# onehot_position_decoder

Figure 1. Met1 routing (onehot_position_decoder).
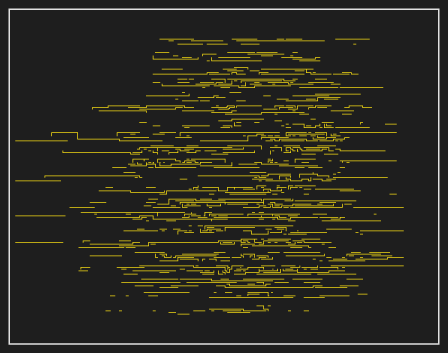
### config.mk
export PLATFORM = sky130hd
export DESIGN_NAME = onehot_position_decoder
export DESIGN_NICKNAME = d
export VERILOG_FILES = /design/src/rtl/onehot_position_decoder.sv
export SDC_FILE = /design/constraint.sdc
export NUM_CORES = 1
export LEC_CHECK = 0
export ABC_CLOCK_PERIOD_IN_PS = 6300
export CAP_MARGIN = 20
export CORE_ASPECT_RATIO = 0.75
export CORE_MARGIN = 5
export CORE_UTILIZATION = 45
export CTS_BUF_LIST = sky130_fd_sc_hd__clkbuf_8 sky130_fd_sc_hd__clkbuf_16
export CTS_CLUSTER_SIZE = 14
export DETAILED_ROUTE_END_ITERATION = 8
export PLACE_DENSITY = 0.79
export SETUP_SLACK_MARGIN = 0.2
export SLEW_MARGIN = 10
export SYNTH_ARGS = -nofsm -noshare
export SYNTH_HDL_FRONTEND = slang
export SYNTH_SLANG_ARGS = --single-unit
### constraint.sdc
create_clock -name clk -period 6.3 [get_ports clk]
set_clock_uncertainty 0.2 [all_clocks]
set_input_delay 1.26 -clock clk [delete_from_list [all_inputs] [get_ports clk]]
set_output_delay 1.26 -clock clk [all_outputs]
set_load 0.01 [all_outputs]
### src/rtl/onehot_position_decoder.sv
// One-hot step bus receiver: decodes the bus to a binary position,
// checks single-bit left advance with wrap, counts wraps, flags faults.
module onehot_position_decoder #(
  parameter int WIDTH = 16,
  parameter int WRAP_CNT_W = 8,
  localparam int IDX_W = (WIDTH > 1) ? $clog2(WIDTH) : 1
) (
  input  logic                  clk,
  input  logic                  reset,
  input  logic [WIDTH-1:0]      in_bus,
  input  logic                  clear_err,
  output logic [IDX_W-1:0]      pos,
  output logic                  pos_valid,
  output logic                  step,
  output logic                  wrap,
  output logic [WRAP_CNT_W-1:0] wrap_count,
  output logic                  err,
  output logic [1:0]            err_code
);

  typedef enum logic [1:0] {
    EMPTY  = 2'd0,
    TRACK  = 2'd1,
    FAULT  = 2'd2,
    RESYNC = 2'd3
  } state_t;

  localparam logic [1:0] CODE_NONE  = 2'b00;
  localparam logic [1:0] CODE_MULTI = 2'b01;
  localparam logic [1:0] CODE_SEQ   = 2'b10;

  state_t                state, state_n;
  logic [WIDTH-1:0]      prev_bus;
  logic [IDX_W-1:0]      idx, pos_inc, pos_n;
  logic [WRAP_CNT_W-1:0] wrap_count_n;
  logic [1:0]            err_code_n;
  logic                  pos_valid_n, step_n, wrap_n, err_n;
  logic                  is_zero, is_multi, is_held, at_last;
  logic                  c_multi, c_one, accept, wrapping;

  assign is_zero  = (in_bus == '0);
  assign is_multi = ((in_bus & (in_bus - WIDTH'(1))) != '0);
  assign is_held  = (in_bus == prev_bus) && (prev_bus != '0);

  // Mutually exclusive classes; ZERO and HELD are the idle remainder
  assign c_multi = is_multi;
  assign c_one   = !is_zero && !is_multi && !is_held;

  assign at_last = (pos == IDX_W'(WIDTH - 1));
  assign pos_inc = at_last ? '0 : pos + IDX_W'(1);

  always_comb begin
    idx = '0;
    for (int i = 0; i < WIDTH; i++) begin
      if (in_bus[i]) idx = IDX_W'(i);
    end
  end

  assign accept = (state == RESYNC) ||
                  ((state == EMPTY) && (idx == '0)) ||
                  ((state == TRACK) && (idx == pos_inc));
  assign wrapping = (state == TRACK) && at_last;

  always_comb begin
    state_n      = state;
    pos_n        = pos;
    pos_valid_n  = pos_valid;
    step_n       = 1'b0;
    wrap_n       = 1'b0;
    wrap_count_n = wrap_count;
    err_n        = err;
    err_code_n   = err_code;
    unique case (state)
      FAULT: begin
        if (clear_err) begin
          state_n     = RESYNC;
          err_n       = 1'b0;
          err_code_n  = CODE_NONE;
          pos_valid_n = 1'b0;
        end
      end
      default: begin
        unique case (1'b1)
          c_multi: begin
            state_n    = FAULT;
            err_n      = 1'b1;
            err_code_n = CODE_MULTI;
          end
          c_one: begin
            if (accept) begin
              state_n     = TRACK;
              pos_n       = idx;
              pos_valid_n = 1'b1;
              step_n      = 1'b1;
              wrap_n      = wrapping;
              if (wrapping && !(&wrap_count))
                wrap_count_n = wrap_count + WRAP_CNT_W'(1);
            end else begin
              state_n    = FAULT;
              err_n      = 1'b1;
              err_code_n = CODE_SEQ;
            end
          end
          default: ;
        endcase
      end
    endcase
  end

  always_ff @(posedge clk or negedge reset) begin
    if (!reset) begin
      state      <= EMPTY;
      prev_bus   <= '0;
      pos        <= '0;
      pos_valid  <= 1'b0;
      step       <= 1'b0;
      wrap       <= 1'b0;
      wrap_count <= '0;
      err        <= 1'b0;
      err_code   <= CODE_NONE;
    end else begin
      state      <= state_n;
      prev_bus   <= in_bus;
      pos        <= pos_n;
      pos_valid  <= pos_valid_n;
      step       <= step_n;
      wrap       <= wrap_n;
      wrap_count <= wrap_count_n;
      err        <= err_n;
      err_code   <= err_code_n;
    end
  end

endmodule
==> impl_summary.log <==
[flow] collecting metrics
[metrics] syn_area_per_cell: 10.4 sq um
[metrics] Post-layout nets: 252
[metrics] number of standard-cell rows in the floorplan: 21
[metrics] capture point of the worst reg-to-reg path: wrap_count[1]
[metrics] Post-synth area hogs: dfrtp_1, xor2_1, nor4_1, nor2_1, xnor2_1
[metrics] number of cells on the worst hold path: 1
[metrics] Post CTS Setup Buffer Count: 0
[metrics] CTS-repair resized insts: 0
[metrics] FF-to-FF setup slack: 3.37 ns
[metrics] number of global-route vias before repair: 1625
[metrics] accumulated negative setup slack: 0 ns
[metrics] Seq/Total Area, Yosys: 44.6%
[metrics] status: finished, final reports clean
[metrics] RSZ-0062 raised after global routing: no
[metrics] most frequently placed logic cells in the final layout: dfrtp_1, clkdlybuf4s50_1, xor2_1
[metrics] flip-flop cell with the highest count after synthesis: dfrtp_1
[metrics] slowest cell on the critical path: clkdlybuf4s50_1
[metrics] area share of the largest cell type after synthesis: 44.6%
[metrics] diode insertion count for antenna repair: 0
[metrics] clock buf count: 7
[metrics] final worst setup slack: 2.05 ns
[metrics] Seq area share: 35.9%
[metrics] post-synthesis xor/xnor area fraction: 10.4%
[metrics] Clock buffers and inverters, area share: 3.84%
[metrics] synthesized-area fraction occupied by and/or/nand/nor cells: 23.4%
[metrics] nonclk buf count: 37
[metrics] combinational share of cell area: 42.1%
[metrics] maximum number of pins on one net before global-route repair: 37
[metrics] critical setup path kind: in2reg
[metrics] path category of the worst min-delay check: reg2reg
[metrics] buffering overhead: 14.7%
[metrics] most common library cells after synthesis: dfrtp_1, xor2_1, nor2_1
[metrics] CTS tree: done
Notes on Figure 1 above:
main direction = horizontal
share of all routed wire = 47%
total vias in the final route: 1702
GRT met1 Usage: 26.2%
post-detailed-routing wire length: 4.75 mm

[state kept, by name, summed over array words and instances (netlist names)]
register,count
step,1
wrap_count,8
prev_bus,16
pos_valid,1
state,2
pos,4
err,1
wrap,1
err_code,2
[power by group]
part           leakage (nW)  internal [W]  switching, W
Clock                0.0503     0.0000973     0.0000752
Combinational         0.522     0.0000259     0.0000349
Sequential            0.455      0.000239    0.00000627
[routing by layer]
metal  track usage, %  part of all wire (%)  vias up
li1                 -                     -      802
met1             26.2                    47      825
met2             25.0                    43       67
met3             4.09                   9.6        8
met4             5.17                   1.0        0
met5                0                     0        -

# shadow_chain_collector

===== config.mk =====
export PLATFORM = sky130hd
export DESIGN_NAME = shadow_chain_collector
export DESIGN_NICKNAME = d
export VERILOG_FILES = /design/src/rtl/shadow_dump_pkg.sv /design/src/rtl/shadow_word_fifo.sv /design/src/rtl/shadow_chain_collector.sv
export SDC_FILE = /design/constraint.sdc
export NUM_CORES = 1
export LEC_CHECK = 0
export ABC_AREA = 0
export CAP_MARGIN = 25
export CORE_ASPECT_RATIO = 2
export CORE_UTILIZATION = 40
export CTS_BUF_LIST = sky130_fd_sc_hd__clkbuf_16
export CTS_CLUSTER_SIZE = 28
export DETAILED_ROUTE_END_ITERATION = 8
export SETUP_SLACK_MARGIN = 0.15
export SYNTH_ARGS = -nofsm -noshare
export SYNTH_HDL_FRONTEND = slang
export SYNTH_SLANG_ARGS = --single-unit

===== constraint.sdc =====
create_clock -name sh_clk -period 9.6 [get_ports sh_clk]
set_input_delay 1.92 -clock sh_clk [delete_from_list [all_inputs] [get_ports sh_clk]]
set_output_delay 1.92 -clock sh_clk [all_outputs]
set_load 0.02 [all_outputs]

===== src/rtl/shadow_dump_pkg.sv =====
// shadow_dump_pkg: shared states, width helpers and defaults for the shadow dump collector
package shadow_dump_pkg;
  typedef enum logic [1:0] {IDLE, COLLECT, FLUSH, FINISH} state_t;
  localparam int DEF_WORD_W = 32;
  localparam int DEF_TIMEOUT = 255;
  function automatic int cw_f(input int n);
    return (n > 1) ? $clog2(n) : 1;
  endfunction
  function automatic int nbw_f(input int w);
    return $clog2(w) + 1;
  endfunction
endpackage


===== src/rtl/shadow_word_fifo.sv =====
// shadow_word_fifo: small sync FIFO with registered occupancy, no fall-through
module shadow_word_fifo #(
  parameter int W = 8,
  parameter int DEPTH = 4,
  localparam int AW = $clog2(DEPTH)
) (
  input  logic clk,
  input  logic rst,
  input  logic push,
  input  logic pop,
  input  logic [W-1:0] din,
  output logic [W-1:0] dout,
  output logic full,
  output logic empty,
  output logic [AW:0] free
);
  logic [W-1:0] mem [DEPTH];
  logic [AW-1:0] wp, rp;
  logic [AW:0] cnt;
  logic do_push, do_pop;
  assign do_pop = pop & !empty;
  assign do_push = push & (!full | do_pop);
  assign full = cnt == (AW+1)'(DEPTH);
  assign empty = cnt == '0;
  assign free = (AW+1)'(DEPTH) - cnt;
  assign dout = mem[rp];
  // storage array, written on an accepted push
  always_ff @(posedge clk)
    if (do_push) mem[wp] <= din;
  // pointers and occupancy; a pop on a full FIFO makes room for the same-cycle push
  always_ff @(posedge clk or posedge rst)
    if (rst) begin
      wp <= '0;
      rp <= '0;
      cnt <= '0;
    end else begin
      wp <= do_push ? wp + 1'b1 : wp;
      rp <= do_pop ? rp + 1'b1 : rp;
      cnt <= cnt + (AW+1)'(do_push) - (AW+1)'(do_pop);
    end
endmodule


===== src/rtl/shadow_chain_collector.sv =====
// shadow_chain_collector: selects a capture chain, deserialises its bits into words and buffers them
module shadow_chain_collector
  import shadow_dump_pkg::*;
#(
  parameter int NUM_CHAINS = 4,
  parameter int WORD_W = DEF_WORD_W,
  parameter int FIFO_DEPTH = 4,
  parameter int TIMEOUT = DEF_TIMEOUT,
  localparam int CW = cw_f(NUM_CHAINS),
  localparam int NBW = nbw_f(WORD_W),
  localparam int TW = $clog2(TIMEOUT + 1),
  localparam int AW = $clog2(FIFO_DEPTH)
) (
  input  logic sh_clk,
  input  logic sh_rst,
  input  logic start,
  input  logic [CW-1:0] chain_sel,
  output logic [NUM_CHAINS-1:0] dump_en,
  input  logic [NUM_CHAINS-1:0] ch_in,
  input  logic [NUM_CHAINS-1:0] ch_in_vld,
  input  logic [NUM_CHAINS-1:0] ch_in_done,
  output logic [WORD_W-1:0] word_data,
  output logic [NBW-1:0] word_nbits,
  output logic word_vld,
  input  logic word_rdy,
  output logic busy,
  output logic dump_done,
  output logic [15:0] bit_count,
  output logic err_overflow,
  output logic err_timeout
);
  localparam logic [(1<<CW)-1:0] LEGAL = {(1<<CW){1'b1}} >> ((1<<CW) - NUM_CHAINS);
  state_t state;
  logic [CW-1:0] sel;
  logic [WORD_W-1:0] shift, word, push_data;
  logic [NBW-1:0] ptr, push_nbits;
  logic [TW-1:0] idle;
  logic [AW:0] free;
  logic full, empty, push, pop, fit, accept, last, vld, done, timeout_hit, room;
  assign vld = ch_in_vld[sel];
  assign done = ch_in_done[sel];
  assign word = shift | (WORD_W'(ch_in[sel]) << ptr);
  assign word_vld = !empty;
  assign pop = word_vld & word_rdy;
  assign fit = !full | pop;
  assign room = free > (AW+1)'(1);
  assign accept = (state == COLLECT) & vld;
  assign last = ptr == NBW'(WORD_W - 1);
  assign timeout_hit = !accept & (idle == TW'(TIMEOUT - 1));
  assign push = (accept & last) | ((state == FLUSH) & (ptr != '0));
  assign push_nbits = (state == FLUSH) ? ptr : NBW'(WORD_W);
  assign push_data = (state == FLUSH) ? shift : word;
  assign busy = state != IDLE;
  shadow_word_fifo #(.W(NBW + WORD_W), .DEPTH(FIFO_DEPTH)) u_fifo (
    .clk(sh_clk),
    .rst(sh_rst),
    .push(push),
    .pop(pop),
    .din({push_nbits, push_data}),
    .dout({word_nbits, word_data}),
    .full(full),
    .empty(empty),
    .free(free)
  );
  // dump FSM with registered enables, counters and sticky error flags
  always_ff @(posedge sh_clk or posedge sh_rst)
    if (sh_rst) begin
      state <= IDLE;
      sel <= '0;
      shift <= '0;
      ptr <= '0;
      idle <= '0;
      dump_en <= '0;
      dump_done <= 1'b0;
      bit_count <= '0;
      err_overflow <= 1'b0;
      err_timeout <= 1'b0;
    end else begin
      dump_done <= 1'b0;
      case (state)
        IDLE:
          if (start && LEGAL[chain_sel]) begin
            state <= COLLECT;
            sel <= chain_sel;
            shift <= '0;
            ptr <= '0;
            idle <= '0;
            bit_count <= '0;
            err_overflow <= 1'b0;
            err_timeout <= 1'b0;
            dump_en <= room ? NUM_CHAINS'(1) << chain_sel : '0;
          end
        COLLECT: begin
          dump_en <= (room && !done && !timeout_hit) ? NUM_CHAINS'(1) << sel : '0;
          if (accept) begin
            idle <= '0;
            bit_count <= (bit_count == 16'hFFFF) ? bit_count : bit_count + 16'd1;
            ptr <= last ? '0 : ptr + 1'b1;
            shift <= last ? '0 : word;
            if (last && !fit) err_overflow <= 1'b1;
          end else
            idle <= idle + 1'b1;
          if (done)
            state <= FLUSH;
          else if (timeout_hit) begin
            err_timeout <= 1'b1;
            state <= FLUSH;
          end
        end
        FLUSH:
          if (ptr == '0 || fit) begin
            ptr <= '0;
            shift <= '0;
            state <= FINISH;
          end
        FINISH: begin
          state <= IDLE;
          dump_done <= 1'b1;
        end
        default: state <= IDLE;
      endcase
    end
endmodule


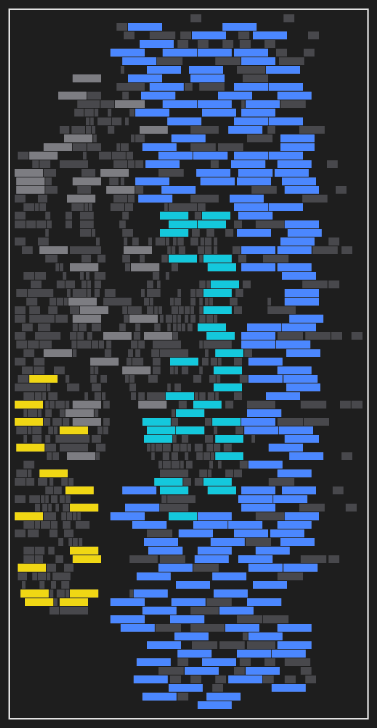
Figure 2: shadow_chain_collector, sequential cells coloured by netlist name.
Other sequential cells in the stronger grey, the rest of the logic in the fainter grey.
yellow -> bit_count  # flops 16
cyan -> shift  # flops 32, where centre
blue -> u_fifo.mem  # flops 152
not coloured = 32
sequential cell area: 6570 sq um
sequential cell power: 0.00127 W
Seq area share: 56.1%
utilization of the core after routing: 48.1%

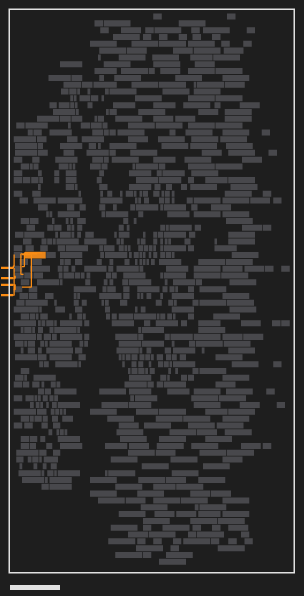
Figure 3: shadow_chain_collector, I/O nets highlighted.
The bar under the picture is 20 um long.
orange -> ch_in_done  # bits 4, direction input, end cells 1, buffers 4, wire 72.7 um
number of placed I/O pins: 81
IO buf count: 80

==> impl_summary.log <==
[flow] collecting metrics
[metrics] number of standard-cell rows in the floorplan: 81
[metrics] largest power group: sequential cells
[metrics] Synth warnings: 0
[metrics] Static Leakage: 4.27 nW
[metrics] number of cells on the worst hold path: 2
[metrics] Mapped Nets: 699
[metrics] share of cells above drive strength 1: 12.8%
[metrics] Unique cell types: 52
[metrics] combinational logic power: 0.00114 W
[metrics] status: finished, final reports clean
[metrics] min Tclk post-route: 4.80 ns
[metrics] Max-slew headroom: 29.8%
[metrics] detailed-routed wire length on met3: 868 um
[metrics] Largest register FFs: 152
[metrics] flip-flop cell with the highest count after synthesis: edfxtp_1
[metrics] sw frac: 33.6%
[metrics] maximum number of pins on one net before global-route repair: 81
[metrics] number of endpoints failing setup at the final stage: 0
[metrics] Arr. time, crit path: 2.88 ns
[metrics] Slew Limit Fails: 0
[metrics] critical setup path kind: reg2out
[metrics] longest individual stage delay on the worst path: 0.62 ns
-- stage by stage --
stage	total power, W	cell area (sq um)	utilization, %	std cells
6_report	0.00321	11700	48.1	1049
5_1_grt	0.00337	11700	48.1	1049
4_1_cts	0.00324	11600	47.9	1046
3_5_place_dp	0.00242	11000	45.1	1010
3_3_place_gp	0.00239	11000	45.1	1009
2_1_floorplan	0.00203	9880	-	661
-- layout make-up --
class	count	area, sq um
tap	290	363
fill	2070	12600
sequential	232	6570
timing repair buffer	92	932
clock buffer	21	526
multi-input combinational	376	3090
inverter	23	86.3
clock inverter	15	139

# leds_uart_reporter

File: src/rtl/soc_debug_pkg.sv
// Shared definitions for the LED reporter: TX state encodings, ASCII constants, drop-counter limit.
// Latency: n/a (types, constants and a pure function only).
// Backpressure: n/a.
package soc_debug_pkg;

    // Bit-level states of the UART byte shifter
    typedef enum logic [1:0] {
        TX_IDLE,
        TX_START,
        TX_DATA,
        TX_STOP
    } tx_state_t;

    // Word-level states of the byte sequencer; LOAD holds a freshly popped word and offers byte 0
    typedef enum logic [1:0] {
        SEQ_IDLE,
        SEQ_LOAD,
        SEQ_SEND
    } seq_state_t;

    localparam logic [7:0] ASCII_ZERO = 8'h30;
    localparam logic [7:0] ASCII_A    = 8'h41;
    localparam logic [7:0] ASCII_LF   = 8'h0A;
    localparam logic [7:0] DROP_MAX   = 8'd255;

    // Uppercase ASCII hex digit for one nibble
    function automatic logic [7:0] hex_ascii(input logic [3:0] nib);
        if (nib < 4'd10) begin
            hex_ascii = ASCII_ZERO + {4'h0, nib};
        end else begin
            hex_ascii = ASCII_A + {4'h0, nib} - 8'd10;
        end
    endfunction

endpackage

File: src/rtl/uart_tx_byte.sv
// 8N1 UART byte transmitter, LSB first, CLKS_PER_BIT cycles per bit.
// Latency: byte accepted on an edge drives the start bit from that edge on; a frame is 10 bit times.
// Backpressure: tx_ready is high when idle and in the final stop-bit cycle, so frames can abut with no gap.
module uart_tx_byte
    import soc_debug_pkg::*;
#(
    parameter int CLKS_PER_BIT = 16
) (
    input  logic       clk,
    input  logic       rst_n,
    input  logic       tx_valid,
    output logic       tx_ready,
    input  logic [7:0] tx_data,
    output logic       txd
);

    localparam int TW = (CLKS_PER_BIT > 1) ? $clog2(CLKS_PER_BIT) : 1;
    localparam logic [TW-1:0] T_LAST = TW'(CLKS_PER_BIT - 1);

    tx_state_t     state;
    tx_state_t     state_next;
    logic [TW-1:0] timer;
    logic [2:0]    bit_idx;
    logic [7:0]    shreg;
    logic          bit_end;
    logic          accept;

    assign bit_end = (timer == T_LAST);
    assign accept  = tx_valid && tx_ready;

    // State register; reset abandons any frame in flight
    always_ff @(posedge clk or negedge rst_n) begin
        if (!rst_n) begin
            state <= TX_IDLE;
        end else begin
            state <= state_next;
        end
    end

    // Next state, line level and ready; txd is decoded from state so reset forces the line high at once
    always_comb begin
        state_next = state;
        tx_ready   = 1'b0;
        txd        = 1'b1;
        case (state)
            TX_IDLE: begin
                tx_ready = 1'b1;
                if (tx_valid) begin
                    state_next = TX_START;
                end
            end
            TX_START: begin
                txd = 1'b0;
                if (bit_end) begin
                    state_next = TX_DATA;
                end
            end
            TX_DATA: begin
                txd = shreg[0];
                if (bit_end && (bit_idx == 3'd7)) begin
                    state_next = TX_STOP;
                end
            end
            TX_STOP: begin
                if (bit_end) begin
                    tx_ready   = 1'b1;
                    state_next = tx_valid ? TX_START : TX_IDLE;
                end
            end
            default: state_next = TX_IDLE;
        endcase
    end

    // Bit timer, bit index and shift register; timer and index wrap to 0 at their terminal values
    always_ff @(posedge clk or negedge rst_n) begin
        if (!rst_n) begin
            timer   <= '0;
            bit_idx <= '0;
            shreg   <= '0;
        end else begin
            if ((state == TX_IDLE) || bit_end) begin
                timer <= '0;
            end else begin
                timer <= timer + TW'(1);
            end
            if ((state == TX_DATA) && bit_end) begin
                bit_idx <= bit_idx + 3'd1;
            end
            if (accept) begin
                shreg <= tx_data;
            end else if ((state == TX_DATA) && bit_end) begin
                shreg <= {1'b0, shreg[7:1]};
            end
        end
    end

endmodule

File: src/rtl/leds_uart_reporter.sv
// Snapshots every change of LEDS into a FIFO and streams each snapshot out of TXD (raw MSB-byte first, or ASCII hex + LF with LEDS_REPORT_HEX_EN).
// Latency: change seen at edge N is written at N, popped at N+1, start bit from N+2.
// Backpressure: none upstream; a change arriving while the FIFO is full is dropped and counted (saturating).
module leds_uart_reporter
    import soc_debug_pkg::*;
#(
    parameter int CLKS_PER_BIT = 16,
    parameter int FIFO_DEPTH   = 4,
    parameter int WIDTH        = 32
) (
    input  logic                        CLK,
    input  logic                        RESET,
    input  logic [WIDTH-1:0]            LEDS,
    output logic                        TXD,
    output logic                        busy,
    output logic [7:0]                  dropped,
    output logic [$clog2(FIFO_DEPTH):0] level
);

    localparam int AW = $clog2(FIFO_DEPTH);
    localparam int LW = AW + 1;
`ifdef LEDS_REPORT_HEX_EN
    localparam int NB = WIDTH / 4 + 1;
`else
    localparam int NB = WIDTH / 8;
`endif
    localparam int BW = (NB > 1) ? $clog2(NB) : 1;
    localparam logic [BW-1:0] LAST_BYTE = BW'(NB - 1);

    logic [WIDTH-1:0] prev;
    logic [WIDTH-1:0] mem [FIFO_DEPTH];
    logic [WIDTH-1:0] head;
    logic [WIDTH-1:0] word;
    logic [AW-1:0]    wr_ptr;
    logic [AW-1:0]    rd_ptr;
    logic [LW-1:0]    count;
    logic [7:0]       drop_cnt;
    logic             push;
    logic             push_ok;
    logic             pop;
    logic             full;
    logic             empty;

    seq_state_t       seq_state;
    seq_state_t       seq_next;
    logic [BW-1:0]    byte_idx;
    logic [BW-1:0]    sel_idx;
    logic             tx_valid;
    logic             tx_ready;
    logic [7:0]       tx_data;

    assign push    = (LEDS != prev);
    assign full    = (count == LW'(FIFO_DEPTH));
    assign empty   = (count == '0);
    // A pop in the same cycle frees the slot, so a full FIFO still takes the push
    assign push_ok = push && (!full || pop);
    assign head    = mem[rd_ptr];

    assign level   = count;
    assign dropped = drop_cnt;
    assign busy    = !empty || (seq_state != SEQ_IDLE);

    // Change detector: prev always follows LEDS so each change is seen exactly once
    always_ff @(posedge CLK or negedge RESET) begin
        if (!RESET) begin
            prev <= '0;
        end else begin
            prev <= LEDS;
        end
    end

    // Snapshot storage; contents need no reset because occupancy is tracked separately
    always_ff @(posedge CLK) begin
        if (push_ok) begin
            mem[wr_ptr] <= LEDS;
        end
    end

    // FIFO pointers, occupancy and saturating drop counter
    always_ff @(posedge CLK or negedge RESET) begin
        if (!RESET) begin
            wr_ptr   <= '0;
            rd_ptr   <= '0;
            count    <= '0;
            drop_cnt <= '0;
        end else begin
            if (push_ok) begin
                wr_ptr <= wr_ptr + AW'(1);
            end
            if (pop) begin
                rd_ptr <= rd_ptr + AW'(1);
            end
            case ({push_ok, pop})
                2'b10:   count <= count + LW'(1);
                2'b01:   count <= count - LW'(1);
                default: count <= count;
            endcase
            if (push && !push_ok && (drop_cnt != DROP_MAX)) begin
                drop_cnt <= drop_cnt + 8'd1;
            end
        end
    end

    // Sequencer state register
    always_ff @(posedge CLK or negedge RESET) begin
        if (!RESET) begin
            seq_state <= SEQ_IDLE;
        end else begin
            seq_state <= seq_next;
        end
    end

    // Sequencer: pop a word, then offer each byte so the shifter can chain frames without idle time
    always_comb begin
        seq_next = seq_state;
        pop      = 1'b0;
        tx_valid = 1'b0;
        sel_idx  = byte_idx;
        case (seq_state)
            SEQ_IDLE: begin
                if (!empty) begin
                    pop      = 1'b1;
                    seq_next = SEQ_LOAD;
                end
            end
            SEQ_LOAD: begin
                tx_valid = 1'b1;
                sel_idx  = '0;
                if (tx_ready) begin
                    seq_next = SEQ_SEND;
                end
            end
            SEQ_SEND: begin
                // In SEND, tx_ready only rises in the last stop-bit cycle of the current byte
                if (tx_ready) begin
                    if (byte_idx != LAST_BYTE) begin
                        tx_valid = 1'b1;
                        sel_idx  = byte_idx + BW'(1);
                    end else if (!empty) begin
                        pop      = 1'b1;
                        seq_next = SEQ_LOAD;
                    end else begin
                        seq_next = SEQ_IDLE;
                    end
                end
            end
            default: seq_next = SEQ_IDLE;
        endcase
    end

    // Word holding register and index of the byte currently on the line
    always_ff @(posedge CLK or negedge RESET) begin
        if (!RESET) begin
            word     <= '0;
            byte_idx <= '0;
        end else begin
            if (pop) begin
                word <= head;
            end
            if (tx_valid && tx_ready) begin
                byte_idx <= sel_idx;
            end
        end
    end

    // Byte encoder: selected byte of the held word, most significant first
    always_comb begin
`ifdef LEDS_REPORT_HEX_EN
        tx_data = ASCII_LF;
        for (int k = 0; k < NB - 1; k++) begin
            if (sel_idx == BW'(k)) begin
                tx_data = hex_ascii(word[WIDTH-1-4*k -: 4]);
            end
        end
`else
        tx_data = 8'h00;
        for (int k = 0; k < NB; k++) begin
            if (sel_idx == BW'(k)) begin
                tx_data = word[WIDTH-1-8*k -: 8];
            end
        end
`endif
    end

    uart_tx_byte #(
        .CLKS_PER_BIT (CLKS_PER_BIT)
    ) u_tx (
        .clk      (CLK),
        .rst_n    (RESET),
        .tx_valid (tx_valid),
        .tx_ready (tx_ready),
        .tx_data  (tx_data),
        .txd      (TXD)
    );

endmodule

File: config.mk
export PLATFORM = sky130hd
export DESIGN_NAME = leds_uart_reporter
export DESIGN_NICKNAME = d
export VERILOG_FILES = /design/src/rtl/soc_debug_pkg.sv /design/src/rtl/uart_tx_byte.sv /design/src/rtl/leds_uart_reporter.sv
export SDC_FILE = /design/constraint.sdc
export NUM_CORES = 1
export LEC_CHECK = 0
export CORE_ASPECT_RATIO = 1.1
export CORE_MARGIN = 10
export CORE_UTILIZATION = 59
export DETAILED_ROUTE_END_ITERATION = 12
export PLACE_DENSITY = 0.78
export SLEW_MARGIN = 20
export SYNTH_ARGS = -nofsm -noshare
export SYNTH_HDL_FRONTEND = slang
export SYNTH_SLANG_ARGS = --single-unit
File: constraint.sdc
create_clock -name CLK -period 4.8 [get_ports CLK]
set_input_delay 0.96 -clock CLK [delete_from_list [all_inputs] [get_ports CLK]]
set_output_delay 0.96 -clock CLK [all_outputs]
set_load 0.01 [all_outputs]
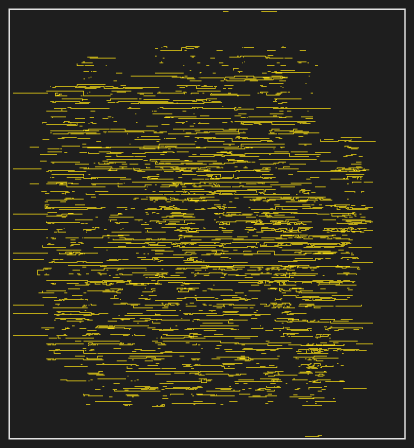
Figure 4: leds_uart_reporter, met1 routing.
nets with wire on the layer = 652
longest straight run = 40.0 um
GRT met1 Usage: 22.1%
total vias in the final route: 5291
post-detailed-routing wire length: 18.3 mm

==> impl_summary.log <==
[flow] collecting metrics
[metrics] status: finished, final reports clean
[metrics] min-delay src: dropped[4]
[metrics] min Tclk post-route: 3.43 ns
[metrics] area of the mapped netlist: 9600 sq um
[metrics] maximum buffer depth of the clock tree: 3
[metrics] number of endpoints failing setup at the final stage: 0
[metrics] clock root buffer master: clkbuf_16
[metrics] largest delay contributor family on the critical path: simple AND/OR/NAND/NOR gates
[metrics] power density over cell area: 353 nW/um^2
[metrics] capture point of the worst reg-to-reg path: level[2]
[metrics] tally of non-filler cells in the final layout: 863
[metrics] signed area change from the synthesized netlist to the final layout: 13.6%
[metrics] sort of element at the end of the critical path: flip-flop
[metrics] Placeable Area: 15900 sq um
[metrics] Slew Limit Fails: 0
[metrics] Placed Instances: 822
[metrics] highest layer used for signal routing: met4
[metrics] M1 wire length: 7.49 mm
[metrics] Seq pwr share: 54.5%
[metrics] stages on the worst setup path: 10
[metrics] synthesized netlist cell count: 593
[metrics] Max-slew headroom: 38.8%
[metrics] NetSw: 0.000781 W
[metrics] met3 Resource Use GR: 2.46%
[metrics] Post CTS Setup Buffer Count: 0
[metrics] most common library cells after synthesis: edfxtp_1, dfrtp_1, nand2_1
[metrics] critical path, cell by cell: clkdlybuf4s50_1 -> xor2_1 -> nor4_2 -> nand4_2 -> nor2_8 -> nand2_1 -> fa_1 -> a21oi_1 -> o2bb2ai_1 -> o211ai_1
[metrics] overall die height: 154 um
[metrics] CTS tree: done
[metrics] Critical R2R Launch: u_tx.state[1]
[metrics] multiplexer fraction of the synthesized cell area: 11.3%
[metrics] Initial Util: 60.6%
[metrics] syn_area_per_cell: 16.2 sq um
[metrics] post-route standard cell area excluding fillers: 10900 sq um
[metrics] number of standard-cell rows in the floorplan: 48
[metrics] Hold Path End: dropped[4]
[metrics] final-report hold violation count: 0
[metrics] overall power after layout: 0.00385 W
[metrics] accumulated negative setup slack: 0 ns
[metrics] FF-to-FF setup slack: 1.54 ns
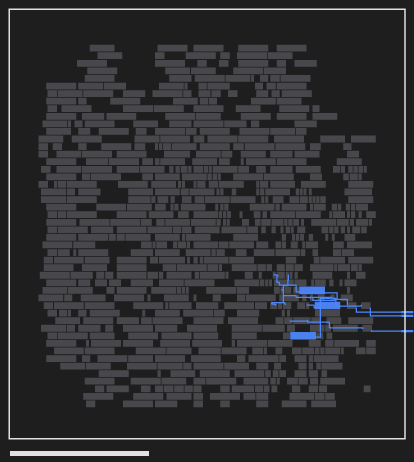
Figure 5: leds_uart_reporter, I/O nets highlighted.
The bar under the picture is 50 um long.
blue -> level  # bits 3, direction output, end cells 3, buffers 3, wire 200 um
IO buf count: 46
number of placed I/O pins: 47

-- state kept, by name, summed over array words and instances (netlist names) --
signal,flops
level,3
word,32
dropped,8
u_tx.bit_idx,3
byte_idx,2
seq_state,2
u_tx.timer,4
u_tx.state,2
u_tx.shreg,8
wr_ptr,2
prev,32
rd_ptr,2
mem,128
-- layout make-up --
type	instances	area, sq um
clock buffers	35	652
well taps	200	250
repair buffers	53	510
inverters	20	75.1
multi-input cells	321	3030
fillers	1062	4950
clock inverters	6	32.5
flip-flops and latches	228	6350

# regfile_read_port

**config.mk**
```make
export PLATFORM = sky130hd
export DESIGN_NAME = regfile_read_port
export DESIGN_NICKNAME = d
export VERILOG_FILES = /design/src/rtl/regfile_read_port.sv
export SDC_FILE = /design/constraint.sdc
export NUM_CORES = 1
export LEC_CHECK = 0
export CAP_MARGIN = 20
export CORE_MARGIN = 5
export CORE_UTILIZATION = 38
export DETAILED_ROUTE_END_ITERATION = 6
export HOLD_SLACK_MARGIN = 0.03
export PLACE_DENSITY = 0.76
export SYNTH_ARGS = -nofsm -noshare
export SYNTH_HDL_FRONTEND = slang
export SYNTH_SLANG_ARGS = --single-unit
```
**constraint.sdc**
```tcl
create_clock -name Clk -period 1.6 [get_ports Clk]
set_clock_uncertainty 0.2 [all_clocks]
set_input_delay 0.16 -clock Clk [delete_from_list [all_inputs] [get_ports Clk]]
set_output_delay 0.16 -clock Clk [all_outputs]
set_load 0.005 [all_outputs]
```
**src/rtl/regfile_read_port.sv**
```systemverilog
// Read-side controller for a tri-state register file. It turns a dual-address request into
// one-hot bus enables, samples both buses after a settle cycle, and returns the two values.
module regfile_read_port #(
    parameter int unsigned WIDTH    = 8,
    parameter int unsigned DEPTH    = 8,
    parameter int unsigned AW       = 3,
    parameter bit          ZERO_REG = 1'b0
) (
    input  logic             Clk,
    input  logic             Rst,
    input  logic             req_valid,
    output logic             req_ready,
    input  logic [AW-1:0]    req_addr_a,
    input  logic [AW-1:0]    req_addr_b,
    output logic [DEPTH-1:0] ReadA,
    output logic [DEPTH-1:0] ReadB,
    input  logic [WIDTH-1:0] BusA,
    input  logic [WIDTH-1:0] BusB,
    output logic             rsp_valid,
    input  logic             rsp_ready,
    output logic [WIDTH-1:0] rsp_data_a,
    output logic [WIDTH-1:0] rsp_data_b
);

    typedef enum logic [1:0] {
        StIdle,
        StDrive,
        StCapture,
        StResp
    } state_e;

    state_e           stateQ, stateD;
    logic [AW-1:0]    addrAQ, addrAD;
    logic [AW-1:0]    addrBQ, addrBD;
    logic [DEPTH-1:0] readAD, readBD;
    logic             rspValidD;
    logic [WIDTH-1:0] dataAD, dataBD;

    // A hard-wired zero register never gets its cell enabled, so the bus simply floats.
    function automatic logic [DEPTH-1:0] decodeAddr(input logic [AW-1:0] addr);
        logic [DEPTH-1:0] vec;
        vec = '0;
        if (!(ZERO_REG && (addr == '0))) begin
            vec[addr] = 1'b1;
        end
        return vec;
    endfunction

    always_comb begin
        stateD    = stateQ;
        addrAD    = addrAQ;
        addrBD    = addrBQ;
        readAD    = ReadA;
        readBD    = ReadB;
        rspValidD = rsp_valid;
        dataAD    = rsp_data_a;
        dataBD    = rsp_data_b;
        req_ready = (stateQ == StIdle);

        unique case (stateQ)
            StIdle: begin
                if (req_valid) begin
                    addrAD = req_addr_a;
                    addrBD = req_addr_b;
                    readAD = decodeAddr(req_addr_a);
                    readBD = decodeAddr(req_addr_b);
                    stateD = StDrive;
                end
            end
            StDrive: begin
                stateD = StCapture;
            end
            StCapture: begin
                // Sampled on the same edge a cell write lands, so the old value is returned.
                dataAD    = (ZERO_REG && (addrAQ == '0)) ? '0 : BusA;
                dataBD    = (ZERO_REG && (addrBQ == '0)) ? '0 : BusB;
                readAD    = '0;
                readBD    = '0;
                rspValidD = 1'b1;
                stateD    = StResp;
            end
            StResp: begin
                if (rsp_ready) begin
                    rspValidD = 1'b0;
                    stateD    = StIdle;
                end
            end
            default: begin
                readAD    = '0;
                readBD    = '0;
                rspValidD = 1'b0;
                stateD    = StIdle;
            end
        endcase
    end

    always_ff @(posedge Clk) begin
        if (Rst) begin
            stateQ     <= StIdle;
            addrAQ     <= '0;
            addrBQ     <= '0;
            ReadA      <= '0;
            ReadB      <= '0;
            rsp_valid  <= 1'b0;
            rsp_data_a <= '0;
            rsp_data_b <= '0;
        end else begin
            stateQ     <= stateD;
            addrAQ     <= addrAD;
            addrBQ     <= addrBD;
            ReadA      <= readAD;
            ReadB      <= readBD;
            rsp_valid  <= rspValidD;
            rsp_data_a <= dataAD;
            rsp_data_b <= dataBD;
        end
    end

endmodule
```
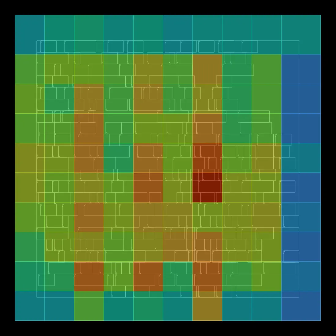
Figure 6: regfile_read_port, routing congestion map.
Top Usage Layer GRT: met2
met3 Resource Use GR: 6.73%
WL/cell: 13.7 um

==> impl_summary.log <==
[flow] collecting metrics
[metrics] detailed-routed wire length on met3: 390 um
[metrics] Arr. time, crit path: 1.55 ns
[metrics] maximum clock frequency: 648 MHz
[metrics] M1 wire length: 1.54 mm
[metrics] most common library cells after synthesis: dfxtp_1, nor2_1, a21oi_1, nand2_1, mux2i_1
[metrics] utilization of the core after routing: 63.5%
[metrics] Post-synth area hogs: dfxtp_1, mux2i_1, a21oi_1, nor2_1, nand3_1
[metrics] post-synth tally of flip-flops with integrated enable: 0
[metrics] via density per instance: 4.90
[metrics] signed area change from the synthesized netlist to the final layout: 63.0%
[metrics] buffering overhead: 30.6%
[metrics] GRT met1 Usage: 16.9%
[metrics] yosys stat chip area: 1430 sq um
[metrics] aoi share: 8.25%
[metrics] path category of the worst min-delay check: reg2reg
[metrics] status: finished, final reports clean
[metrics] final worst setup slack: 0.0564 ns
[metrics] area of the mapped netlist: 1430 sq um
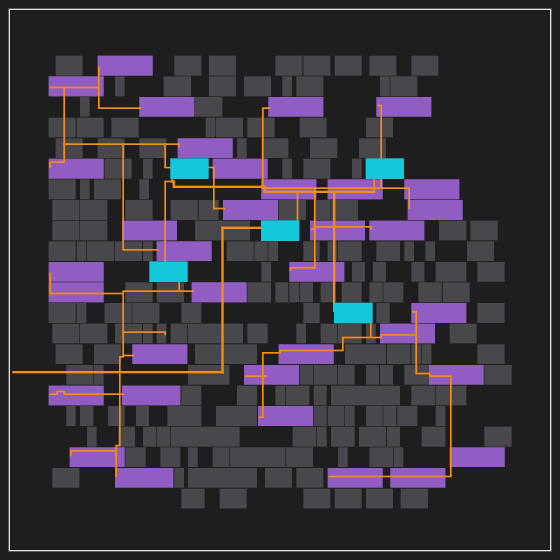
Figure 7: regfile_read_port, clock network drawn from the DEF.
orange -> clock wires  # length 425 um
cyan -> clock drivers  # count 5
purple -> flip-flops  # count 35
flops lie = spread over the die
routed clock nets = 6
power dissipated in the clock network: 0.000567 W
Skew-Pair Late Insertion Delay: 0.27 ns

-- flip-flops by register name (all words and copies together) (netlist names) --
name        count
ReadA           8
ReadB           8
rsp_data_a      8
rsp_data_b      8
rsp_valid       1
stateQ          2
-- cells in the final DEF (no fill, tap or decap), drive strengths merged --
cell type,Yosys,routed
clkdlybuf4s50,0,58
dfxtp,35,35
nor2,22,22
a21oi,19,19
mux2i,17,17
nand2,17,17
nand3,13,13
buf,7,8
clkbuf,1,7
and2b,5,5
nand4,4,4
ha,4,4
nand2b,2,2
mux2,1,2
nor2b,2,2
inv,2,2
a211oi,1,1
a21o,1,1
dlygate4sd2,0,1

# train_seq3_flat

Figure 8. I/O nets highlighted (train_seq3_flat).
The bar under the picture is 20 um long.
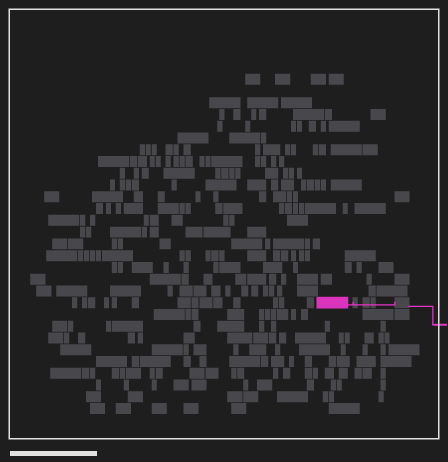
Figure 9. Routing congestion map (train_seq3_flat).
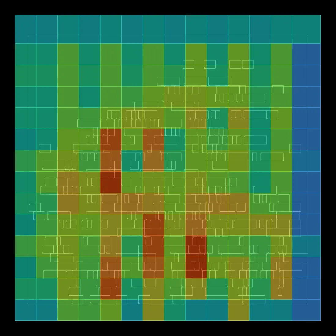
### src/rtl/train_seq3_if.sv
// Signal bundle between train_seq3, its upstream sample source and the 3-in/3-out network.
// master = sequencer side, slave = upstream/network side.
interface train_seq3_if #(
    parameter int unsigned WIDTH     = 3,
    parameter int unsigned EPOCH_LEN = 16
);
    localparam int unsigned EW = $clog2(EPOCH_LEN + 1);

    logic             train_en;
    logic             sample_valid;
    logic             sample_ready;
    logic [WIDTH-1:0] sample_x;
    logic [WIDTH-1:0] sample_y;
    logic [WIDTH-1:0] fin;
    logic [WIDTH-1:0] fout;
    logic [WIDTH-1:0] bin;
    logic             fd_prop;
    logic             bk_prop;
    logic             control_in;
    logic             result_valid;
    logic [WIDTH-1:0] result_err;
    logic             epoch_done;
    logic [EW-1:0]    epoch_errors;

    modport master (
        input  train_en, sample_valid, sample_x, sample_y, fout, control_in,
        output sample_ready, fin, bin, fd_prop, bk_prop, result_valid, result_err,
               epoch_done, epoch_errors
    );

    modport slave (
        output train_en, sample_valid, sample_x, sample_y, fout, control_in,
        input  sample_ready, fin, bin, fd_prop, bk_prop, result_valid, result_err,
               epoch_done, epoch_errors
    );
endinterface

### src/rtl/train_seq3.sv
// Training sequencer for the 3-in/3-out network: accept, forward settle, backward, report.
// Optional TRAIN_SKIP_CORRECT_EN: skip the backward phase for correctly classified samples.
module train_seq3 #(
    parameter int unsigned WIDTH         = 3,
    parameter int unsigned SETTLE_CYCLES = 8,
    parameter int unsigned BK_CYCLES     = 8,
    parameter int unsigned EPOCH_LEN     = 16
) (
    input logic         clk_in,
    input logic         rst_in,
    train_seq3_if.master bus
);
    localparam int unsigned EW     = $clog2(EPOCH_LEN + 1);
    localparam int unsigned MaxCyc = (SETTLE_CYCLES > BK_CYCLES) ? SETTLE_CYCLES : BK_CYCLES;
    localparam int unsigned CW     = $clog2(MaxCyc + 1);

    typedef enum logic [1:0] {StIdle, StFwd, StBwd, StReport} state_e;

    state_e           state_q, state_d;
    logic [CW-1:0]    cnt_q, cnt_d;
    logic [WIDTH-1:0] fin_q, fin_d;
    logic [WIDTH-1:0] y_q, y_d;
    logic             ten_q, ten_d;
    logic [WIDTH-1:0] fout_q, fout_d;
    logic             ready_q, ready_d;
    logic             fd_q, fd_d;
    logic             bk_q, bk_d;
    logic [WIDTH-1:0] bin_q, bin_d;
    logic             rv_q, rv_d;
    logic [WIDTH-1:0] rerr_q, rerr_d;
    logic             ed_q, ed_d;
    logic [EW-1:0]    eerr_q, eerr_d;
    logic [EW-1:0]    scnt_q, scnt_d;
    logic [EW-1:0]    ecnt_q, ecnt_d;

    logic             finish;
    logic             go_bwd;
    logic [WIDTH-1:0] err_fin;
    logic [EW-1:0]    scnt_inc;
    logic [EW-1:0]    ecnt_inc;

    always_comb begin
        state_d  = state_q;
        cnt_d    = cnt_q;
        fin_d    = fin_q;
        y_d      = y_q;
        ten_d    = ten_q;
        fout_d   = fout_q;
        ready_d  = ready_q;
        fd_d     = fd_q;
        bk_d     = bk_q;
        bin_d    = bin_q;
        rv_d     = 1'b0;
        rerr_d   = rerr_q;
        ed_d     = 1'b0;
        eerr_d   = eerr_q;
        scnt_d   = scnt_q;
        ecnt_d   = ecnt_q;
        finish   = 1'b0;
        go_bwd   = 1'b0;
        err_fin  = '0;
        scnt_inc = '0;
        ecnt_inc = '0;

        case (state_q)
            StIdle: begin
                ready_d = 1'b1;
                if (bus.sample_valid && ready_q) begin
                    fin_d   = bus.sample_x;
                    y_d     = bus.sample_y;
                    ten_d   = bus.train_en;
                    fd_d    = 1'b1;
                    ready_d = 1'b0;
                    cnt_d   = '0;
                    state_d = StFwd;
                end
            end
            StFwd: begin
                if (cnt_q == CW'(SETTLE_CYCLES - 1)) begin
                    fd_d    = 1'b0;
                    fout_d  = bus.fout;
                    err_fin = bus.fout ^ y_q;
`ifdef TRAIN_SKIP_CORRECT_EN
                    go_bwd  = ten_q && (err_fin != '0);
`else
                    go_bwd  = ten_q;
`endif
                    if (go_bwd) begin
                        bk_d    = 1'b1;
                        bin_d   = ~(y_q ^ bus.fout);
                        cnt_d   = '0;
                        state_d = StBwd;
                    end else begin
                        finish = 1'b1;
                    end
                end else begin
                    cnt_d = cnt_q + CW'(1);
                end
            end
            StBwd: begin
                if (bus.control_in || (cnt_q == CW'(BK_CYCLES - 1))) begin
                    bk_d    = 1'b0;
                    bin_d   = '1;
                    err_fin = fout_q ^ y_q;
                    finish  = 1'b1;
                end else begin
                    cnt_d = cnt_q + CW'(1);
                end
            end
            StReport: begin
                ready_d = 1'b1;
                state_d = StIdle;
            end
            default: state_d = StIdle;
        endcase

        // Result and epoch bookkeeping land on the edge that enters REPORT.
        if (finish) begin
            state_d  = StReport;
            rv_d     = 1'b1;
            rerr_d   = err_fin;
            scnt_inc = scnt_q + EW'(1);
            ecnt_inc = ecnt_q + EW'(err_fin != '0);
            if (scnt_inc == EW'(EPOCH_LEN)) begin
                ed_d   = 1'b1;
                eerr_d = ecnt_inc;
                scnt_d = '0;
                ecnt_d = '0;
            end else begin
                scnt_d = scnt_inc;
                ecnt_d = ecnt_inc;
            end
        end
    end

    always_ff @(posedge clk_in) begin
        if (rst_in) begin
            state_q <= StIdle;
            cnt_q   <= '0;
            fin_q   <= '0;
            y_q     <= '0;
            ten_q   <= 1'b0;
            fout_q  <= '0;
            ready_q <= 1'b0;
            fd_q    <= 1'b0;
            bk_q    <= 1'b0;
            bin_q   <= '1;
            rv_q    <= 1'b0;
            rerr_q  <= '0;
            ed_q    <= 1'b0;
            eerr_q  <= '0;
            scnt_q  <= '0;
            ecnt_q  <= '0;
        end else begin
            state_q <= state_d;
            cnt_q   <= cnt_d;
            fin_q   <= fin_d;
            y_q     <= y_d;
            ten_q   <= ten_d;
            fout_q  <= fout_d;
            ready_q <= ready_d;
            fd_q    <= fd_d;
            bk_q    <= bk_d;
            bin_q   <= bin_d;
            rv_q    <= rv_d;
            rerr_q  <= rerr_d;
            ed_q    <= ed_d;
            eerr_q  <= eerr_d;
            scnt_q  <= scnt_d;
            ecnt_q  <= ecnt_d;
        end
    end

    assign bus.sample_ready = ready_q;
    assign bus.fin          = fin_q;
    assign bus.bin          = bin_q;
    assign bus.fd_prop      = fd_q;
    assign bus.bk_prop      = bk_q;
    assign bus.result_valid = rv_q;
    assign bus.result_err   = rerr_q;
    assign bus.epoch_done   = ed_q;
    assign bus.epoch_errors = eerr_q;
endmodule

### src/flat_wrapper.sv
// flat-port wrapper written by rule: the top's interface ports become plain ports
module train_seq3_flat 
#(
    parameter int unsigned WIDTH         = 3,
    parameter int unsigned SETTLE_CYCLES = 8,
    parameter int unsigned BK_CYCLES     = 8,
    parameter int unsigned EPOCH_LEN     = 16
)
  (clk_in, rst_in, bus_train_en, bus_sample_valid, bus_sample_x, bus_sample_y, bus_fout, bus_control_in, bus_sample_ready, bus_fin, bus_bin, bus_fd_prop, bus_bk_prop, bus_result_valid, bus_result_err, bus_epoch_done, bus_epoch_errors);
  train_seq3_if #(.WIDTH(WIDTH), .EPOCH_LEN(EPOCH_LEN)) bus_i ();
  input logic clk_in;
  input logic rst_in;
  input wire logic [$bits(bus_i.train_en)-1:0] bus_train_en;
  input wire logic [$bits(bus_i.sample_valid)-1:0] bus_sample_valid;
  input wire logic [$bits(bus_i.sample_x)-1:0] bus_sample_x;
  input wire logic [$bits(bus_i.sample_y)-1:0] bus_sample_y;
  input wire logic [$bits(bus_i.fout)-1:0] bus_fout;
  input wire logic [$bits(bus_i.control_in)-1:0] bus_control_in;
  output wire logic [$bits(bus_i.sample_ready)-1:0] bus_sample_ready;
  output wire logic [$bits(bus_i.fin)-1:0] bus_fin;
  output wire logic [$bits(bus_i.bin)-1:0] bus_bin;
  output wire logic [$bits(bus_i.fd_prop)-1:0] bus_fd_prop;
  output wire logic [$bits(bus_i.bk_prop)-1:0] bus_bk_prop;
  output wire logic [$bits(bus_i.result_valid)-1:0] bus_result_valid;
  output wire logic [$bits(bus_i.result_err)-1:0] bus_result_err;
  output wire logic [$bits(bus_i.epoch_done)-1:0] bus_epoch_done;
  output wire logic [$bits(bus_i.epoch_errors)-1:0] bus_epoch_errors;
  assign bus_i.train_en = bus_train_en;
  assign bus_i.sample_valid = bus_sample_valid;
  assign bus_i.sample_x = bus_sample_x;
  assign bus_i.sample_y = bus_sample_y;
  assign bus_i.fout = bus_fout;
  assign bus_i.control_in = bus_control_in;
  assign bus_sample_ready = bus_i.sample_ready;
  assign bus_fin = bus_i.fin;
  assign bus_bin = bus_i.bin;
  assign bus_fd_prop = bus_i.fd_prop;
  assign bus_bk_prop = bus_i.bk_prop;
  assign bus_result_valid = bus_i.result_valid;
  assign bus_result_err = bus_i.result_err;
  assign bus_epoch_done = bus_i.epoch_done;
  assign bus_epoch_errors = bus_i.epoch_errors;
  train_seq3 #(.WIDTH(WIDTH), .SETTLE_CYCLES(SETTLE_CYCLES), .BK_CYCLES(BK_CYCLES), .EPOCH_LEN(EPOCH_LEN)) u_core (.clk_in(clk_in), .rst_in(rst_in), .bus(bus_i));
endmodule
### config.mk
export PLATFORM = sky130hd
export DESIGN_NAME = train_seq3_flat
export DESIGN_NICKNAME = d
export VERILOG_FILES = /design/src/rtl/train_seq3_if.sv /design/src/rtl/train_seq3.sv /design/src/flat_wrapper.sv
export SDC_FILE = /design/constraint.sdc
export NUM_CORES = 1
export LEC_CHECK = 0
export ABC_AREA = 1
export CORE_MARGIN = 4
export CORE_UTILIZATION = 25
export CTS_CLUSTER_DIAMETER = 50
export DETAILED_ROUTE_END_ITERATION = 12
export PLACE_DENSITY = 0.49
export SYNTH_ARGS = -nofsm -noshare
export SYNTH_HDL_FRONTEND = slang
export SYNTH_SLANG_ARGS = --single-unit
export TNS_END_PERCENT = 1
### constraint.sdc
create_clock -name clk_in -period 3.17 [get_ports clk_in]
set_clock_uncertainty 0.2 [all_clocks]
set_input_delay 0.4755 -clock clk_in [delete_from_list [all_inputs] [get_ports clk_in]]
set_output_delay 0.4755 -clock clk_in [all_outputs]
set_load 0.03 [all_outputs]
==> impl_summary.log <==
[flow] collecting metrics
[metrics] status: finished, final reports clean
[metrics] stages on the worst setup path: 15
[metrics] horizontal die dimension: 99.0 um
[metrics] overall power after layout: 0.00173 W
[metrics] Setup crit start kind: flip-flop
[metrics] transition time at the pin with the least slew margin: 0.556 ns
[metrics] Seq area share: 32.2%
[metrics] signed area change from the synthesized netlist to the final layout: 26.4%
[metrics] biggest area consumer among synthesized cells: dfxtp_1
[metrics] utilization of the core after routing: 33.1%
[metrics] Synth Register Bits: 42
[metrics] Combinational Area: 1080 sq um
[metrics] area of the mapped netlist: 2070 sq um
[metrics] post-DP HPWL: 3.65 mm
[metrics] sort of element at the end of the critical path: flip-flop
[metrics] FF-to-FF setup slack: 0.57 ns
[metrics] highest layer used for signal routing: met4
[metrics] maximum clock frequency: 384 MHz
[metrics] total congestion overflow: 0
[metrics] total vias in the final route: 1857
[metrics] overall die height: 99.0 um
[metrics] cts bufs inserted: 5
[metrics] prevailing logic family in the synthesized netlist: simple AND/OR/NAND/NOR gates
[metrics] number of standard-cell rows in the floorplan: 32
[metrics] capture point of the worst reg-to-reg path: u_core.ecnt_q[4]
[metrics] combinational share of cell area: 41.2%
[metrics] GR met2 Demand/Resource: 15.8%
[metrics] diode insertion count for antenna repair: 0
[metrics] wire length of the first global-routing pass: 8.43 mm
[metrics] worst-path maximum fanout: 7
[metrics] last weighted congestion value of the routability-driven placer: 0.836
[metrics] largest delay contributor family on the critical path: simple AND/OR/NAND/NOR gates
[metrics] path category of the worst min-delay check: reg2reg
[metrics] min-delay src: u_core.bus.epoch_errors[1]
[metrics] warning total across the stage logs: 29
[metrics] Mapped Nets: 304
[metrics] Placed Instances: 415
[metrics] number of fillers in the final layout: 862
[metrics] synthesized netlist cell count: 282
[metrics] CTS tree: done
[metrics] count of antenna-violating nets left after detailed routing: 0
[metrics] Synth Area in Adders: 4.84%
[metrics] slowest cell on the critical path: dfxtp_1
[metrics] share of flip-flops with an asynchronous set or reset: 0%
[metrics] Clock buffers and inverters, area share: 3.49%
[metrics] maximum ir drop on the vdd rail: 0.000216 V
[metrics] clock root buffer master: clkbuf_8
[metrics] most prevalent standard cell on the critical path: nand2_1
[metrics] last element of the critical path: u_core.ecnt_q[4]
[metrics] final-report hold violation count: 0
[metrics] buffering overhead: 13.7%
[metrics] CTS-repair resized insts: 0
[metrics] most frequently placed logic cells in the final layout: nand2_1, dfxtp_1, nor2_1
[metrics] Post-layout nets: 342
[metrics] final worst setup slack: 0.568 ns
About Figure 8:
magenta -> bus_bk_prop  # bits 1, direction output, end cells 1, buffers 1, wire 23.0 um
number of placed I/O pins: 33
IO buf count: 32

About Figure 9:
Top Usage Layer GRT: met2
met3 Resource Use GR: 2.55%

-- report_power, final --
group,switching [W],leakage (nW),internal [W]
clock,0.000183,0.0482,0.000176
sequential,0.0000647,0.342,0.000619
combinational,0.000436,0.747,0.000256
total,0.000683,1.14,0.00105
-- synthesized netlist by cell type (2+ instances only) --
library cell and instances:
nand2_1 72, dfxtp_1 42, nor2_1 35, inv_1 31
nand3_1 21, o21ai_0 20, a21oi_1 10, ha_1 8
xnor2_1 6, a31oi_1 4, clkbuf_1 4, xor2_1 4
nand2_4 3, nand4_1 3, o21ai_1 3, o22ai_1 3
nand3_4 2

# matrix_dac_sched

<file path="src/rtl/matrix_dac_sched.sv">
// Round-robin scheduler sharing one matrix_dac engine among NREQ requesters.
// Latches job parameters at grant and watches engine STATE for start, completion and timeout.
module matrix_dac_sched #(
  parameter int NREQ       = 4,
  parameter int ROW_W      = 5,
  parameter int COL_W      = 13,
  parameter int TIMEOUT    = 65536,
  parameter int START_WAIT = 4,
  localparam int ID_W      = $clog2(NREQ)
) (
  input  logic                  clk,
  input  logic                  rst,
  input  logic [NREQ-1:0]       req,
  input  logic [NREQ*ROW_W-1:0] req_row,
  input  logic [NREQ*COL_W-1:0] req_col,
  output logic [NREQ-1:0]       ack,
  output logic [NREQ-1:0]       done,
  output logic [NREQ-1:0]       err,
  output logic                  eng_trg,
  output logic [ROW_W-1:0]      eng_row1,
  output logic [COL_W-1:0]      eng_column,
  input  logic [3:0]            eng_state,
  output logic                  busy,
  output logic [ID_W-1:0]       cur_id
);

  typedef enum logic [1:0] {IDLE, WAIT_START, RUN, FIN} state_e;

  localparam int unsigned NREQ_U = NREQ;
  localparam logic [19:0] SW_MAX = 20'(START_WAIT);
  localparam logic [19:0] TO_MAX = 20'(TIMEOUT - 1);

  state_e           state_q, state_d;
  logic [19:0]      wait_q, wait_d, wdog_q, wdog_d;
  logic [19:0]      wait_inc, wdog_inc;
  logic [ID_W-1:0]  ptr_q, ptr_d, id_q, id_d;
  logic [NREQ-1:0]  ack_q, ack_d, done_q, done_d, err_q, err_d;
  logic             trg_q, trg_d, busy_q, busy_d;
  logic [ROW_W-1:0] row_q, row_d;
  logic [COL_W-1:0] col_q, col_d;
  logic [ID_W-1:0]  win;
  logic             found;
  logic             eng_idle;

  assign eng_idle = (eng_state == 4'd0);
  assign wait_inc = (wait_q == '1) ? wait_q : wait_q + 20'd1;
  assign wdog_inc = (wdog_q == '1) ? wdog_q : wdog_q + 20'd1;

  // First set request at or above ptr, wrapping modulo NREQ.
  always_comb begin
    win   = '0;
    found = 1'b0;
    for (int unsigned i = 0; i < NREQ_U; i++) begin
      if (!found && req[(32'(ptr_q) + i) % NREQ_U]) begin
        found = 1'b1;
        win   = ID_W'((32'(ptr_q) + i) % NREQ_U);
      end
    end
  end

  always_comb begin
    state_d = state_q;
    wait_d  = wait_q;
    wdog_d  = wdog_q;
    ptr_d   = ptr_q;
    id_d    = id_q;
    ack_d   = '0;
    done_d  = '0;
    err_d   = '0;
    trg_d   = 1'b0;
    busy_d  = busy_q;
    row_d   = row_q;
    col_d   = col_q;
    case (state_q)
      IDLE: begin
        if (found && eng_idle) begin
          ack_d[win] = 1'b1;
          trg_d      = 1'b1;
          row_d      = req_row[win*ROW_W +: ROW_W];
          col_d      = req_col[win*COL_W +: COL_W];
          id_d       = win;
          busy_d     = 1'b1;
          wait_d     = '0;
          state_d    = WAIT_START;
        end
      end
      WAIT_START: begin
        if (!eng_idle) begin
          wdog_d  = '0;
          state_d = RUN;
        end else begin
          wait_d = wait_inc;
          if (wait_inc == SW_MAX) begin
            err_d[id_q] = 1'b1;
            state_d     = FIN;
          end
        end
      end
      RUN: begin
        if (eng_idle) begin
          done_d[id_q] = 1'b1;
          state_d      = FIN;
        end else begin
          wdog_d = wdog_inc;
          if (wdog_q == TO_MAX) begin
            err_d[id_q] = 1'b1;
            state_d     = FIN;
          end
        end
      end
      FIN: begin
        busy_d  = 1'b0;
        ptr_d   = (int'(id_q) == NREQ - 1) ? '0 : id_q + ID_W'(1);
        state_d = IDLE;
      end
      default: state_d = IDLE;
    endcase
  end

  always_ff @(posedge clk) begin
    if (rst) begin
      state_q <= IDLE;
      wait_q  <= '0;
      wdog_q  <= '0;
      ptr_q   <= '0;
      id_q    <= '0;
      ack_q   <= '0;
      done_q  <= '0;
      err_q   <= '0;
      trg_q   <= 1'b0;
      busy_q  <= 1'b0;
      row_q   <= '0;
      col_q   <= '0;
    end else begin
      state_q <= state_d;
      wait_q  <= wait_d;
      wdog_q  <= wdog_d;
      ptr_q   <= ptr_d;
      id_q    <= id_d;
      ack_q   <= ack_d;
      done_q  <= done_d;
      err_q   <= err_d;
      trg_q   <= trg_d;
      busy_q  <= busy_d;
      row_q   <= row_d;
      col_q   <= col_d;
    end
  end

  assign ack        = ack_q;
  assign done       = done_q;
  assign err        = err_q;
  assign eng_trg    = trg_q;
  assign eng_row1   = row_q;
  assign eng_column = col_q;
  assign busy       = busy_q;
  assign cur_id     = id_q;

endmodule
</file>
<file path="config.mk">
export PLATFORM = sky130hd
export DESIGN_NAME = matrix_dac_sched
export DESIGN_NICKNAME = d
export VERILOG_FILES = /design/src/rtl/matrix_dac_sched.sv
export SDC_FILE = /design/constraint.sdc
export NUM_CORES = 1
export LEC_CHECK = 0
export ABC_AREA = 0
export ABC_CLOCK_PERIOD_IN_PS = 2950
export CAP_MARGIN = 40
export CORE_ASPECT_RATIO = 1.75
export CORE_UTILIZATION = 30
export CTS_CLUSTER_DIAMETER = 30
export DETAILED_ROUTE_END_ITERATION = 8
export GPL_TIMING_DRIVEN = 0
export PLACE_DENSITY = 0.58
export SLEW_MARGIN = 20
export SYNTH_ARGS = -nofsm -noshare
export SYNTH_HDL_FRONTEND = slang
export SYNTH_SLANG_ARGS = --single-unit
</file>
<file path="constraint.sdc">
create_clock -name clk -period 2.95 [get_ports clk]
set_input_delay 0.7375 -clock clk [delete_from_list [all_inputs] [get_ports clk]]
set_output_delay 0.7375 -clock clk [all_outputs]
set_load 0.02 [all_outputs]
</file>
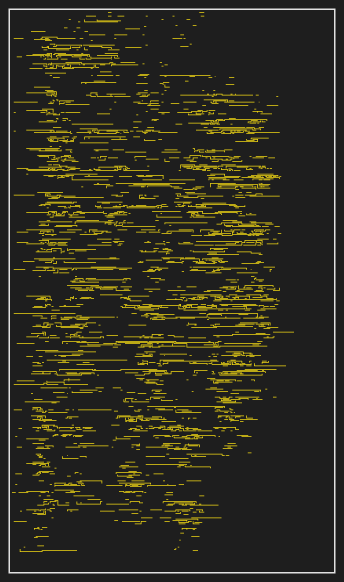
Figure 10: matrix_dac_sched, met1 routing.
nets with wire on the layer = 729
longest straight run = 23.5 um
share of all routed wire = 35%
wire length on this layer = 5080 um
GRT met1 Usage: 17.7%
total vias in the final route: 4758
post-detailed-routing wire length: 14.3 mm

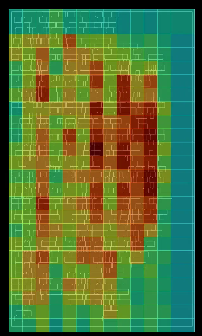
Figure 11: matrix_dac_sched, routing congestion map.
utilization of the core after routing: 42.3%
GR met2 Demand/Resource: 37.9%

==> impl_summary.log <==
[flow] collecting metrics
[metrics] count of maximum capacitance violations: 0
[metrics] maximum ir drop on the vdd rail: 0.000343 V
[metrics] syn_area_per_cell: 7.43 sq um
[metrics] Setup crit start kind: flip-flop
[metrics] Seq pwr share: 39.1%
[metrics] synthesized netlist cell count: 609
[metrics] Static Leakage: 2.18 nW
[metrics] Post-synth area hogs: dfxtp_1, nand2_1, nand3_1, a21oi_1, nor2_1
[metrics] highest layer used for signal routing: met4
[metrics] sequential cell power: 0.00110 W
[metrics] IO buf count: 115
[metrics] transition time at the pin with the least slew margin: 0.624 ns
[metrics] warning total across the stage logs: 34
[metrics] Arr. time, crit path: 3.07 ns
[metrics] area share of the largest cell type after synthesis: 34.5%
[metrics] Synth Register Bits: 78
[metrics] share of flip-flops with an asynchronous set or reset: 0%
[metrics] CTS tree: done
[metrics] FF-to-FF path depth: 9
[metrics] post-placement setup slack: -0.279 ns
[metrics] Internal Dissipation: 0.00203 W
[metrics] number of cells on the worst hold path: 2
[metrics] All-Layer GR Usage: 19.2%
[metrics] Critical R2R Launch: wait_q[1]
[metrics] Combinational Area: 2790 sq um
[metrics] Synth warnings: 0
[metrics] power density over cell area: 449 nW/um^2
[metrics] inverters: 13
[metrics] post-DP HPWL: 11.3 mm
[metrics] nonclk buf count: 154
[metrics] number of placed I/O pins: 116
[metrics] buffering overhead: 21.5%
[metrics] Post CTS Setup Buffer Count: 0
[metrics] post-synth tally of flip-flops with integrated enable: 0
[metrics] Initial Util: 30.5%
[metrics] detailed-routing iteration count for the pre-antenna-repair pass: 5
[metrics] Mapped Nets: 702
[metrics] Gate power share: 21.1%
[metrics] slowest cell on the critical path: a2111oi_4
[metrics] clock sink count: 78
[metrics] Clock buffers and inverters, area share: 4.78%
[metrics] critical path data required time: 3.20 ns
[metrics] maximum number of pins on one net before global-route repair: 13
[metrics] WL/cell: 15.5 um
[metrics] Max-slew headroom: 58.0%
[metrics] crit path launch: wait_q[1]
[metrics] total congestion overflow: 0
[metrics] largest power group: the clock network
[metrics] number of global-route vias before repair: 4920
[metrics] overall die height: 165 um
[metrics] Placed Instances: 907
[metrics] synthesized-area fraction occupied by and/or/nand/nor cells: 37.5%
[metrics] post-synthesis xor/xnor area fraction: 4.26%
[metrics] Met2 Routed Length: 7.96 mm
[metrics] status: finished, final reports clean
flip-flops by register name, indices dropped and copies added (netlist names):
signal      cells
eng_trg         1
wait_q         20
eng_row1        5
done            4
wdog_q         20
eng_column     13
busy            1
cur_id          2
state_q         2
ptr_q           2
err             4
ack             4
through the flow:
stage	setup TNS (ns)	total power [W]	area, sq um	hold WS (ns)
2_1_floorplan	0	0.00146	4530	0.467
3_3_place_gp	-4.95	0.00170	5910	0.443
3_5_place_dp	-5.60	0.00171	5910	0.447
4_1_cts	0	0.00284	6210	0.453
5_1_grt	-0.00248	0.00295	6280	0.470
6_report	0	0.00282	6280	0.453

# carrier_nco

Figure 12. Met1 routing (carrier_nco).
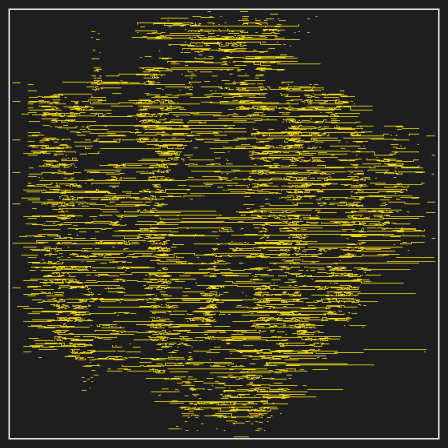
Figure 13. Clock network drawn from the DEF (carrier_nco).
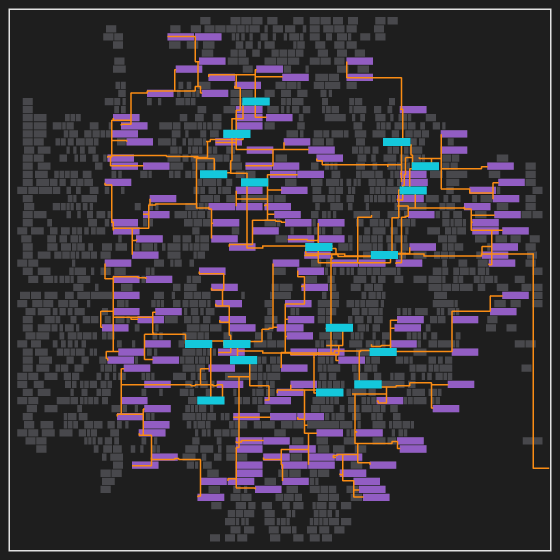
Figure 14. I/O nets highlighted (carrier_nco).
The bar under the picture is 50 um long.
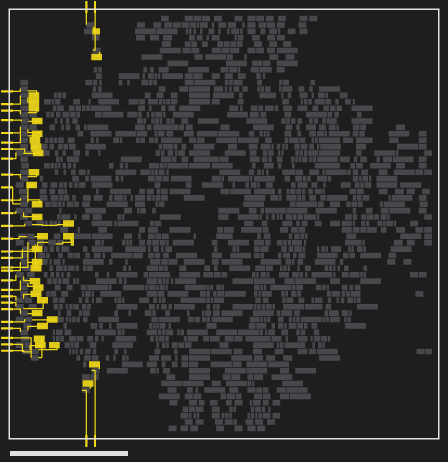
[config.mk]
export PLATFORM = sky130hd
export DESIGN_NAME = carrier_nco
export DESIGN_NICKNAME = d
export VERILOG_FILES = /design/src/rtl/carrier_nco_pkg.sv /design/src/rtl/carrier_nco_regs.sv /design/src/rtl/carrier_nco.sv
export SDC_FILE = /design/constraint.sdc
export NUM_CORES = 1
export LEC_CHECK = 0
export CORE_MARGIN = 2
export CORE_UTILIZATION = 35
export DETAILED_ROUTE_END_ITERATION = 8
export PLACE_DENSITY = 0.65
export SETUP_SLACK_MARGIN = 0.1
export SYNTH_ARGS = -nofsm -noshare
export SYNTH_HDL_FRONTEND = slang
export SYNTH_SLANG_ARGS = --single-unit
[constraint.sdc]
create_clock -name clk -period 7.9 [get_ports clk]
set_input_delay 2.37 -clock clk [delete_from_list [all_inputs] [get_ports clk]]
set_output_delay 2.37 -clock clk [all_outputs]
set_load 0.01 [all_outputs]
[src/rtl/carrier_nco_pkg.sv]
// carrier_nco_pkg: shared address map and control-bit layout for the
// carrier NCO.
//   CNCO_SPACE     : value of addr[11:4] that selects this block
//   CNCO_*         : register offsets (addr[3:0]) within the block space
//   CTRL_*         : bit indices inside the control register
//   inCarrierSpace : block-space decode of a bus address
package carrier_nco_pkg;

   localparam logic [7:0] CNCO_SPACE  = 8'h10;

   localparam logic [3:0] CNCO_CENTER = 4'h0;
   localparam logic [3:0] CNCO_PHOFF  = 4'h4;
   localparam logic [3:0] CNCO_CTRL   = 4'h8;
   localparam logic [3:0] CNCO_FREQ   = 4'hC;

   localparam int CTRL_LOOP_EN = 0;
   localparam int CTRL_HOLD    = 1;
   localparam int CTRL_CLEAR   = 2;
   localparam int CTRL_FREEZE  = 3;

   function automatic logic inCarrierSpace(input logic [11:0] a);
      return a[11:4] == CNCO_SPACE;
   endfunction

endpackage

[src/rtl/carrier_nco_regs.sv]
// carrierNcoRegs: microprocessor register file for the carrier NCO.
//   clk, reset        : system clock, async active-high reset
//   wr0..wr3          : byte-lane write strobes (wr0 = bits 7:0)
//   addr, din, dout   : bus address, write data, combinational read data
//   ncoFreq           : live frequency word for the read-only readback
//   centerFreq        : programmed centre frequency
//   phaseOffset       : output phase offset
//   loopEnable, holdOnUnlock, freezeAccum : control levels
//   clearPhase        : one-cycle pulse following a control write with bit2 set
module carrierNcoRegs
   import carrier_nco_pkg::*;
(
   input  logic        clk,
   input  logic        reset,
   input  logic        wr0,
   input  logic        wr1,
   input  logic        wr2,
   input  logic        wr3,
   input  logic [11:0] addr,
   input  logic [31:0] din,
   input  logic [31:0] ncoFreq,
   output logic [31:0] dout,
   output logic [31:0] centerFreq,
   output logic [11:0] phaseOffset,
   output logic        loopEnable,
   output logic        holdOnUnlock,
   output logic        clearPhase,
   output logic        freezeAccum
);

   logic hit;
   assign hit = inCarrierSpace(addr);

   always_ff @(posedge clk or posedge reset) begin
      if (reset) begin
         centerFreq   <= '0;
         phaseOffset  <= '0;
         loopEnable   <= 1'b0;
         holdOnUnlock <= 1'b0;
         clearPhase   <= 1'b0;
         freezeAccum  <= 1'b0;
      end else begin
         clearPhase <= 1'b0;
         if (hit) begin
            case (addr[3:0])
               CNCO_CENTER: begin
                  if (wr0) centerFreq[7:0]   <= din[7:0];
                  if (wr1) centerFreq[15:8]  <= din[15:8];
                  if (wr2) centerFreq[23:16] <= din[23:16];
                  if (wr3) centerFreq[31:24] <= din[31:24];
               end
               CNCO_PHOFF: begin
                  if (wr0) phaseOffset[7:0]  <= din[7:0];
                  if (wr1) phaseOffset[11:8] <= din[11:8];
               end
               CNCO_CTRL: begin
                  if (wr0) begin
                     loopEnable   <= din[CTRL_LOOP_EN];
                     holdOnUnlock <= din[CTRL_HOLD];
                     clearPhase   <= din[CTRL_CLEAR];
                     freezeAccum  <= din[CTRL_FREEZE];
                  end
               end
               default: ;
            endcase
         end
      end
   end

   always_comb begin
      dout = '0;
      if (hit) begin
         case (addr[3:0])
            CNCO_CENTER: dout = centerFreq;
            CNCO_PHOFF:  dout = {20'd0, phaseOffset};
            CNCO_CTRL:   dout = {28'd0, freezeAccum, 1'b0, holdOnUnlock, loopEnable};
            CNCO_FREQ:   dout = ncoFreq;
            default:     dout = '0;
         endcase
      end
   end

endmodule

[src/rtl/carrier_nco.sv]
// carrier_nco: carrier tracking loop NCO.
//   clk, reset          : system clock, async active-high reset
//   ddcSync             : sample strobe, accumulator advances when high
//   wr0..wr3/addr/din/dout : register bus
//   carrierFreqOffset   : loop lag frequency word (two's complement)
//   carrierLeadFreq     : loop lead frequency word (two's complement)
//   carrierFreqEn       : qualifies both loop words
//   carrierLock         : loop lock indication
//   ncoPhase/ncoPhaseEn : carrier phase and its one-cycle valid strobe
//   ncoFreq             : centre + loop frequency word
module carrier_nco
   import carrier_nco_pkg::*;
#(
   parameter int ACC_WIDTH   = 32,
   parameter int PHASE_WIDTH = 12
) (
   input  logic                   clk,
   input  logic                   reset,
   input  logic                   ddcSync,
   input  logic                   wr0,
   input  logic                   wr1,
   input  logic                   wr2,
   input  logic                   wr3,
   input  logic [11:0]            addr,
   input  logic [31:0]            din,
   output logic [31:0]            dout,
   input  logic [ACC_WIDTH-1:0]   carrierFreqOffset,
   input  logic [ACC_WIDTH-1:0]   carrierLeadFreq,
   input  logic                   carrierFreqEn,
   input  logic                   carrierLock,
   output logic [PHASE_WIDTH-1:0] ncoPhase,
   output logic                   ncoPhaseEn,
   output logic [ACC_WIDTH-1:0]   ncoFreq
);

   logic [31:0]            centerFreq;
   logic [11:0]            phaseOffset;
   logic                   loopEnable;
   logic                   holdOnUnlock;
   logic                   clearPhase;
   logic                   freezeAccum;
   logic [ACC_WIDTH-1:0]   loopFreq;
   logic [ACC_WIDTH-1:0]   acc;
   logic                   syncD;

   carrierNcoRegs uRegs (
      .clk          (clk),
      .reset        (reset),
      .wr0          (wr0),
      .wr1          (wr1),
      .wr2          (wr2),
      .wr3          (wr3),
      .addr         (addr),
      .din          (din),
      .ncoFreq      (32'(ncoFreq)),
      .dout         (dout),
      .centerFreq   (centerFreq),
      .phaseOffset  (phaseOffset),
      .loopEnable   (loopEnable),
      .holdOnUnlock (holdOnUnlock),
      .clearPhase   (clearPhase),
      .freezeAccum  (freezeAccum)
   );

   always_ff @(posedge clk or posedge reset) begin
      if (reset) begin
         loopFreq   <= '0;
         ncoFreq    <= '0;
         acc        <= '0;
         syncD      <= 1'b0;
         ncoPhase   <= '0;
         ncoPhaseEn <= 1'b0;
      end else begin
         // An unlocked loop with hold enabled keeps its last good frequency.
         if (carrierFreqEn) begin
            if (!loopEnable)
               loopFreq <= '0;
            else if (!(holdOnUnlock && !carrierLock))
               loopFreq <= carrierFreqOffset + carrierLeadFreq;
         end

         ncoFreq <= ACC_WIDTH'(centerFreq) + loopFreq;

         if (clearPhase)
            acc <= '0;
         else if (ddcSync && !freezeAccum)
            acc <= acc + ncoFreq;

         // Phase is taken one cycle after the advance so it reflects the new acc.
         syncD      <= ddcSync;
         ncoPhaseEn <= syncD;
         if (syncD)
            ncoPhase <= acc[ACC_WIDTH-1 -: PHASE_WIDTH] + PHASE_WIDTH'(phaseOffset);
      end
   end

endmodule
==> impl_summary.log <==
[flow] collecting metrics
[metrics] Synth Area in Adders: 12.5%
[metrics] post-synth tally of flip-flops with integrated enable: 0
[metrics] power density over cell area: 161 nW/um^2
[metrics] largest delay contributor family on the critical path: buffers and inverters
[metrics] Post-synth area hogs: dfrtp_1, ha_1, mux2_2, a21oi_1, nand2_1
[metrics] Placeable Area: 31300 sq um
[metrics] status: finished, final reports clean
[metrics] Gate power share: 19.3%
[metrics] signed area change from the synthesized netlist to the final layout: 27.5%
[metrics] sw frac: 26.8%
[metrics] tally of non-filler cells in the final layout: 1794
[metrics] final-report hold violation count: 0
[metrics] critical path, cell by cell: clkdlybuf4s50_1 -> nor4_1 -> and4b_1 -> nand2_1 -> buf_4 -> a21oi_1 -> clkdlybuf4s50_1
[metrics] Clock buffers and inverters, area share: 4.69%
[metrics] accumulated negative setup slack: 0 ns
[metrics] Mapped Nets: 1422
[metrics] Placed Instances: 1762
[metrics] diode insertion count for antenna repair: 0
About Figure 12:
longest straight run = 55.2 um
nets with wire on the layer = 1451
main direction = horizontal
share of all routed wire = 45%
GRT met1 Usage: 27.1%
post-detailed-routing wire length: 32.7 mm
total vias in the final route: 9736

About Figure 13:
cyan -> clock drivers  # count 17
purple -> flip-flops  # count 158
orange -> clock wires  # length 2190 um
routed clock nets = 18
flops lie = spread over the die
final setup skew: 0.0160 ns
Skew-Pair Late Insertion Delay: 0.43 ns
share of power burned in the clock network: 41.2%
power dissipated in the clock network: 0.000935 W

About Figure 14:
yellow -> carrierFreqOffset  # bits 32, direction input, end cells 33, buffers 32, wire 510 um
IO buf count: 193
number of placed I/O pins: 194

## sequential cells by signal, summed over array words and instances (netlist names)
| register | count |
|---|---|
| uRegs.centerFreq | 32 |
| uRegs.freezeAccum | 1 |
| loopFreq | 32 |
| uRegs.loopEnable | 1 |
| uRegs.holdOnUnlock | 1 |
| acc | 32 |
| ncoPhaseEn | 1 |
| ncoPhase | 12 |
| uRegs.phaseOffset | 12 |
| syncD | 1 |
| uRegs.clearPhase | 1 |
| ncoFreq | 32 |

# prog_loader

### src/rtl/prog_loader.sv
// Writable 16-bit program store loaded from a byte stream; stalls the core until loaded.
// Optional checksum byte at the end of each load is enabled with LOADER_CHECKSUM_EN.
//   state   | meaning
//   IDLE    | no program, core stalled
//   RECV_LO | waiting for low byte of instruction wptr
//   RECV_HI | waiting for high byte, writes mem[wptr]
//   CHECK   | waiting for checksum byte (LOADER_CHECKSUM_EN only)
//   RUN     | program loaded, core enabled
module prog_loader #(
  parameter int DEPTH   = 8,
  parameter int INSTR_W = 16,
  parameter int ADDR_W  = $clog2(DEPTH)
) (
  input  logic               clock,
  input  logic               rst_n,
  input  logic               start,
  input  logic               in_valid,
  input  logic [7:0]         in_data,
  output logic               in_ready,
  input  logic [ADDR_W-1:0]  fetch_addr,
  output logic [INSTR_W-1:0] fetch_instr,
  output logic               core_en,
  output logic               busy,
  output logic               done,
  output logic               err
);

  typedef enum logic [2:0] {
    S_IDLE    = 3'd0,
    S_RECV_LO = 3'd1,
    S_RECV_HI = 3'd2,
    S_RUN     = 3'd3,
    S_CHECK   = 3'd4
  } state_t;

  state_t             state_q, state_d;
  logic [ADDR_W-1:0]  wptr_q, wptr_d;
  logic [7:0]         lo_q, lo_d;
  logic [INSTR_W-1:0] mem_q [DEPTH];
  logic               hs;
  logic               mem_we;

`ifdef LOADER_CHECKSUM_EN
  logic [7:0] sum_q, sum_d;
  logic       err_q, err_d;
`endif

  assign hs = in_valid & in_ready;

  always_comb begin
    state_d = state_q;
    wptr_d  = wptr_q;
    lo_d    = lo_q;
    mem_we  = 1'b0;
`ifdef LOADER_CHECKSUM_EN
    sum_d   = sum_q;
    err_d   = err_q;
`endif
    // start has priority over any byte presented in the same cycle
    if (start) begin
      state_d = S_RECV_LO;
      wptr_d  = '0;
      lo_d    = '0;
`ifdef LOADER_CHECKSUM_EN
      sum_d   = '0;
      err_d   = 1'b0;
`endif
    end else begin
      case (state_q)
        S_RECV_LO: if (hs) begin
          lo_d    = in_data;
          state_d = S_RECV_HI;
`ifdef LOADER_CHECKSUM_EN
          sum_d   = sum_q + in_data;
`endif
        end
        S_RECV_HI: if (hs) begin
          mem_we = 1'b1;
`ifdef LOADER_CHECKSUM_EN
          sum_d  = sum_q + in_data;
`endif
          if (wptr_q == ADDR_W'(DEPTH - 1)) begin
`ifdef LOADER_CHECKSUM_EN
            state_d = S_CHECK;
`else
            state_d = S_RUN;
`endif
          end else begin
            wptr_d  = wptr_q + 1'b1;
            state_d = S_RECV_LO;
          end
        end
`ifdef LOADER_CHECKSUM_EN
        S_CHECK: if (hs) begin
          if (8'(sum_q + in_data) == 8'd0) begin
            state_d = S_RUN;
          end else begin
            state_d = S_IDLE;
            err_d   = 1'b1;
          end
        end
`endif
        default: ;
      endcase
    end
  end

  always_ff @(posedge clock or negedge rst_n) begin
    if (!rst_n) begin
      state_q <= S_IDLE;
      wptr_q  <= '0;
      lo_q    <= '0;
    end else begin
      state_q <= state_d;
      wptr_q  <= wptr_d;
      lo_q    <= lo_d;
    end
  end

`ifdef LOADER_CHECKSUM_EN
  always_ff @(posedge clock or negedge rst_n) begin
    if (!rst_n) begin
      sum_q <= '0;
      err_q <= 1'b0;
    end else begin
      sum_q <= sum_d;
      err_q <= err_d;
    end
  end
  assign err = err_q;
`else
  assign err = 1'b0;
`endif

  always_ff @(posedge clock or negedge rst_n) begin
    if (!rst_n) begin
      for (int i = 0; i < DEPTH; i++) mem_q[i] <= '0;
    end else if (mem_we) begin
      mem_q[wptr_q] <= {in_data, lo_q};
    end
  end

  assign in_ready    = (state_q == S_RECV_LO) || (state_q == S_RECV_HI) || (state_q == S_CHECK);
  assign busy        = in_ready;
  assign core_en     = (state_q == S_RUN);
  assign done        = (state_q == S_RUN);
  assign fetch_instr = (state_q == S_RUN) ? mem_q[fetch_addr] : '0;

endmodule

### config.mk
export PLATFORM = sky130hd
export DESIGN_NAME = prog_loader
export DESIGN_NICKNAME = d
export VERILOG_FILES = /design/src/rtl/prog_loader.sv
export SDC_FILE = /design/constraint.sdc
export NUM_CORES = 1
export LEC_CHECK = 0
export ABC_AREA = 0
export CAP_MARGIN = 5
export CORE_MARGIN = 2
export CORE_UTILIZATION = 49
export CTS_BUF_LIST = sky130_fd_sc_hd__clkbuf_4 sky130_fd_sc_hd__clkbuf_8
export CTS_CLUSTER_DIAMETER = 60
export DETAILED_ROUTE_END_ITERATION = 8
export GPL_ROUTABILITY_DRIVEN = 0
export GPL_TIMING_DRIVEN = 0
export PLACE_DENSITY = 0.78
export SYNTH_ARGS = -nofsm -noshare
export SYNTH_HDL_FRONTEND = slang
export SYNTH_SLANG_ARGS = --single-unit
### constraint.sdc
create_clock -name clock -period 2 [get_ports clock]
set_input_delay 0.4 -clock clock [delete_from_list [all_inputs] [get_ports clock]]
set_output_delay 0.4 -clock clock [all_outputs]
set_load 0.1 [all_outputs]
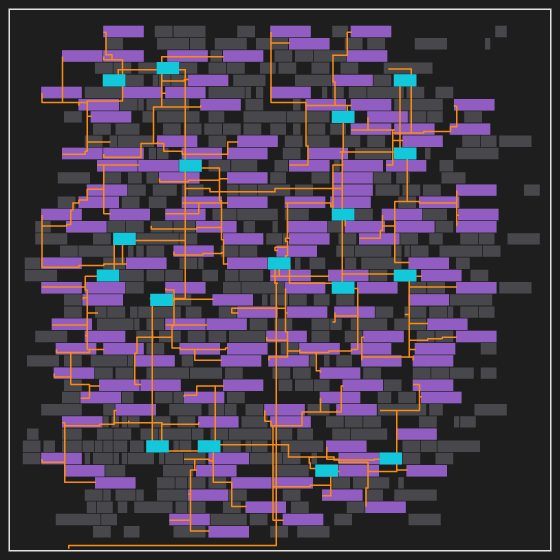
Figure 15: prog_loader, clock network drawn from the DEF.
cyan -> clock drivers  # count 17
purple -> flip-flops  # count 141
orange -> clock wires  # length 1680 um
routed clock nets = 18
power dissipated in the clock network: 0.00240 W
final setup skew: 0.00639 ns

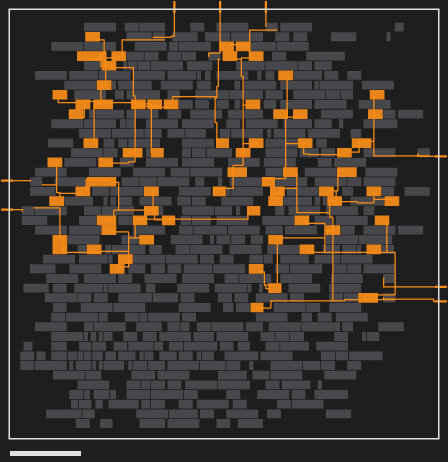
Figure 16: prog_loader, I/O nets highlighted.
The bar under the picture is 20 um long.
orange -> in_data  # bits 8, direction input, end cells 72, buffers 8, wire 906 um
number of placed I/O pins: 36
IO buf count: 31

==> impl_summary.log <==
[flow] collecting metrics
[metrics] buffering overhead: 11.4%
[metrics] Leading cell kind: sequential cells
[metrics] critical path data required time: 1.60 ns
[metrics] worst-path maximum fanout: 7
[metrics] number of endpoints failing setup at the final stage: 43
[metrics] Initial Util: 50.1%
[metrics] biggest area consumer among synthesized cells: dfrtp_1
[metrics] wire length of the first global-routing pass: 24.0 mm
[metrics] detailed-routed wire length on met3: 494 um
[metrics] area share of the largest cell type after synthesis: 53.1%
[metrics] Placed Instances: 654
[metrics] Gate power share: 24.6%
[metrics] clock sink count: 141
[metrics] sw frac: 31.1%
[metrics] Bufs and invs on worst path: 2
[metrics] last element of the critical path: fetch_instr[7]
[metrics] Post CTS Setup Buffer Count: 11
[metrics] post-synthesis xor/xnor area fraction: 0.132%
[metrics] power density over cell area: 867 nW/um^2
[metrics] via density per instance: 5.71
[metrics] violated checks: negative setup slack
[metrics] path category of the worst min-delay check: reg2reg
[metrics] Post-layout nets: 530
[metrics] Synth Register Bits: 141
[metrics] CTS tree: done
[metrics] status: complete, but fails checks
[metrics] WL/cell: 21.8 um
[metrics] Static Leakage: 4.06 nW
[metrics] final worst setup slack: -0.253 ns
power groups by stage:
stage | combinational (W) | sequential (W) | clock (W)
after floorplan | 0.00115 | 0.00312 | 0
after global placement | 0.00148 | 0.00315 | 0
after detailed placement | 0.00151 | 0.00317 | 0
after CTS | 0.00177 | 0.00311 | 0.00243
after global routing | 0.00187 | 0.00313 | 0.00255
final | 0.00180 | 0.00311 | 0.00240
sequential cells by signal, summed over array words and instances, names as in the netlist:
name and cells:
mem_q 128, state_q 2, lo_q 8, wptr_q 3

# div_unit_flat

Figure 17. Sequential cells coloured by netlist name (div_unit_flat).
Other sequential cells in the stronger grey, the rest of the logic in the fainter grey.
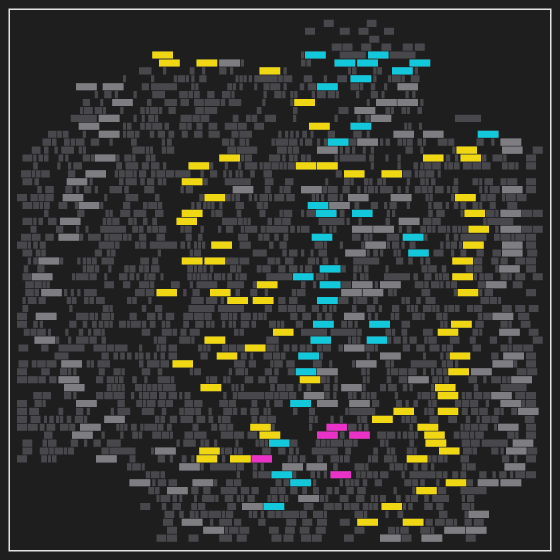
Figure 18. Clock network drawn from the DEF (div_unit_flat).
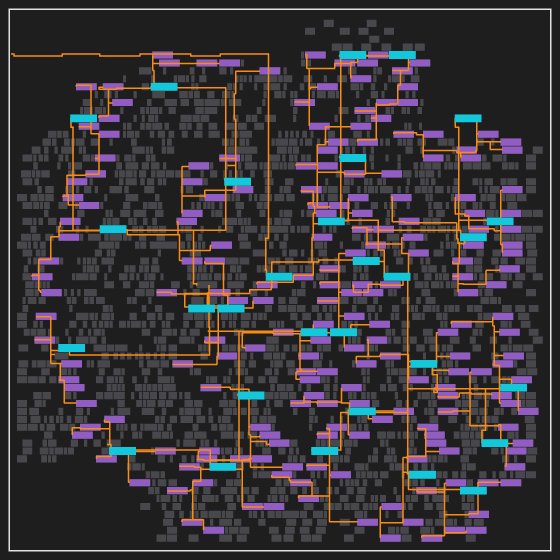
`src/rtl/div_unit_if.sv`:
```
// div_unit_if: EXE-stage <-> divider handshake bundle.
// master = EXE stage (issues DIV/DIVU), slave = div_unit.
// Optional abort line div_annul exists only when DIV_ANNUL_EN is defined.
interface div_unit_if #(
    parameter int DATA_W = 32
);
    logic              div_start;
    logic              div_signed;
    logic [DATA_W-1:0] dividend;
    logic [DATA_W-1:0] divisor;
`ifdef DIV_ANNUL_EN
    logic              div_annul;
`endif
    logic [DATA_W-1:0] div_lo;
    logic [DATA_W-1:0] div_hi;
    logic              div_ready;
    logic              stallreq_exe;

`ifdef DIV_ANNUL_EN
    modport master (
        output div_start, div_signed, dividend, divisor, div_annul,
        input  div_lo, div_hi, div_ready, stallreq_exe
    );
    modport slave (
        input  div_start, div_signed, dividend, divisor, div_annul,
        output div_lo, div_hi, div_ready, stallreq_exe
    );
`else
    modport master (
        output div_start, div_signed, dividend, divisor,
        input  div_lo, div_hi, div_ready, stallreq_exe
    );
    modport slave (
        input  div_start, div_signed, dividend, divisor,
        output div_lo, div_hi, div_ready, stallreq_exe
    );
`endif
endinterface

```
`src/rtl/div_unit.sv`:
```
// div_unit: multi-cycle radix-2 restoring divider for DIV/DIVU.
// Quotient -> div_lo, remainder -> div_hi. Raises stallreq_exe while a
// requested division is not finished.
// Optional feature macro: DIV_ANNUL_EN (adds div_annul abort input).
module div_unit #(
    parameter int DATA_W = 32
) (
    input  logic       cpu_clk_50M,
    input  logic       cpu_rst,
    div_unit_if.slave  div_bus
);
    localparam int   CNT_W  = $clog2(DATA_W);
    localparam logic STOP   = 1'b1;
    localparam logic NOSTOP = 1'b0;

    typedef enum logic [1:0] {
        IDLE = 2'd0,
        ZERO = 2'd1,
        BUSY = 2'd2,
        DONE = 2'd3
    } state_t;

    state_t              state_reg,   state_next;
    logic [CNT_W-1:0]    cnt_reg,     cnt_next;
    logic [2*DATA_W:0]   work_reg,    work_next;   // {remainder[32:0], quotient[31:0]}
    logic [DATA_W-1:0]   dvsr_reg,    dvsr_next;   // |divisor|
    logic [DATA_W-1:0]   dvnd_reg,    dvnd_next;   // dividend as presented (for /0)
    logic                neg_q_reg,   neg_q_next;
    logic                neg_r_reg,   neg_r_next;
    logic [DATA_W-1:0]   lo_reg,      lo_next;
    logic [DATA_W-1:0]   hi_reg,      hi_next;

    logic                annul;
    logic                a_neg;
    logic                b_neg;
    logic [DATA_W-1:0]   abs_a;
    logic [DATA_W-1:0]   abs_b;
    logic [DATA_W+1:0]   trial;
    logic [2*DATA_W:0]   step_work;
    logic [DATA_W-1:0]   quot;
    logic [DATA_W-1:0]   rem;

`ifdef DIV_ANNUL_EN
    assign annul = div_bus.div_annul;
`else
    assign annul = 1'b0;
`endif

    // Operand conditioning: magnitudes are only taken for signed divides.
    assign a_neg = div_bus.div_signed & div_bus.dividend[DATA_W-1];
    assign b_neg = div_bus.div_signed & div_bus.divisor[DATA_W-1];
    assign abs_a = a_neg ? (~div_bus.dividend + 1'b1) : div_bus.dividend;
    assign abs_b = b_neg ? (~div_bus.divisor + 1'b1) : div_bus.divisor;

    // One restoring step: shift left, trial-subtract from the upper part.
    // The extra top bit of the trial difference is the borrow (negative).
    assign trial     = work_reg[2*DATA_W:DATA_W-1] - {2'b00, dvsr_reg};
    assign step_work = trial[DATA_W+1]
                     ? {work_reg[2*DATA_W-1:0], 1'b0}
                     : {trial[DATA_W:0], work_reg[DATA_W-2:0], 1'b1};
    assign quot      = step_work[DATA_W-1:0];
    assign rem       = step_work[2*DATA_W-1:DATA_W];

    // Next-state and datapath update; annul overrides everything.
    always_comb begin
        state_next = state_reg;
        cnt_next   = cnt_reg;
        work_next  = work_reg;
        dvsr_next  = dvsr_reg;
        dvnd_next  = dvnd_reg;
        neg_q_next = neg_q_reg;
        neg_r_next = neg_r_reg;
        lo_next    = lo_reg;
        hi_next    = hi_reg;

        if (annul) begin
            state_next = IDLE;
        end else begin
            case (state_reg)
                IDLE: begin
                    if (div_bus.div_start) begin
                        dvnd_next  = div_bus.dividend;
                        dvsr_next  = abs_b;
                        neg_r_next = a_neg;
                        neg_q_next = a_neg ^ b_neg;
                        work_next  = {{(DATA_W+1){1'b0}}, abs_a};
                        cnt_next   = '0;
                        state_next = (div_bus.divisor == '0) ? ZERO : BUSY;
                    end
                end
                BUSY: begin
                    work_next = step_work;
                    cnt_next  = cnt_reg + 1'b1;
                    if (cnt_reg == CNT_W'(DATA_W - 1)) begin
                        // Sign fix-up: quotient truncates toward zero,
                        // remainder follows the dividend's sign.
                        lo_next    = neg_q_reg ? (~quot + 1'b1) : quot;
                        hi_next    = neg_r_reg ? (~rem + 1'b1) : rem;
                        state_next = DONE;
                    end
                end
                ZERO: begin
                    lo_next    = '1;
                    hi_next    = dvnd_reg;
                    state_next = DONE;
                end
                DONE: begin
                    if (!div_bus.div_start) begin
                        state_next = IDLE;
                    end
                end
                default: state_next = IDLE;
            endcase
        end
    end

    // State and datapath registers with synchronous reset.
    always_ff @(posedge cpu_clk_50M) begin
        if (cpu_rst) begin
            state_reg <= IDLE;
            cnt_reg   <= '0;
            work_reg  <= '0;
            dvsr_reg  <= '0;
            dvnd_reg  <= '0;
            neg_q_reg <= 1'b0;
            neg_r_reg <= 1'b0;
            lo_reg    <= '0;
            hi_reg    <= '0;
        end else begin
            state_reg <= state_next;
            cnt_reg   <= cnt_next;
            work_reg  <= work_next;
            dvsr_reg  <= dvsr_next;
            dvnd_reg  <= dvnd_next;
            neg_q_reg <= neg_q_next;
            neg_r_reg <= neg_r_next;
            lo_reg    <= lo_next;
            hi_reg    <= hi_next;
        end
    end

    assign div_bus.div_lo       = lo_reg;
    assign div_bus.div_hi       = hi_reg;
    assign div_bus.div_ready    = (state_reg == DONE);
    assign div_bus.stallreq_exe = (div_bus.div_start && (state_reg != DONE)
                                   && !cpu_rst && !annul) ? STOP : NOSTOP;
endmodule

```
`src/flat_wrapper.sv`:
```
// flat-port wrapper written by rule: the top's interface ports become plain ports
module div_unit_flat 
#(
    parameter int DATA_W = 32
)
  (cpu_clk_50M, cpu_rst, div_bus_div_start, div_bus_div_signed, div_bus_dividend, div_bus_divisor, div_bus_div_lo, div_bus_div_hi, div_bus_div_ready, div_bus_stallreq_exe);
  div_unit_if #(.DATA_W(DATA_W)) div_bus_i ();
  input  logic cpu_clk_50M;
  input  logic cpu_rst;
  input wire logic [$bits(div_bus_i.div_start)-1:0] div_bus_div_start;
  input wire logic [$bits(div_bus_i.div_signed)-1:0] div_bus_div_signed;
  input wire logic [$bits(div_bus_i.dividend)-1:0] div_bus_dividend;
  input wire logic [$bits(div_bus_i.divisor)-1:0] div_bus_divisor;
  output wire logic [$bits(div_bus_i.div_lo)-1:0] div_bus_div_lo;
  output wire logic [$bits(div_bus_i.div_hi)-1:0] div_bus_div_hi;
  output wire logic [$bits(div_bus_i.div_ready)-1:0] div_bus_div_ready;
  output wire logic [$bits(div_bus_i.stallreq_exe)-1:0] div_bus_stallreq_exe;
  assign div_bus_i.div_start = div_bus_div_start;
  assign div_bus_i.div_signed = div_bus_div_signed;
  assign div_bus_i.dividend = div_bus_dividend;
  assign div_bus_i.divisor = div_bus_divisor;
  assign div_bus_div_lo = div_bus_i.div_lo;
  assign div_bus_div_hi = div_bus_i.div_hi;
  assign div_bus_div_ready = div_bus_i.div_ready;
  assign div_bus_stallreq_exe = div_bus_i.stallreq_exe;
  div_unit #(.DATA_W(DATA_W)) u_core (.cpu_clk_50M(cpu_clk_50M), .cpu_rst(cpu_rst), .div_bus(div_bus_i));
endmodule
```
`config.mk`:
```
export PLATFORM = sky130hd
export DESIGN_NAME = div_unit_flat
export DESIGN_NICKNAME = d
export VERILOG_FILES = /design/src/rtl/div_unit_if.sv /design/src/rtl/div_unit.sv /design/src/flat_wrapper.sv
export SDC_FILE = /design/constraint.sdc
export NUM_CORES = 1
export LEC_CHECK = 0
export CAP_MARGIN = 20
export CORE_MARGIN = 2
export CORE_UTILIZATION = 40
export CTS_CLUSTER_SIZE = 8
export DETAILED_ROUTE_END_ITERATION = 16
export HOLD_SLACK_MARGIN = 0.03
export PLACE_DENSITY = 0.63
export SLEW_MARGIN = 20
export SYNTH_ARGS = -nofsm -noshare
export SYNTH_HDL_FRONTEND = slang
export SYNTH_SLANG_ARGS = --single-unit
```
`constraint.sdc`:
```
create_clock -name cpu_clk_50M -period 7.8 [get_ports cpu_clk_50M]
set_input_delay 1.56 -clock cpu_clk_50M [delete_from_list [all_inputs] [get_ports cpu_clk_50M]]
set_output_delay 1.56 -clock cpu_clk_50M [all_outputs]
set_load 0.01 [all_outputs]
```
==> impl_summary.log <==
[flow] collecting metrics
[metrics] status: finished, final reports clean
[metrics] Yosys Instances: 1768
[metrics] via density per instance: 5.80
[metrics] initial antenna violation count: 2
[metrics] critical setup path kind: reg2reg
[metrics] RSZ-0062 raised after global routing: no
[metrics] Post-synth area hogs: dfxtp_1, nand2_1, nor2_1, a21oi_1, xnor2_1
[metrics] post-synthesis xor/xnor area fraction: 8.64%
[metrics] CTS clk-pin slew, worst paths: 0.05 ns
[metrics] number of cells on the worst hold path: 2
[metrics] number of placed I/O pins: 134
[metrics] post-synth tally of flip-flops with integrated enable: 0
[metrics] Static Leakage: 5.61 nW
[metrics] total congestion overflow: 0
[metrics] transition time at the pin with the least slew margin: 1.23 ns
[metrics] chip area: 34400 sq um
[metrics] detailed-routing iteration count for the pre-antenna-repair pass: 6
[metrics] last element of the critical path: u_core.div_bus.div_hi[28]
[metrics] flip-flop cell with the highest count after synthesis: dfxtp_1
[metrics] Met2 Routed Length: 19.3 mm
[metrics] placed inst area: 14800 sq um
## Picture notes: Figure 17
magenta -> u_core.cnt_reg  # flops 5, where south
yellow -> u_core.work_reg  # flops 65
cyan -> u_core.div_bus.div_hi  # flops 32, where a vertical strip down the middle
not coloured = 100
utilization of the core after routing: 47.9%
Seq area share: 26.0%
sequential cell area: 4040 sq um
sequential cell power: 0.00139 W

## Picture notes: Figure 18
orange -> clock wires  # length 3040 um
cyan -> clock drivers  # count 29
purple -> flip-flops  # count 202
routed clock nets = 30
flops lie = spread over the die
final setup skew: 0.0144 ns
share of power burned in the clock network: 25.6%
power dissipated in the clock network: 0.00114 W
Skew-Pair Late Insertion Delay: 0.56 ns

==> layout make-up <==
class / instances / share of cell area, %
Inverter: 60 / 1.45
Sequential cell: 202 / 26.0
Timing Repair Buffer: 153 / 9.53
Antenna cell: 2 / 0.0322
Multi-Input combinational cell: 1389 / 54.4
Tap cell: 442 / 3.56
Clock buffer: 33 / 4.89
Clock inverter: 1 / 0.129
==> critical path: cells and delay by family, from the launching register on <==
family | cells | cell delay (ns)
adders and majority gates | 2 | 0.69
muxes | 1 | 0.42
and+or+nand+nor | 8 | 2.23
AOI/OAI and AO/OA | 6 | 1.69
buffers and inverters | 1 | 0.06
DFF | 1 | 0.36

# pulse_stretcher

## config.mk

```make
export PLATFORM = sky130hd
export DESIGN_NAME = pulse_stretcher
export DESIGN_NICKNAME = d
export VERILOG_FILES = /design/src/rtl/aes_ctrl_pkg.sv /design/src/rtl/hold_counter.sv /design/src/rtl/pulse_stretcher.sv
export SDC_FILE = /design/constraint.sdc
export NUM_CORES = 1
export LEC_CHECK = 0
export ABC_AREA = 1
export CORE_MARGIN = 3
export CORE_UTILIZATION = 55
export CTS_CLUSTER_SIZE = 12
export DETAILED_ROUTE_END_ITERATION = 10
export PLACE_DENSITY = 0.83
export SETUP_SLACK_MARGIN = 0.02
export SYNTH_ARGS = -nofsm -noshare
export SYNTH_HDL_FRONTEND = slang
export SYNTH_SLANG_ARGS = --single-unit
export TNS_END_PERCENT = 100
```

## constraint.sdc

```tcl
create_clock -name clk -period 3.65 [get_ports clk]
set_input_delay 0.73 -clock clk [delete_from_list [all_inputs] [get_ports clk]]
set_output_delay 0.73 -clock clk [all_outputs]
set_load 0.03 [all_outputs]
```

## src/rtl/aes_ctrl_pkg.sv

```systemverilog
// Shared types for the pulse stretcher: FSM state encoding and default counter width.
package aes_ctrl_pkg;

    localparam int CNT_W_DEF = 8;

    typedef enum logic [1:0] {
        IDLE     = 2'd0,
        HOLD     = 2'd1,
        WAIT_ACK = 2'd2,
        RELEASE  = 2'd3
    } state_t;

endpackage

```

## src/rtl/hold_counter.sv

```systemverilog
// Hold-length down-counter: loads on acceptance, decrements toward 1 and never wraps.
module hold_counter #(
    parameter int CNT_W = 8
) (
    input  logic             clk,
    input  logic             rst,
    input  logic             load,
    input  logic [CNT_W-1:0] load_val,
    input  logic             dec,
    output logic             is_one
);

    logic [CNT_W-1:0] cnt;

    always_ff @(posedge clk or posedge rst) begin
        if (rst) begin
            cnt <= '0;
        end else if (load) begin
            cnt <= load_val;
        end else if (dec && (cnt > CNT_W'(1))) begin
            cnt <= cnt - CNT_W'(1);
        end
    end

    assign is_one = (cnt == CNT_W'(1));

endmodule

```

## src/rtl/pulse_stretcher.sv

```systemverilog
// Converts a single-cycle request into a level held for a minimum length and until acknowledged.
module pulse_stretcher
    import aes_ctrl_pkg::*;
#(
    parameter int CNT_W = CNT_W_DEF
) (
    input  logic             clk,
    input  logic             rst,
    input  logic             pulse_in,
    input  logic [CNT_W-1:0] hold_len,
    input  logic             ack,
    input  logic             clr_err,
    output logic             level_out,
    output logic             done,
    output logic             overrun
);

    state_t           state, state_nxt;
    logic             ack_seen, ack_seen_nxt;
    logic             load, dec, is_one;
    logic [CNT_W-1:0] load_val;

    // A zero length still produces a one-cycle level.
    assign load_val = (hold_len == '0) ? CNT_W'(1) : hold_len;

    hold_counter #(.CNT_W(CNT_W)) u_cnt (
        .clk      (clk),
        .rst      (rst),
        .load     (load),
        .load_val (load_val),
        .dec      (dec),
        .is_one   (is_one)
    );

    always_comb begin
        state_nxt    = state;
        ack_seen_nxt = ack_seen;
        load         = 1'b0;
        dec          = 1'b0;
        case (state)
            IDLE: begin
                if (pulse_in) begin
                    state_nxt    = HOLD;
                    load         = 1'b1;
                    ack_seen_nxt = 1'b0;
                end
            end
            HOLD: begin
                if (ack) ack_seen_nxt = 1'b1;
                if (is_one) state_nxt = (ack_seen || ack) ? RELEASE : WAIT_ACK;
                else        dec       = 1'b1;
            end
            WAIT_ACK: begin
                if (ack) state_nxt = RELEASE;
            end
            RELEASE: state_nxt = IDLE;
            default: state_nxt = IDLE;
        endcase
    end

    // Outputs are registered off the next state so level_out rises one cycle after acceptance.
    always_ff @(posedge clk or posedge rst) begin
        if (rst) begin
            state     <= IDLE;
            ack_seen  <= 1'b0;
            level_out <= 1'b0;
            done      <= 1'b0;
            overrun   <= 1'b0;
        end else begin
            state     <= state_nxt;
            ack_seen  <= ack_seen_nxt;
            level_out <= (state_nxt == HOLD) || (state_nxt == WAIT_ACK);
            done      <= (state_nxt == RELEASE);
            if (pulse_in && (state != IDLE)) overrun <= 1'b1;
            else if (clr_err)                overrun <= 1'b0;
        end
    end

endmodule

```

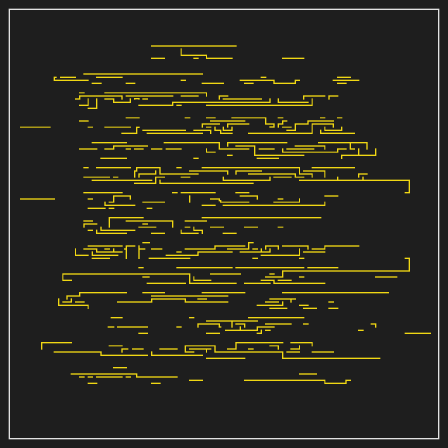
Figure 19: pulse_stretcher, met1 routing.
share of all routed wire = 47%
wire length on this layer = 839 um
post-detailed-routing wire length: 1.80 mm
total vias in the final route: 813
GRT met1 Usage: 23.9%

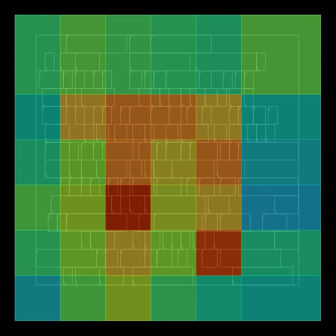
Figure 20: pulse_stretcher, routing congestion map.
utilization of the core after routing: 72.5%
Top Usage Layer GRT: met2
GR met2 Demand/Resource: 31.9%

==> impl_summary.log <==
[flow] collecting metrics
[metrics] status: finished, final reports clean
[metrics] count of maximum capacitance violations: 0
[metrics] Mapped Nets: 133
[metrics] Setup crit start kind: flip-flop
[metrics] yosys stat chip area: 906 sq um
[metrics] share of flip-flops with an asynchronous set or reset: 100%
[metrics] synthesized-area fraction occupied by and/or/nand/nor cells: 42.5%
[metrics] Max-slew headroom: 64.6%
[metrics] accumulated negative setup slack: 0 ns
[metrics] sort of element at the end of the critical path: primary output
[metrics] Arr. time, crit path: 1.29 ns
[metrics] longest individual stage delay on the worst path: 0.67 ns
[metrics] area share of the largest cell type after synthesis: 38.7%
[metrics] diode insertion count for antenna repair: 0
[metrics] Placeable Area: 1520 sq um
[metrics] post-placement setup slack: 1.67 ns
[metrics] prevailing logic family in the synthesized netlist: simple AND/OR/NAND/NOR gates
[metrics] path category of the worst min-delay check: reg2reg
[metrics] Synth Register Bits: 14
[metrics] Hold Path End: ack_seen
[metrics] post-DP HPWL: 1.39 mm
[metrics] capture point of the worst reg-to-reg path: level_out
[metrics] count of antenna-violating nets left after detailed routing: 0
[metrics] critical setup path kind: reg2out
[metrics] multiplexer fraction of the synthesized cell area: 0%
[metrics] stages on the worst setup path: 1
[metrics] residual DRC count: 0
[metrics] Post CTS Setup Buffer Count: 0
[metrics] critical path data required time: 2.92 ns
[metrics] maximum ir drop on the vdd rail: 0.000154 V
[metrics] Static Leakage: 0.575 nW
[metrics] total number of H-tree levels: 1
[metrics] CTS-repair resized insts: 0
[metrics] tally of non-filler cells in the final layout: 151
[metrics] final-report hold violation count: 0
[metrics] Met2 Routed Length: 848 um
[metrics] met3 Resource Use GR: 3.52%
[metrics] Unique cell types: 21
[metrics] most instantiated logic cell after routing: nand2_1
[metrics] number of cells on the worst hold path: 1
[metrics] number of standard-cell rows in the floorplan: 14
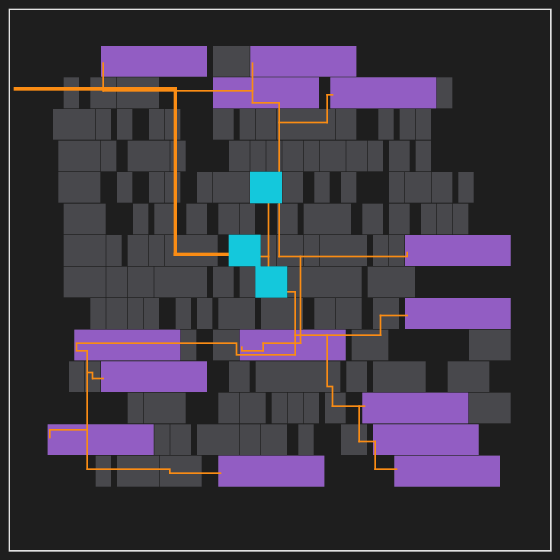
Figure 21: pulse_stretcher, clock network drawn from the DEF.
cyan -> clock drivers  # count 3
purple -> flip-flops  # count 14
orange -> clock wires  # length 199 um
routed clock nets = 4
share of power burned in the clock network: 38.9%
power dissipated in the clock network: 0.000114 W
final setup skew: 0.00584 ns
Skew-Pair Late Insertion Delay: 0.28 ns

-- power by group --
| part | switching, W | internal (W) | leakage (nW) |
|---|---|---|---|
| Clock | 0.0000530 | 0.0000606 | 0.0210 |
| Combinational | 0.00000891 | 0.0000134 | 0.403 |
| Sequential | 0.000000315 | 0.000156 | 0.151 |
| Total | 0.0000622 | 0.000230 | 0.575 |
-- cell type report --
class	count	area (sq um)
tap	16	20.0
sequential	14	350
clock buffer	4	36.3
inverter	16	60.1
timing repair buffer	15	150
multi-input combinational	86	488
fill	128	419

# hack_uart_tx

Figure 22. Clock network drawn from the DEF (hack_uart_tx).
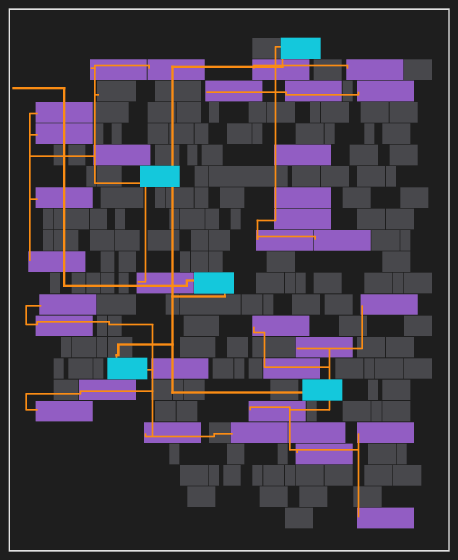
Figure 23. I/O nets highlighted (hack_uart_tx).
The bar under the picture is 20 um long.
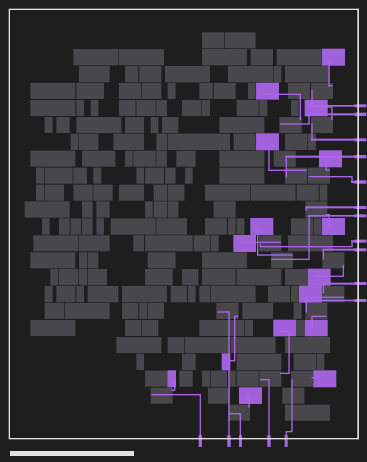
===== src/rtl/hack_uart_pkg.sv =====
// Shared definitions for the Hack serial link (word transmitter and receiver).
package hack_uart_pkg;

    typedef enum logic [1:0] {
        IDLE  = 2'd0,
        START = 2'd1,
        DATA  = 2'd2,
        STOP  = 2'd3
    } uart_state_e;

    localparam int FRAME_BITS           = 10;
    localparam int DEFAULT_CLKS_PER_BIT = 434;

endpackage


===== src/rtl/hack_baud_tick.sv =====
// Bit-period timer: counts 0..CLKS_PER_BIT-1 and flags the last cycle of each bit.
module hack_baud_tick
    import hack_uart_pkg::*;
#(
    parameter int CLKS_PER_BIT = DEFAULT_CLKS_PER_BIT
) (
    input  logic clk,
    input  logic rst_n,
    input  logic clr,
    output logic tick
);

    localparam int            CW   = (CLKS_PER_BIT > 2) ? $clog2(CLKS_PER_BIT) : 1;
    localparam logic [CW-1:0] LAST = CW'(CLKS_PER_BIT - 1);
    localparam logic [CW-1:0] ONE  = CW'(1);

    logic [CW-1:0] cnt_r;

    // Free-running bit counter, held at zero while cleared and wrapping after the last cycle.
    always_ff @(posedge clk) begin
        if (!rst_n) begin
            cnt_r <= {CW{1'b0}};
        end else if (clr) begin
            cnt_r <= {CW{1'b0}};
        end else if (cnt_r == LAST) begin
            cnt_r <= {CW{1'b0}};
        end else begin
            cnt_r <= cnt_r + ONE;
        end
    end

    assign tick = (cnt_r == LAST);

endmodule


===== src/rtl/hack_uart_tx.sv =====
// Sends each 16-bit Hack word as two back-to-back 8N1 bytes, low byte first.
module hack_uart_tx
    import hack_uart_pkg::*;
#(
    parameter int CLKS_PER_BIT = DEFAULT_CLKS_PER_BIT
) (
    input  logic        clk,
    input  logic        rst_n,
    input  logic [15:0] in,
    input  logic        in_valid,
    output logic        in_ready,
    output logic        tx,
    output logic        busy
);

    uart_state_e state_r, state_next_s;
    logic [2:0]  bit_cnt_r, bit_cnt_next_s;
    logic        byte_idx_r, byte_idx_next_s;
    logic [15:0] shift_r, shift_next_s;
    logic        tx_r, tx_next_s;
    logic        ready_r;
    logic        busy_r;
    logic        tick_s;
    logic        timer_clr_s;
    logic        accept_s;

    assign timer_clr_s = (state_r == IDLE);
    assign accept_s    = in_valid && ready_r;

    hack_baud_tick #(
        .CLKS_PER_BIT(CLKS_PER_BIT)
    ) u_tick (
        .clk  (clk),
        .rst_n(rst_n),
        .clr  (timer_clr_s),
        .tick (tick_s)
    );

    // Next-state logic; tx is computed one step ahead so the line changes on the transition edge.
    always_comb begin
        state_next_s    = state_r;
        bit_cnt_next_s  = bit_cnt_r;
        byte_idx_next_s = byte_idx_r;
        shift_next_s    = shift_r;
        tx_next_s       = 1'b1;
        case (state_r)
            IDLE: begin
                if (accept_s) begin
                    state_next_s    = START;
                    shift_next_s    = in;
                    byte_idx_next_s = 1'b0;
                    bit_cnt_next_s  = 3'd0;
                    tx_next_s       = 1'b0;
                end else begin
                    tx_next_s = 1'b1;
                end
            end
            START: begin
                if (tick_s) begin
                    state_next_s = DATA;
                    tx_next_s    = shift_r[0];
                end else begin
                    tx_next_s = 1'b0;
                end
            end
            DATA: begin
                // Shifting the whole word means byte 1 lines up in shift_r[7:0] after byte 0.
                if (tick_s) begin
                    shift_next_s   = {1'b0, shift_r[15:1]};
                    bit_cnt_next_s = bit_cnt_r + 3'd1;
                    if (bit_cnt_r == 3'd7) begin
                        state_next_s = STOP;
                        tx_next_s    = 1'b1;
                    end else begin
                        tx_next_s = shift_r[1];
                    end
                end else begin
                    tx_next_s = shift_r[0];
                end
            end
            STOP: begin
                if (tick_s) begin
                    if (byte_idx_r == 1'b0) begin
                        byte_idx_next_s = 1'b1;
                        state_next_s    = START;
                        tx_next_s       = 1'b0;
                    end else begin
                        state_next_s = IDLE;
                        tx_next_s    = 1'b1;
                    end
                end else begin
                    tx_next_s = 1'b1;
                end
            end
            default: begin
                state_next_s = IDLE;
                tx_next_s    = 1'b1;
            end
        endcase
    end

    // State, datapath and registered handshake/line outputs.
    always_ff @(posedge clk) begin
        if (!rst_n) begin
            state_r    <= IDLE;
            bit_cnt_r  <= 3'd0;
            byte_idx_r <= 1'b0;
            shift_r    <= 16'h0000;
            tx_r       <= 1'b1;
            ready_r    <= 1'b1;
            busy_r     <= 1'b0;
        end else begin
            state_r    <= state_next_s;
            bit_cnt_r  <= bit_cnt_next_s;
            byte_idx_r <= byte_idx_next_s;
            shift_r    <= shift_next_s;
            tx_r       <= tx_next_s;
            ready_r    <= (state_next_s == IDLE);
            busy_r     <= (state_next_s != IDLE);
        end
    end

    assign in_ready = ready_r;
    assign busy     = busy_r;
    assign tx       = tx_r;

endmodule


===== config.mk =====
export PLATFORM = sky130hd
export DESIGN_NAME = hack_uart_tx
export DESIGN_NICKNAME = d
export VERILOG_FILES = /design/src/rtl/hack_uart_pkg.sv /design/src/rtl/hack_baud_tick.sv /design/src/rtl/hack_uart_tx.sv
export SDC_FILE = /design/constraint.sdc
export NUM_CORES = 1
export LEC_CHECK = 0
export CAP_MARGIN = 20
export CORE_ASPECT_RATIO = 1.25
export CORE_MARGIN = 2
export CORE_UTILIZATION = 50
export DETAILED_ROUTE_END_ITERATION = 6
export HOLD_SLACK_MARGIN = 0.1
export PLACE_DENSITY = 0.73
export SKIP_LAST_GASP = 1
export SYNTH_ARGS = -nofsm -noshare
export SYNTH_HDL_FRONTEND = slang
export SYNTH_SLANG_ARGS = --single-unit
export TNS_END_PERCENT = 30

===== constraint.sdc =====
create_clock -name clk -period 2.8 [get_ports clk]
set_clock_uncertainty 0.2 [all_clocks]
set_input_delay 0.7 -clock clk [delete_from_list [all_inputs] [get_ports clk]]
set_output_delay 0.7 -clock clk [all_outputs]
set_load 0.01 [all_outputs]

==> impl_summary.log <==
[flow] collecting metrics
[metrics] Largest register FFs: 16
[metrics] count of maximum capacitance violations: 0
[metrics] final hold slack: 0.285 ns
[metrics] clock root buffer master: clkbuf_8
[metrics] maximum ir drop on the vdd rail: 0.000388 V
[metrics] sequential cell power: 0.000536 W
[metrics] last weighted congestion value of the routability-driven placer: 0.728
[metrics] final worst setup slack: 0.664 ns
[metrics] worst-path maximum fanout: 3
[metrics] highest layer used for signal routing: met4
[metrics] synthesized-area fraction occupied by and/or/nand/nor cells: 20.4%
[metrics] met3 Resource Use GR: 7.09%
[metrics] Post-synth area hogs: dfxtp_1, o211a_1, mux2i_1, nand2_1, nor2_1
[metrics] status: finished, final reports clean
[metrics] tapcell count: 37
[metrics] quantity of hold-fixing buffers added after cts: 0
[metrics] Seq/Total Area, Yosys: 40.5%
[metrics] clock sink count: 34
[metrics] final-report hold violation count: 0
[metrics] nonclk buf count: 25
[metrics] maximum clock frequency: 468 MHz
[metrics] warning total across the stage logs: 27
[metrics] wire length of the first global-routing pass: 5.50 mm
[metrics] critical path, cell by cell: clkdlybuf4s50_1
[metrics] post-placement setup slack: 0.224 ns
[metrics] most instantiated logic cell after routing: dfxtp_1
[metrics] Setup crit start kind: flip-flop
[metrics] RSZ-0062 raised after global routing: no
[metrics] Placeable Area: 3220 sq um
[metrics] horizontal die dimension: 55.8 um
[metrics] registers with the most flip-flops: shift_r x16, u_tick.cnt_r x9, bit_cnt_r x3
[metrics] most frequently placed logic cells in the final layout: dfxtp_1, nand2_1, clkdlybuf4s50_1
[metrics] syn_area_per_cell: 9.94 sq um
[metrics] yosys stat chip area: 1680 sq um
[metrics] detailed-routing iteration count for the pre-antenna-repair pass: 4
[metrics] post-detailed-routing wire length: 3.06 mm
[metrics] Combinational Area: 893 sq um
[metrics] sort of element at the end of the critical path: primary output
[metrics] overall die height: 68.8 um
[metrics] Multi-input comb cells: 121
[metrics] number of standard-cell rows in the floorplan: 23
[metrics] diode insertion count for antenna repair: 0
[metrics] area of the mapped netlist: 1680 sq um
[metrics] combinational logic power: 0.000130 W
Notes on Figure 22 above:
orange -> clock wires  # length 436 um
cyan -> clock drivers  # count 5
purple -> flip-flops  # count 34
routed clock nets = 6
flops lie = spread over the die
power dissipated in the clock network: 0.000367 W
share of power burned in the clock network: 35.6%
Skew-Pair Late Insertion Delay: 0.29 ns

Notes on Figure 23 above:
purple -> in  # bits 16, direction input, end cells 16, buffers 16, wire 279 um
number of placed I/O pins: 22
IO buf count: 21

==> synth_stat cells, drive strengths merged (4+ instances only) <==
library cell and count:
ha 4, nand2 24, buf 8, o211a 15, nand3 6, nor2 14, xnor2 6, dfxtp 34
inv 4, mux2i 14
==> final timing paths <==
check | slack (ns) | endpoint
min | 0.28 | u_tick.cnt_r[0]
max reg2reg | 0.75 | shift_r[14]
max | 0.66 | in_ready
min reg2reg | 0.28 | u_tick.cnt_r[0]

# voice_allocator

Figure 24. Clock network drawn from the DEF (voice_allocator).
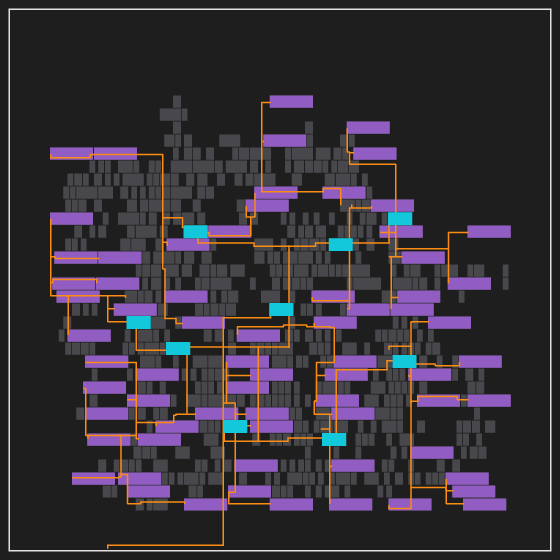
$ cat src/rtl/voice_allocator.sv
// voice_allocator: shares NUM_VOICES tone generators among note-on/note-off
// events. Each event walks IDLE -> LOOKUP -> COMMIT. The voice search is
// registered in LOOKUP so that COMMIT only has to apply a pre-decided update.
//
//   state  | meaning
//   -------+--------------------------------------------------------------
//   IDLE   | waiting for an event; ev_ready high unless all_off
//   LOOKUP | captured event; match/free/oldest search is registered
//   COMMIT | voice table and ages updated from the registered search
module voice_allocator #(
    parameter int NUM_VOICES = 4,
    parameter int AGE_W      = 4,
    parameter int MAX_NOTE   = 88
) (
    input  logic                    clk,
    input  logic                    rst_n,
    input  logic                    ev_valid,
    output logic                    ev_ready,
    input  logic                    ev_on,
    input  logic [7:0]              ev_note,
    input  logic                    all_off,
    output logic [8*NUM_VOICES-1:0] voice_note,
    output logic [NUM_VOICES-1:0]   voice_active,
    output logic                    steal_pulse,
    output logic                    err_pulse,
    output logic                    busy
);

    localparam int IDX_W = (NUM_VOICES > 1) ? $clog2(NUM_VOICES) : 1;
    localparam logic [AGE_W-1:0] AGE_MAX = {AGE_W{1'b1}};

    typedef enum logic [1:0] {
        IDLE   = 2'd0,
        LOOKUP = 2'd1,
        COMMIT = 2'd2
    } state_t;

    state_t state, state_nxt;

    logic [7:0]       notes [NUM_VOICES];
    logic [AGE_W-1:0] ages  [NUM_VOICES];

    logic             on_q;
    logic [7:0]       note_q;

    logic             match_hit_c, free_hit_c;
    logic [IDX_W-1:0] match_idx_c, free_idx_c, old_idx_c;
    logic             match_hit_q, free_hit_q;
    logic [IDX_W-1:0] match_idx_q, free_idx_q, old_idx_q;
    logic [IDX_W-1:0] commit_idx;
    logic             commit_steal;

    logic accept;
    logic legal;

    assign ev_ready = (state == IDLE) && !all_off;
    assign busy     = (state != IDLE);
    assign accept   = ev_valid && ev_ready;
    assign legal    = (ev_note != 8'd0) && (ev_note <= 8'(MAX_NOTE));

    // Flatten the voice table onto the output bus and derive activity flags.
    always_comb begin
        voice_note   = '0;
        voice_active = '0;
        for (int i = 0; i < NUM_VOICES; i++) begin
            voice_note[8*i +: 8] = notes[i];
            voice_active[i]      = (notes[i] != 8'd0);
        end
    end

    // Voice search: lowest matching voice, lowest free voice, oldest voice
    // (ties resolved toward the lowest index by the strict compare).
    always_comb begin
        match_hit_c = 1'b0;
        match_idx_c = '0;
        free_hit_c  = 1'b0;
        free_idx_c  = '0;
        old_idx_c   = '0;
        for (int i = NUM_VOICES - 1; i >= 0; i--) begin
            if (notes[i] == note_q) begin
                match_hit_c = 1'b1;
                match_idx_c = IDX_W'(i);
            end
            if (notes[i] == 8'd0) begin
                free_hit_c = 1'b1;
                free_idx_c = IDX_W'(i);
            end
        end
        for (int i = 1; i < NUM_VOICES; i++) begin
            if (ages[i] > ages[old_idx_c]) begin
                old_idx_c = IDX_W'(i);
            end
        end
    end

    // Pick the voice a note-on lands on: retrigger, then free slot, then steal.
    always_comb begin
        commit_idx   = old_idx_q;
        commit_steal = 1'b0;
        if (match_hit_q) begin
            commit_idx = match_idx_q;
        end else if (free_hit_q) begin
            commit_idx = free_idx_q;
        end else begin
            commit_steal = 1'b1;
        end
    end

    // State register.
    always_ff @(posedge clk or negedge rst_n) begin
        if (!rst_n) begin
            state <= IDLE;
        end else begin
            state <= state_nxt;
        end
    end

    // Next-state logic; all_off overrides everything and discards the event.
    always_comb begin
        state_nxt = state;
        if (all_off) begin
            state_nxt = IDLE;
        end else begin
            case (state)
                IDLE:    if (accept && legal) state_nxt = LOOKUP;
                LOOKUP:  state_nxt = COMMIT;
                COMMIT:  state_nxt = IDLE;
                default: state_nxt = IDLE;
            endcase
        end
    end

    // Event capture, registered search results, voice table and pulses.
    always_ff @(posedge clk or negedge rst_n) begin
        if (!rst_n) begin
            on_q        <= 1'b0;
            note_q      <= 8'd0;
            match_hit_q <= 1'b0;
            match_idx_q <= '0;
            free_hit_q  <= 1'b0;
            free_idx_q  <= '0;
            old_idx_q   <= '0;
            steal_pulse <= 1'b0;
            err_pulse   <= 1'b0;
            for (int i = 0; i < NUM_VOICES; i++) begin
                notes[i] <= 8'd0;
                ages[i]  <= '0;
            end
        end else begin
            steal_pulse <= 1'b0;
            err_pulse   <= 1'b0;
            if (all_off) begin
                for (int i = 0; i < NUM_VOICES; i++) begin
                    notes[i] <= 8'd0;
                    ages[i]  <= '0;
                end
            end else begin
                case (state)
                    IDLE: begin
                        if (accept) begin
                            on_q   <= ev_on;
                            note_q <= ev_note;
                            if (!legal) begin
                                err_pulse <= 1'b1;
                            end
                        end
                    end
                    LOOKUP: begin
                        match_hit_q <= match_hit_c;
                        match_idx_q <= match_idx_c;
                        free_hit_q  <= free_hit_c;
                        free_idx_q  <= free_idx_c;
                        old_idx_q   <= old_idx_c;
                    end
                    COMMIT: begin
                        if (on_q) begin
                            steal_pulse <= commit_steal;
                            for (int i = 0; i < NUM_VOICES; i++) begin
                                if (IDX_W'(i) == commit_idx) begin
                                    notes[i] <= note_q;
                                    ages[i]  <= '0;
                                end else if (notes[i] != 8'd0 && ages[i] != AGE_MAX) begin
                                    ages[i] <= ages[i] + 1'b1;
                                end
                            end
                        end else if (match_hit_q) begin
                            for (int i = 0; i < NUM_VOICES; i++) begin
                                if (IDX_W'(i) == match_idx_q) begin
                                    notes[i] <= 8'd0;
                                    ages[i]  <= '0;
                                end
                            end
                        end
                    end
                    default: ;
                endcase
            end
        end
    end

endmodule
$ cat config.mk
export PLATFORM = sky130hd
export DESIGN_NAME = voice_allocator
export DESIGN_NICKNAME = d
export VERILOG_FILES = /design/src/rtl/voice_allocator.sv
export SDC_FILE = /design/constraint.sdc
export NUM_CORES = 1
export LEC_CHECK = 0
export ABC_AREA = 1
export CAP_MARGIN = 20
export CORE_MARGIN = 8
export CORE_UTILIZATION = 45
export DETAILED_ROUTE_END_ITERATION = 6
export DONT_BUFFER_PORTS = 1
export HOLD_SLACK_MARGIN = 0.15
export PLACE_DENSITY = 0.7
export SLEW_MARGIN = 25
export SYNTH_ARGS = -nofsm -noshare
export SYNTH_HDL_FRONTEND = slang
export SYNTH_SLANG_ARGS = --single-unit
$ cat constraint.sdc
create_clock -name clk -period 5.9 [get_ports clk]
set_input_delay 1.18 -clock clk [delete_from_list [all_inputs] [get_ports clk]]
set_output_delay 1.18 -clock clk [all_outputs]
set_load 0.005 [all_outputs]
==> impl_summary.log <==
[flow] collecting metrics
[metrics] status: finished, final reports clean
[metrics] chip area: 12800 sq um
[metrics] multiplexer fraction of the synthesized cell area: 0%
[metrics] Arr. time, crit path: 3.84 ns
[metrics] combinational share of cell area: 49.3%
[metrics] yosys stat chip area: 4240 sq um
[metrics] number of DRC markers after the initial detailed-route iteration: 188
[metrics] tally of non-filler cells in the final layout: 667
[metrics] count of antenna-violating nets left after detailed routing: 0
[metrics] path category of the worst min-delay check: in2async
[metrics] total vias in the final route: 3563
[metrics] longest individual stage delay on the worst path: 0.43 ns
[metrics] Leading cell kind: multi-input combinational cells
[metrics] maximum ir drop on the vdd rail: 0.000167 V
[metrics] final worst setup slack: 2.28 ns
[metrics] sequential cell area: 1730 sq um
[metrics] last weighted congestion value of the routability-driven placer: 0.867
[metrics] utilization of the core after routing: 48.1%
[metrics] CTS tree: done
[metrics] final-report hold violation count: 0
[metrics] most frequent cell after synthesis: nand2_1
[metrics] nonclk buf count: 0
[metrics] stages on the worst setup path: 18
[metrics] Post CTS Setup Buffer Count: 0
[metrics] overall power after layout: 0.00179 W
[metrics] Largest register FFs: 32
[metrics] most common library cells after synthesis: nand2_1, dfrtp_1, nor2_1
[metrics] Mapped Nets: 588
[metrics] Skew-Pair Late Insertion Delay: 0.36 ns
[metrics] clock buf count: 9
[metrics] Yosys Instances: 559
[metrics] worst-path maximum fanout: 10
[metrics] Seq area share: 39.0%
[metrics] Post-synth area hogs: dfrtp_1, nand2_1, nor2_1, ha_1, nand3_1
[metrics] prevailing logic family in the synthesized netlist: simple AND/OR/NAND/NOR gates
[metrics] synthesized-area fraction occupied by and/or/nand/nor cells: 29.6%
[metrics] CTS clk-pin slew, worst paths: 0.08 ns
[metrics] FF-to-FF setup slack: 2.28 ns
[metrics] area share of the largest cell type after synthesis: 40.8%
[metrics] clock sink count: 69
[metrics] horizontal die dimension: 113 um
[metrics] Initial Util: 46.1%
[metrics] number of standard-cell rows in the floorplan: 35
[metrics] number of fillers in the final layout: 921
[metrics] number of global-route vias before repair: 3320
[metrics] most instantiated logic cell after routing: nand2_1
[metrics] placed inst area: 4250 sq um
[metrics] post-route standard cell area excluding fillers: 4420 sq um
[metrics] largest delay contributor family on the critical path: AND-OR/OR-AND gates
[metrics] post-placement setup slack: 2.35 ns
[metrics] warning total across the stage logs: 26
Notes on Figure 24 above:
purple -> flip-flops  # count 69
cyan -> clock drivers  # count 9
orange -> clock wires  # length 960 um
routed clock nets = 10
final setup skew: 0.0118 ns
share of power burned in the clock network: 19.5%

report_power, final:
part | internal [W] | leakage (nW) | switching (W)
clock | 0.000153 | 0.0739 | 0.000197
sequential | 0.000565 | 0.900 | 0.000143
combinational | 0.000272 | 1.18 | 0.000461
total | 0.000990 | 2.16 | 0.000802
layer usage:
layer	track usage (%)	part of all wire, %	up-vias
met5	0	0	-
met4	4.09	1.0	0
met3	5.06	7.1	9
met2	24.8	44	99
met1	22.5	47	1661
li1	-	-	1794

# lt24_pixel_writer

--- src/rtl/lt24_pixel_writer.sv ---
// ---------------------------------------------------------------------------
// lt24_pixel_writer
//
// Purpose:
//   Accepts single pixels (column, row, RGB565 colour) and writes them to an
//   LT24 LCD controller over its 8080-style parallel bus.  A non-sequential
//   pixel is preceded by a full address-window setup:
//     0x2A, x hi, x lo, (WIDTH-1) hi, (WIDTH-1) lo,
//     0x2B, y hi, y lo, (HEIGHT-1) hi, (HEIGHT-1) lo,
//     0x2C
//   and is followed by one 16-bit data write.  Each bus write is two cycles:
//   phase A (Wr_n low, RS/Data valid) then phase B (Wr_n high, RS/Data held).
//   Chip select stays low for the whole transaction and goes high whenever
//   the block is idle.  Out-of-range pixels are swallowed without bus
//   activity.
//
// Configuration:
//   LT24_SEQ_BURST_EN - when defined, a pixel that continues the previous
//   one in raster order (next column, or wrap to column 0 of the next row
//   when the window was opened at column 0) skips the address setup and is
//   written with a single data write.  When undefined, every in-range pixel
//   gets the full setup and no history registers exist.
//
// Ports:
//   clock          in   single clock, rising edge
//   globalReset_n  in   asynchronous active-low reset
//   xAddr[7:0]     in   pixel column
//   yAddr[8:0]     in   pixel row
//   pixelData[15:0]in   RGB565 colour
//   pixelWrite     in   pixel request (accepted when pixelReady is high)
//   pixelReady     out  block can accept a pixel
//   LT24Wr_n       out  write strobe, active low
//   LT24Rd_n       out  read strobe, tied inactive
//   LT24CS_n       out  chip select, active low
//   LT24RS         out  register select: 0 command, 1 data
//   LT24Data[15:0] out  LCD data bus
// ---------------------------------------------------------------------------
module lt24_pixel_writer #(
    parameter int WIDTH  = 240,
    parameter int HEIGHT = 320
) (
    input  logic        clock,
    input  logic        globalReset_n,
    input  logic [7:0]  xAddr,
    input  logic [8:0]  yAddr,
    input  logic [15:0] pixelData,
    input  logic        pixelWrite,
    output logic        pixelReady,
    output logic        LT24Wr_n,
    output logic        LT24Rd_n,
    output logic        LT24CS_n,
    output logic        LT24RS,
    output logic [15:0] LT24Data
);

    typedef enum logic [1:0] {
        IDLE  = 2'd0,
        ADDR  = 2'd1,
        PIXEL = 2'd2
    } state_t;

    localparam logic [15:0] LAST_COL = 16'(WIDTH - 1);
    localparam logic [15:0] LAST_ROW = 16'(HEIGHT - 1);
    localparam logic [8:0]  X_LIMIT  = 9'(WIDTH);
    localparam logic [9:0]  Y_LIMIT  = 10'(HEIGHT);
    localparam logic [3:0]  LAST_IDX = 4'd10;

    state_t      state_r;
    logic [3:0]  wrIdx_r;     // index of the current address-setup write
    logic        phaseB_r;    // current bus write is in its hold phase
    logic [7:0]  xLatch_r;
    logic [8:0]  yLatch_r;
    logic [15:0] pixel_r;

    logic        accept_s;
    logic        inRange_s;
    logic        seq_s;

    // Returns {RS, Data} for write number idx of the address-window setup.
    function automatic logic [16:0] addrWord(input logic [3:0] idx,
                                             input logic [7:0] x,
                                             input logic [8:0] y);
        logic [15:0] xw;
        logic [15:0] yw;
        xw = {8'h00, x};
        yw = {7'h00, y};
        case (idx)
            4'd0:    addrWord = {1'b0, 16'h002A};
            4'd1:    addrWord = {1'b1, 8'h00, xw[15:8]};
            4'd2:    addrWord = {1'b1, 8'h00, xw[7:0]};
            4'd3:    addrWord = {1'b1, 8'h00, LAST_COL[15:8]};
            4'd4:    addrWord = {1'b1, 8'h00, LAST_COL[7:0]};
            4'd5:    addrWord = {1'b0, 16'h002B};
            4'd6:    addrWord = {1'b1, 8'h00, yw[15:8]};
            4'd7:    addrWord = {1'b1, 8'h00, yw[7:0]};
            4'd8:    addrWord = {1'b1, 8'h00, LAST_ROW[15:8]};
            4'd9:    addrWord = {1'b1, 8'h00, LAST_ROW[7:0]};
            4'd10:   addrWord = {1'b0, 16'h002C};
            default: addrWord = {1'b0, 16'h002C};
        endcase
    endfunction

    assign LT24Rd_n = 1'b1;
    assign accept_s = pixelWrite & pixelReady;

`ifdef LT24_SEQ_BURST_EN
    logic       histValid_r;  // prevX_r/prevY_r describe the last written pixel
    logic [7:0] prevX_r;
    logic [8:0] prevY_r;
    logic [7:0] winStart_r;   // column the current address window starts at

    // History of the last completed pixel and of the open window.
    always_ff @(posedge clock or negedge globalReset_n) begin
        if (!globalReset_n) begin
            histValid_r <= 1'b0;
            prevX_r     <= 8'd0;
            prevY_r     <= 9'd0;
            winStart_r  <= 8'd0;
        end else if (state_r == IDLE && accept_s) begin
            if (!inRange_s) begin
                histValid_r <= 1'b0;
            end else if (!seq_s) begin
                winStart_r <= xAddr;
            end
        end else if (state_r == PIXEL && phaseB_r) begin
            prevX_r     <= xLatch_r;
            prevY_r     <= yLatch_r;
            histValid_r <= 1'b1;
        end
    end
`endif

    // Range check and raster-continuation detection for the offered pixel.
    always_comb begin
        inRange_s = 1'b0;
        seq_s     = 1'b0;
        if (({1'b0, xAddr} < X_LIMIT) && ({1'b0, yAddr} < Y_LIMIT)) begin
            inRange_s = 1'b1;
        end else begin
            inRange_s = 1'b0;
        end
`ifdef LT24_SEQ_BURST_EN
        // Wrap to the next row only continues the window if it was opened
        // at column 0; otherwise the controller would wrap to winStart_r.
        seq_s = histValid_r &&
                ((({1'b0, yAddr} == {1'b0, prevY_r}) &&
                  ({1'b0, xAddr} == ({1'b0, prevX_r} + 9'd1))) ||
                 ((xAddr == 8'd0) &&
                  ({1'b0, yAddr} == ({1'b0, prevY_r} + 10'd1)) &&
                  ({1'b0, prevX_r} == LAST_COL[8:0]) &&
                  (winStart_r == 8'd0)));
`else
        seq_s = 1'b0;
`endif
    end

    // Transaction state machine driving the registered LCD bus outputs.
    always_ff @(posedge clock or negedge globalReset_n) begin
        if (!globalReset_n) begin
            state_r    <= IDLE;
            pixelReady <= 1'b0;
            LT24Wr_n   <= 1'b1;
            LT24CS_n   <= 1'b1;
            LT24RS     <= 1'b1;
            LT24Data   <= 16'h0000;
            wrIdx_r    <= 4'd0;
            phaseB_r   <= 1'b0;
            xLatch_r   <= 8'd0;
            yLatch_r   <= 9'd0;
            pixel_r    <= 16'h0000;
        end else begin
            case (state_r)
                IDLE: begin
                    if (accept_s) begin
                        pixelReady <= 1'b0;
                        xLatch_r   <= xAddr;
                        yLatch_r   <= yAddr;
                        pixel_r    <= pixelData;
                        phaseB_r   <= 1'b0;
                        if (!inRange_s) begin
                            // Swallowed: stay idle, ready returns next cycle.
                            state_r <= IDLE;
                        end else if (seq_s) begin
                            state_r  <= PIXEL;
                            LT24CS_n <= 1'b0;
                            LT24Wr_n <= 1'b0;
                            LT24RS   <= 1'b1;
                            LT24Data <= pixelData;
                        end else begin
                            state_r  <= ADDR;
                            wrIdx_r  <= 4'd0;
                            LT24CS_n <= 1'b0;
                            LT24Wr_n <= 1'b0;
                            {LT24RS, LT24Data} <= addrWord(4'd0, xAddr, yAddr);
                        end
                    end else begin
                        pixelReady <= 1'b1;
                        LT24CS_n   <= 1'b1;
                        LT24Wr_n   <= 1'b1;
                        LT24RS     <= 1'b1;
                    end
                end
                ADDR: begin
                    if (!phaseB_r) begin
                        LT24Wr_n <= 1'b1;
                        phaseB_r <= 1'b1;
                    end else if (wrIdx_r == LAST_IDX) begin
                        state_r  <= PIXEL;
                        LT24Wr_n <= 1'b0;
                        LT24RS   <= 1'b1;
                        LT24Data <= pixel_r;
                        phaseB_r <= 1'b0;
                    end else begin
                        wrIdx_r  <= wrIdx_r + 4'd1;
                        LT24Wr_n <= 1'b0;
                        phaseB_r <= 1'b0;
                        {LT24RS, LT24Data} <= addrWord(wrIdx_r + 4'd1, xLatch_r, yLatch_r);
                    end
                end
                PIXEL: begin
                    if (!phaseB_r) begin
                        LT24Wr_n <= 1'b1;
                        phaseB_r <= 1'b1;
                    end else begin
                        state_r    <= IDLE;
                        LT24CS_n   <= 1'b1;
                        LT24Wr_n   <= 1'b1;
                        LT24RS     <= 1'b1;
                        pixelReady <= 1'b1;
                        phaseB_r   <= 1'b0;
                    end
                end
                default: begin
                    state_r    <= IDLE;
                    pixelReady <= 1'b0;
                    LT24CS_n   <= 1'b1;
                    LT24Wr_n   <= 1'b1;
                    LT24RS     <= 1'b1;
                    phaseB_r   <= 1'b0;
                end
            endcase
        end
    end

endmodule
--- config.mk ---
export PLATFORM = sky130hd
export DESIGN_NAME = lt24_pixel_writer
export DESIGN_NICKNAME = d
export VERILOG_FILES = /design/src/rtl/lt24_pixel_writer.sv
export SDC_FILE = /design/constraint.sdc
export NUM_CORES = 1
export LEC_CHECK = 0
export ABC_AREA = 0
export CORE_MARGIN = 3
export CORE_UTILIZATION = 40
export DETAILED_ROUTE_END_ITERATION = 10
export HOLD_SLACK_MARGIN = 0.08
export PLACE_DENSITY = 0.71
export SLEW_MARGIN = 40
export SYNTH_ARGS = -nofsm -noshare
export SYNTH_HDL_FRONTEND = slang
export SYNTH_SLANG_ARGS = --single-unit
--- constraint.sdc ---
create_clock -name clock -period 2.3 [get_ports clock]
set_input_delay 0.345 -clock clock [delete_from_list [all_inputs] [get_ports clock]]
set_output_delay 0.345 -clock clock [all_outputs]
set_load 0.02 [all_outputs]
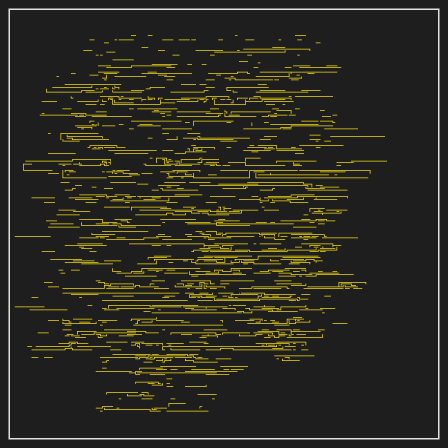
Figure 25: lt24_pixel_writer, met1 routing.
wire length on this layer = 3340 um
longest straight run = 25.8 um
nets with wire on the layer = 351
share of all routed wire = 44%
main direction = horizontal
GRT met1 Usage: 25.0%
post-detailed-routing wire length: 7.59 mm
total vias in the final route: 2472

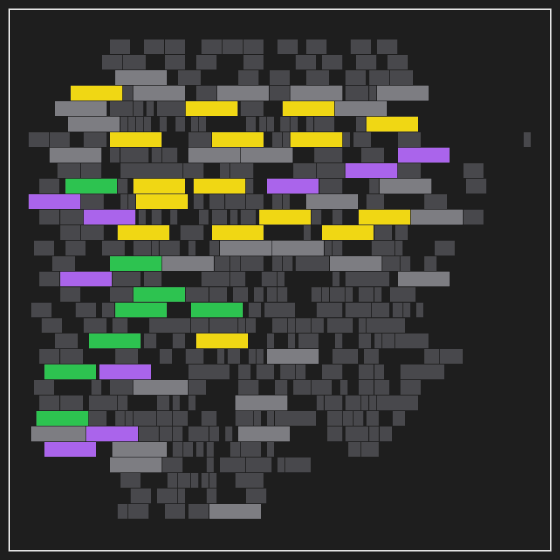
Figure 26: lt24_pixel_writer, sequential cells coloured by netlist name.
Other sequential cells in the stronger grey, the rest of the logic in the fainter grey.
purple -> yLatch_r  # flops 9
yellow -> LT24Data  # flops 16
green -> xLatch_r  # flops 8, where west
not coloured = 27
sequential cell area: 1510 sq um
Seq area share: 37.1%
sequential cell power: 0.00177 W
utilization of the core after routing: 54.5%

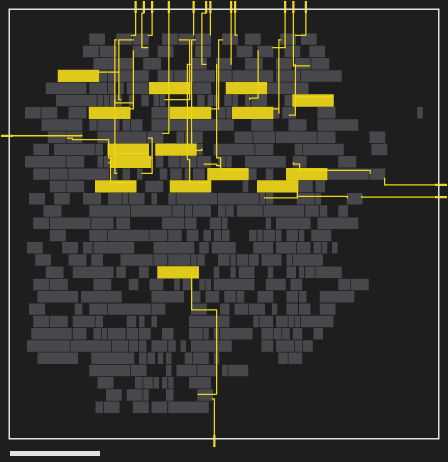
Figure 27: lt24_pixel_writer, I/O nets highlighted.
The bar under the picture is 20 um long.
yellow -> LT24Data  # bits 16, direction output, end cells 16, buffers 16, wire 560 um
IO buf count: 55
number of placed I/O pins: 57

==> impl_summary.log <==
[flow] collecting metrics
[metrics] status: finished, final reports clean
[metrics] Post-synth area hogs: dfrtp_1, mux2_2, nand2_1, nand3_1, ha_1
[metrics] placed inst area: 3860 sq um
[metrics] Synth Area in Adders: 2.77%
[metrics] overall power after layout: 0.00479 W
[metrics] min-delay src: LT24Data[9]
[metrics] area of the mapped netlist: 3160 sq um
[metrics] most frequently placed logic cells in the final layout: dfrtp_1, clkdlybuf4s50_1, nand2_1
[metrics] critical path, cell by cell: inv_1 -> ha_1 -> nor2_1 -> a21o_1 -> a211oi_4 -> buf_4 -> nand3_1 -> o211ai_1
[metrics] largest power group: combinational cells
[metrics] sw frac: 37.2%
[metrics] CTS clk-pin slew, worst paths: 0.07 ns
[metrics] synthesized-area fraction occupied by and/or/nand/nor cells: 15.7%
[metrics] transition time at the pin with the least slew margin: 0.669 ns
[metrics] Gate power share: 43.7%
[metrics] Seq pwr share: 37.0%
[metrics] min Tclk post-route: 2.11 ns
[metrics] aoi share: 15.9%
[metrics] NetSw: 0.00178 W
[metrics] M1 wire length: 3.34 mm
[metrics] warning total across the stage logs: 31
[metrics] path category of the worst min-delay check: reg2reg
-- cell type report --
cell class              instances  area (sq um)  share of cell area, %
inverters                      10          37.5                  0.925
multi-input cells             204          1520                   37.4
well taps                      99           124                   3.05
clock inverters                 6          65.1                   1.60
repair buffers                 71           681                   16.8
clock buffers                  10           128                   3.14
flip-flops and latches         60          1510                   37.1
-- timing repair --
item	in CTS	in global routing
hold endpoints to repair	25	0
hold buffers	1	0
setup endpoints to repair	0	0
gates resized	0	0
-- worst min-delay path: stages (launching register included) --
cell and delay [ns]:
dfrtp_1 0.35, nand2_1 0.05, nand2_1 0.05

# imem_loader_flat

Figure 28. Sequential cells coloured by netlist name (imem_loader_flat).
Other sequential cells in the stronger grey, the rest of the logic in the fainter grey.
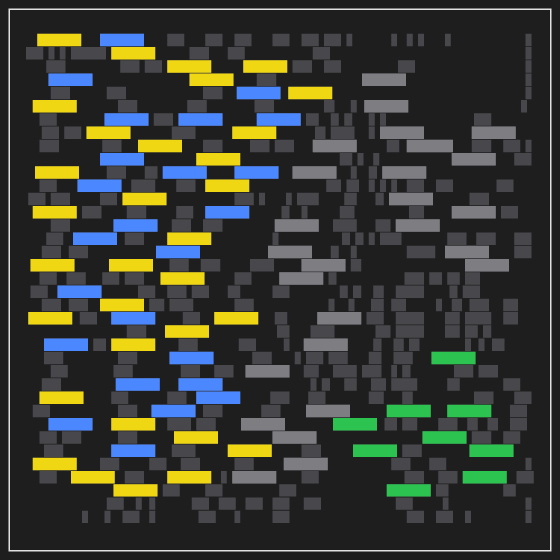
<file path="config.mk">
export PLATFORM = sky130hd
export DESIGN_NAME = imem_loader_flat
export DESIGN_NICKNAME = d
export VERILOG_FILES = /design/src/rtl/imem_loader_if.sv /design/src/rtl/imem_loader.sv /design/src/flat_wrapper.sv
export SDC_FILE = /design/constraint.sdc
export NUM_CORES = 1
export LEC_CHECK = 0
export CELL_PAD_IN_SITES_DETAIL_PLACEMENT = 1
export CELL_PAD_IN_SITES_GLOBAL_PLACEMENT = 1
export CORE_MARGIN = 3
export CORE_UTILIZATION = 36
export CTS_BUF_LIST = sky130_fd_sc_hd__clkbuf_8
export DETAILED_ROUTE_END_ITERATION = 12
export PLACE_DENSITY_LB_ADDON = 0.05
export SYNTH_ARGS = -nofsm -noshare
export SYNTH_HDL_FRONTEND = slang
export SYNTH_SLANG_ARGS = --single-unit
</file>
<file path="constraint.sdc">
create_clock -name clk -period 2.4 [get_ports clk]
set_input_delay 0.24 -clock clk [delete_from_list [all_inputs] [get_ports clk]]
set_output_delay 0.24 -clock clk [all_outputs]
set_load 0.01 [all_outputs]
</file>
<file path="src/rtl/imem_loader_if.sv">
// Byte-stream handshake and instruction-memory write port of the boot loader.
// Latency: none (wires only).
// Backpressure: byte_ready from the loader throttles the byte source; the memory port has none.
//
// Signals:
//   byte_valid / byte_data / byte_ready : valid/ready byte stream, source -> loader
//   mem_we / mem_addr / mem_wdata       : instruction memory write port, loader -> memory
//
// The master modport is the loader side, the slave modport is the source/memory side.
interface imem_loader_if;
    logic        byte_valid;
    logic [7:0]  byte_data;
    logic        byte_ready;
    logic        mem_we;
    logic [31:0] mem_addr;
    logic [31:0] mem_wdata;

    modport master (
        input  byte_valid, byte_data,
        output byte_ready, mem_we, mem_addr, mem_wdata
    );

    modport slave (
        output byte_valid, byte_data,
        input  byte_ready, mem_we, mem_addr, mem_wdata
    );
endinterface

</file>
<file path="src/rtl/imem_loader.sv">
// Boot-time instruction memory writer: packs bytes big-endian into words and writes them from index 0.
// Latency: 4 accepted bytes + 1 write cycle per word; all outputs registered.
// Backpressure: byte_ready is high only while collecting bytes; it drops during the write cycle.
//
// Ports:
//   clk, rst (async, active low)
//   start, num_words      : begin a load of num_words words (accepted in IDLE/DONE only)
//   bus (master modport)  : byte stream in, memory write port out
//   cpu_hold              : processor reset, high until the image is complete (and valid)
//   busy, done, err       : load status; err is the checksum mismatch flag
//
// Optional feature: define IMEM_LOADER_CHECKSUM_EN to require a trailing checksum byte
// (8-bit sum of all data bytes). Without it err is tied low and there is no CHECK state.
module imem_loader #(
    parameter int ADDR_W = 8
) (
    input  logic            clk,
    input  logic            rst,
    input  logic            start,
    input  logic [ADDR_W:0] num_words,
    imem_loader_if.master   bus,
    output logic            cpu_hold,
    output logic            busy,
    output logic            done,
    output logic            err
);

    typedef enum logic [2:0] {
        IDLE  = 3'd0,
        RECV  = 3'd1,
        WRITE = 3'd2,
`ifdef IMEM_LOADER_CHECKSUM_EN
        CHECK = 3'd3,
`endif
        DONE  = 3'd4
    } state_t;

    // Where the FSM goes once the last word has been written (or for an empty image).
`ifdef IMEM_LOADER_CHECKSUM_EN
    localparam state_t AFTER_LAST = CHECK;
`else
    localparam state_t AFTER_LAST = DONE;
`endif

    state_t            state;
    state_t            nextState;
    logic [ADDR_W:0]   numWordsLat;
    logic [ADDR_W-1:0] wordIdx;
    logic [1:0]        byteCnt;
    logic [23:0]       wordBuf;     // first three bytes of the word being assembled
    logic              byteReady;
    logic              memWe;
    logic [31:0]       memAddr;
    logic [31:0]       memWdata;

    logic              byteReadyD;
    logic              memWeD;
    logic              busyD;
    logic              doneD;
    logic              cpuHoldD;
    logic              errD;

    logic              startAcc;
    logic              byteFire;
    logic              lastWord;

    assign startAcc = start && (state == IDLE || state == DONE);
    // byteReady is registered from the next state, so it is high exactly in RECV/CHECK.
    assign byteFire = bus.byte_valid && byteReady;
    // Compared one bit wider so a full 2^ADDR_W image ends at index 2^ADDR_W-1.
    assign lastWord = ({1'b0, wordIdx} == (numWordsLat - (ADDR_W + 1)'(1)));

    assign bus.byte_ready = byteReady;
    assign bus.mem_we     = memWe;
    assign bus.mem_addr   = memAddr;
    assign bus.mem_wdata  = memWdata;

`ifdef IMEM_LOADER_CHECKSUM_EN
    logic [7:0] sum;
    logic       errQ;

    always_comb begin
        errD = errQ;
        if (startAcc) begin
            errD = 1'b0;
        end else if (state == CHECK && byteFire && bus.byte_data != sum) begin
            errD = 1'b1;
        end
    end

    always_ff @(posedge clk or negedge rst) begin
        if (!rst) begin
            sum  <= '0;
            errQ <= 1'b0;
        end else begin
            errQ <= errD;
            if (startAcc) begin
                sum <= '0;
            end else if (state == RECV && byteFire) begin
                sum <= sum + bus.byte_data;
            end
        end
    end

    assign err = errQ;
`else
    assign errD = 1'b0;
    assign err  = 1'b0;
`endif

    // State register.
    always_ff @(posedge clk or negedge rst) begin
        if (!rst) begin
            state <= IDLE;
        end else begin
            state <= nextState;
        end
    end

    // Next-state logic.
    always_comb begin
        nextState = state;
        case (state)
            IDLE, DONE: begin
                if (start) begin
                    nextState = (num_words == '0) ? AFTER_LAST : RECV;
                end
            end
            RECV: begin
                if (byteFire && byteCnt == 2'd3) begin
                    nextState = WRITE;
                end
            end
            WRITE: begin
                nextState = lastWord ? AFTER_LAST : RECV;
            end
`ifdef IMEM_LOADER_CHECKSUM_EN
            CHECK: begin
                if (byteFire) begin
                    nextState = DONE;
                end
            end
`endif
            default: nextState = IDLE;
        endcase
    end

    // Output decode from the next state so every status output is a flop.
    always_comb begin
        byteReadyD = 1'b0;
        memWeD     = 1'b0;
        busyD      = 1'b0;
        doneD      = 1'b0;
        cpuHoldD   = 1'b1;
        case (nextState)
            RECV: begin
                byteReadyD = 1'b1;
                busyD      = 1'b1;
            end
            WRITE: begin
                memWeD = 1'b1;
                busyD  = 1'b1;
            end
`ifdef IMEM_LOADER_CHECKSUM_EN
            CHECK: begin
                byteReadyD = 1'b1;
                busyD      = 1'b1;
            end
`endif
            DONE: begin
                doneD    = 1'b1;
                cpuHoldD = errD;    // a bad image keeps the processor held
            end
            default: ;
        endcase
    end

    // Output registers and datapath.
    always_ff @(posedge clk or negedge rst) begin
        if (!rst) begin
            byteReady   <= 1'b0;
            memWe       <= 1'b0;
            busy        <= 1'b0;
            done        <= 1'b0;
            cpu_hold    <= 1'b1;
            memAddr     <= '0;
            memWdata    <= '0;
            numWordsLat <= '0;
            wordIdx     <= '0;
            byteCnt     <= '0;
            wordBuf     <= '0;
        end else begin
            byteReady <= byteReadyD;
            memWe     <= memWeD;
            busy      <= busyD;
            done      <= doneD;
            cpu_hold  <= cpuHoldD;

            if (startAcc) begin
                numWordsLat <= num_words;
                wordIdx     <= '0;
                byteCnt     <= '0;
            end

            if (state == RECV && byteFire) begin
                byteCnt <= byteCnt + 2'd1;
                wordBuf <= {wordBuf[15:0], bus.byte_data};
                // The write port only changes when the word is complete, so it holds
                // its last value everywhere outside WRITE.
                if (byteCnt == 2'd3) begin
                    memWdata <= {wordBuf, bus.byte_data};
                    memAddr  <= 32'(wordIdx);
                end
            end

            // Wraps to 0 after a full-size image; that value is never written.
            if (state == WRITE) begin
                wordIdx <= wordIdx + ADDR_W'(1);
            end
        end
    end

endmodule

</file>
<file path="src/flat_wrapper.sv">
// flat-port wrapper written by rule: the top's interface ports become plain ports
module imem_loader_flat 
#(
    parameter int ADDR_W = 8
)
  (clk, rst, start, num_words, cpu_hold, busy, done, err, bus_byte_valid, bus_byte_data, bus_byte_ready, bus_mem_we, bus_mem_addr, bus_mem_wdata);
  imem_loader_if bus_i ();
  input  logic clk;
  input  logic rst;
  input  logic start;
  input  logic [ADDR_W:0] num_words;
  output logic cpu_hold;
  output logic busy;
  output logic done;
  output logic err;
  input wire logic [$bits(bus_i.byte_valid)-1:0] bus_byte_valid;
  input wire logic [$bits(bus_i.byte_data)-1:0] bus_byte_data;
  output wire logic [$bits(bus_i.byte_ready)-1:0] bus_byte_ready;
  output wire logic [$bits(bus_i.mem_we)-1:0] bus_mem_we;
  output wire logic [$bits(bus_i.mem_addr)-1:0] bus_mem_addr;
  output wire logic [$bits(bus_i.mem_wdata)-1:0] bus_mem_wdata;
  assign bus_i.byte_valid = bus_byte_valid;
  assign bus_i.byte_data = bus_byte_data;
  assign bus_byte_ready = bus_i.byte_ready;
  assign bus_mem_we = bus_i.mem_we;
  assign bus_mem_addr = bus_i.mem_addr;
  assign bus_mem_wdata = bus_i.mem_wdata;
  imem_loader #(.ADDR_W(ADDR_W)) u_core (.clk(clk), .rst(rst), .start(start), .num_words(num_words), .bus(bus_i), .cpu_hold(cpu_hold), .busy(busy), .done(done), .err(err));
endmodule
</file>
==> impl_summary.log <==
[flow] collecting metrics
[metrics] warning total across the stage logs: 26
[metrics] initial antenna violation count: 0
[metrics] Critical R2R Launch: u_core.numWordsLat[1]
[metrics] number of fillers in the final layout: 1082
[metrics] area of the mapped netlist: 3960 sq um
[metrics] CTS-repair resized insts: 0
[metrics] Post-layout nets: 393
[metrics] tally of non-filler cells in the final layout: 510
[metrics] capture point of the worst reg-to-reg path: u_core.cpu_hold
[metrics] prevailing logic family in the synthesized netlist: multiplexers
[metrics] clock root buffer master: clkbuf_8
[metrics] worst-path maximum fanout: 4
[metrics] detailed-routed wire length on met3: 551 um
[metrics] maximum buffer depth of the clock tree: 2
[metrics] Max-slew headroom: 60.4%
[metrics] longest individual stage delay on the worst path: 0.55 ns
[metrics] most instantiated logic cell after routing: dfrtp_1
[metrics] accumulated negative setup slack: 0 ns
[metrics] chip area: 12300 sq um
[metrics] detailed-routing iteration count for the pre-antenna-repair pass: 4
[metrics] Post-synth area hogs: dfrtp_1, mux2_2, buf_4, mux2_1, nand2_1
[metrics] number of standard-cell rows in the floorplan: 37
[metrics] transition time at the pin with the least slew margin: 0.595 ns
[metrics] clock sink count: 91
[metrics] wire length of the first global-routing pass: 14.0 mm
[metrics] yosys stat chip area: 3960 sq um
[metrics] Post CTS Setup Buffer Count: 0
[metrics] biggest area consumer among synthesized cells: dfrtp_1
[metrics] Setup crit start kind: flip-flop
[metrics] diode insertion count for antenna repair: 0
[metrics] total vias in the final route: 2495
[metrics] via density per instance: 4.89
[metrics] total number of H-tree levels: 3
[metrics] count of antenna-violating nets left after detailed routing: 0
[metrics] Placeable Area: 10500 sq um
[metrics] status: finished, final reports clean
[metrics] Arr. time, crit path: 2.56 ns
[metrics] CTS clk-pin slew, worst paths: 0.10 ns
[metrics] Skew-Pair Late Insertion Delay: 0.36 ns
[metrics] Synth Register Bits: 91
[metrics] area share of the largest cell type after synthesis: 56.9%
[metrics] post-synth tally of flip-flops with integrated enable: 0
[metrics] final setup skew: 0.0129 ns
[metrics] Placed Instances: 492
[metrics] Slew Limit Fails: 0
[metrics] Synth Area in Adders: 0.948%
[metrics] final hold slack: 0.421 ns
[metrics] NetSw: 0.00187 W
[metrics] combinational logic power: 0.00213 W
[metrics] FF-to-FF path depth: 7
[metrics] final worst setup slack: 0.129 ns
[metrics] power density over cell area: 1160 nW/um^2
[metrics] Met2 Routed Length: 4.15 mm
[metrics] total congestion overflow: 0
[metrics] IO buf count: 65
[metrics] Unique cell types: 46
[metrics] aoi share: 4.58%
[metrics] min Tclk post-route: 2.27 ns
[metrics] slowest cell on the critical path: or4_4
[metrics] most frequently placed logic cells in the final layout: dfrtp_1, mux2_2, clkdlybuf4s50_1
[metrics] syn_area_per_cell: 13.5 sq um
[metrics] count of maximum capacitance violations: 0
About Figure 28:
blue -> u_core.wordBuf  # flops 24
yellow -> u_core.bus.mem_wdata  # flops 32
green -> u_core.numWordsLat  # flops 9, where south-east
not coloured = 26
Seq area share: 46.0%
utilization of the core after routing: 47.2%
sequential cell power: 0.00261 W
sequential cell area: 2280 sq um

final cells by class:
type / instances / area share [%]
Multi-Input combinational cell: 187 / 31.4
Timing Repair Buffer: 76 / 15.0
Sequential cell: 91 / 46.0
Inverter: 4 / 0.303
Tap cell: 136 / 3.43
Clock inverter: 6 / 1.09
Clock buffer: 10 / 2.78
metal layers:
metal / up-vias / GRT usage (%)
met2: 60 / 23.9
met3: 11 / 4.69
met4: 0 / 5.67
met5: - / 0
met1: 1285 / 16.6
li1: 1139 / -

# linear_router

Figure 29. Sequential cells coloured by netlist name (linear_router).
Other sequential cells in the stronger grey, the rest of the logic in the fainter grey.
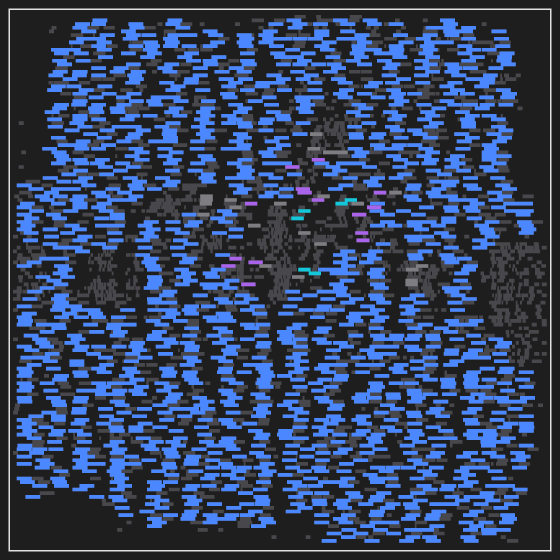
Figure 30. I/O nets highlighted (linear_router).
The bar under the picture is 100 um long.
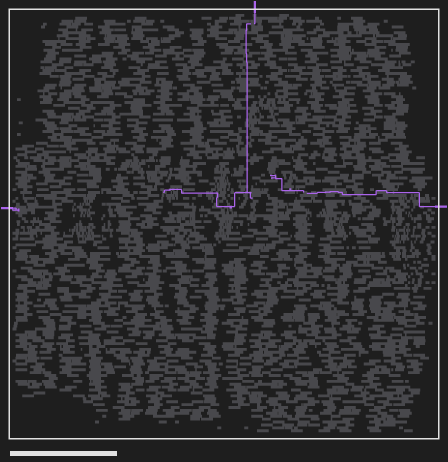
===== src/rtl/linear_router.sv =====
// linear_router: three-port wormhole router node (local/west/east) for a linear chain.
// Define LINEAR_ROUTER_STATS_EN to add per-output saturating flit counters (flit_count).
//
// state  | meaning
// IDLE   | output free; head/single flits from any input may be granted round-robin
// LOCKED | output owned by one input until its tail (or single) flit transfers out
module linear_router #(
    parameter int N          = 4,
    parameter int INDEX      = 0,
    parameter int DATA_WIDTH = 32,
    parameter int FIFO_DEPTH = 16,
    parameter int DEST_WIDTH = $clog2(N)
) (
    input  logic                    clk,
    input  logic                    rst,
    input  logic [3*DATA_WIDTH-1:0] data_in_bus,
    input  logic [2:0]              valid_in_bus,
    output logic [2:0]              ready_in_bus,
    output logic [3*DATA_WIDTH-1:0] data_out_bus,
    output logic [2:0]              valid_out_bus,
`ifdef LINEAR_ROUTER_STATS_EN
    output logic [3*32-1:0]         flit_count,
`endif
    input  logic [2:0]              ready_out_bus
);
    localparam int AW = $clog2(FIFO_DEPTH);

    typedef enum logic {IDLE = 1'b0, LOCKED = 1'b1} state_t;

    logic [DATA_WIDTH-1:0] mem [3][FIFO_DEPTH];
    logic [AW:0]           wr_ptr [3];
    logic [AW:0]           rd_ptr [3];
    logic [2:0]            full, empty, push, pop;
    logic [DATA_WIDTH-1:0] head_flit [3];
    logic [1:0]            route [3];
    logic                  ready_en;

    state_t     state_q [3];
    state_t     state_d [3];
    logic [1:0] src_q [3];
    logic [1:0] src_d [3];
    logic [1:0] rr_q [3];
    logic [1:0] rr_d [3];
    logic [1:0] sel [3];
    logic [1:0] gnt [3];
    logic [2:0] req [3];
    logic [2:0] hit, active, xfer;

    // Out-of-range destinations and edge-of-chain overruns are delivered locally.
    function automatic logic [1:0] route_of(input logic [DEST_WIDTH-1:0] dest);
        if (int'(dest) >= N || int'(dest) == INDEX) return 2'd0;
        else if (int'(dest) < INDEX) return (INDEX == 0) ? 2'd0 : 2'd1;
        else return (INDEX == N - 1) ? 2'd0 : 2'd2;
    endfunction

    function automatic logic [1:0] wrap3(input logic [1:0] base, input int offs);
        int sum;
        sum = int'(base) + offs;
        if (sum >= 3) sum = sum - 3;
        return sum[1:0];
    endfunction

    always_ff @(posedge clk or negedge rst) begin
        if (!rst) begin
            ready_en <= 1'b0;
            for (int p = 0; p < 3; p++) begin
                wr_ptr[p] <= '0;
                rd_ptr[p] <= '0;
            end
        end else begin
            ready_en <= 1'b1;
            for (int p = 0; p < 3; p++) begin
                if (push[p]) wr_ptr[p] <= wr_ptr[p] + 1'b1;
                if (pop[p])  rd_ptr[p] <= rd_ptr[p] + 1'b1;
            end
        end
    end

    always_ff @(posedge clk) begin
        for (int p = 0; p < 3; p++) begin
            if (push[p]) mem[p][wr_ptr[p][AW-1:0]] <= data_in_bus[p*DATA_WIDTH +: DATA_WIDTH];
        end
    end

    always_comb begin
        full         = '0;
        empty        = '0;
        ready_in_bus = '0;
        push         = '0;
        for (int p = 0; p < 3; p++) begin
            empty[p]        = (wr_ptr[p] == rd_ptr[p]);
            full[p]         = (wr_ptr[p][AW] != rd_ptr[p][AW]) &&
                              (wr_ptr[p][AW-1:0] == rd_ptr[p][AW-1:0]);
            ready_in_bus[p] = ready_en & ~full[p];
            push[p]         = valid_in_bus[p] & ready_in_bus[p];
            head_flit[p]    = mem[p][rd_ptr[p][AW-1:0]];
            route[p]        = route_of(head_flit[p][DATA_WIDTH-3 -: DEST_WIDTH]);
        end
    end

    // Grant is combinational in IDLE so a head flit leaves the cycle after it is written.
    always_comb begin
        hit           = '0;
        active        = '0;
        xfer          = '0;
        pop           = '0;
        valid_out_bus = '0;
        data_out_bus  = '0;
        for (int o = 0; o < 3; o++) begin
            req[o]     = '0;
            gnt[o]     = rr_q[o];
            state_d[o] = state_q[o];
            src_d[o]   = src_q[o];
            rr_d[o]    = rr_q[o];
            for (int i = 0; i < 3; i++) begin
                req[o][i] = ~empty[i] & head_flit[i][DATA_WIDTH-2] & (route[i] == 2'(o));
            end
            for (int k = 2; k >= 0; k--) begin
                if (req[o][wrap3(rr_q[o], k)]) begin
                    hit[o] = 1'b1;
                    gnt[o] = wrap3(rr_q[o], k);
                end
            end
            active[o]        = (state_q[o] == LOCKED) | hit[o];
            sel[o]           = (state_q[o] == LOCKED) ? src_q[o] : gnt[o];
            valid_out_bus[o] = active[o] & ~empty[sel[o]];
            xfer[o]          = valid_out_bus[o] & ready_out_bus[o];
            if (valid_out_bus[o]) data_out_bus[o*DATA_WIDTH +: DATA_WIDTH] = head_flit[sel[o]];
            if (state_q[o] == IDLE && hit[o]) begin
                state_d[o] = LOCKED;
                src_d[o]   = gnt[o];
            end
            if (xfer[o] && head_flit[sel[o]][DATA_WIDTH-1]) begin
                state_d[o] = IDLE;
                rr_d[o]    = wrap3(sel[o], 1);
            end
        end
        for (int i = 0; i < 3; i++) begin
            for (int o = 0; o < 3; o++) begin
                if (xfer[o] && sel[o] == 2'(i)) pop[i] = 1'b1;
            end
        end
    end

    always_ff @(posedge clk or negedge rst) begin
        if (!rst) begin
            for (int o = 0; o < 3; o++) begin
                state_q[o] <= IDLE;
                src_q[o]   <= '0;
                rr_q[o]    <= '0;
            end
        end else begin
            for (int o = 0; o < 3; o++) begin
                state_q[o] <= state_d[o];
                src_q[o]   <= src_d[o];
                rr_q[o]    <= rr_d[o];
            end
        end
    end

`ifdef LINEAR_ROUTER_STATS_EN
    logic [31:0] cnt_q [3];

    always_ff @(posedge clk or negedge rst) begin
        if (!rst) begin
            for (int o = 0; o < 3; o++) cnt_q[o] <= '0;
        end else begin
            for (int o = 0; o < 3; o++) begin
                if (xfer[o] && cnt_q[o] != '1) cnt_q[o] <= cnt_q[o] + 32'd1;
            end
        end
    end

    always_comb begin
        flit_count = '0;
        for (int o = 0; o < 3; o++) flit_count[o*32 +: 32] = cnt_q[o];
    end
`endif

endmodule


===== config.mk =====
export PLATFORM = sky130hd
export DESIGN_NAME = linear_router
export DESIGN_NICKNAME = d
export VERILOG_FILES = /design/src/rtl/linear_router.sv
export SDC_FILE = /design/constraint.sdc
export NUM_CORES = 2
export LEC_CHECK = 0
export CORE_MARGIN = 2
export CORE_UTILIZATION = 40
export DETAILED_ROUTE_END_ITERATION = 6
export PLACE_DENSITY_LB_ADDON = 0.05
export SYNTH_ARGS = -nofsm -noshare
export SYNTH_HDL_FRONTEND = slang
export SYNTH_SLANG_ARGS = --single-unit

===== constraint.sdc =====
create_clock -name clk -period 8.2 [get_ports clk]
set_clock_uncertainty 0.1 [all_clocks]
set_input_delay 1.64 -clock clk [delete_from_list [all_inputs] [get_ports clk]]
set_output_delay 1.64 -clock clk [all_outputs]
set_load 0.02 [all_outputs]

==> impl_summary.log <==
[flow] collecting metrics
[metrics] Yosys Instances: 2930
[metrics] inverters: 29
[metrics] most frequently placed logic cells in the final layout: edfxtp_1, mux4_2, clkdlybuf4s50_1
[metrics] status: finished, final reports clean
[metrics] All-Layer GR Usage: 21.7%
[metrics] Seq area share: 64.4%
[metrics] transition time at the pin with the least slew margin: 1.11 ns
[metrics] number of cells on the worst hold path: 1
[metrics] area share of the largest cell type after synthesis: 73.2%
[metrics] initial antenna violation count: 25
[metrics] most common library cells after synthesis: edfxtp_1, mux4_2, nor2_1
[metrics] post-placement setup slack: 0.668 ns
[metrics] Top Usage Layer GRT: met2
[metrics] synthesized netlist cell count: 2930
[metrics] detailed-routed wire length on met3: 11.2 mm
[metrics] final-report hold violation count: 0
[metrics] maximum number of pins on one net before global-route repair: 71
[metrics] overall power after layout: 0.0289 W
[metrics] count of maximum capacitance violations: 0
[metrics] Static Leakage: 23.4 nW
[metrics] post-route standard cell area excluding fillers: 73400 sq um
[metrics] accumulated negative setup slack: 0 ns
[metrics] nonclk buf count: 297
[metrics] number of standard-cell rows in the floorplan: 145
[metrics] Hold Path End: rd_ptr[14]
[metrics] buffering overhead: 3.73%
[metrics] Synth Area in Adders: 0.594%
[metrics] clock sink count: 1580
[metrics] critical path data required time: 6.46 ns
[metrics] total vias in the final route: 31102
[metrics] registers: 1580
[metrics] GRT met1 Usage: 30.5%
[metrics] chip area: 161000 sq um
[metrics] path category of the worst min-delay check: reg2reg
[metrics] maximum ir drop on the vdd rail: 0.000533 V
[metrics] Mapped Nets: 3063
[metrics] Unique cell types: 75
[metrics] Placed Instances: 5114
[metrics] Synth Register Bits: 1580
[metrics] M1 wire length: 75.7 mm
[metrics] number of fillers in the final layout: 12861
[metrics] Post CTS Setup Buffer Count: 1
[metrics] number of endpoints failing setup at the final stage: 0
[metrics] prevailing logic family in the synthesized netlist: multiplexers
[metrics] final worst setup slack: 0.501 ns
[metrics] FF-to-FF setup slack: 3.07 ns
[metrics] yosys stat chip area: 63000 sq um
[metrics] final hold slack: 0.387 ns
[metrics] WL/cell: 32.2 um
[metrics] CTS clk-pin slew, worst paths: 0.06 ns
[metrics] Initial Util: 40.3%
[metrics] number of DRC markers after the initial detailed-route iteration: 3044
[metrics] most frequent cell after synthesis: edfxtp_1
[metrics] Synth warnings: 0
[metrics] CTS tree: done
[metrics] Multi-input comb cells: 1154
[metrics] area of the mapped netlist: 63000 sq um
About Figure 29:
blue -> mem  # flops 1536, where spread over the die
cyan -> rr_q  # flops 6
purple -> rd_ptr  # flops 15
sequential cell area: 47300 sq um
utilization of the core after routing: 47.0%
sequential cell power: 0.00984 W

About Figure 30:
purple -> valid_out_bus  # bits 3, direction output, end cells 3, buffers 3, wire 510 um
IO buf count: 205
number of placed I/O pins: 206

## worst max-delay path: cells and delay by family (launching register included)
kind	cells	cell delay [ns]
AOI/OAI and AO/OA	3	0.67
muxes	2	0.85
and+or+nand+nor	5	1.54
buffers and inverters	4	1.58
DFF	1	0.48
## registers in the layout (all words and copies together) (netlist names)
name      count
rd_ptr       15
state_q       3
ready_en      1
wr_ptr       15
mem        1536
src_q         4
rr_q          6
## power by group
part	total (W)	internal, W	switching, W	leakage, nW
combinational	0.0117	0.00468	0.00703	6.39
sequential	0.00984	0.00937	0.000473	14.4
clock	0.00731	0.00420	0.00312	2.61

# phase_sequencer

<file path="config.mk">
export PLATFORM = sky130hd
export DESIGN_NAME = phase_sequencer
export DESIGN_NICKNAME = d
export VERILOG_FILES = /design/src/rtl/phase_sequencer.sv
export SDC_FILE = /design/constraint.sdc
export NUM_CORES = 1
export LEC_CHECK = 0
export ABC_CLOCK_PERIOD_IN_PS = 1800
export CAP_MARGIN = 20
export CORE_MARGIN = 4
export CORE_UTILIZATION = 45
export DETAILED_ROUTE_END_ITERATION = 8
export PLACE_DENSITY = 0.73
export SLEW_MARGIN = 20
export SYNTH_ARGS = -nofsm -noshare
export SYNTH_HDL_FRONTEND = slang
export SYNTH_SLANG_ARGS = --single-unit
</file>
<file path="constraint.sdc">
create_clock -name clock -period 1.8 [get_ports clock]
set_input_delay 0.18 -clock clock [delete_from_list [all_inputs] [get_ports clock]]
set_output_delay 0.18 -clock clock [all_outputs]
set_load 0.01 [all_outputs]
</file>
<file path="src/rtl/phase_sequencer.sv">
// phase_sequencer
//    Sequencing controller for the five-phase instruction cycle
//    (P1 fetch .. P5 writeback). It holds the register-file clear after
//    reset. It then steps the datapath through one-hot phase strobes
//    under run/stop/single-step control from the exec/step buttons. It
//    also honours datapath halt and stall requests.
//
// Ports
//    clock          in   system clock, rising edge
//    reset          in   synchronous, active-high
//    exec           in   run/stop button (level, rising edge acts)
//    step           in   single-instruction button (level, rising edge acts)
//    halt           in   datapath halt request (level)
//    stall          in   datapath wait, freezes the phase while high
//    register_reset out  register-file clear, high during INIT
//    phase          out  current phase index 0..4, 0 when inactive
//    p1..p5         out  one-hot phase strobes, all 0 when inactive
//    running        out  high while stepping through phases (RUN or STEP)
//    halted         out  high in HALTED
//    instr_count    out  instructions retired since reset, wraps
module phase_sequencer #(
   parameter int unsigned INIT_CYCLES = 4,
   parameter int unsigned COUNT_W     = 16
) (
   input  logic               clock,
   input  logic               reset,
   input  logic               exec,
   input  logic               step,
   input  logic               halt,
   input  logic               stall,
   output logic               register_reset,
   output logic [2:0]         phase,
   output logic               p1,
   output logic               p2,
   output logic               p3,
   output logic               p4,
   output logic               p5,
   output logic               running,
   output logic               halted,
   output logic [COUNT_W-1:0] instr_count
);

   typedef enum logic [2:0] {
      S_INIT,
      S_IDLE,
      S_RUN,
      S_STEP,
      S_HALTED
   } state_t;

   localparam logic [3:0] INIT_LAST  = 4'(INIT_CYCLES - 1);
   localparam logic [2:0] LAST_PHASE = 3'd4;

   state_t               state_q,     state_d;
   logic [3:0]           init_cnt_q,  init_cnt_d;
   logic                 reg_reset_q, reg_reset_d;
   logic [2:0]           phase_q,     phase_d;
   logic [4:0]           strobe_q,    strobe_d;   // {p5,p4,p3,p2,p1}
   logic                 running_q,   running_d;
   logic                 halted_q,    halted_d;
   logic [COUNT_W-1:0]   count_q,     count_d;
   logic                 stop_req_q,  stop_req_d;
   logic                 halt_req_q,  halt_req_d;
   logic                 exec_q;
   logic                 step_q;

   logic                 exec_rise;
   logic                 step_rise;

   // Button history resets to 1 so a button held through reset is not
   // mistaken for a fresh press.
   assign exec_rise = exec & ~exec_q;
   assign step_rise = step & ~step_q;

   always_comb begin
      state_d     = state_q;
      init_cnt_d  = init_cnt_q;
      reg_reset_d = reg_reset_q;
      phase_d     = phase_q;
      strobe_d    = strobe_q;
      running_d   = running_q;
      halted_d    = halted_q;
      count_d     = count_q;
      stop_req_d  = stop_req_q;
      halt_req_d  = halt_req_q;

      unique case (state_q)
         S_INIT: begin
            // Count from 0 after reset; register_reset drops on the
            // INIT_CYCLES-th edge after reset release.
            if (init_cnt_q == INIT_LAST) begin
               state_d     = S_IDLE;
               reg_reset_d = 1'b0;
            end else begin
               init_cnt_d = init_cnt_q + 4'd1;
            end
         end

         S_IDLE: begin
            if (exec_rise || step_rise) begin
               state_d    = exec_rise ? S_RUN : S_STEP;
               phase_d    = '0;
               strobe_d   = 5'b00001;
               running_d  = 1'b1;
               stop_req_d = 1'b0;
               halt_req_d = 1'b0;
            end
         end

         S_RUN, S_STEP: begin
            // Requests are captured on any cycle, stalled or not, and
            // only act at the end of the current instruction.
            if (state_q == S_RUN && exec_rise) begin
               stop_req_d = 1'b1;
            end
            if (halt) begin
               halt_req_d = 1'b1;
            end

            if (!stall) begin
               if (phase_q == LAST_PHASE) begin
                  count_d = count_q + 1'b1;
                  if (halt_req_q || halt) begin
                     state_d    = S_HALTED;
                     halted_d   = 1'b1;
                     phase_d    = '0;
                     strobe_d   = '0;
                     running_d  = 1'b0;
                     stop_req_d = 1'b0;
                     halt_req_d = 1'b0;
                  end else if (state_q == S_STEP || stop_req_q) begin
                     state_d    = S_IDLE;
                     phase_d    = '0;
                     strobe_d   = '0;
                     running_d  = 1'b0;
                     stop_req_d = 1'b0;
                  end else begin
                     phase_d  = '0;
                     strobe_d = 5'b00001;
                  end
               end else begin
                  phase_d  = phase_q + 3'd1;
                  strobe_d = strobe_q << 1;
               end
            end
         end

         S_HALTED: begin
            if (exec_rise) begin
               state_d  = S_IDLE;
               halted_d = 1'b0;
            end
         end

         default: begin
            state_d     = S_INIT;
            init_cnt_d  = '0;
            reg_reset_d = 1'b1;
            phase_d     = '0;
            strobe_d    = '0;
            running_d   = 1'b0;
            halted_d    = 1'b0;
            stop_req_d  = 1'b0;
            halt_req_d  = 1'b0;
         end
      endcase
   end

   always_ff @(posedge clock) begin
      if (reset) begin
         state_q     <= S_INIT;
         init_cnt_q  <= '0;
         reg_reset_q <= 1'b1;
         phase_q     <= '0;
         strobe_q    <= '0;
         running_q   <= 1'b0;
         halted_q    <= 1'b0;
         count_q     <= '0;
         stop_req_q  <= 1'b0;
         halt_req_q  <= 1'b0;
         exec_q      <= 1'b1;
         step_q      <= 1'b1;
      end else begin
         state_q     <= state_d;
         init_cnt_q  <= init_cnt_d;
         reg_reset_q <= reg_reset_d;
         phase_q     <= phase_d;
         strobe_q    <= strobe_d;
         running_q   <= running_d;
         halted_q    <= halted_d;
         count_q     <= count_d;
         stop_req_q  <= stop_req_d;
         halt_req_q  <= halt_req_d;
         exec_q      <= exec;
         step_q      <= step;
      end
   end

   assign register_reset = reg_reset_q;
   assign phase          = phase_q;
   assign p1             = strobe_q[0];
   assign p2             = strobe_q[1];
   assign p3             = strobe_q[2];
   assign p4             = strobe_q[3];
   assign p5             = strobe_q[4];
   assign running        = running_q;
   assign halted         = halted_q;
   assign instr_count    = count_q;

   // At most one strobe, and running exactly when a strobe is live.
   a_strobe_onehot0 : assert property (@(posedge clock) $onehot0(strobe_q));
   a_running_strobe : assert property (@(posedge clock) running_q == $onehot(strobe_q));

endmodule

</file>
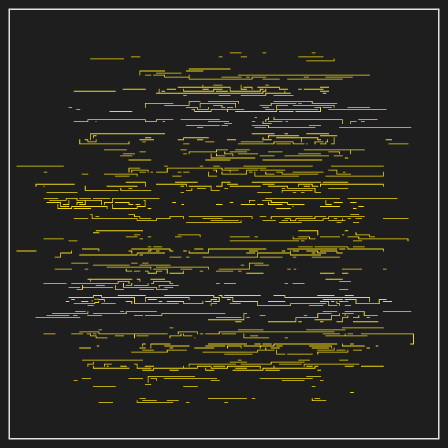
Figure 31: phase_sequencer, met1 routing.
main direction = horizontal
share of all routed wire = 46%
longest straight run = 22.1 um
wire length on this layer = 2000 um
post-detailed-routing wire length: 4.38 mm
GRT met1 Usage: 23.8%
total vias in the final route: 1775

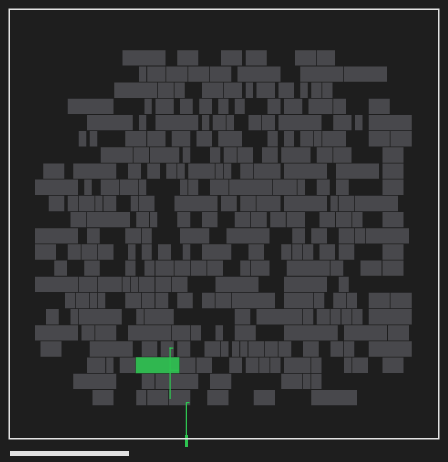
Figure 32: phase_sequencer, I/O nets highlighted.
The bar under the picture is 20 um long.
green -> halted  # bits 1, direction output, end cells 1, buffers 1, wire 16.4 um
IO buf count: 32
number of placed I/O pins: 33

-- flip-flops by register name, indices dropped and copies added (netlist names) --
signal	cells
exec_q	1
halt_req_q	1
halted	1
init_cnt_q	4
instr_count	16
phase	3
register_reset	1
running	1
state_q	3
step_q	1
stop_req_q	1
strobe_q	5
-- area by class of cell --
type                    count  area [sq um]  share of cell area (%)
clock buffers               7          76.3                    3.04
repair buffers             59           523                    20.8
inverters                   7          26.3                    1.05
well taps                  48          60.1                    2.39
multi-input cells         159          1060                    42.2
flip-flops and latches     38           766                    30.5
==> impl_summary.log <==
[flow] collecting metrics
[metrics] status: finished, final reports clean
[metrics] count of antenna-violating nets left after detailed routing: 0
[metrics] area share of the largest cell type after synthesis: 41.3%
[metrics] aoi share: 17.5%
[metrics] Post-layout nets: 280
[metrics] FF-to-FF setup slack: 0.06 ns
[metrics] Placed Instances: 310
[metrics] power density over cell area: 812 nW/um^2
[metrics] Post CTS Setup Buffer Count: 0
[metrics] FF-to-FF path depth: 7
[metrics] path category of the worst min-delay check: reg2reg
[metrics] Top Usage Layer GRT: met2
[metrics] largest power group: sequential cells
[metrics] most frequent cell after synthesis: dfxtp_1
[metrics] sort of element at the end of the critical path: flip-flop
[metrics] Met2 Routed Length: 2.15 mm
[metrics] CTS tree: done
[metrics] Critical R2R Launch: phase[0]
[metrics] clock root buffer master: clkbuf_8
[metrics] accumulated negative setup slack: 0 ns
[metrics] Setup crit start kind: flip-flop
[metrics] Hold Path End: running
[metrics] largest delay contributor family on the critical path: simple AND/OR/NAND/NOR gates
[metrics] Internal Dissipation: 0.00144 W
[metrics] area of the mapped netlist: 1840 sq um
[metrics] detailed-routed wire length on met3: 186 um
[metrics] diode insertion count for antenna repair: 0
[metrics] initial antenna violation count: 0
[metrics] critical path, cell by cell: inv_2 -> ha_4 -> nand3b_4 -> or3_4 -> buf_4 -> or3_1 -> a21oi_1
[metrics] Gate power share: 27.3%
[metrics] signed area change from the synthesized netlist to the final layout: 36.3%
[metrics] WL/cell: 13.8 um
[metrics] maximum buffer depth of the clock tree: 2
[metrics] synthesized netlist cell count: 214
[metrics] Synth warnings: 0
[metrics] slowest cell on the critical path: or3_4
[metrics] total number of H-tree levels: 2
[metrics] post-synth tally of flip-flops with integrated enable: 0
[metrics] Seq/Total Area, Yosys: 41.3%
[metrics] transition time at the pin with the least slew margin: 0.564 ns
[metrics] sw frac: 29.3%
[metrics] chip area: 5180 sq um
[metrics] worst-path maximum fanout: 6
[metrics] post-synthesis xor/xnor area fraction: 4.28%
[metrics] count of maximum capacitance violations: 0
[metrics] flip-flop cell with the highest count after synthesis: dfxtp_1
[metrics] power dissipated in the clock network: 0.000529 W
[metrics] share of flip-flops with an asynchronous set or reset: 0%
[metrics] Synth Area in Adders: 2.72%
[metrics] prevailing logic family in the synthesized netlist: simple AND/OR/NAND/NOR gates
[metrics] crit path launch: phase[0]
[metrics] Static Leakage: 0.886 nW
[metrics] Synth Register Bits: 38
[metrics] clock sink count: 38
[metrics] via density per instance: 5.58
[metrics] maximum clock frequency: 576 MHz
[metrics] NetSw: 0.000596 W
[metrics] Max-slew headroom: 62.3%
[metrics] sequential cell power: 0.000952 W
[metrics] number of global-route vias before repair: 1611
[metrics] number of standard-cell rows in the floorplan: 22
[metrics] GR met2 Demand/Resource: 29.4%
[metrics] quantity of hold-fixing buffers added after cts: 0
[metrics] min-delay src: running
[metrics] maximum number of pins on one net before global-route repair: 22
[metrics] Slew Limit Fails: 0
[metrics] last weighted congestion value of the routability-driven placer: 0.753
[metrics] number of fillers in the final layout: 335
[metrics] final worst setup slack: 0.0632 ns
[metrics] number of DRC markers after the initial detailed-route iteration: 117

# music_player_poly

Figure 33. Clock network drawn from the DEF (music_player_poly).
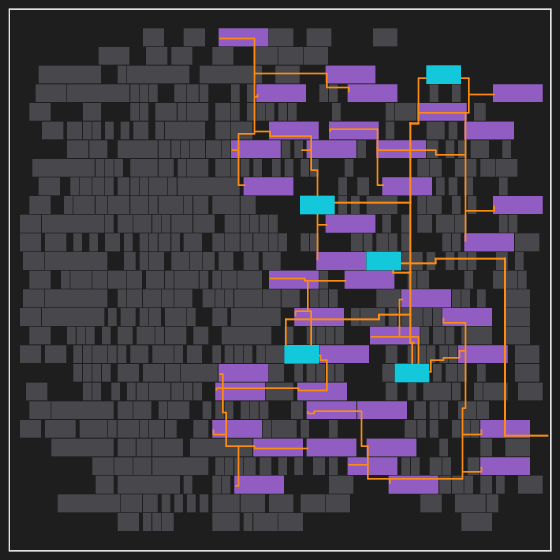
Figure 34. Routing congestion map (music_player_poly).
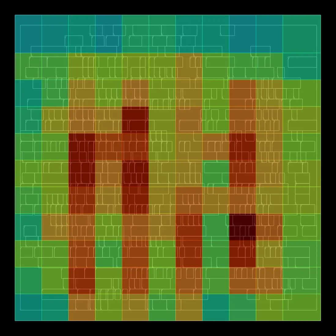
**config.mk**
```make
export PLATFORM = sky130hd
export DESIGN_NAME = music_player_poly
export DESIGN_NICKNAME = d
export VERILOG_FILES = /design/src/rtl/music_player_poly.sv
export SDC_FILE = /design/constraint.sdc
export NUM_CORES = 1
export LEC_CHECK = 0
export ABC_AREA = 1
export CORE_UTILIZATION = 45
export CTS_CLUSTER_SIZE = 20
export DETAILED_ROUTE_END_ITERATION = 8
export GPL_TIMING_DRIVEN = 0
export PLACE_DENSITY = 0.76
export SLEW_MARGIN = 20
export SYNTH_ARGS = -nofsm -noshare
export SYNTH_HDL_FRONTEND = slang
export SYNTH_SLANG_ARGS = --single-unit
```
**constraint.sdc**
```tcl
create_clock -name clk -period 2.05 [get_ports clk]
set_input_delay 0.3075 -clock clk [delete_from_list [all_inputs] [get_ports clk]]
set_output_delay 0.3075 -clock clk [all_outputs]
set_load 0.01 [all_outputs]
```
**src/rtl/music_player_poly.sv**
```systemverilog
// Multi-voice music player top: transport FSM, frame sync, beat divider and saturating voice mixer.
// Optional MUSIC_PLAYER_AUTOPLAY_EN: song_done while playing resumes playback on the next song.
module music_player_poly #(
    parameter int NUM_SONGS = 4,
    parameter int SONG_BITS = 2,
    parameter int VOICES    = 2,
    parameter int SAMPLE_W  = 16,
    parameter int BEAT_DIV  = 1000,
    parameter int BEAT_BITS = 10
) (
    input  logic                         clk,
    input  logic                         reset,
    input  logic                         play_pause,
    input  logic                         next,
    input  logic                         prev,
    input  logic                         NewFrame,
    input  logic                         song_done,
    input  logic [VOICES*SAMPLE_W-1:0]   voice_sample,
    output logic                         ready,
    output logic                         beat,
    output logic                         play,
    output logic [SONG_BITS-1:0]         song,
    output logic                         reset_play,
    output logic [SAMPLE_W-1:0]          sample,
    output logic                         sample_valid
);
    typedef enum logic [1:0] {RESET_PLAY, PAUSED, PLAYING, ADVANCE} state_t;

`ifdef MUSIC_PLAYER_AUTOPLAY_EN
    localparam state_t DONE_TARGET = PLAYING;
`else
    localparam state_t DONE_TARGET = PAUSED;
`endif

    localparam int SUM_W = SAMPLE_W + 3;
    localparam logic signed [SUM_W-1:0] SAT_MAX = {4'b0000, {(SAMPLE_W-1){1'b1}}};
    localparam logic signed [SUM_W-1:0] SAT_MIN = {4'b1111, {(SAMPLE_W-1){1'b0}}};

    state_t                 state_q, state_d, target_q, target_d;
    logic                   fwd_q, fwd_d;
    logic [SONG_BITS-1:0]   song_q, song_d;
    logic                   reset_play_q;
    logic                   nf_s1_q, nf_s2_q, nf_s3_q, ready_q;
    logic [BEAT_BITS-1:0]   beat_cnt_q;
    logic                   beat_q;
    logic [SAMPLE_W-1:0]    sample_q;
    logic                   sample_valid_q;
    logic signed [SUM_W-1:0] mix_sum;
    logic [SAMPLE_W-1:0]    mix_sat;
    logic                   step;

    // next and prev together cancel each other; play_pause still gets through.
    assign step = next ^ prev;

    always_comb begin
        state_d  = state_q;
        target_d = target_q;
        fwd_d    = fwd_q;
        song_d   = song_q;
        case (state_q)
            RESET_PLAY: state_d = target_q;
            PAUSED: begin
                if (step) begin
                    state_d  = ADVANCE;
                    fwd_d    = next;
                    target_d = PAUSED;
                end else if (play_pause) begin
                    state_d = PLAYING;
                end
            end
            PLAYING: begin
                if (step) begin
                    state_d  = ADVANCE;
                    fwd_d    = next;
                    target_d = PLAYING;
                end else if (song_done) begin
                    state_d  = ADVANCE;
                    fwd_d    = 1'b1;
                    target_d = DONE_TARGET;
                end else if (play_pause) begin
                    state_d = PAUSED;
                end
            end
            ADVANCE: begin
                if (fwd_q)
                    song_d = (song_q == SONG_BITS'(NUM_SONGS-1)) ? '0 : song_q + 1'b1;
                else
                    song_d = (song_q == '0) ? SONG_BITS'(NUM_SONGS-1) : song_q - 1'b1;
                state_d = RESET_PLAY;
            end
            default: state_d = RESET_PLAY;
        endcase
    end

    always_ff @(posedge clk) begin
        if (reset) begin
            state_q      <= RESET_PLAY;
            target_q     <= PAUSED;
            fwd_q        <= 1'b1;
            song_q       <= '0;
            reset_play_q <= 1'b0;
        end else begin
            state_q      <= state_d;
            target_q     <= target_d;
            fwd_q        <= fwd_d;
            song_q       <= song_d;
            reset_play_q <= (state_q == RESET_PLAY);
        end
    end

    // Two-flop synchroniser plus a third flop for rising-edge detect.
    always_ff @(posedge clk) begin
        if (reset) begin
            nf_s1_q <= 1'b0;
            nf_s2_q <= 1'b0;
            nf_s3_q <= 1'b0;
            ready_q <= 1'b0;
        end else begin
            nf_s1_q <= NewFrame;
            nf_s2_q <= nf_s1_q;
            nf_s3_q <= nf_s2_q;
            ready_q <= nf_s2_q & ~nf_s3_q;
        end
    end

    always_ff @(posedge clk) begin
        if (reset || reset_play_q) begin
            beat_cnt_q <= '0;
            beat_q     <= 1'b0;
        end else begin
            beat_q <= 1'b0;
            if (ready_q) begin
                if (beat_cnt_q == BEAT_BITS'(BEAT_DIV-1)) begin
                    beat_cnt_q <= '0;
                    beat_q     <= 1'b1;
                end else begin
                    beat_cnt_q <= beat_cnt_q + 1'b1;
                end
            end
        end
    end

    always_comb begin
        mix_sum = '0;
        for (int v = 0; v < VOICES; v++)
            mix_sum = mix_sum + SUM_W'($signed(voice_sample[v*SAMPLE_W +: SAMPLE_W]));
        if (mix_sum > SAT_MAX)
            mix_sat = SAT_MAX[SAMPLE_W-1:0];
        else if (mix_sum < SAT_MIN)
            mix_sat = SAT_MIN[SAMPLE_W-1:0];
        else
            mix_sat = mix_sum[SAMPLE_W-1:0];
    end

    always_ff @(posedge clk) begin
        if (reset) begin
            sample_q       <= '0;
            sample_valid_q <= 1'b0;
        end else begin
            sample_valid_q <= ready_q;
            if (ready_q)
                sample_q <= play ? mix_sat : '0;
        end
    end

    assign ready        = ready_q;
    assign beat         = beat_q;
    assign play         = (state_q == PLAYING);
    assign song         = song_q;
    assign reset_play   = reset_play_q;
    assign sample       = sample_q;
    assign sample_valid = sample_valid_q;
endmodule

```
==> impl_summary.log <==
[flow] collecting metrics
[metrics] status: finished, final reports clean
[metrics] clock sink count: 40
[metrics] most instantiated logic cell after routing: nand2_1
[metrics] M1 wire length: 2.72 mm
[metrics] post-placement setup slack: -0.699 ns
[metrics] CTS-repair resized insts: 70
[metrics] most frequent cell after synthesis: nand2_1
[metrics] wire length of the first global-routing pass: 11.0 mm
[metrics] maximum number of pins on one net before global-route repair: 12
[metrics] number of global-route vias before repair: 2702
[metrics] longest individual stage delay on the worst path: 0.27 ns
[metrics] prevailing logic family in the synthesized netlist: simple AND/OR/NAND/NOR gates
[metrics] signed area change from the synthesized netlist to the final layout: 45.2%
[metrics] Placeable Area: 5610 sq um
[metrics] overall die height: 78.8 um
[metrics] Synth warnings: 0
[metrics] aoi share: 8.73%
[metrics] min Tclk post-route: 1.98 ns
[metrics] GRT met1 Usage: 23.6%
[metrics] Yosys Instances: 404
[metrics] diode insertion count for antenna repair: 0
[metrics] Max-slew headroom: 67.7%
[metrics] initial antenna violation count: 0
[metrics] final worst path period share: 96.8%
[metrics] slowest cell on the critical path: ha_4
[metrics] maximum ir drop on the vdd rail: 0.000304 V
[metrics] Combinational Area: 1910 sq um
Notes on Figure 33 above:
orange -> clock wires  # length 477 um
purple -> flip-flops  # count 40
cyan -> clock drivers  # count 5
routed clock nets = 6
Skew-Pair Late Insertion Delay: 0.29 ns
power dissipated in the clock network: 0.000489 W
share of power burned in the clock network: 24.5%
final setup skew: 0.00661 ns

Notes on Figure 34 above:
GR met2 Demand/Resource: 43.0%
WL/cell: 11.8 um

## registers in the layout, summed over array words and instances (netlist names)
signal,flops
beat,1
beat_cnt_q,10
fwd_q,1
nf_s1_q,1
nf_s2_q,1
nf_s3_q,1
ready,1
reset_play,1
sample,16
sample_valid,1
song,2
state_q,2
target_q,2
## final timing paths
| kind | start | endpoint | slack (ns) | depth (start not counted) |
|---|---|---|---|---|
| min reg2reg | nf_s3_q | ready | 0.41 | 1 |
| max reg2reg | state_q[1] | sample[0] | 0.24 | 8 |
| min | nf_s3_q | ready | 0.41 | 1 |
| max | voice_sample[22] | sample[7] | 0.07 | 17 |

# uart_rx_word

## config.mk

```make
export PLATFORM = sky130hd
export DESIGN_NAME = uart_rx_word
export DESIGN_NICKNAME = d
export VERILOG_FILES = /design/src/rtl/uart_rx_word.sv
export SDC_FILE = /design/constraint.sdc
export NUM_CORES = 1
export LEC_CHECK = 0
export CORE_MARGIN = 2
export CORE_UTILIZATION = 40
export DETAILED_ROUTE_END_ITERATION = 10
export SYNTH_ARGS = -nofsm -noshare
export SYNTH_HDL_FRONTEND = slang
export SYNTH_SLANG_ARGS = --single-unit
```

## constraint.sdc

```tcl
create_clock -name clk -period 1.91 [get_ports clk]
set_clock_uncertainty 0.1 [all_clocks]
set_input_delay 0.2865 -clock clk [delete_from_list [all_inputs] [get_ports clk]]
set_output_delay 0.2865 -clock clk [all_outputs]
set_load 0.01 [all_outputs]
```

## src/rtl/uart_rx_word.sv

```systemverilog
// 8N1 UART receiver that packs four bytes little-endian into a 32-bit word behind a valid/ready handshake.
// Define UART_RX_OVERRUN_EN to drop words that arrive while the previous one is unconsumed and raise a sticky overrun flag.
module uart_rx_word #(
  parameter int CLK_PER_HALF_BIT = 5208
) (
  input  logic        clk,
  input  logic        rstn,
  input  logic        rxd,
  output logic [31:0] rdata,
  output logic        valid,
  input  logic        ready,
  output logic        ferr
`ifdef UART_RX_OVERRUN_EN
  ,output logic       overrun
`endif
);

  localparam int CW = $clog2(2 * CLK_PER_HALF_BIT);
  localparam logic [CW-1:0] E_BIT     = CW'(2 * CLK_PER_HALF_BIT - 1);
  localparam logic [CW-1:0] MID_START = CW'(CLK_PER_HALF_BIT - 1);

  typedef enum logic [2:0] {IDLE, START, DATA, STOP, WAIT_HI} state_t;

  state_t          state, next_state;
  logic            rx_meta, rxs, rxs_prev;
  logic [CW-1:0]   cnt;
  logic [2:0]      bit_cnt;
  logic [7:0]      shift;
  logic [1:0]      byte_cnt;
  logic [23:0]     word_buf;
  logic            cnt_clr, sample, stop_ok, stop_bad, done;
  logic [31:0]     new_word;

  // rxs_prev gives the falling-edge detector a registered copy of the synchronized line.
  always_ff @(posedge clk or negedge rstn) begin
    if (!rstn) begin
      rx_meta  <= 1'b1;
      rxs      <= 1'b1;
      rxs_prev <= 1'b1;
    end else begin
      rx_meta  <= rxd;
      rxs      <= rx_meta;
      rxs_prev <= rxs;
    end
  end

  always_ff @(posedge clk or negedge rstn) begin
    if (!rstn) state <= IDLE;
    else       state <= next_state;
  end

  always_comb begin
    next_state = state;
    cnt_clr    = 1'b0;
    sample     = 1'b0;
    stop_ok    = 1'b0;
    stop_bad   = 1'b0;
    case (state)
      IDLE: begin
        cnt_clr = 1'b1;
        if (rxs_prev && !rxs) next_state = START;
      end
      START: begin
        if (cnt == MID_START) begin
          if (!rxs) begin
            next_state = DATA;
            cnt_clr    = 1'b1;
          end else begin
            next_state = IDLE;
          end
        end
      end
      DATA: begin
        if (cnt == E_BIT) begin
          sample = 1'b1;
          if (bit_cnt == 3'd7) next_state = STOP;
        end
      end
      STOP: begin
        if (cnt == E_BIT) begin
          stop_ok    = rxs;
          stop_bad   = !rxs;
          next_state = WAIT_HI;
        end
      end
      WAIT_HI: begin
        if (rxs) next_state = IDLE;
      end
      default: next_state = IDLE;
    endcase
  end

  always_ff @(posedge clk or negedge rstn) begin
    if (!rstn) begin
      cnt     <= '0;
      bit_cnt <= 3'd0;
      shift   <= 8'h00;
    end else begin
      if (cnt_clr || cnt == E_BIT) cnt <= '0;
      else                         cnt <= cnt + CW'(1);
      if (state != DATA)  bit_cnt <= 3'd0;
      else if (sample)    bit_cnt <= bit_cnt + 3'd1;
      if (sample) shift <= {rxs, shift[7:1]};
    end
  end

  assign done     = stop_ok && (byte_cnt == 2'd3);
  assign new_word = {shift, word_buf};

  // A framing error throws away the partial word so the next byte restarts at lane 0.
  always_ff @(posedge clk or negedge rstn) begin
    if (!rstn) begin
      byte_cnt <= 2'd0;
      word_buf <= 24'h0;
    end else if (stop_bad) begin
      byte_cnt <= 2'd0;
      word_buf <= 24'h0;
    end else if (stop_ok) begin
      byte_cnt <= byte_cnt + 2'd1;
      case (byte_cnt)
        2'd0:    word_buf[7:0]   <= shift;
        2'd1:    word_buf[15:8]  <= shift;
        2'd2:    word_buf[23:16] <= shift;
        default: word_buf        <= word_buf;
      endcase
    end
  end

`ifdef UART_RX_OVERRUN_EN
  always_ff @(posedge clk or negedge rstn) begin
    if (!rstn) begin
      rdata   <= 32'h0;
      valid   <= 1'b0;
      ferr    <= 1'b0;
      overrun <= 1'b0;
    end else begin
      ferr <= stop_bad;
      if (done && (!valid || ready)) begin
        rdata <= new_word;
        valid <= 1'b1;
      end else begin
        if (done)           overrun <= 1'b1;
        if (valid && ready) valid   <= 1'b0;
      end
    end
  end
`else
  always_ff @(posedge clk or negedge rstn) begin
    if (!rstn) begin
      rdata <= 32'h0;
      valid <= 1'b0;
      ferr  <= 1'b0;
    end else begin
      ferr <= stop_bad;
      if (done) begin
        rdata <= new_word;
        valid <= 1'b1;
      end else if (valid && ready) begin
        valid <= 1'b0;
      end
    end
  end
`endif

endmodule
```

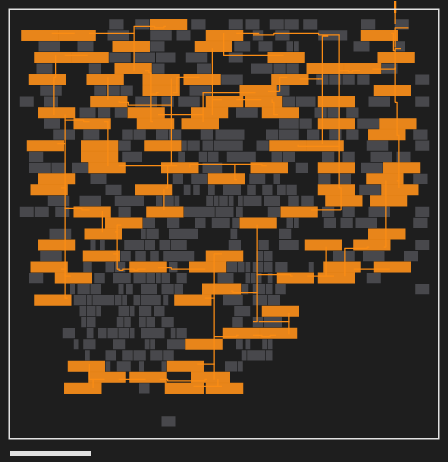
Figure 35: uart_rx_word, I/O nets highlighted.
The bar under the picture is 20 um long.
orange -> rstn  # bits 1, direction input, end cells 91, buffers 5, wire 758 um
IO buf count: 37
number of placed I/O pins: 38

==> impl_summary.log <==
[flow] collecting metrics
[metrics] Slew Limit Fails: 0
[metrics] total number of H-tree levels: 3
[metrics] share of flip-flops with an asynchronous set or reset: 100%
[metrics] share of cells above drive strength 1: 34.7%
[metrics] NetSw: 0.00107 W
[metrics] maximum clock frequency: 515 MHz
[metrics] final hold slack: 0.223 ns
[metrics] aoi share: 12.2%
[metrics] Synth warnings: 0
[metrics] Combinational Area: 1720 sq um
[metrics] utilization of the core after routing: 50.2%
[metrics] critical setup path kind: reg2reg
[metrics] Clock buffers and inverters, area share: 3.79%
[metrics] most common library cells after synthesis: dfrtp_1, mux2_4, a31o_2
[metrics] final worst setup slack: -0.0325 ns
[metrics] sequential cell power: 0.00207 W
[metrics] violated checks: negative setup slack
[metrics] placed inst area: 4850 sq um
[metrics] clock root buffer master: clkbuf_8
[metrics] capture point of the worst reg-to-reg path: word_buf[9]
[metrics] area share of the largest cell type after synthesis: 53.4%
[metrics] wire length of the first global-routing pass: 14.4 mm
[metrics] status: complete, but fails checks
[metrics] residual DRC count: 0
[metrics] All-Layer GR Usage: 16.4%
[metrics] registers: 91
[metrics] crit path launch: cnt[0]
[metrics] post-route standard cell area excluding fillers: 5120 sq um
[metrics] Mapped Nets: 332
[metrics] synthesized netlist cell count: 321
[metrics] WL/cell: 16.3 um
[metrics] sequential cell area: 2280 sq um
[metrics] clock sink count: 91
[metrics] detailed-routed wire length on met3: 386 um
[metrics] biggest area consumer among synthesized cells: dfrtp_1
[metrics] FF-to-FF setup slack: -0.03 ns
[metrics] Multi-input comb cells: 197
[metrics] combinational logic power: 0.000500 W
[metrics] highest layer used for signal routing: met4
[metrics] number of endpoints failing setup at the final stage: 50
[metrics] final-report hold violation count: 0
[metrics] Gate power share: 13.0%
[metrics] flip-flop cell with the highest count after synthesis: dfrtp_1
[metrics] post-placement setup slack: -0.0367 ns
[metrics] final worst path period share: 102%
[metrics] Seq area share: 44.6%
[metrics] Initial Util: 40.5%
[metrics] largest power group: sequential cells
[metrics] min-delay src: rxd
[metrics] Yosys Instances: 321
[metrics] Setup crit start kind: flip-flop
[metrics] worst-path maximum fanout: 29
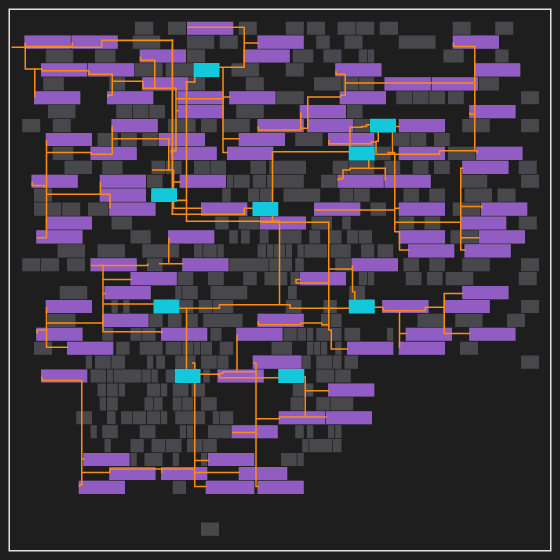
Figure 36: uart_rx_word, clock network drawn from the DEF.
purple -> flip-flops  # count 91
orange -> clock wires  # length 1110 um
cyan -> clock drivers  # count 9
flops lie = spread over the die
routed clock nets = 10
power dissipated in the clock network: 0.00129 W
share of power burned in the clock network: 33.4%
Skew-Pair Late Insertion Delay: 0.37 ns

-- sequential cells by signal, summed over array words and instances, names as in the netlist --
register	count
rxs_prev	1
cnt	14
ferr	1
shift	8
byte_cnt	2
bit_cnt	3
state	3
rx_meta	1
valid	1
rdata	32
rxs	1
word_buf	24
-- worst max-delay path by stage --
stage	endpoint	slack (ns)	depth (start not counted)
3_3_place_gp	rdata[15]	0.001	6
5_1_grt	rdata[19]	-0.11	6
3_5_place_dp	rdata[2]	-0.04	6
2_1_floorplan	rdata[12]	0.008	6
6_report	word_buf[9]	-0.03	7
4_1_cts	rdata[2]	-0.06	6

# unary_operand_serializer

### config.mk
export PLATFORM = sky130hd
export DESIGN_NAME = unary_operand_serializer
export DESIGN_NICKNAME = d
export VERILOG_FILES = /design/src/rtl/unary_pkg.sv /design/src/rtl/unary_therm_bit.sv /design/src/rtl/unary_operand_serializer.sv
export SDC_FILE = /design/constraint.sdc
export NUM_CORES = 1
export LEC_CHECK = 0
export CORE_MARGIN = 1
export CORE_UTILIZATION = 45
export DETAILED_ROUTE_END_ITERATION = 16
export MAX_ROUTING_LAYER = met4
export PLACE_DENSITY = 0.75
export SETUP_SLACK_MARGIN = 0.02
export SKIP_CTS_REPAIR_TIMING = 1
export SYNTH_ARGS = -nofsm -noshare
export SYNTH_HDL_FRONTEND = slang
export SYNTH_SLANG_ARGS = --single-unit
### constraint.sdc
create_clock -name clk -period 7 [get_ports clk]
set_input_delay 1.75 -clock clk [delete_from_list [all_inputs] [get_ports clk]]
set_output_delay 1.75 -clock clk [all_outputs]
set_load 0.02 [all_outputs]
### src/rtl/unary_pkg.sv
// Shared types and helpers for the unary adder front end.
// Holds the serializer state encoding, default frame lengths and the output bundle.
package unary_pkg;

    localparam int unsigned UNARY_FRAME_LEN = 15;
    localparam int unsigned UNARY_WRITE_LEN = 20;

    typedef enum logic [1:0] {
        IDLE  = 2'd0,
        READ  = 2'd1,
        WRITE = 2'd2
    } ser_state_t;

    // Registered output bundle driven toward the adder and the operand source
    typedef struct packed {
        logic a;
        logic b;
        logic en;
        logic read_or_write;
        logic busy;
        logic in_ready;
        logic done;
    } ser_out_t;

    function automatic int unsigned unary_sat(input int unsigned val, input int unsigned max);
        return (val > max) ? max : val;
    endfunction

endpackage

### src/rtl/unary_therm_bit.sv
// One thermometer-code stream bit: high while the frame position is below the operand.
module unary_therm_bit #(
    parameter int unsigned CW = 5,
    parameter int unsigned VW = 4
) (
    input  logic [CW-1:0] cnt,
    input  logic [VW-1:0] val,
    output logic          bit_c
);

    localparam int unsigned MW = (CW > VW) ? CW : VW;

    assign bit_c = MW'(cnt) < MW'(val);

endmodule

### src/rtl/unary_operand_serializer.sv
// Converts a binary operand pair into fixed-length thermometer frames for the unary adder,
// then holds the adder in write mode for a drain window and pulses done.
module unary_operand_serializer
    import unary_pkg::*;
#(
    parameter int unsigned FRAME_LEN = UNARY_FRAME_LEN,
    parameter int unsigned W         = 4,
    parameter int unsigned WRITE_LEN = UNARY_WRITE_LEN
) (
    input  logic         clk,
    input  logic         rst,
    input  logic         in_valid,
    output logic         in_ready,
    input  logic [W-1:0] a_val,
    input  logic [W-1:0] b_val,
    output logic         A,
    output logic         B,
    output logic         en,
    output logic         read_or_write,
    output logic         busy,
    output logic         done
);

    localparam int unsigned CNT_MAX = (FRAME_LEN > WRITE_LEN) ? FRAME_LEN : WRITE_LEN;
    localparam int unsigned CW      = (CNT_MAX > 1) ? $clog2(CNT_MAX) : 1;

    localparam logic [CW-1:0] READ_LAST  = CW'(FRAME_LEN - 1);
    localparam logic [CW-1:0] WRITE_LAST = CW'(WRITE_LEN - 1);

    ser_state_t     state_q;
    ser_state_t     state_d;
    logic [CW-1:0]  cnt_q;
    logic [CW-1:0]  cnt_d;
    logic [W-1:0]   a_q;
    logic [W-1:0]   a_d;
    logic [W-1:0]   b_q;
    logic [W-1:0]   b_d;
    ser_out_t       out_q;
    ser_out_t       out_d;
    logic           accept;
    logic           a_bit;
    logic           b_bit;

    assign accept = in_valid & out_q.in_ready;

    // State, counter and operand registers
    always_ff @(posedge clk) begin
        if (rst) begin
            state_q <= IDLE;
            cnt_q   <= '0;
            a_q     <= '0;
            b_q     <= '0;
        end else begin
            state_q <= state_d;
            cnt_q   <= cnt_d;
            a_q     <= a_d;
            b_q     <= b_d;
        end
    end

    // Next state, counter and operand capture
    always_comb begin
        state_d = state_q;
        cnt_d   = cnt_q;
        a_d     = a_q;
        b_d     = b_q;
        unique case (state_q)
            IDLE: begin
                if (accept) begin
                    state_d = READ;
                    cnt_d   = '0;
                    a_d     = W'(unary_sat(32'(a_val), FRAME_LEN));
                    b_d     = W'(unary_sat(32'(b_val), FRAME_LEN));
                end
            end
            READ: begin
                if (cnt_q == READ_LAST) begin
                    state_d = WRITE;
                    cnt_d   = '0;
                end else begin
                    cnt_d = cnt_q + CW'(1);
                end
            end
            WRITE: begin
                if (cnt_q == WRITE_LAST) begin
                    state_d = IDLE;
                    cnt_d   = '0;
                end else begin
                    cnt_d = cnt_q + CW'(1);
                end
            end
            default: begin
                state_d = IDLE;
                cnt_d   = '0;
            end
        endcase
    end

    // Stream bits are computed from next-cycle values so the registered outputs line up
    unary_therm_bit #(
        .CW (CW),
        .VW (W)
    ) u_therm_a (
        .cnt   (cnt_d),
        .val   (a_d),
        .bit_c (a_bit)
    );

    unary_therm_bit #(
        .CW (CW),
        .VW (W)
    ) u_therm_b (
        .cnt   (cnt_d),
        .val   (b_d),
        .bit_c (b_bit)
    );

    // Output decode for the cycle after this edge
    always_comb begin
        out_d = '0;
        unique case (state_d)
            IDLE: begin
                out_d.in_ready = 1'b1;
                out_d.done     = (state_q == WRITE);
            end
            READ: begin
                out_d.a    = a_bit;
                out_d.b    = b_bit;
                out_d.en   = 1'b1;
                out_d.busy = 1'b1;
            end
            WRITE: begin
                out_d.en            = 1'b1;
                out_d.read_or_write = 1'b1;
                out_d.busy          = 1'b1;
            end
            default: begin
                out_d.in_ready = 1'b1;
            end
        endcase
    end

    always_ff @(posedge clk) begin
        if (rst) begin
            out_q          <= '0;
            out_q.in_ready <= 1'b1;
        end else begin
            out_q <= out_d;
        end
    end

    assign A             = out_q.a;
    assign B             = out_q.b;
    assign en            = out_q.en;
    assign read_or_write = out_q.read_or_write;
    assign busy          = out_q.busy;
    assign in_ready      = out_q.in_ready;
    assign done          = out_q.done;

endmodule

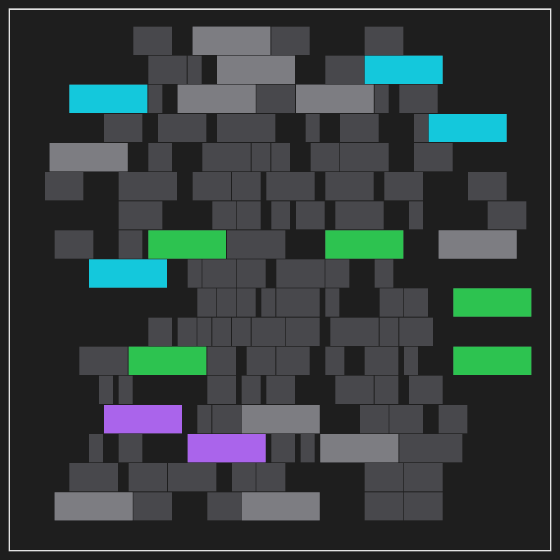
Figure 37: unary_operand_serializer, sequential cells coloured by netlist name.
Other sequential cells in the stronger grey, the rest of the logic in the fainter grey.
purple -> state_q  # flops 2
cyan -> b_q  # flops 4
green -> cnt_q  # flops 5
sequential cell area: 420 sq um
utilization of the core after routing: 57.7%
Seq area share: 32.9%
sequential cell power: 0.000132 W

==> impl_summary.log <==
[flow] collecting metrics
[metrics] status: finished, final reports clean
[metrics] detailed-routed wire length on met3: 52 um
[metrics] accumulated negative setup slack: 0 ns
[metrics] clock sink count: 21
[metrics] Initial Util: 47.8%
[metrics] initial antenna violation count: 0
[metrics] maximum clock frequency: 283 MHz
[metrics] critical setup path kind: in2reg
[metrics] Slew Limit Fails: 0
[metrics] sw frac: 29.8%
[metrics] Placeable Area: 2210 sq um
[metrics] buffering overhead: 13.9%
[metrics] area of the mapped netlist: 1060 sq um
[metrics] most common library cells after synthesis: dfxtp_1, ha_1, nor2_1
[metrics] post-synth tally of flip-flops with integrated enable: 0
[metrics] warning total across the stage logs: 29
[metrics] residual DRC count: 0
[metrics] Skew-Pair Late Insertion Delay: 0.33 ns
[metrics] number of fillers in the final layout: 220
[metrics] cts bufs inserted: 3
[metrics] yosys stat chip area: 1060 sq um
[metrics] combinational logic power: 0.0000590 W
[metrics] Bufs and invs on worst path: 2
[metrics] power dissipated in the clock network: 0.0000633 W
[metrics] Clock buffers and inverters, area share: 2.16%
[metrics] registers: 21
[metrics] critical path data required time: 7.23 ns
[metrics] placed inst area: 1250 sq um
[metrics] FF-to-FF path depth: 9
[metrics] prevailing logic family in the synthesized netlist: simple AND/OR/NAND/NOR gates
[metrics] post-detailed-routing wire length: 2.02 mm
[metrics] tapcell count: 28
[metrics] count of maximum capacitance violations: 0
[metrics] Placed Instances: 147
-- per-layer routing --
| layer | vias up | GRT usage [%] |
|---|---|---|
| met5 | - | - |
| met4 | 0 | 8.33 |
| met3 | 5 | 2.73 |
| met2 | 15 | 29.1 |
| met1 | 374 | 23.5 |
| li1 | 421 | - |
-- worst paths after layout --
path / from / slack [ns] / to
setup / recovery: in_valid / 3.47 / A
setup reg to reg: cnt_q[0] / 4.40 / A
hold / removal: a_q[1] / 0.52 / a_q[1]
hold reg to reg: a_q[1] / 0.52 / a_q[1]

# dp_drain_mux_flat

**src/rtl/dp_pkg.sv**
```systemverilog
// Shared definitions for the drain mux slice.
//   drain_state_t : drain FSM states
//   DP_BW         : default group result / output bus width
//   DP_N_GROUPS   : default number of SMAC groups
package dp_pkg;

    typedef enum logic [1:0] {
        IDLE = 2'd0,
        SEND = 2'd1,
        DONE = 2'd2
    } drain_state_t;

    localparam int DP_BW       = 128;
    localparam int DP_N_GROUPS = 4;

endpackage

```
**src/rtl/dp_drain_mux_if.sv**
```systemverilog
// Bus between the SMAC array / writeback path and dp_drain_mux.
//   start, grp_mask, in_from_smacs : snapshot request side
//   out_data/out_grp/out_last/out_valid/out_ready : drain beat handshake
//   busy, done : drain status
// master = the drain mux itself, slave = its environment.
interface dp_drain_mux_if
    import dp_pkg::*;
#(
    parameter int BW       = DP_BW,
    parameter int N_GROUPS = DP_N_GROUPS
);
    localparam int SEL_W = $clog2(N_GROUPS);

    logic                   start;
    logic [N_GROUPS-1:0]    grp_mask;
    logic [N_GROUPS*BW-1:0] in_from_smacs;
    logic [BW-1:0]          out_data;
    logic [SEL_W-1:0]       out_grp;
    logic                   out_last;
    logic                   out_valid;
    logic                   out_ready;
    logic                   busy;
    logic                   done;

    modport master (
        input  start, grp_mask, in_from_smacs, out_ready,
        output out_data, out_grp, out_last, out_valid, busy, done
    );

    modport slave (
        output start, grp_mask, in_from_smacs, out_ready,
        input  out_data, out_grp, out_last, out_valid, busy, done
    );
endinterface

```
**src/rtl/dp_prio_enc.sv**
```systemverilog
// Lowest-set-bit priority encoder.
//   mask   : request vector
//   idx    : index of the lowest set bit (0 when mask is empty)
//   onehot : exactly one bit of mask is set
//   any    : at least one bit of mask is set
module dp_prio_enc #(
    parameter int N = 4,
    localparam int SEL_W = $clog2(N)
) (
    input  logic [N-1:0]     mask,
    output logic [SEL_W-1:0] idx,
    output logic             onehot,
    output logic             any
);
    always_comb begin
        idx = '0;
        // Scan downwards so the lowest set bit wins.
        for (int i = N - 1; i >= 0; i--) begin
            if (mask[i]) idx = SEL_W'(i);
        end
    end

    assign any    = |mask;
    // Clearing the lowest set bit leaves nothing when only one was set.
    assign onehot = any && ((mask & (mask - {{(N-1){1'b0}}, 1'b1})) == '0);
endmodule

```
**src/rtl/dp_drain_mux.sv**
```systemverilog
// Snapshots N_GROUPS SMAC result words on start, then drains the groups
// selected by grp_mask onto one BW-wide bus in ascending group order.
//   clk, rst : clock, asynchronous active-high reset
//   bus      : dp_drain_mux_if master (request, beat handshake, status)
module dp_drain_mux
    import dp_pkg::*;
#(
    parameter int BW       = DP_BW,
    parameter int N_GROUPS = DP_N_GROUPS
) (
    input  logic           clk,
    input  logic           rst,
    dp_drain_mux_if.master bus
);
    localparam int SEL_W = $clog2(N_GROUPS);

    drain_state_t                   state, state_nxt;
    logic [N_GROUPS-1:0][BW-1:0]    snap, snap_nxt;
    logic [N_GROUPS-1:0]            rem_mask, rem_nxt, clr_mask;
    logic [SEL_W-1:0]               nxt_idx;
    logic                           nxt_onehot, nxt_any;
    logic                           xfer;

    assign xfer = bus.out_valid && bus.out_ready;

    always_comb begin
        state_nxt = state;
        rem_nxt   = rem_mask;
        snap_nxt  = snap;
        clr_mask  = '0;
        clr_mask[bus.out_grp] = 1'b1;
        case (state)
            IDLE: if (bus.start) begin
                snap_nxt  = bus.in_from_smacs;
                rem_nxt   = bus.grp_mask;
                state_nxt = (bus.grp_mask != '0) ? SEND : DONE;
            end
            SEND: if (xfer) begin
                rem_nxt = rem_mask & ~clr_mask;
                if (bus.out_last) state_nxt = DONE;
            end
            DONE:    state_nxt = IDLE;
            default: state_nxt = IDLE;
        endcase
    end

    // Decode the mask that will be live next cycle so every beat field
    // comes straight out of a flop.
    dp_prio_enc #(.N(N_GROUPS)) u_enc (
        .mask   (rem_nxt),
        .idx    (nxt_idx),
        .onehot (nxt_onehot),
        .any    (nxt_any)
    );

    always_ff @(posedge clk or posedge rst) begin
        if (rst) begin
            state         <= IDLE;
            snap          <= '0;
            rem_mask      <= '0;
            bus.out_data  <= '0;
            bus.out_grp   <= '0;
            bus.out_last  <= 1'b0;
            bus.out_valid <= 1'b0;
            bus.busy      <= 1'b0;
            bus.done      <= 1'b0;
        end else begin
            state         <= state_nxt;
            snap          <= snap_nxt;
            rem_mask      <= rem_nxt;
            bus.out_valid <= (state_nxt == SEND) && nxt_any;
            bus.out_data  <= (state_nxt == SEND) ? snap_nxt[nxt_idx] : '0;
            bus.out_grp   <= (state_nxt == SEND) ? nxt_idx : '0;
            bus.out_last  <= (state_nxt == SEND) && nxt_onehot;
            bus.busy      <= (state_nxt != IDLE);
            bus.done      <= (state_nxt == DONE);
        end
    end
endmodule

```
**src/flat_wrapper.sv**
```systemverilog
// flat-port wrapper written by rule: the top's interface ports become plain ports
module dp_drain_mux_flat import dp_pkg::*;
#(
    parameter int BW       = DP_BW,
    parameter int N_GROUPS = DP_N_GROUPS
)
  (clk, rst, bus_start, bus_grp_mask, bus_in_from_smacs, bus_out_ready, bus_out_data, bus_out_grp, bus_out_last, bus_out_valid, bus_busy, bus_done);
  dp_drain_mux_if #(.BW(BW), .N_GROUPS(N_GROUPS)) bus_i ();
  input  logic clk;
  input  logic rst;
  input wire logic [$bits(bus_i.start)-1:0] bus_start;
  input wire logic [$bits(bus_i.grp_mask)-1:0] bus_grp_mask;
  input wire logic [$bits(bus_i.in_from_smacs)-1:0] bus_in_from_smacs;
  input wire logic [$bits(bus_i.out_ready)-1:0] bus_out_ready;
  output wire logic [$bits(bus_i.out_data)-1:0] bus_out_data;
  output wire logic [$bits(bus_i.out_grp)-1:0] bus_out_grp;
  output wire logic [$bits(bus_i.out_last)-1:0] bus_out_last;
  output wire logic [$bits(bus_i.out_valid)-1:0] bus_out_valid;
  output wire logic [$bits(bus_i.busy)-1:0] bus_busy;
  output wire logic [$bits(bus_i.done)-1:0] bus_done;
  assign bus_i.start = bus_start;
  assign bus_i.grp_mask = bus_grp_mask;
  assign bus_i.in_from_smacs = bus_in_from_smacs;
  assign bus_i.out_ready = bus_out_ready;
  assign bus_out_data = bus_i.out_data;
  assign bus_out_grp = bus_i.out_grp;
  assign bus_out_last = bus_i.out_last;
  assign bus_out_valid = bus_i.out_valid;
  assign bus_busy = bus_i.busy;
  assign bus_done = bus_i.done;
  dp_drain_mux #(.BW(BW), .N_GROUPS(N_GROUPS)) u_core (.clk(clk), .rst(rst), .bus(bus_i));
endmodule
```
**config.mk**
```make
export PLATFORM = sky130hd
export DESIGN_NAME = dp_drain_mux_flat
export DESIGN_NICKNAME = d
export VERILOG_FILES = /design/src/rtl/dp_pkg.sv /design/src/rtl/dp_drain_mux_if.sv /design/src/rtl/dp_prio_enc.sv /design/src/rtl/dp_drain_mux.sv /design/src/flat_wrapper.sv
export SDC_FILE = /design/constraint.sdc
export NUM_CORES = 2
export LEC_CHECK = 0
export ABC_AREA = 1
export CORE_AREA = 2 2 254 256
export DETAILED_ROUTE_END_ITERATION = 16
export DIE_AREA = 0 0 256 258
export PLACE_DENSITY_LB_ADDON = 0.25
export RECOVER_POWER = 25
export SLEW_MARGIN = 40
export SYNTH_ARGS = -nofsm -noshare
export SYNTH_HDL_FRONTEND = slang
export SYNTH_SLANG_ARGS = --single-unit
```
**constraint.sdc**
```tcl
create_clock -name clk -period 27.3 [get_ports clk]
set_clock_uncertainty 0.1 [all_clocks]
set_input_delay 5.46 -clock clk [delete_from_list [all_inputs] [get_ports clk]]
set_output_delay 5.46 -clock clk [all_outputs]
set_load 0.1 [all_outputs]
```
==> impl_summary.log <==
[flow] collecting metrics
[metrics] Synth Area in Adders: 0%
[metrics] synthesized-area fraction occupied by and/or/nand/nor cells: 23.5%
[metrics] maximum number of pins on one net before global-route repair: 178
[metrics] status: complete, but fails checks
[metrics] violated checks: max-capacitance violations, max-slew violations
[metrics] count of maximum capacitance violations: 6
[metrics] inverters: 531
[metrics] Slew Limit Fails: 466
[metrics] Largest register FFs: 512
[metrics] final worst path period share: 55.3%
[metrics] horizontal die dimension: 256 um
[metrics] post-DP HPWL: 58.9 mm
[metrics] highest layer used for signal routing: met5
[metrics] wire length of the first global-routing pass: 144 mm
[metrics] Mapped Nets: 3911
[metrics] Multi-input comb cells: 1968
[synthesized netlist by cell type]
cell	count
nand2_1	271
a21oi_1	132
nand4_1	1
or2_2	513
nor2_2	4
inv_1	528
nor2_1	6
o21ai_0	516
nand3_1	519
clkbuf_1	146
buf_4	5
buf_1	4
nand2_4	3
dfrtp_1	652
buf_2	83
inv_2	3
nand2_2	1
o211ai_4	1
buf_6	2
nand3_2	1
[critical path, cell delays in order]
cell	delay, ns
dlygate4sd3_1	0.55
clkinvlp_2	0.88
clkbuf_1	4.21
clkbuf_1	3.37
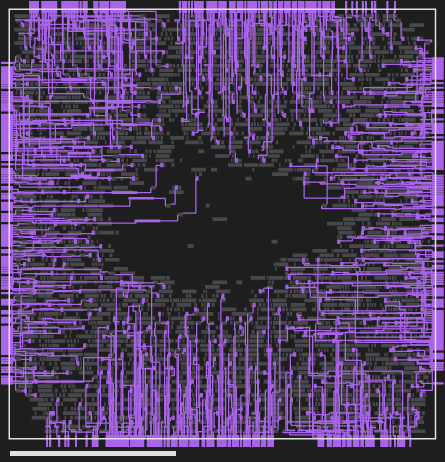
Figure 38: dp_drain_mux_flat, I/O nets highlighted.
The bar under the picture is 100 um long.
purple -> bus_in_from_smacs  # bits 512, direction input, end cells 512, buffers 512, wire 24.2 mm
number of placed I/O pins: 654
IO buf count: 653

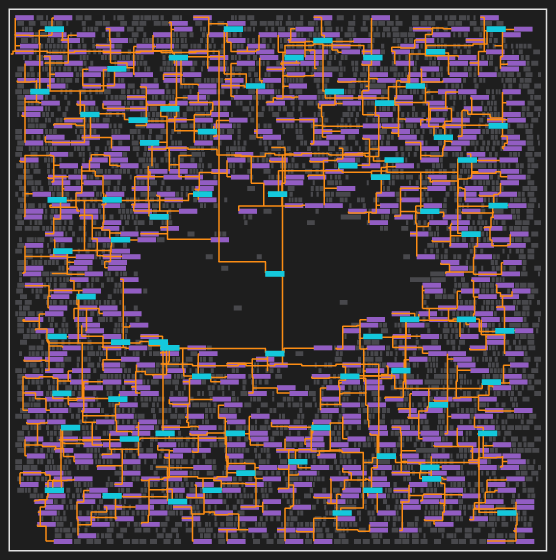
Figure 39: dp_drain_mux_flat, clock network drawn from the DEF.
orange -> clock wires  # length 8240 um
cyan -> clock drivers  # count 71
purple -> flip-flops  # count 652
routed clock nets = 72
share of power burned in the clock network: 17.9%
power dissipated in the clock network: 0.000989 W
Skew-Pair Late Insertion Delay: 0.61 ns


# fetch_unit

[config.mk]
export PLATFORM = sky130hd
export DESIGN_NAME = fetch_unit
export DESIGN_NICKNAME = d
export VERILOG_FILES = /design/src/rtl/cpu_defs.sv /design/src/rtl/fetch_counter.sv /design/src/rtl/fetch_unit.sv
export SDC_FILE = /design/constraint.sdc
export NUM_CORES = 1
export LEC_CHECK = 0
export CAP_MARGIN = 0
export CORE_MARGIN = 2
export CORE_UTILIZATION = 48
export CTS_CLUSTER_SIZE = 8
export DETAILED_ROUTE_END_ITERATION = 10
export MAX_ROUTING_LAYER = met4
export PLACE_DENSITY = 0.86
export RECOVER_POWER = 25
export SETUP_SLACK_MARGIN = 0.05
export SLEW_MARGIN = 10
export SYNTH_ARGS = -nofsm -noshare
export SYNTH_HDL_FRONTEND = slang
export SYNTH_SLANG_ARGS = --single-unit
[constraint.sdc]
create_clock -name clk -period 8.33 [get_ports clk]
set_input_delay 1.666 -clock clk [delete_from_list [all_inputs] [get_ports clk]]
set_output_delay 1.666 -clock clk [all_outputs]
set_load 0.1 [all_outputs]
[src/rtl/cpu_defs.sv]
// Shared definitions for the multicycle MIPS core front end.
package cpu_defs;

  localparam int unsigned XLEN = 32;

  // Fetch sequencer states
  typedef enum logic [1:0] {
    S_REQ     = 2'd0,
    S_VALID   = 2'd1,
    S_DISCARD = 2'd2
  } fetch_state_e;

  localparam logic [XLEN-1:0] RESET_PC_DEF  = 32'h0000_3000;
  localparam logic [XLEN-1:0] NOP_WORD      = 32'h0000_0000;
  localparam logic [XLEN-1:0] EXC_VECTOR    = 32'h0000_4180;
  localparam logic [XLEN-1:0] EXC_VECTOR_BT = 32'hBFC0_0380;

  // True when the low address bits select a whole word
  function automatic logic word_aligned(input logic [1:0] lsb);
    return lsb == 2'b00;
  endfunction

endpackage

[src/rtl/fetch_counter.sv]
// Enable/wrap event counter, reusable for performance counters.
module fetch_counter #(
  parameter int unsigned W = 32
) (
  input  logic         clk,
  input  logic         rst,
  input  logic         en,
  output logic [W-1:0] count
);

  // Count enabled cycles, wrapping modulo 2^W
  always_ff @(posedge clk or posedge rst) begin
    if (rst) begin
      count <= '0;
    end else if (en) begin
      count <= count + W'(1);
    end
  end

endmodule

[src/rtl/fetch_unit.sv]
// PC register and instruction-fetch sequencer of the multicycle MIPS core.
module fetch_unit
  import cpu_defs::*;
#(
  parameter logic [31:0] RESET_PC = RESET_PC_DEF,
  parameter int unsigned COUNT_W  = 32
) (
  input  logic               clk,
  input  logic               rst,
  input  logic               i_pause,
  input  logic               i_pc_load,
  input  logic [31:0]        i_next_pc,
  input  logic               i_flush,
  input  logic [31:0]        i_flush_pc,
  output logic               o_imem_req,
  output logic [31:0]        o_imem_addr,
  input  logic               i_imem_ack,
  input  logic [31:0]        i_imem_rdata,
  output logic               o_valid,
  output logic [31:0]        o_pc,
  output logic [31:0]        o_instr,
  output logic               o_adel,
  output logic [COUNT_W-1:0] o_fetch_count
);

  fetch_state_e state_q, state_d;
  logic [31:0]  pc_q, pc_d;
  logic [31:0]  flush_pc_q, flush_pc_d;
  logic [31:0]  instr_q, instr_d;
  logic         req_q, req_d;
  logic         valid_q, valid_d;
  logic         adel_q, adel_d;
  logic         count_en_c;
  logic         flush_ok_c;
  logic         load_ok_c;
  logic [31:0]  target_c;

  // Redirects are only honoured while not paused
  assign flush_ok_c = i_flush & ~i_pause;
  assign load_ok_c  = i_pc_load & ~i_pause;

  // State and datapath registers
  always_ff @(posedge clk or posedge rst) begin
    if (rst) begin
      state_q    <= S_REQ;
      pc_q       <= RESET_PC;
      flush_pc_q <= RESET_PC;
      instr_q    <= NOP_WORD;
      req_q      <= 1'b0;
      valid_q    <= 1'b0;
      adel_q     <= 1'b0;
    end else begin
      state_q    <= state_d;
      pc_q       <= pc_d;
      flush_pc_q <= flush_pc_d;
      instr_q    <= instr_d;
      req_q      <= req_d;
      valid_q    <= valid_d;
      adel_q     <= adel_d;
    end
  end

  // Next-state and next-datapath logic; a request, once raised, holds until ack
  always_comb begin
    state_d    = state_q;
    pc_d       = pc_q;
    flush_pc_d = flush_pc_q;
    instr_d    = instr_q;
    req_d      = req_q;
    valid_d    = valid_q;
    adel_d     = adel_q;
    count_en_c = 1'b0;
    target_c   = flush_pc_q;
    unique case (state_q)
      S_REQ: begin
        if (req_q) begin
          if (i_imem_ack) begin
            req_d = 1'b0;
            if (flush_ok_c) begin
              pc_d  = i_flush_pc;
              req_d = word_aligned(i_flush_pc[1:0]);
            end else begin
              instr_d    = i_imem_rdata;
              valid_d    = 1'b1;
              adel_d     = 1'b0;
              state_d    = S_VALID;
              count_en_c = 1'b1;
            end
          end else if (flush_ok_c) begin
            flush_pc_d = i_flush_pc;
            state_d    = S_DISCARD;
          end
        end else if (!i_pause) begin
          // Idle REQ cycle: after reset or when the PC is misaligned
          if (i_flush) begin
            pc_d  = i_flush_pc;
            req_d = word_aligned(i_flush_pc[1:0]);
          end else if (!word_aligned(pc_q[1:0])) begin
            instr_d    = NOP_WORD;
            valid_d    = 1'b1;
            adel_d     = 1'b1;
            state_d    = S_VALID;
            count_en_c = 1'b1;
          end else begin
            req_d = 1'b1;
          end
        end
      end
      S_VALID: begin
        if (flush_ok_c || load_ok_c) begin
          target_c = flush_ok_c ? i_flush_pc : i_next_pc;
          pc_d     = target_c;
          req_d    = word_aligned(target_c[1:0]);
          valid_d  = 1'b0;
          adel_d   = 1'b0;
          state_d  = S_REQ;
        end
      end
      S_DISCARD: begin
        if (i_imem_ack) begin
          target_c = flush_ok_c ? i_flush_pc : flush_pc_q;
          pc_d     = target_c;
          req_d    = word_aligned(target_c[1:0]);
          state_d  = S_REQ;
        end else if (flush_ok_c) begin
          flush_pc_d = i_flush_pc;
        end
      end
      default: begin
        state_d = S_REQ;
        req_d   = 1'b0;
        valid_d = 1'b0;
      end
    endcase
  end

  // Retired-fetch counter: one tick per entry into VALID
  fetch_counter #(
    .W (COUNT_W)
  ) u_fetch_counter (
    .clk   (clk),
    .rst   (rst),
    .en    (count_en_c),
    .count (o_fetch_count)
  );

  assign o_imem_req  = req_q;
  assign o_imem_addr = pc_q;
  assign o_valid     = valid_q;
  assign o_pc        = pc_q;
  assign o_instr     = instr_q;
  assign o_adel      = adel_q;

endmodule

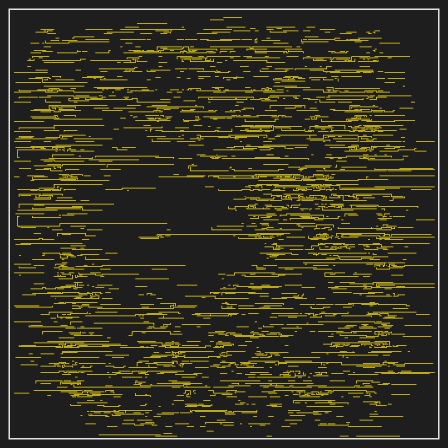
Figure 40: fetch_unit, met1 routing.
longest straight run = 29.7 um
share of all routed wire = 42%
GRT met1 Usage: 31.0%
total vias in the final route: 5330
post-detailed-routing wire length: 17.2 mm

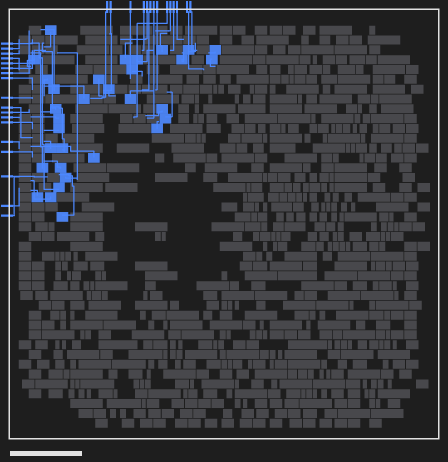
Figure 41: fetch_unit, I/O nets highlighted.
The bar under the picture is 20 um long.
blue -> i_imem_rdata  # bits 32, direction input, end cells 32, buffers 32, wire 803 um
number of placed I/O pins: 233
IO buf count: 232

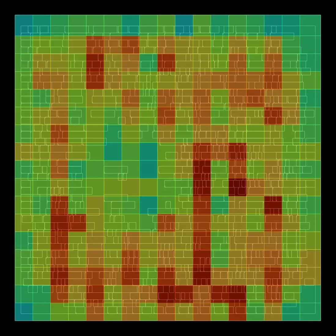
Figure 42: fetch_unit, routing congestion map.
utilization of the core after routing: 71.7%
All-Layer GR Usage: 25.8%
met3 Resource Use GR: 5.16%
WL/cell: 18.1 um
GR met2 Demand/Resource: 41.4%

==> impl_summary.log <==
[flow] collecting metrics
[metrics] status: complete, but fails checks
[metrics] violated checks: max-capacitance violations, max-slew violations
[metrics] final setup skew: 0.00649 ns
[metrics] clock sink count: 133
[metrics] crit path launch: rst
[metrics] most common library cells after synthesis: dfrtp_1, nand2_1, nor2_1
[metrics] path category of the worst min-delay check: reg2reg
[metrics] Slew Limit Fails: 136
[metrics] total congestion overflow: 0
[metrics] sort of element at the end of the critical path: async pin
[metrics] Initial Util: 49.4%
[metrics] stages on the worst setup path: 3
[metrics] cts bufs inserted: 17
[metrics] warning total across the stage logs: 29
[metrics] Critical R2R Launch: state_q[0]
[metrics] last element of the critical path: o_instr[21]
[metrics] count of maximum capacitance violations: 2
[metrics] syn_area_per_cell: 10.9 sq um
-- through the flow --
stage	hold slack [ns]	area, sq um	instances
final	0.465	9130	953
after global routing	0.497	9130	953
after CTS	0.468	9140	953
after detailed placement	0.457	8500	921
after global placement	0.457	8500	921
after floorplan	0.459	6290	576
-- final cells by class --
cell class,count,area share (%)
clock buffer,19,4.96
clock inverter,13,1.97
inverter,8,0.343
multi-input combinational,370,27.9
sequential,133,36.5
tap,172,2.36
timing repair buffer,238,25.9

# m_div_controller

### src/rtl/m_div_controller.sv
// Sequencing controller for the M-extension iterative restoring divider.
// Drives datapath mux selects, applies RISC-V sign fix-up and special cases, registers result.
module m_div_controller #(
  parameter int unsigned ITERATIONS = 32
) (
  input  logic        clk,
  input  logic        resetn,
  input  logic        start,
  input  logic        kill,
  input  logic [1:0]  op,
  input  logic [31:0] rs1,
  input  logic [31:0] rs2,
  input  logic [31:0] R,
  input  logic [31:0] Z,
  output logic [1:0]  mux_R,
  output logic [1:0]  mux_D,
  output logic [1:0]  mux_Z,
  output logic        busy,
  output logic        done,
  output logic [31:0] result
);

  localparam logic [1:0] SelKeep   = 2'd0;
  localparam logic [1:0] SelRA     = 2'd1;
  localparam logic [1:0] SelRANeg  = 2'd2;
  localparam logic [1:0] SelRSub   = 2'd3;
  localparam logic [1:0] SelDB     = 2'd1;
  localparam logic [1:0] SelDBNeg  = 2'd2;
  localparam logic [1:0] SelDShr   = 2'd3;
  localparam logic [1:0] SelZZero  = 2'd1;
  localparam logic [1:0] SelZShl   = 2'd2;
  localparam logic [4:0] LastCnt   = 5'(ITERATIONS - 1);

  typedef enum logic [1:0] {StIdle, StIter, StFix, StDone} state_e;

  state_e      r_state, w_state_d;
  logic [4:0]  r_cnt, w_cnt_d;
  logic        r_busy, w_busy_d;
  logic [31:0] r_result, w_result_d;
  logic        r_is_rem, w_is_rem_d;
  logic        r_neg_q, w_neg_q_d;
  logic        r_neg_r, w_neg_r_d;

  logic        w_is_signed;
  logic        w_div_zero;
  logic        w_overflow;

  assign w_is_signed = ~op[0];
  assign w_div_zero  = (rs2 == 32'd0);
  assign w_overflow  = w_is_signed && (rs1 == 32'h8000_0000) && (rs2 == 32'hFFFF_FFFF);

  always_comb begin
    w_state_d  = r_state;
    w_cnt_d    = r_cnt;
    w_busy_d   = 1'b0;
    w_result_d = r_result;
    w_is_rem_d = r_is_rem;
    w_neg_q_d  = r_neg_q;
    w_neg_r_d  = r_neg_r;
    mux_R      = SelKeep;
    mux_D      = SelKeep;
    mux_Z      = SelKeep;

    unique case (r_state)
      StIdle: begin
        if (start && !kill) begin
          w_is_rem_d = op[1];
          w_neg_q_d  = w_is_signed & (rs1[31] ^ rs2[31]);
          w_neg_r_d  = w_is_signed & rs1[31];
          if (w_div_zero) begin
            w_result_d = op[1] ? rs1 : 32'hFFFF_FFFF;
            w_state_d  = StDone;
          end else if (w_overflow) begin
            w_result_d = op[1] ? 32'd0 : 32'h8000_0000;
            w_state_d  = StDone;
          end else begin
            // Operands load as magnitudes; sign is restored in FIX.
            mux_R     = (w_is_signed && rs1[31]) ? SelRANeg : SelRA;
            mux_D     = (w_is_signed && rs2[31]) ? SelDBNeg : SelDB;
            mux_Z     = SelZZero;
            w_cnt_d   = 5'd0;
            w_busy_d  = 1'b1;
            w_state_d = StIter;
          end
        end
      end
      StIter: begin
        if (kill) begin
          w_state_d = StIdle;
        end else begin
          mux_R    = SelRSub;
          mux_D    = SelDShr;
          mux_Z    = SelZShl;
          w_cnt_d  = r_cnt + 5'd1;
          w_busy_d = 1'b1;
          if (r_cnt == LastCnt) begin
            w_state_d = StFix;
          end
        end
      end
      StFix: begin
        if (kill) begin
          w_state_d = StIdle;
        end else begin
          if (r_is_rem) begin
            w_result_d = r_neg_r ? (32'd0 - R) : R;
          end else begin
            w_result_d = r_neg_q ? (32'd0 - Z) : Z;
          end
          w_state_d = StDone;
        end
      end
      StDone: begin
        w_state_d = StIdle;
      end
      default: begin
        w_state_d = StIdle;
      end
    endcase
  end

  always_ff @(posedge clk or negedge resetn) begin
    if (!resetn) begin
      r_state  <= StIdle;
      r_cnt    <= 5'd0;
      r_busy   <= 1'b0;
      r_result <= 32'd0;
      r_is_rem <= 1'b0;
      r_neg_q  <= 1'b0;
      r_neg_r  <= 1'b0;
    end else begin
      r_state  <= w_state_d;
      r_cnt    <= w_cnt_d;
      r_busy   <= w_busy_d;
      r_result <= w_result_d;
      r_is_rem <= w_is_rem_d;
      r_neg_q  <= w_neg_q_d;
      r_neg_r  <= w_neg_r_d;
    end
  end

  assign busy   = r_busy;
  assign done   = (r_state == StDone);
  assign result = r_result;

endmodule

### config.mk
export PLATFORM = sky130hd
export DESIGN_NAME = m_div_controller
export DESIGN_NICKNAME = d
export VERILOG_FILES = /design/src/rtl/m_div_controller.sv
export SDC_FILE = /design/constraint.sdc
export NUM_CORES = 1
export LEC_CHECK = 0
export ABC_AREA = 1
export CAP_MARGIN = 5
export CORE_MARGIN = 2
export CORE_UTILIZATION = 30
export CTS_CLUSTER_SIZE = 20
export DETAILED_ROUTE_END_ITERATION = 12
export GPL_ROUTABILITY_DRIVEN = 1
export GPL_TIMING_DRIVEN = 0
export MAX_ROUTING_LAYER = met4
export PLACE_DENSITY_LB_ADDON = 0.12
export RECOVER_POWER = 100
export SLEW_MARGIN = 20
export SYNTH_ARGS = -nofsm -noshare
export SYNTH_HDL_FRONTEND = slang
export SYNTH_SLANG_ARGS = --single-unit
### constraint.sdc
create_clock -name clk -period 1.6 [get_ports clk]
set_input_delay 0.32 -clock clk [delete_from_list [all_inputs] [get_ports clk]]
set_output_delay 0.32 -clock clk [all_outputs]
set_load 0.02 [all_outputs]
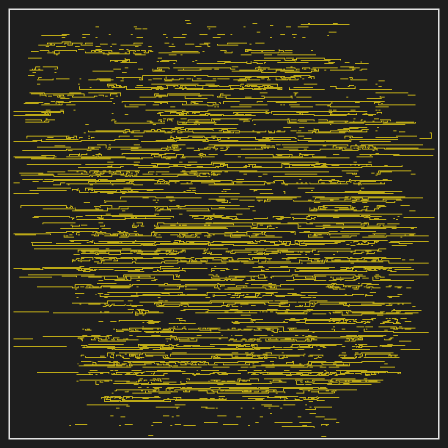
Figure 43: m_div_controller, met1 routing.
main direction = horizontal
wire length on this layer = 10500 um
nets with wire on the layer = 1193
post-detailed-routing wire length: 22.7 mm
GRT met1 Usage: 33.7%
total vias in the final route: 7038

==> impl_summary.log <==
[flow] collecting metrics
[metrics] worst-path maximum fanout: 3
[metrics] final worst setup slack: -0.248 ns
[metrics] WL/cell: 16.0 um
[metrics] post-DP HPWL: 17.5 mm
[metrics] total congestion overflow: 0
[metrics] wire length of the first global-routing pass: 33.6 mm
[metrics] Combinational Area: 4050 sq um
[metrics] Seq/Total Area, Yosys: 21.1%
[metrics] overall die height: 134 um
[metrics] critical setup path kind: in2out
[metrics] synthesized netlist cell count: 969
[metrics] Placeable Area: 16600 sq um
[metrics] Met2 Routed Length: 10.2 mm
[metrics] post-route standard cell area excluding fillers: 8220 sq um
[metrics] Static Leakage: 4.43 nW
[metrics] number of DRC markers after the initial detailed-route iteration: 578
[metrics] detailed-routed wire length on met3: 1.52 mm
[metrics] violated checks: negative setup slack
[metrics] Initial Util: 30.7%
[metrics] crit path launch: rs1[30]
[metrics] Slew Limit Fails: 0
[metrics] RSZ-0062 raised after global routing: yes
[metrics] final hold slack: 0.342 ns
[metrics] Unique cell types: 32
[metrics] clock buf count: 5
[metrics] M1 wire length: 10.5 mm
[metrics] combinational logic power: 0.00427 W
[metrics] FF-to-FF path depth: 12
[metrics] min Tclk post-route: 1.85 ns
[metrics] Leading cell kind: multi-input combinational cells
[metrics] Hold Path End: result[11]
[metrics] most frequently placed logic cells in the final layout: nand2_1, nand3_1, nor2_1
[metrics] last element of the critical path: mux_R[1]
[metrics] number of placed I/O pins: 174
[metrics] Internal Dissipation: 0.00348 W
[metrics] cts bufs inserted: 5
[metrics] yosys stat chip area: 5090 sq um
[metrics] detailed-routing iteration count for the pre-antenna-repair pass: 5
[metrics] tapcell count: 220
[metrics] CTS tree: done
[metrics] via density per instance: 4.96
[metrics] highest layer used for signal routing: met4
[metrics] Clock buffers and inverters, area share: 1.81%
[metrics] sort of element at the end of the critical path: primary output
[metrics] last weighted congestion value of the routability-driven placer: 0.932
[metrics] status: complete, but fails checks
[metrics] Post CTS Setup Buffer Count: 29
[metrics] transition time at the pin with the least slew margin: 1.03 ns
[metrics] number of endpoints failing setup at the final stage: 38
[metrics] Synth warnings: 0
[metrics] Yosys Instances: 969
[metrics] placed inst area: 7140 sq um
[metrics] Multi-input comb cells: 804
[metrics] final setup skew: 0.00743 ns
[metrics] maximum buffer depth of the clock tree: 2
[metrics] buffering overhead: 27.9%
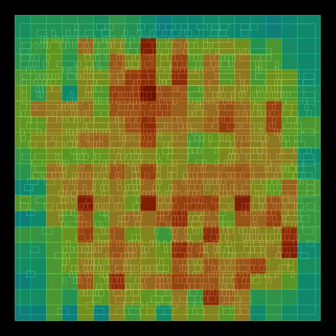
Figure 44: m_div_controller, routing congestion map.
All-Layer GR Usage: 24.6%
Top Usage Layer GRT: met2
utilization of the core after routing: 49.6%

[synthesized netlist by cell type, drive strengths merged]
library cell	n	area share, %
nand2	351	26
nor2	198	16
nand3	153	15
inv	93	6.9
o21ai	52	5.1
dfrtp	43	21
buf	23	2.5
a21oi	14	1.4
clkbuf	9	0.66
nand4	8	1.3
nand3b	5	0.74
ha	4	0.98
o211ai	4	0.59
o21bai	3	0.44
nor3	2	0.20
or2	2	0.25
xor2	2	0.34
a31oi	1	0.12
nor3b	1	0.15
o221ai	1	0.17

# v_issue_sched

Figure 45. I/O nets highlighted (v_issue_sched).
The bar under the picture is 50 um long.
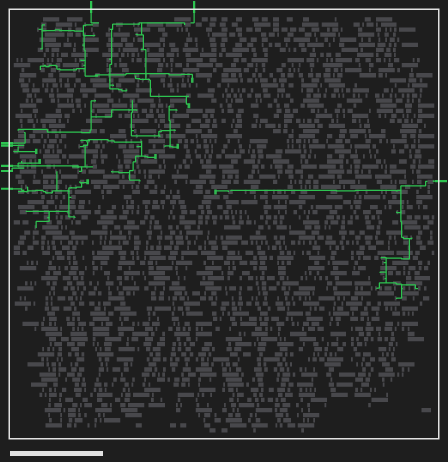
Figure 46. Routing congestion map (v_issue_sched).
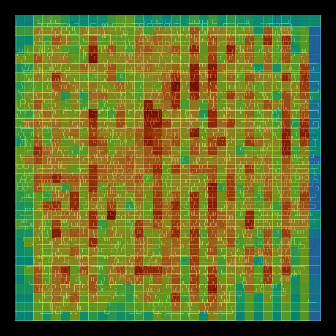
File: config.mk
export PLATFORM = sky130hd
export DESIGN_NAME = v_issue_sched
export DESIGN_NICKNAME = d
export VERILOG_FILES = /design/src/rtl/v_sched_pkg.sv /design/src/rtl/v_sb_counter.sv /design/src/rtl/v_issue_sched.sv
export SDC_FILE = /design/constraint.sdc
export NUM_CORES = 1
export LEC_CHECK = 0
export CELL_PAD_IN_SITES_DETAIL_PLACEMENT = 1
export CELL_PAD_IN_SITES_GLOBAL_PLACEMENT = 1
export CORE_UTILIZATION = 40
export CTS_BUF_LIST = sky130_fd_sc_hd__clkbuf_16
export CTS_CLUSTER_DIAMETER = 60
export DETAILED_ROUTE_END_ITERATION = 8
export PLACE_DENSITY_LB_ADDON = 0.1
export SETUP_SLACK_MARGIN = 0.2
export SYNTH_ARGS = -nofsm -noshare
export SYNTH_HDL_FRONTEND = slang
export SYNTH_HIERARCHICAL = 1
export SYNTH_SLANG_ARGS = --single-unit
File: constraint.sdc
create_clock -name clk -period 10 [get_ports clk]
set_input_delay 2 -clock clk [delete_from_list [all_inputs] [get_ports clk]]
set_output_delay 2 -clock clk [all_outputs]
set_load 0.005 [all_outputs]
File: src/rtl/v_sched_pkg.sv
// Shared types, FU codes and pipeline delays for the vector issue scheduler.
// Also holds the instruction decode table for the 140-177 vector group.
package v_sched_pkg;

  typedef enum logic [2:0] {
    FU_VLOG   = 3'd0,
    FU_VSHIFT = 3'd1,
    FU_VADD   = 3'd2,
    FU_FPMUL  = 3'd3,
    FU_FPADD  = 3'd4,
    FU_FPRA   = 3'd5,
    FU_VPOP   = 3'd6,
    FU_MEM    = 3'd7
  } fu_e;

  typedef enum logic {
    S_IDLE = 1'b0,
    S_WAIT = 1'b1
  } pst_e;

  localparam logic [3:0] D_VLOG    = 4'd2;
  localparam logic [3:0] D_VSHIFT  = 4'd4;
  localparam logic [3:0] D_VADD    = 4'd3;
  localparam logic [3:0] D_FPMUL   = 4'd7;
  localparam logic [3:0] D_FPADD   = 4'd6;
  localparam logic [3:0] D_FPRECIP = 4'd14;
  localparam logic [3:0] D_VPOP    = 4'd5;
  localparam logic [3:0] D_MEM_RD  = 4'd9;
  localparam logic [3:0] D_MEM_WR  = 4'd11;

  typedef struct packed {
    logic       v_type;
    fu_e        fu;
    logic [3:0] delay;
    logic       vi_en;
    logic       vj_en;
    logic       vk_en;
    logic       a_chk;
  } dec_t;

  // op is cip[15:9]; op[0] doubles as the Vj-vs-Sj select of the 140-147 group.
  function automatic dec_t v_decode(input logic [6:0] op, input logic [2:0] k);
    dec_t d;
    d = '0;
    if (op >= 7'o140 && op <= 7'o147) begin
      d.v_type = 1'b1; d.fu = FU_VLOG; d.delay = D_VLOG;
      d.vi_en = 1'b1; d.vj_en = op[0]; d.vk_en = 1'b1;
    end else if (op >= 7'o150 && op <= 7'o153) begin
      d.v_type = 1'b1; d.fu = FU_VSHIFT; d.delay = D_VSHIFT;
      d.vi_en = 1'b1; d.vj_en = 1'b1;
    end else if (op >= 7'o154 && op <= 7'o157) begin
      d.v_type = 1'b1; d.fu = FU_VADD; d.delay = D_VADD;
      d.vi_en = 1'b1; d.vj_en = 1'b1; d.vk_en = 1'b1;
    end else if (op >= 7'o160 && op <= 7'o167) begin
      d.v_type = 1'b1; d.fu = FU_FPMUL; d.delay = D_FPMUL;
      d.vi_en = 1'b1; d.vj_en = 1'b1; d.vk_en = 1'b1;
    end else if (op >= 7'o170 && op <= 7'o173) begin
      d.v_type = 1'b1; d.fu = FU_FPADD; d.delay = D_FPADD;
      d.vi_en = 1'b1; d.vj_en = 1'b1; d.vk_en = 1'b1;
    end else if (op == 7'o174) begin
      if (k == 3'd0) begin
        d.v_type = 1'b1; d.fu = FU_FPRA; d.delay = D_FPRECIP;
        d.vi_en = 1'b1; d.vj_en = 1'b1;
      end else if (k == 3'd1 || k == 3'd2) begin
        d.v_type = 1'b1; d.fu = FU_VPOP; d.delay = D_VPOP;
        d.vi_en = 1'b1; d.vj_en = 1'b1;
      end
    end else if (op == 7'o175) begin
      d.v_type = 1'b1; d.fu = FU_VLOG; d.delay = D_VLOG; d.vj_en = 1'b1;
    end else if (op == 7'o176) begin
      d.v_type = 1'b1; d.fu = FU_MEM; d.delay = D_MEM_WR;
      d.vi_en = 1'b1; d.a_chk = 1'b1;
    end else if (op == 7'o177) begin
      d.v_type = 1'b1; d.fu = FU_MEM; d.delay = D_MEM_RD;
      d.vj_en = 1'b1; d.a_chk = 1'b1;
    end
    return d;
  endfunction

endpackage

File: src/rtl/v_sb_counter.sv
// One scoreboard countdown: load wins over decrement, saturates at zero.
// o_win flags the chaining window measured against the VL latched at load.
module v_sb_counter #(
  parameter int CNT_W     = 8,
  parameter int CHAIN_WIN = 1
) (
  input  logic             clk,
  input  logic             i_rst_n,
  input  logic             i_load,
  input  logic [CNT_W-1:0] i_load_val,
  input  logic [CNT_W-1:0] i_vl,
  output logic             o_zero,
  output logic             o_win
);

  logic [CNT_W-1:0] r_cnt;
  logic [CNT_W-1:0] r_vl;

  always_ff @(posedge clk or negedge i_rst_n) begin
    if (!i_rst_n) begin
      r_cnt <= '0;
      r_vl  <= '0;
    end else if (i_load) begin
      r_cnt <= i_load_val;
      r_vl  <= i_vl;
    end else if (r_cnt != '0) begin
      r_cnt <= r_cnt - 1'b1;
    end
  end

  assign o_zero = (r_cnt == '0);
  // vl_q - CHAIN_WIN < cnt <= vl_q, rearranged so nothing underflows
  assign o_win  = (r_cnt <= r_vl) &&
                  (({1'b0, r_cnt} + (CNT_W+1)'(CHAIN_WIN)) > {1'b0, r_vl});

endmodule

File: src/rtl/v_issue_sched.sv
// Issue control for V-register instructions: decode, per-register/per-FU
// scoreboard with chaining windows, and a short-VL postpone FSM.
module v_issue_sched
  import v_sched_pkg::*;
#(
  parameter int LOGDEPTH  = 6,
  parameter int NVFU      = 8,
  parameter int SHORT_VL  = 1,
  parameter int POSTPONE  = 2,
  parameter int CHAIN_WIN = 1,
  parameter int CNT_W     = 8
) (
  input  logic                clk,
  input  logic                i_rst_n,
  input  logic [15:0]         i_cip,
  input  logic                i_cip_vld,
  input  logic [7:0]          i_a_res_mask,
  input  logic [LOGDEPTH:0]   i_vl,
  input  logic [7:0]          i_vreg_busy,
  input  logic [7:0]          i_vreg_chain_n,
  input  logic [NVFU-1:0]     i_vfu_busy,
  output logic                o_v_issue,
  output logic [7:0]          o_vwrite_start,
  output logic [7:0]          o_vread_start,
  output logic [NVFU-1:0]     o_vfu_start,
  output logic [2:0]          o_fu,
  output logic [3:0]          o_fu_delay,
  output logic                o_hold,
  output logic [7:0]          o_sb_busy
);

  localparam int VLW    = LOGDEPTH + 1;
  localparam int PCNT_W = (POSTPONE < 2) ? 1 : $clog2(POSTPONE + 1);

  dec_t             w_dec;
  logic [2:0]       w_i, w_j, w_k;
  logic [VLW-1:0]   w_vl;
  logic [CNT_W-1:0] w_wr_val, w_vl_c;
  logic [7:0]       w_wr_zero, w_wr_win, w_rd_zero, w_rd_win, w_wr_ld, w_rd_ld;
  logic [NVFU-1:0]  w_fu_zero, w_fu_win, w_fu_ld;
  logic             w_vi_ok, w_vj_ok, w_vk_ok, w_fu_ok, w_a_conflict, w_ready;
  logic             w_issue, w_issue_g, w_unused;
  pst_e             r_state, w_state_nx;
  logic [PCNT_W-1:0] r_pcnt, w_pcnt_nx;
  logic [15:0]      r_cip, w_cip_nx;

  assign w_dec  = v_decode(i_cip[15:9], i_cip[2:0]);
  assign w_i    = i_cip[8:6];
  assign w_j    = i_cip[5:3];
  assign w_k    = i_cip[2:0];
  assign w_vl   = (i_vl == '0) ? {1'b1, {LOGDEPTH{1'b0}}} : i_vl;
  assign w_vl_c = CNT_W'(w_vl);
  assign w_wr_val = CNT_W'(w_dec.delay) + w_vl_c + CNT_W'(1);

  assign w_vi_ok = !w_dec.vi_en ||
                   (!i_vreg_busy[w_i] && w_wr_zero[w_i] && w_rd_zero[w_i]);
  assign w_vj_ok = !w_dec.vj_en ||
                   ((!i_vreg_busy[w_j] || !i_vreg_chain_n[w_j]) &&
                    (w_wr_zero[w_j] || w_wr_win[w_j]));
  assign w_vk_ok = !w_dec.vk_en ||
                   ((!i_vreg_busy[w_k] || !i_vreg_chain_n[w_k]) &&
                    (w_wr_zero[w_k] || w_wr_win[w_k]));
  assign w_fu_ok = !i_vfu_busy[w_dec.fu] && w_fu_zero[w_dec.fu];
  assign w_a_conflict = w_dec.a_chk && (i_a_res_mask[0] || i_a_res_mask[w_k]);
  assign w_ready = i_cip_vld && w_dec.v_type && w_vi_ok && w_vj_ok && w_vk_ok &&
                   w_fu_ok && !w_a_conflict;

  // i_cip_vld has no ready: the parcel is accepted exactly on the o_v_issue
  // cycle and decode must hold it (o_hold) until then; an async reset
  // forces every output low.
  assign w_issue_g = w_issue && i_rst_n;

  always_ff @(posedge clk or negedge i_rst_n) begin
    if (!i_rst_n) begin
      r_state <= S_IDLE;
      r_pcnt  <= '0;
      r_cip   <= '0;
    end else begin
      r_state <= w_state_nx;
      r_pcnt  <= w_pcnt_nx;
      r_cip   <= w_cip_nx;
    end
  end

  always_comb begin
    w_state_nx = r_state;
    w_pcnt_nx  = r_pcnt;
    w_cip_nx   = r_cip;
    w_issue    = 1'b0;
    case (r_state)
      S_IDLE: begin
        if (w_ready) begin
          if (w_vl <= VLW'(SHORT_VL)) begin
            w_state_nx = S_WAIT;
            w_pcnt_nx  = PCNT_W'(POSTPONE);
            w_cip_nx   = i_cip;
          end else begin
            w_issue = 1'b1;
          end
        end
      end
      S_WAIT: begin
        if (!i_cip_vld || (i_cip != r_cip)) begin
          w_state_nx = S_IDLE;
        end else if (r_pcnt == PCNT_W'(1)) begin
          if (w_ready) begin
            w_issue    = 1'b1;
            w_state_nx = S_IDLE;
          end
        end else begin
          w_pcnt_nx = r_pcnt - 1'b1;
        end
      end
      default: w_state_nx = S_IDLE;
    endcase
  end

  for (genvar g = 0; g < 8; g++) begin : g_vreg
    assign w_wr_ld[g] = w_issue_g && w_dec.vi_en && (w_i == 3'(g));
    assign w_rd_ld[g] = w_issue_g && ((w_dec.vj_en && (w_j == 3'(g))) ||
                                      (w_dec.vk_en && (w_k == 3'(g))));
    v_sb_counter #(.CNT_W(CNT_W), .CHAIN_WIN(CHAIN_WIN)) u_wr (
      .clk(clk), .i_rst_n(i_rst_n), .i_load(w_wr_ld[g]), .i_load_val(w_wr_val),
      .i_vl(w_vl_c), .o_zero(w_wr_zero[g]), .o_win(w_wr_win[g]));
    v_sb_counter #(.CNT_W(CNT_W), .CHAIN_WIN(CHAIN_WIN)) u_rd (
      .clk(clk), .i_rst_n(i_rst_n), .i_load(w_rd_ld[g]), .i_load_val(w_vl_c),
      .i_vl('0), .o_zero(w_rd_zero[g]), .o_win(w_rd_win[g]));
  end

  for (genvar g = 0; g < NVFU; g++) begin : g_fu
    assign w_fu_ld[g] = w_issue_g && (int'(w_dec.fu) == g);
    v_sb_counter #(.CNT_W(CNT_W), .CHAIN_WIN(CHAIN_WIN)) u_fu (
      .clk(clk), .i_rst_n(i_rst_n), .i_load(w_fu_ld[g]), .i_load_val(w_vl_c),
      .i_vl('0), .o_zero(w_fu_zero[g]), .o_win(w_fu_win[g]));
  end

  assign w_unused       = ^{w_rd_win, w_fu_win};
  assign o_v_issue      = w_issue_g;
  assign o_vwrite_start = w_wr_ld;
  assign o_vread_start  = w_rd_ld;
  assign o_vfu_start    = w_fu_ld;
  assign o_fu           = i_rst_n ? 3'(w_dec.fu) : 3'd0;
  assign o_fu_delay     = i_rst_n ? w_dec.delay : 4'd0;
  assign o_hold         = i_rst_n && i_cip_vld && w_dec.v_type && !w_issue_g;
  assign o_sb_busy      = ~w_wr_zero;

endmodule

==> impl_summary.log <==
[flow] collecting metrics
[metrics] area of the mapped netlist: 20700 sq um
[metrics] clock root buffer master: clkbuf_16
[metrics] Synth warnings: 6
[metrics] Critical R2R Launch: g_vreg[2].u_wr/r_cnt[2]
[metrics] overall power after layout: 0.00557 W
[metrics] count of maximum capacitance violations: 0
[metrics] met3 Resource Use GR: 4.10%
[metrics] RSZ-0062 raised after global routing: no
[metrics] post-placement setup slack: 1.34 ns
[metrics] Combinational Area: 12500 sq um
[metrics] registers: 275
[metrics] Top Usage Layer GRT: met2
[metrics] Max-slew headroom: 38.2%
[metrics] Skew-Pair Late Insertion Delay: 0.58 ns
[metrics] cts bufs inserted: 42
[metrics] final worst path period share: 86.8%
[metrics] Initial Util: 40.9%
[metrics] final hold slack: 0.492 ns
[metrics] min-delay src: r_cip[14]
[metrics] last weighted congestion value of the routability-driven placer: 0.841
[metrics] NetSw: 0.00218 W
[metrics] status: finished, final reports clean
[metrics] M1 wire length: 29.8 mm
[metrics] final worst setup slack: 1.32 ns
[metrics] warning total across the stage logs: 69
[metrics] quantity of hold-fixing buffers added after cts: 0
[metrics] share of cells above drive strength 1: 10.4%
[metrics] GR met2 Demand/Resource: 40.9%
[metrics] synthesized netlist cell count: 2298
About Figure 45:
green -> o_vread_start  # bits 8, direction output, end cells 8, buffers 14, wire 1140 um
number of placed I/O pins: 99
IO buf count: 98

About Figure 46:
WL/cell: 21.1 um
utilization of the core after routing: 46.6%
All-Layer GR Usage: 24.7%
GRT met1 Usage: 32.8%

==> critical path: stages <==
cell	delay [ns]
clkdlybuf4s50_1	0.75
nor4_2	0.56
o211ai_2	0.15
inv_2	0.18
or2_0	0.38
a311oi_1	0.20
o31ai_2	0.38
nand4b_2	0.47
buf_4	0.41
nor4_2	0.24
buf_4	0.38
clkdlybuf4s50_1	0.57
==> flip-flops by register name, summed over array words and instances, names as in the netlist <==
signal and count:
r_cip 16, r_pcnt 2, r_state 1, g_fu.u_fu/r_cnt 64
g_vreg.u_wr/r_cnt 64, g_vreg.u_wr/r_vl 64, g_vreg.u_rd/r_cnt 64


==> screenshots <==
Routing congestion map.
image #1
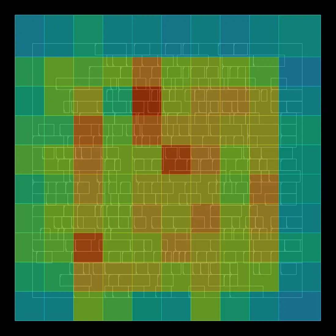
image #2
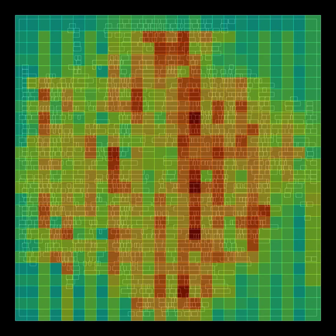
image #3
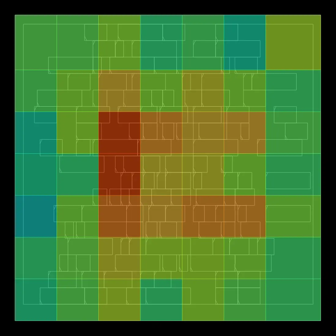
image #4
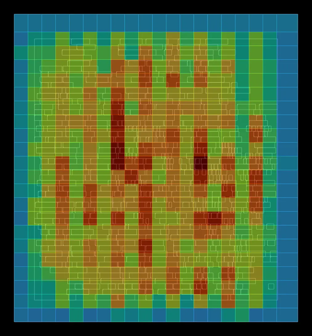
image #5
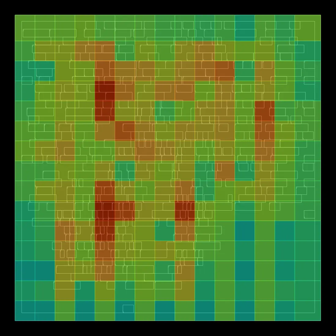
image #6
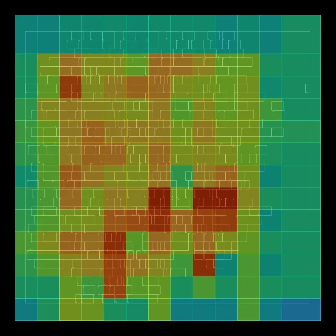
image #4 -> leds_uart_reporter
image #1 -> phase_sequencer
image #3 -> unary_operand_serializer
image #6 -> lt24_pixel_writer
image #2 -> carrier_nco
image #5 -> uart_rx_word


==> notes/layouts.md <==
Pictures saved along the way, in no particular order.

Sequential cells coloured by netlist name.
Other sequential cells in the stronger grey, the rest of the logic in the fainter grey.
picture 1
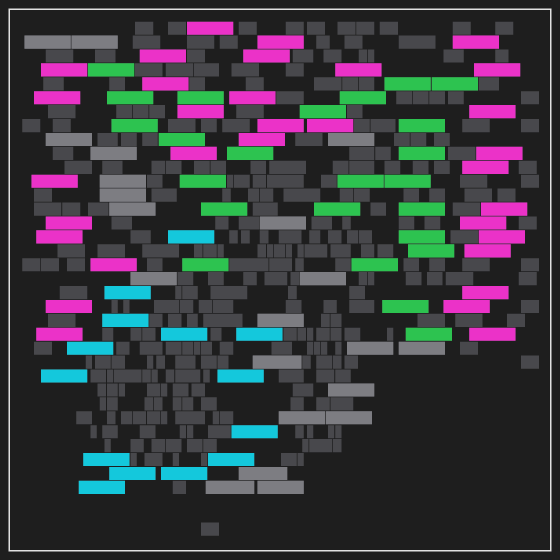
picture 2
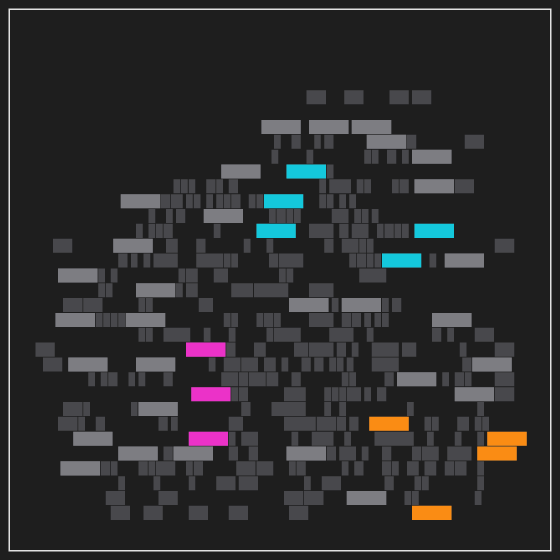
picture 3
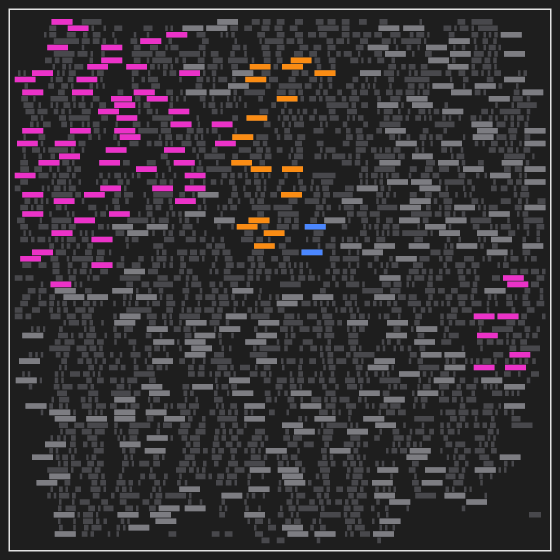
picture 4
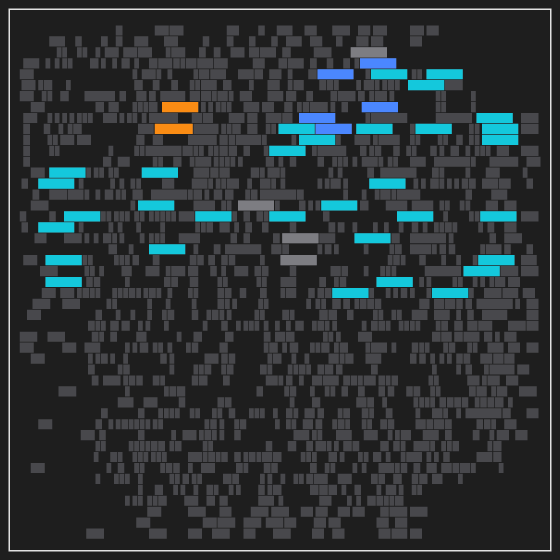
picture 5
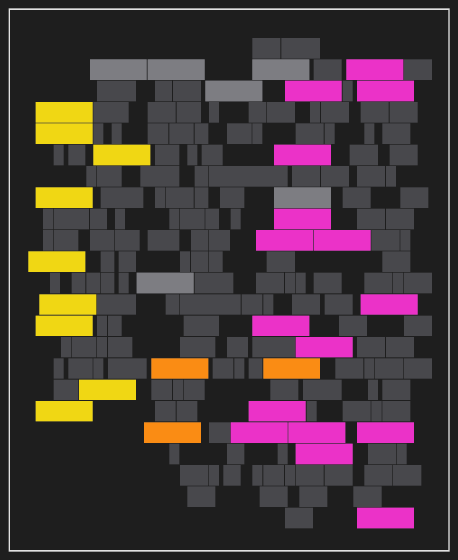
picture 6
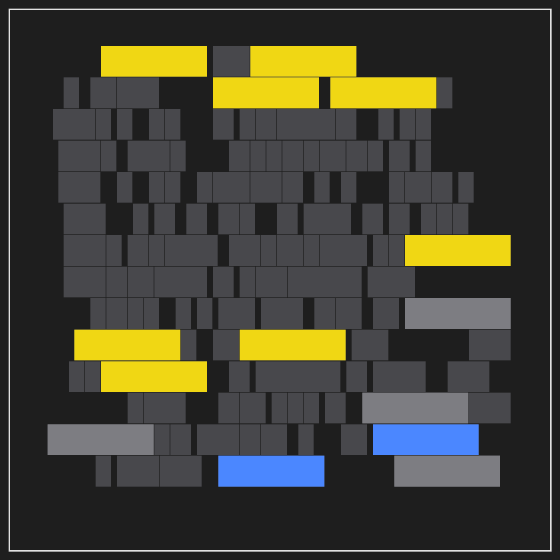
- picture 5 = hack_uart_tx
- picture 2 = train_seq3_flat
- picture 6 = pulse_stretcher
- picture 3 = v_issue_sched
- picture 4 = m_div_controller
- picture 1 = uart_rx_word
- fewest cells: picture 6
- most cells: picture 3

Power is estimated from default activity; no workload was simulated.
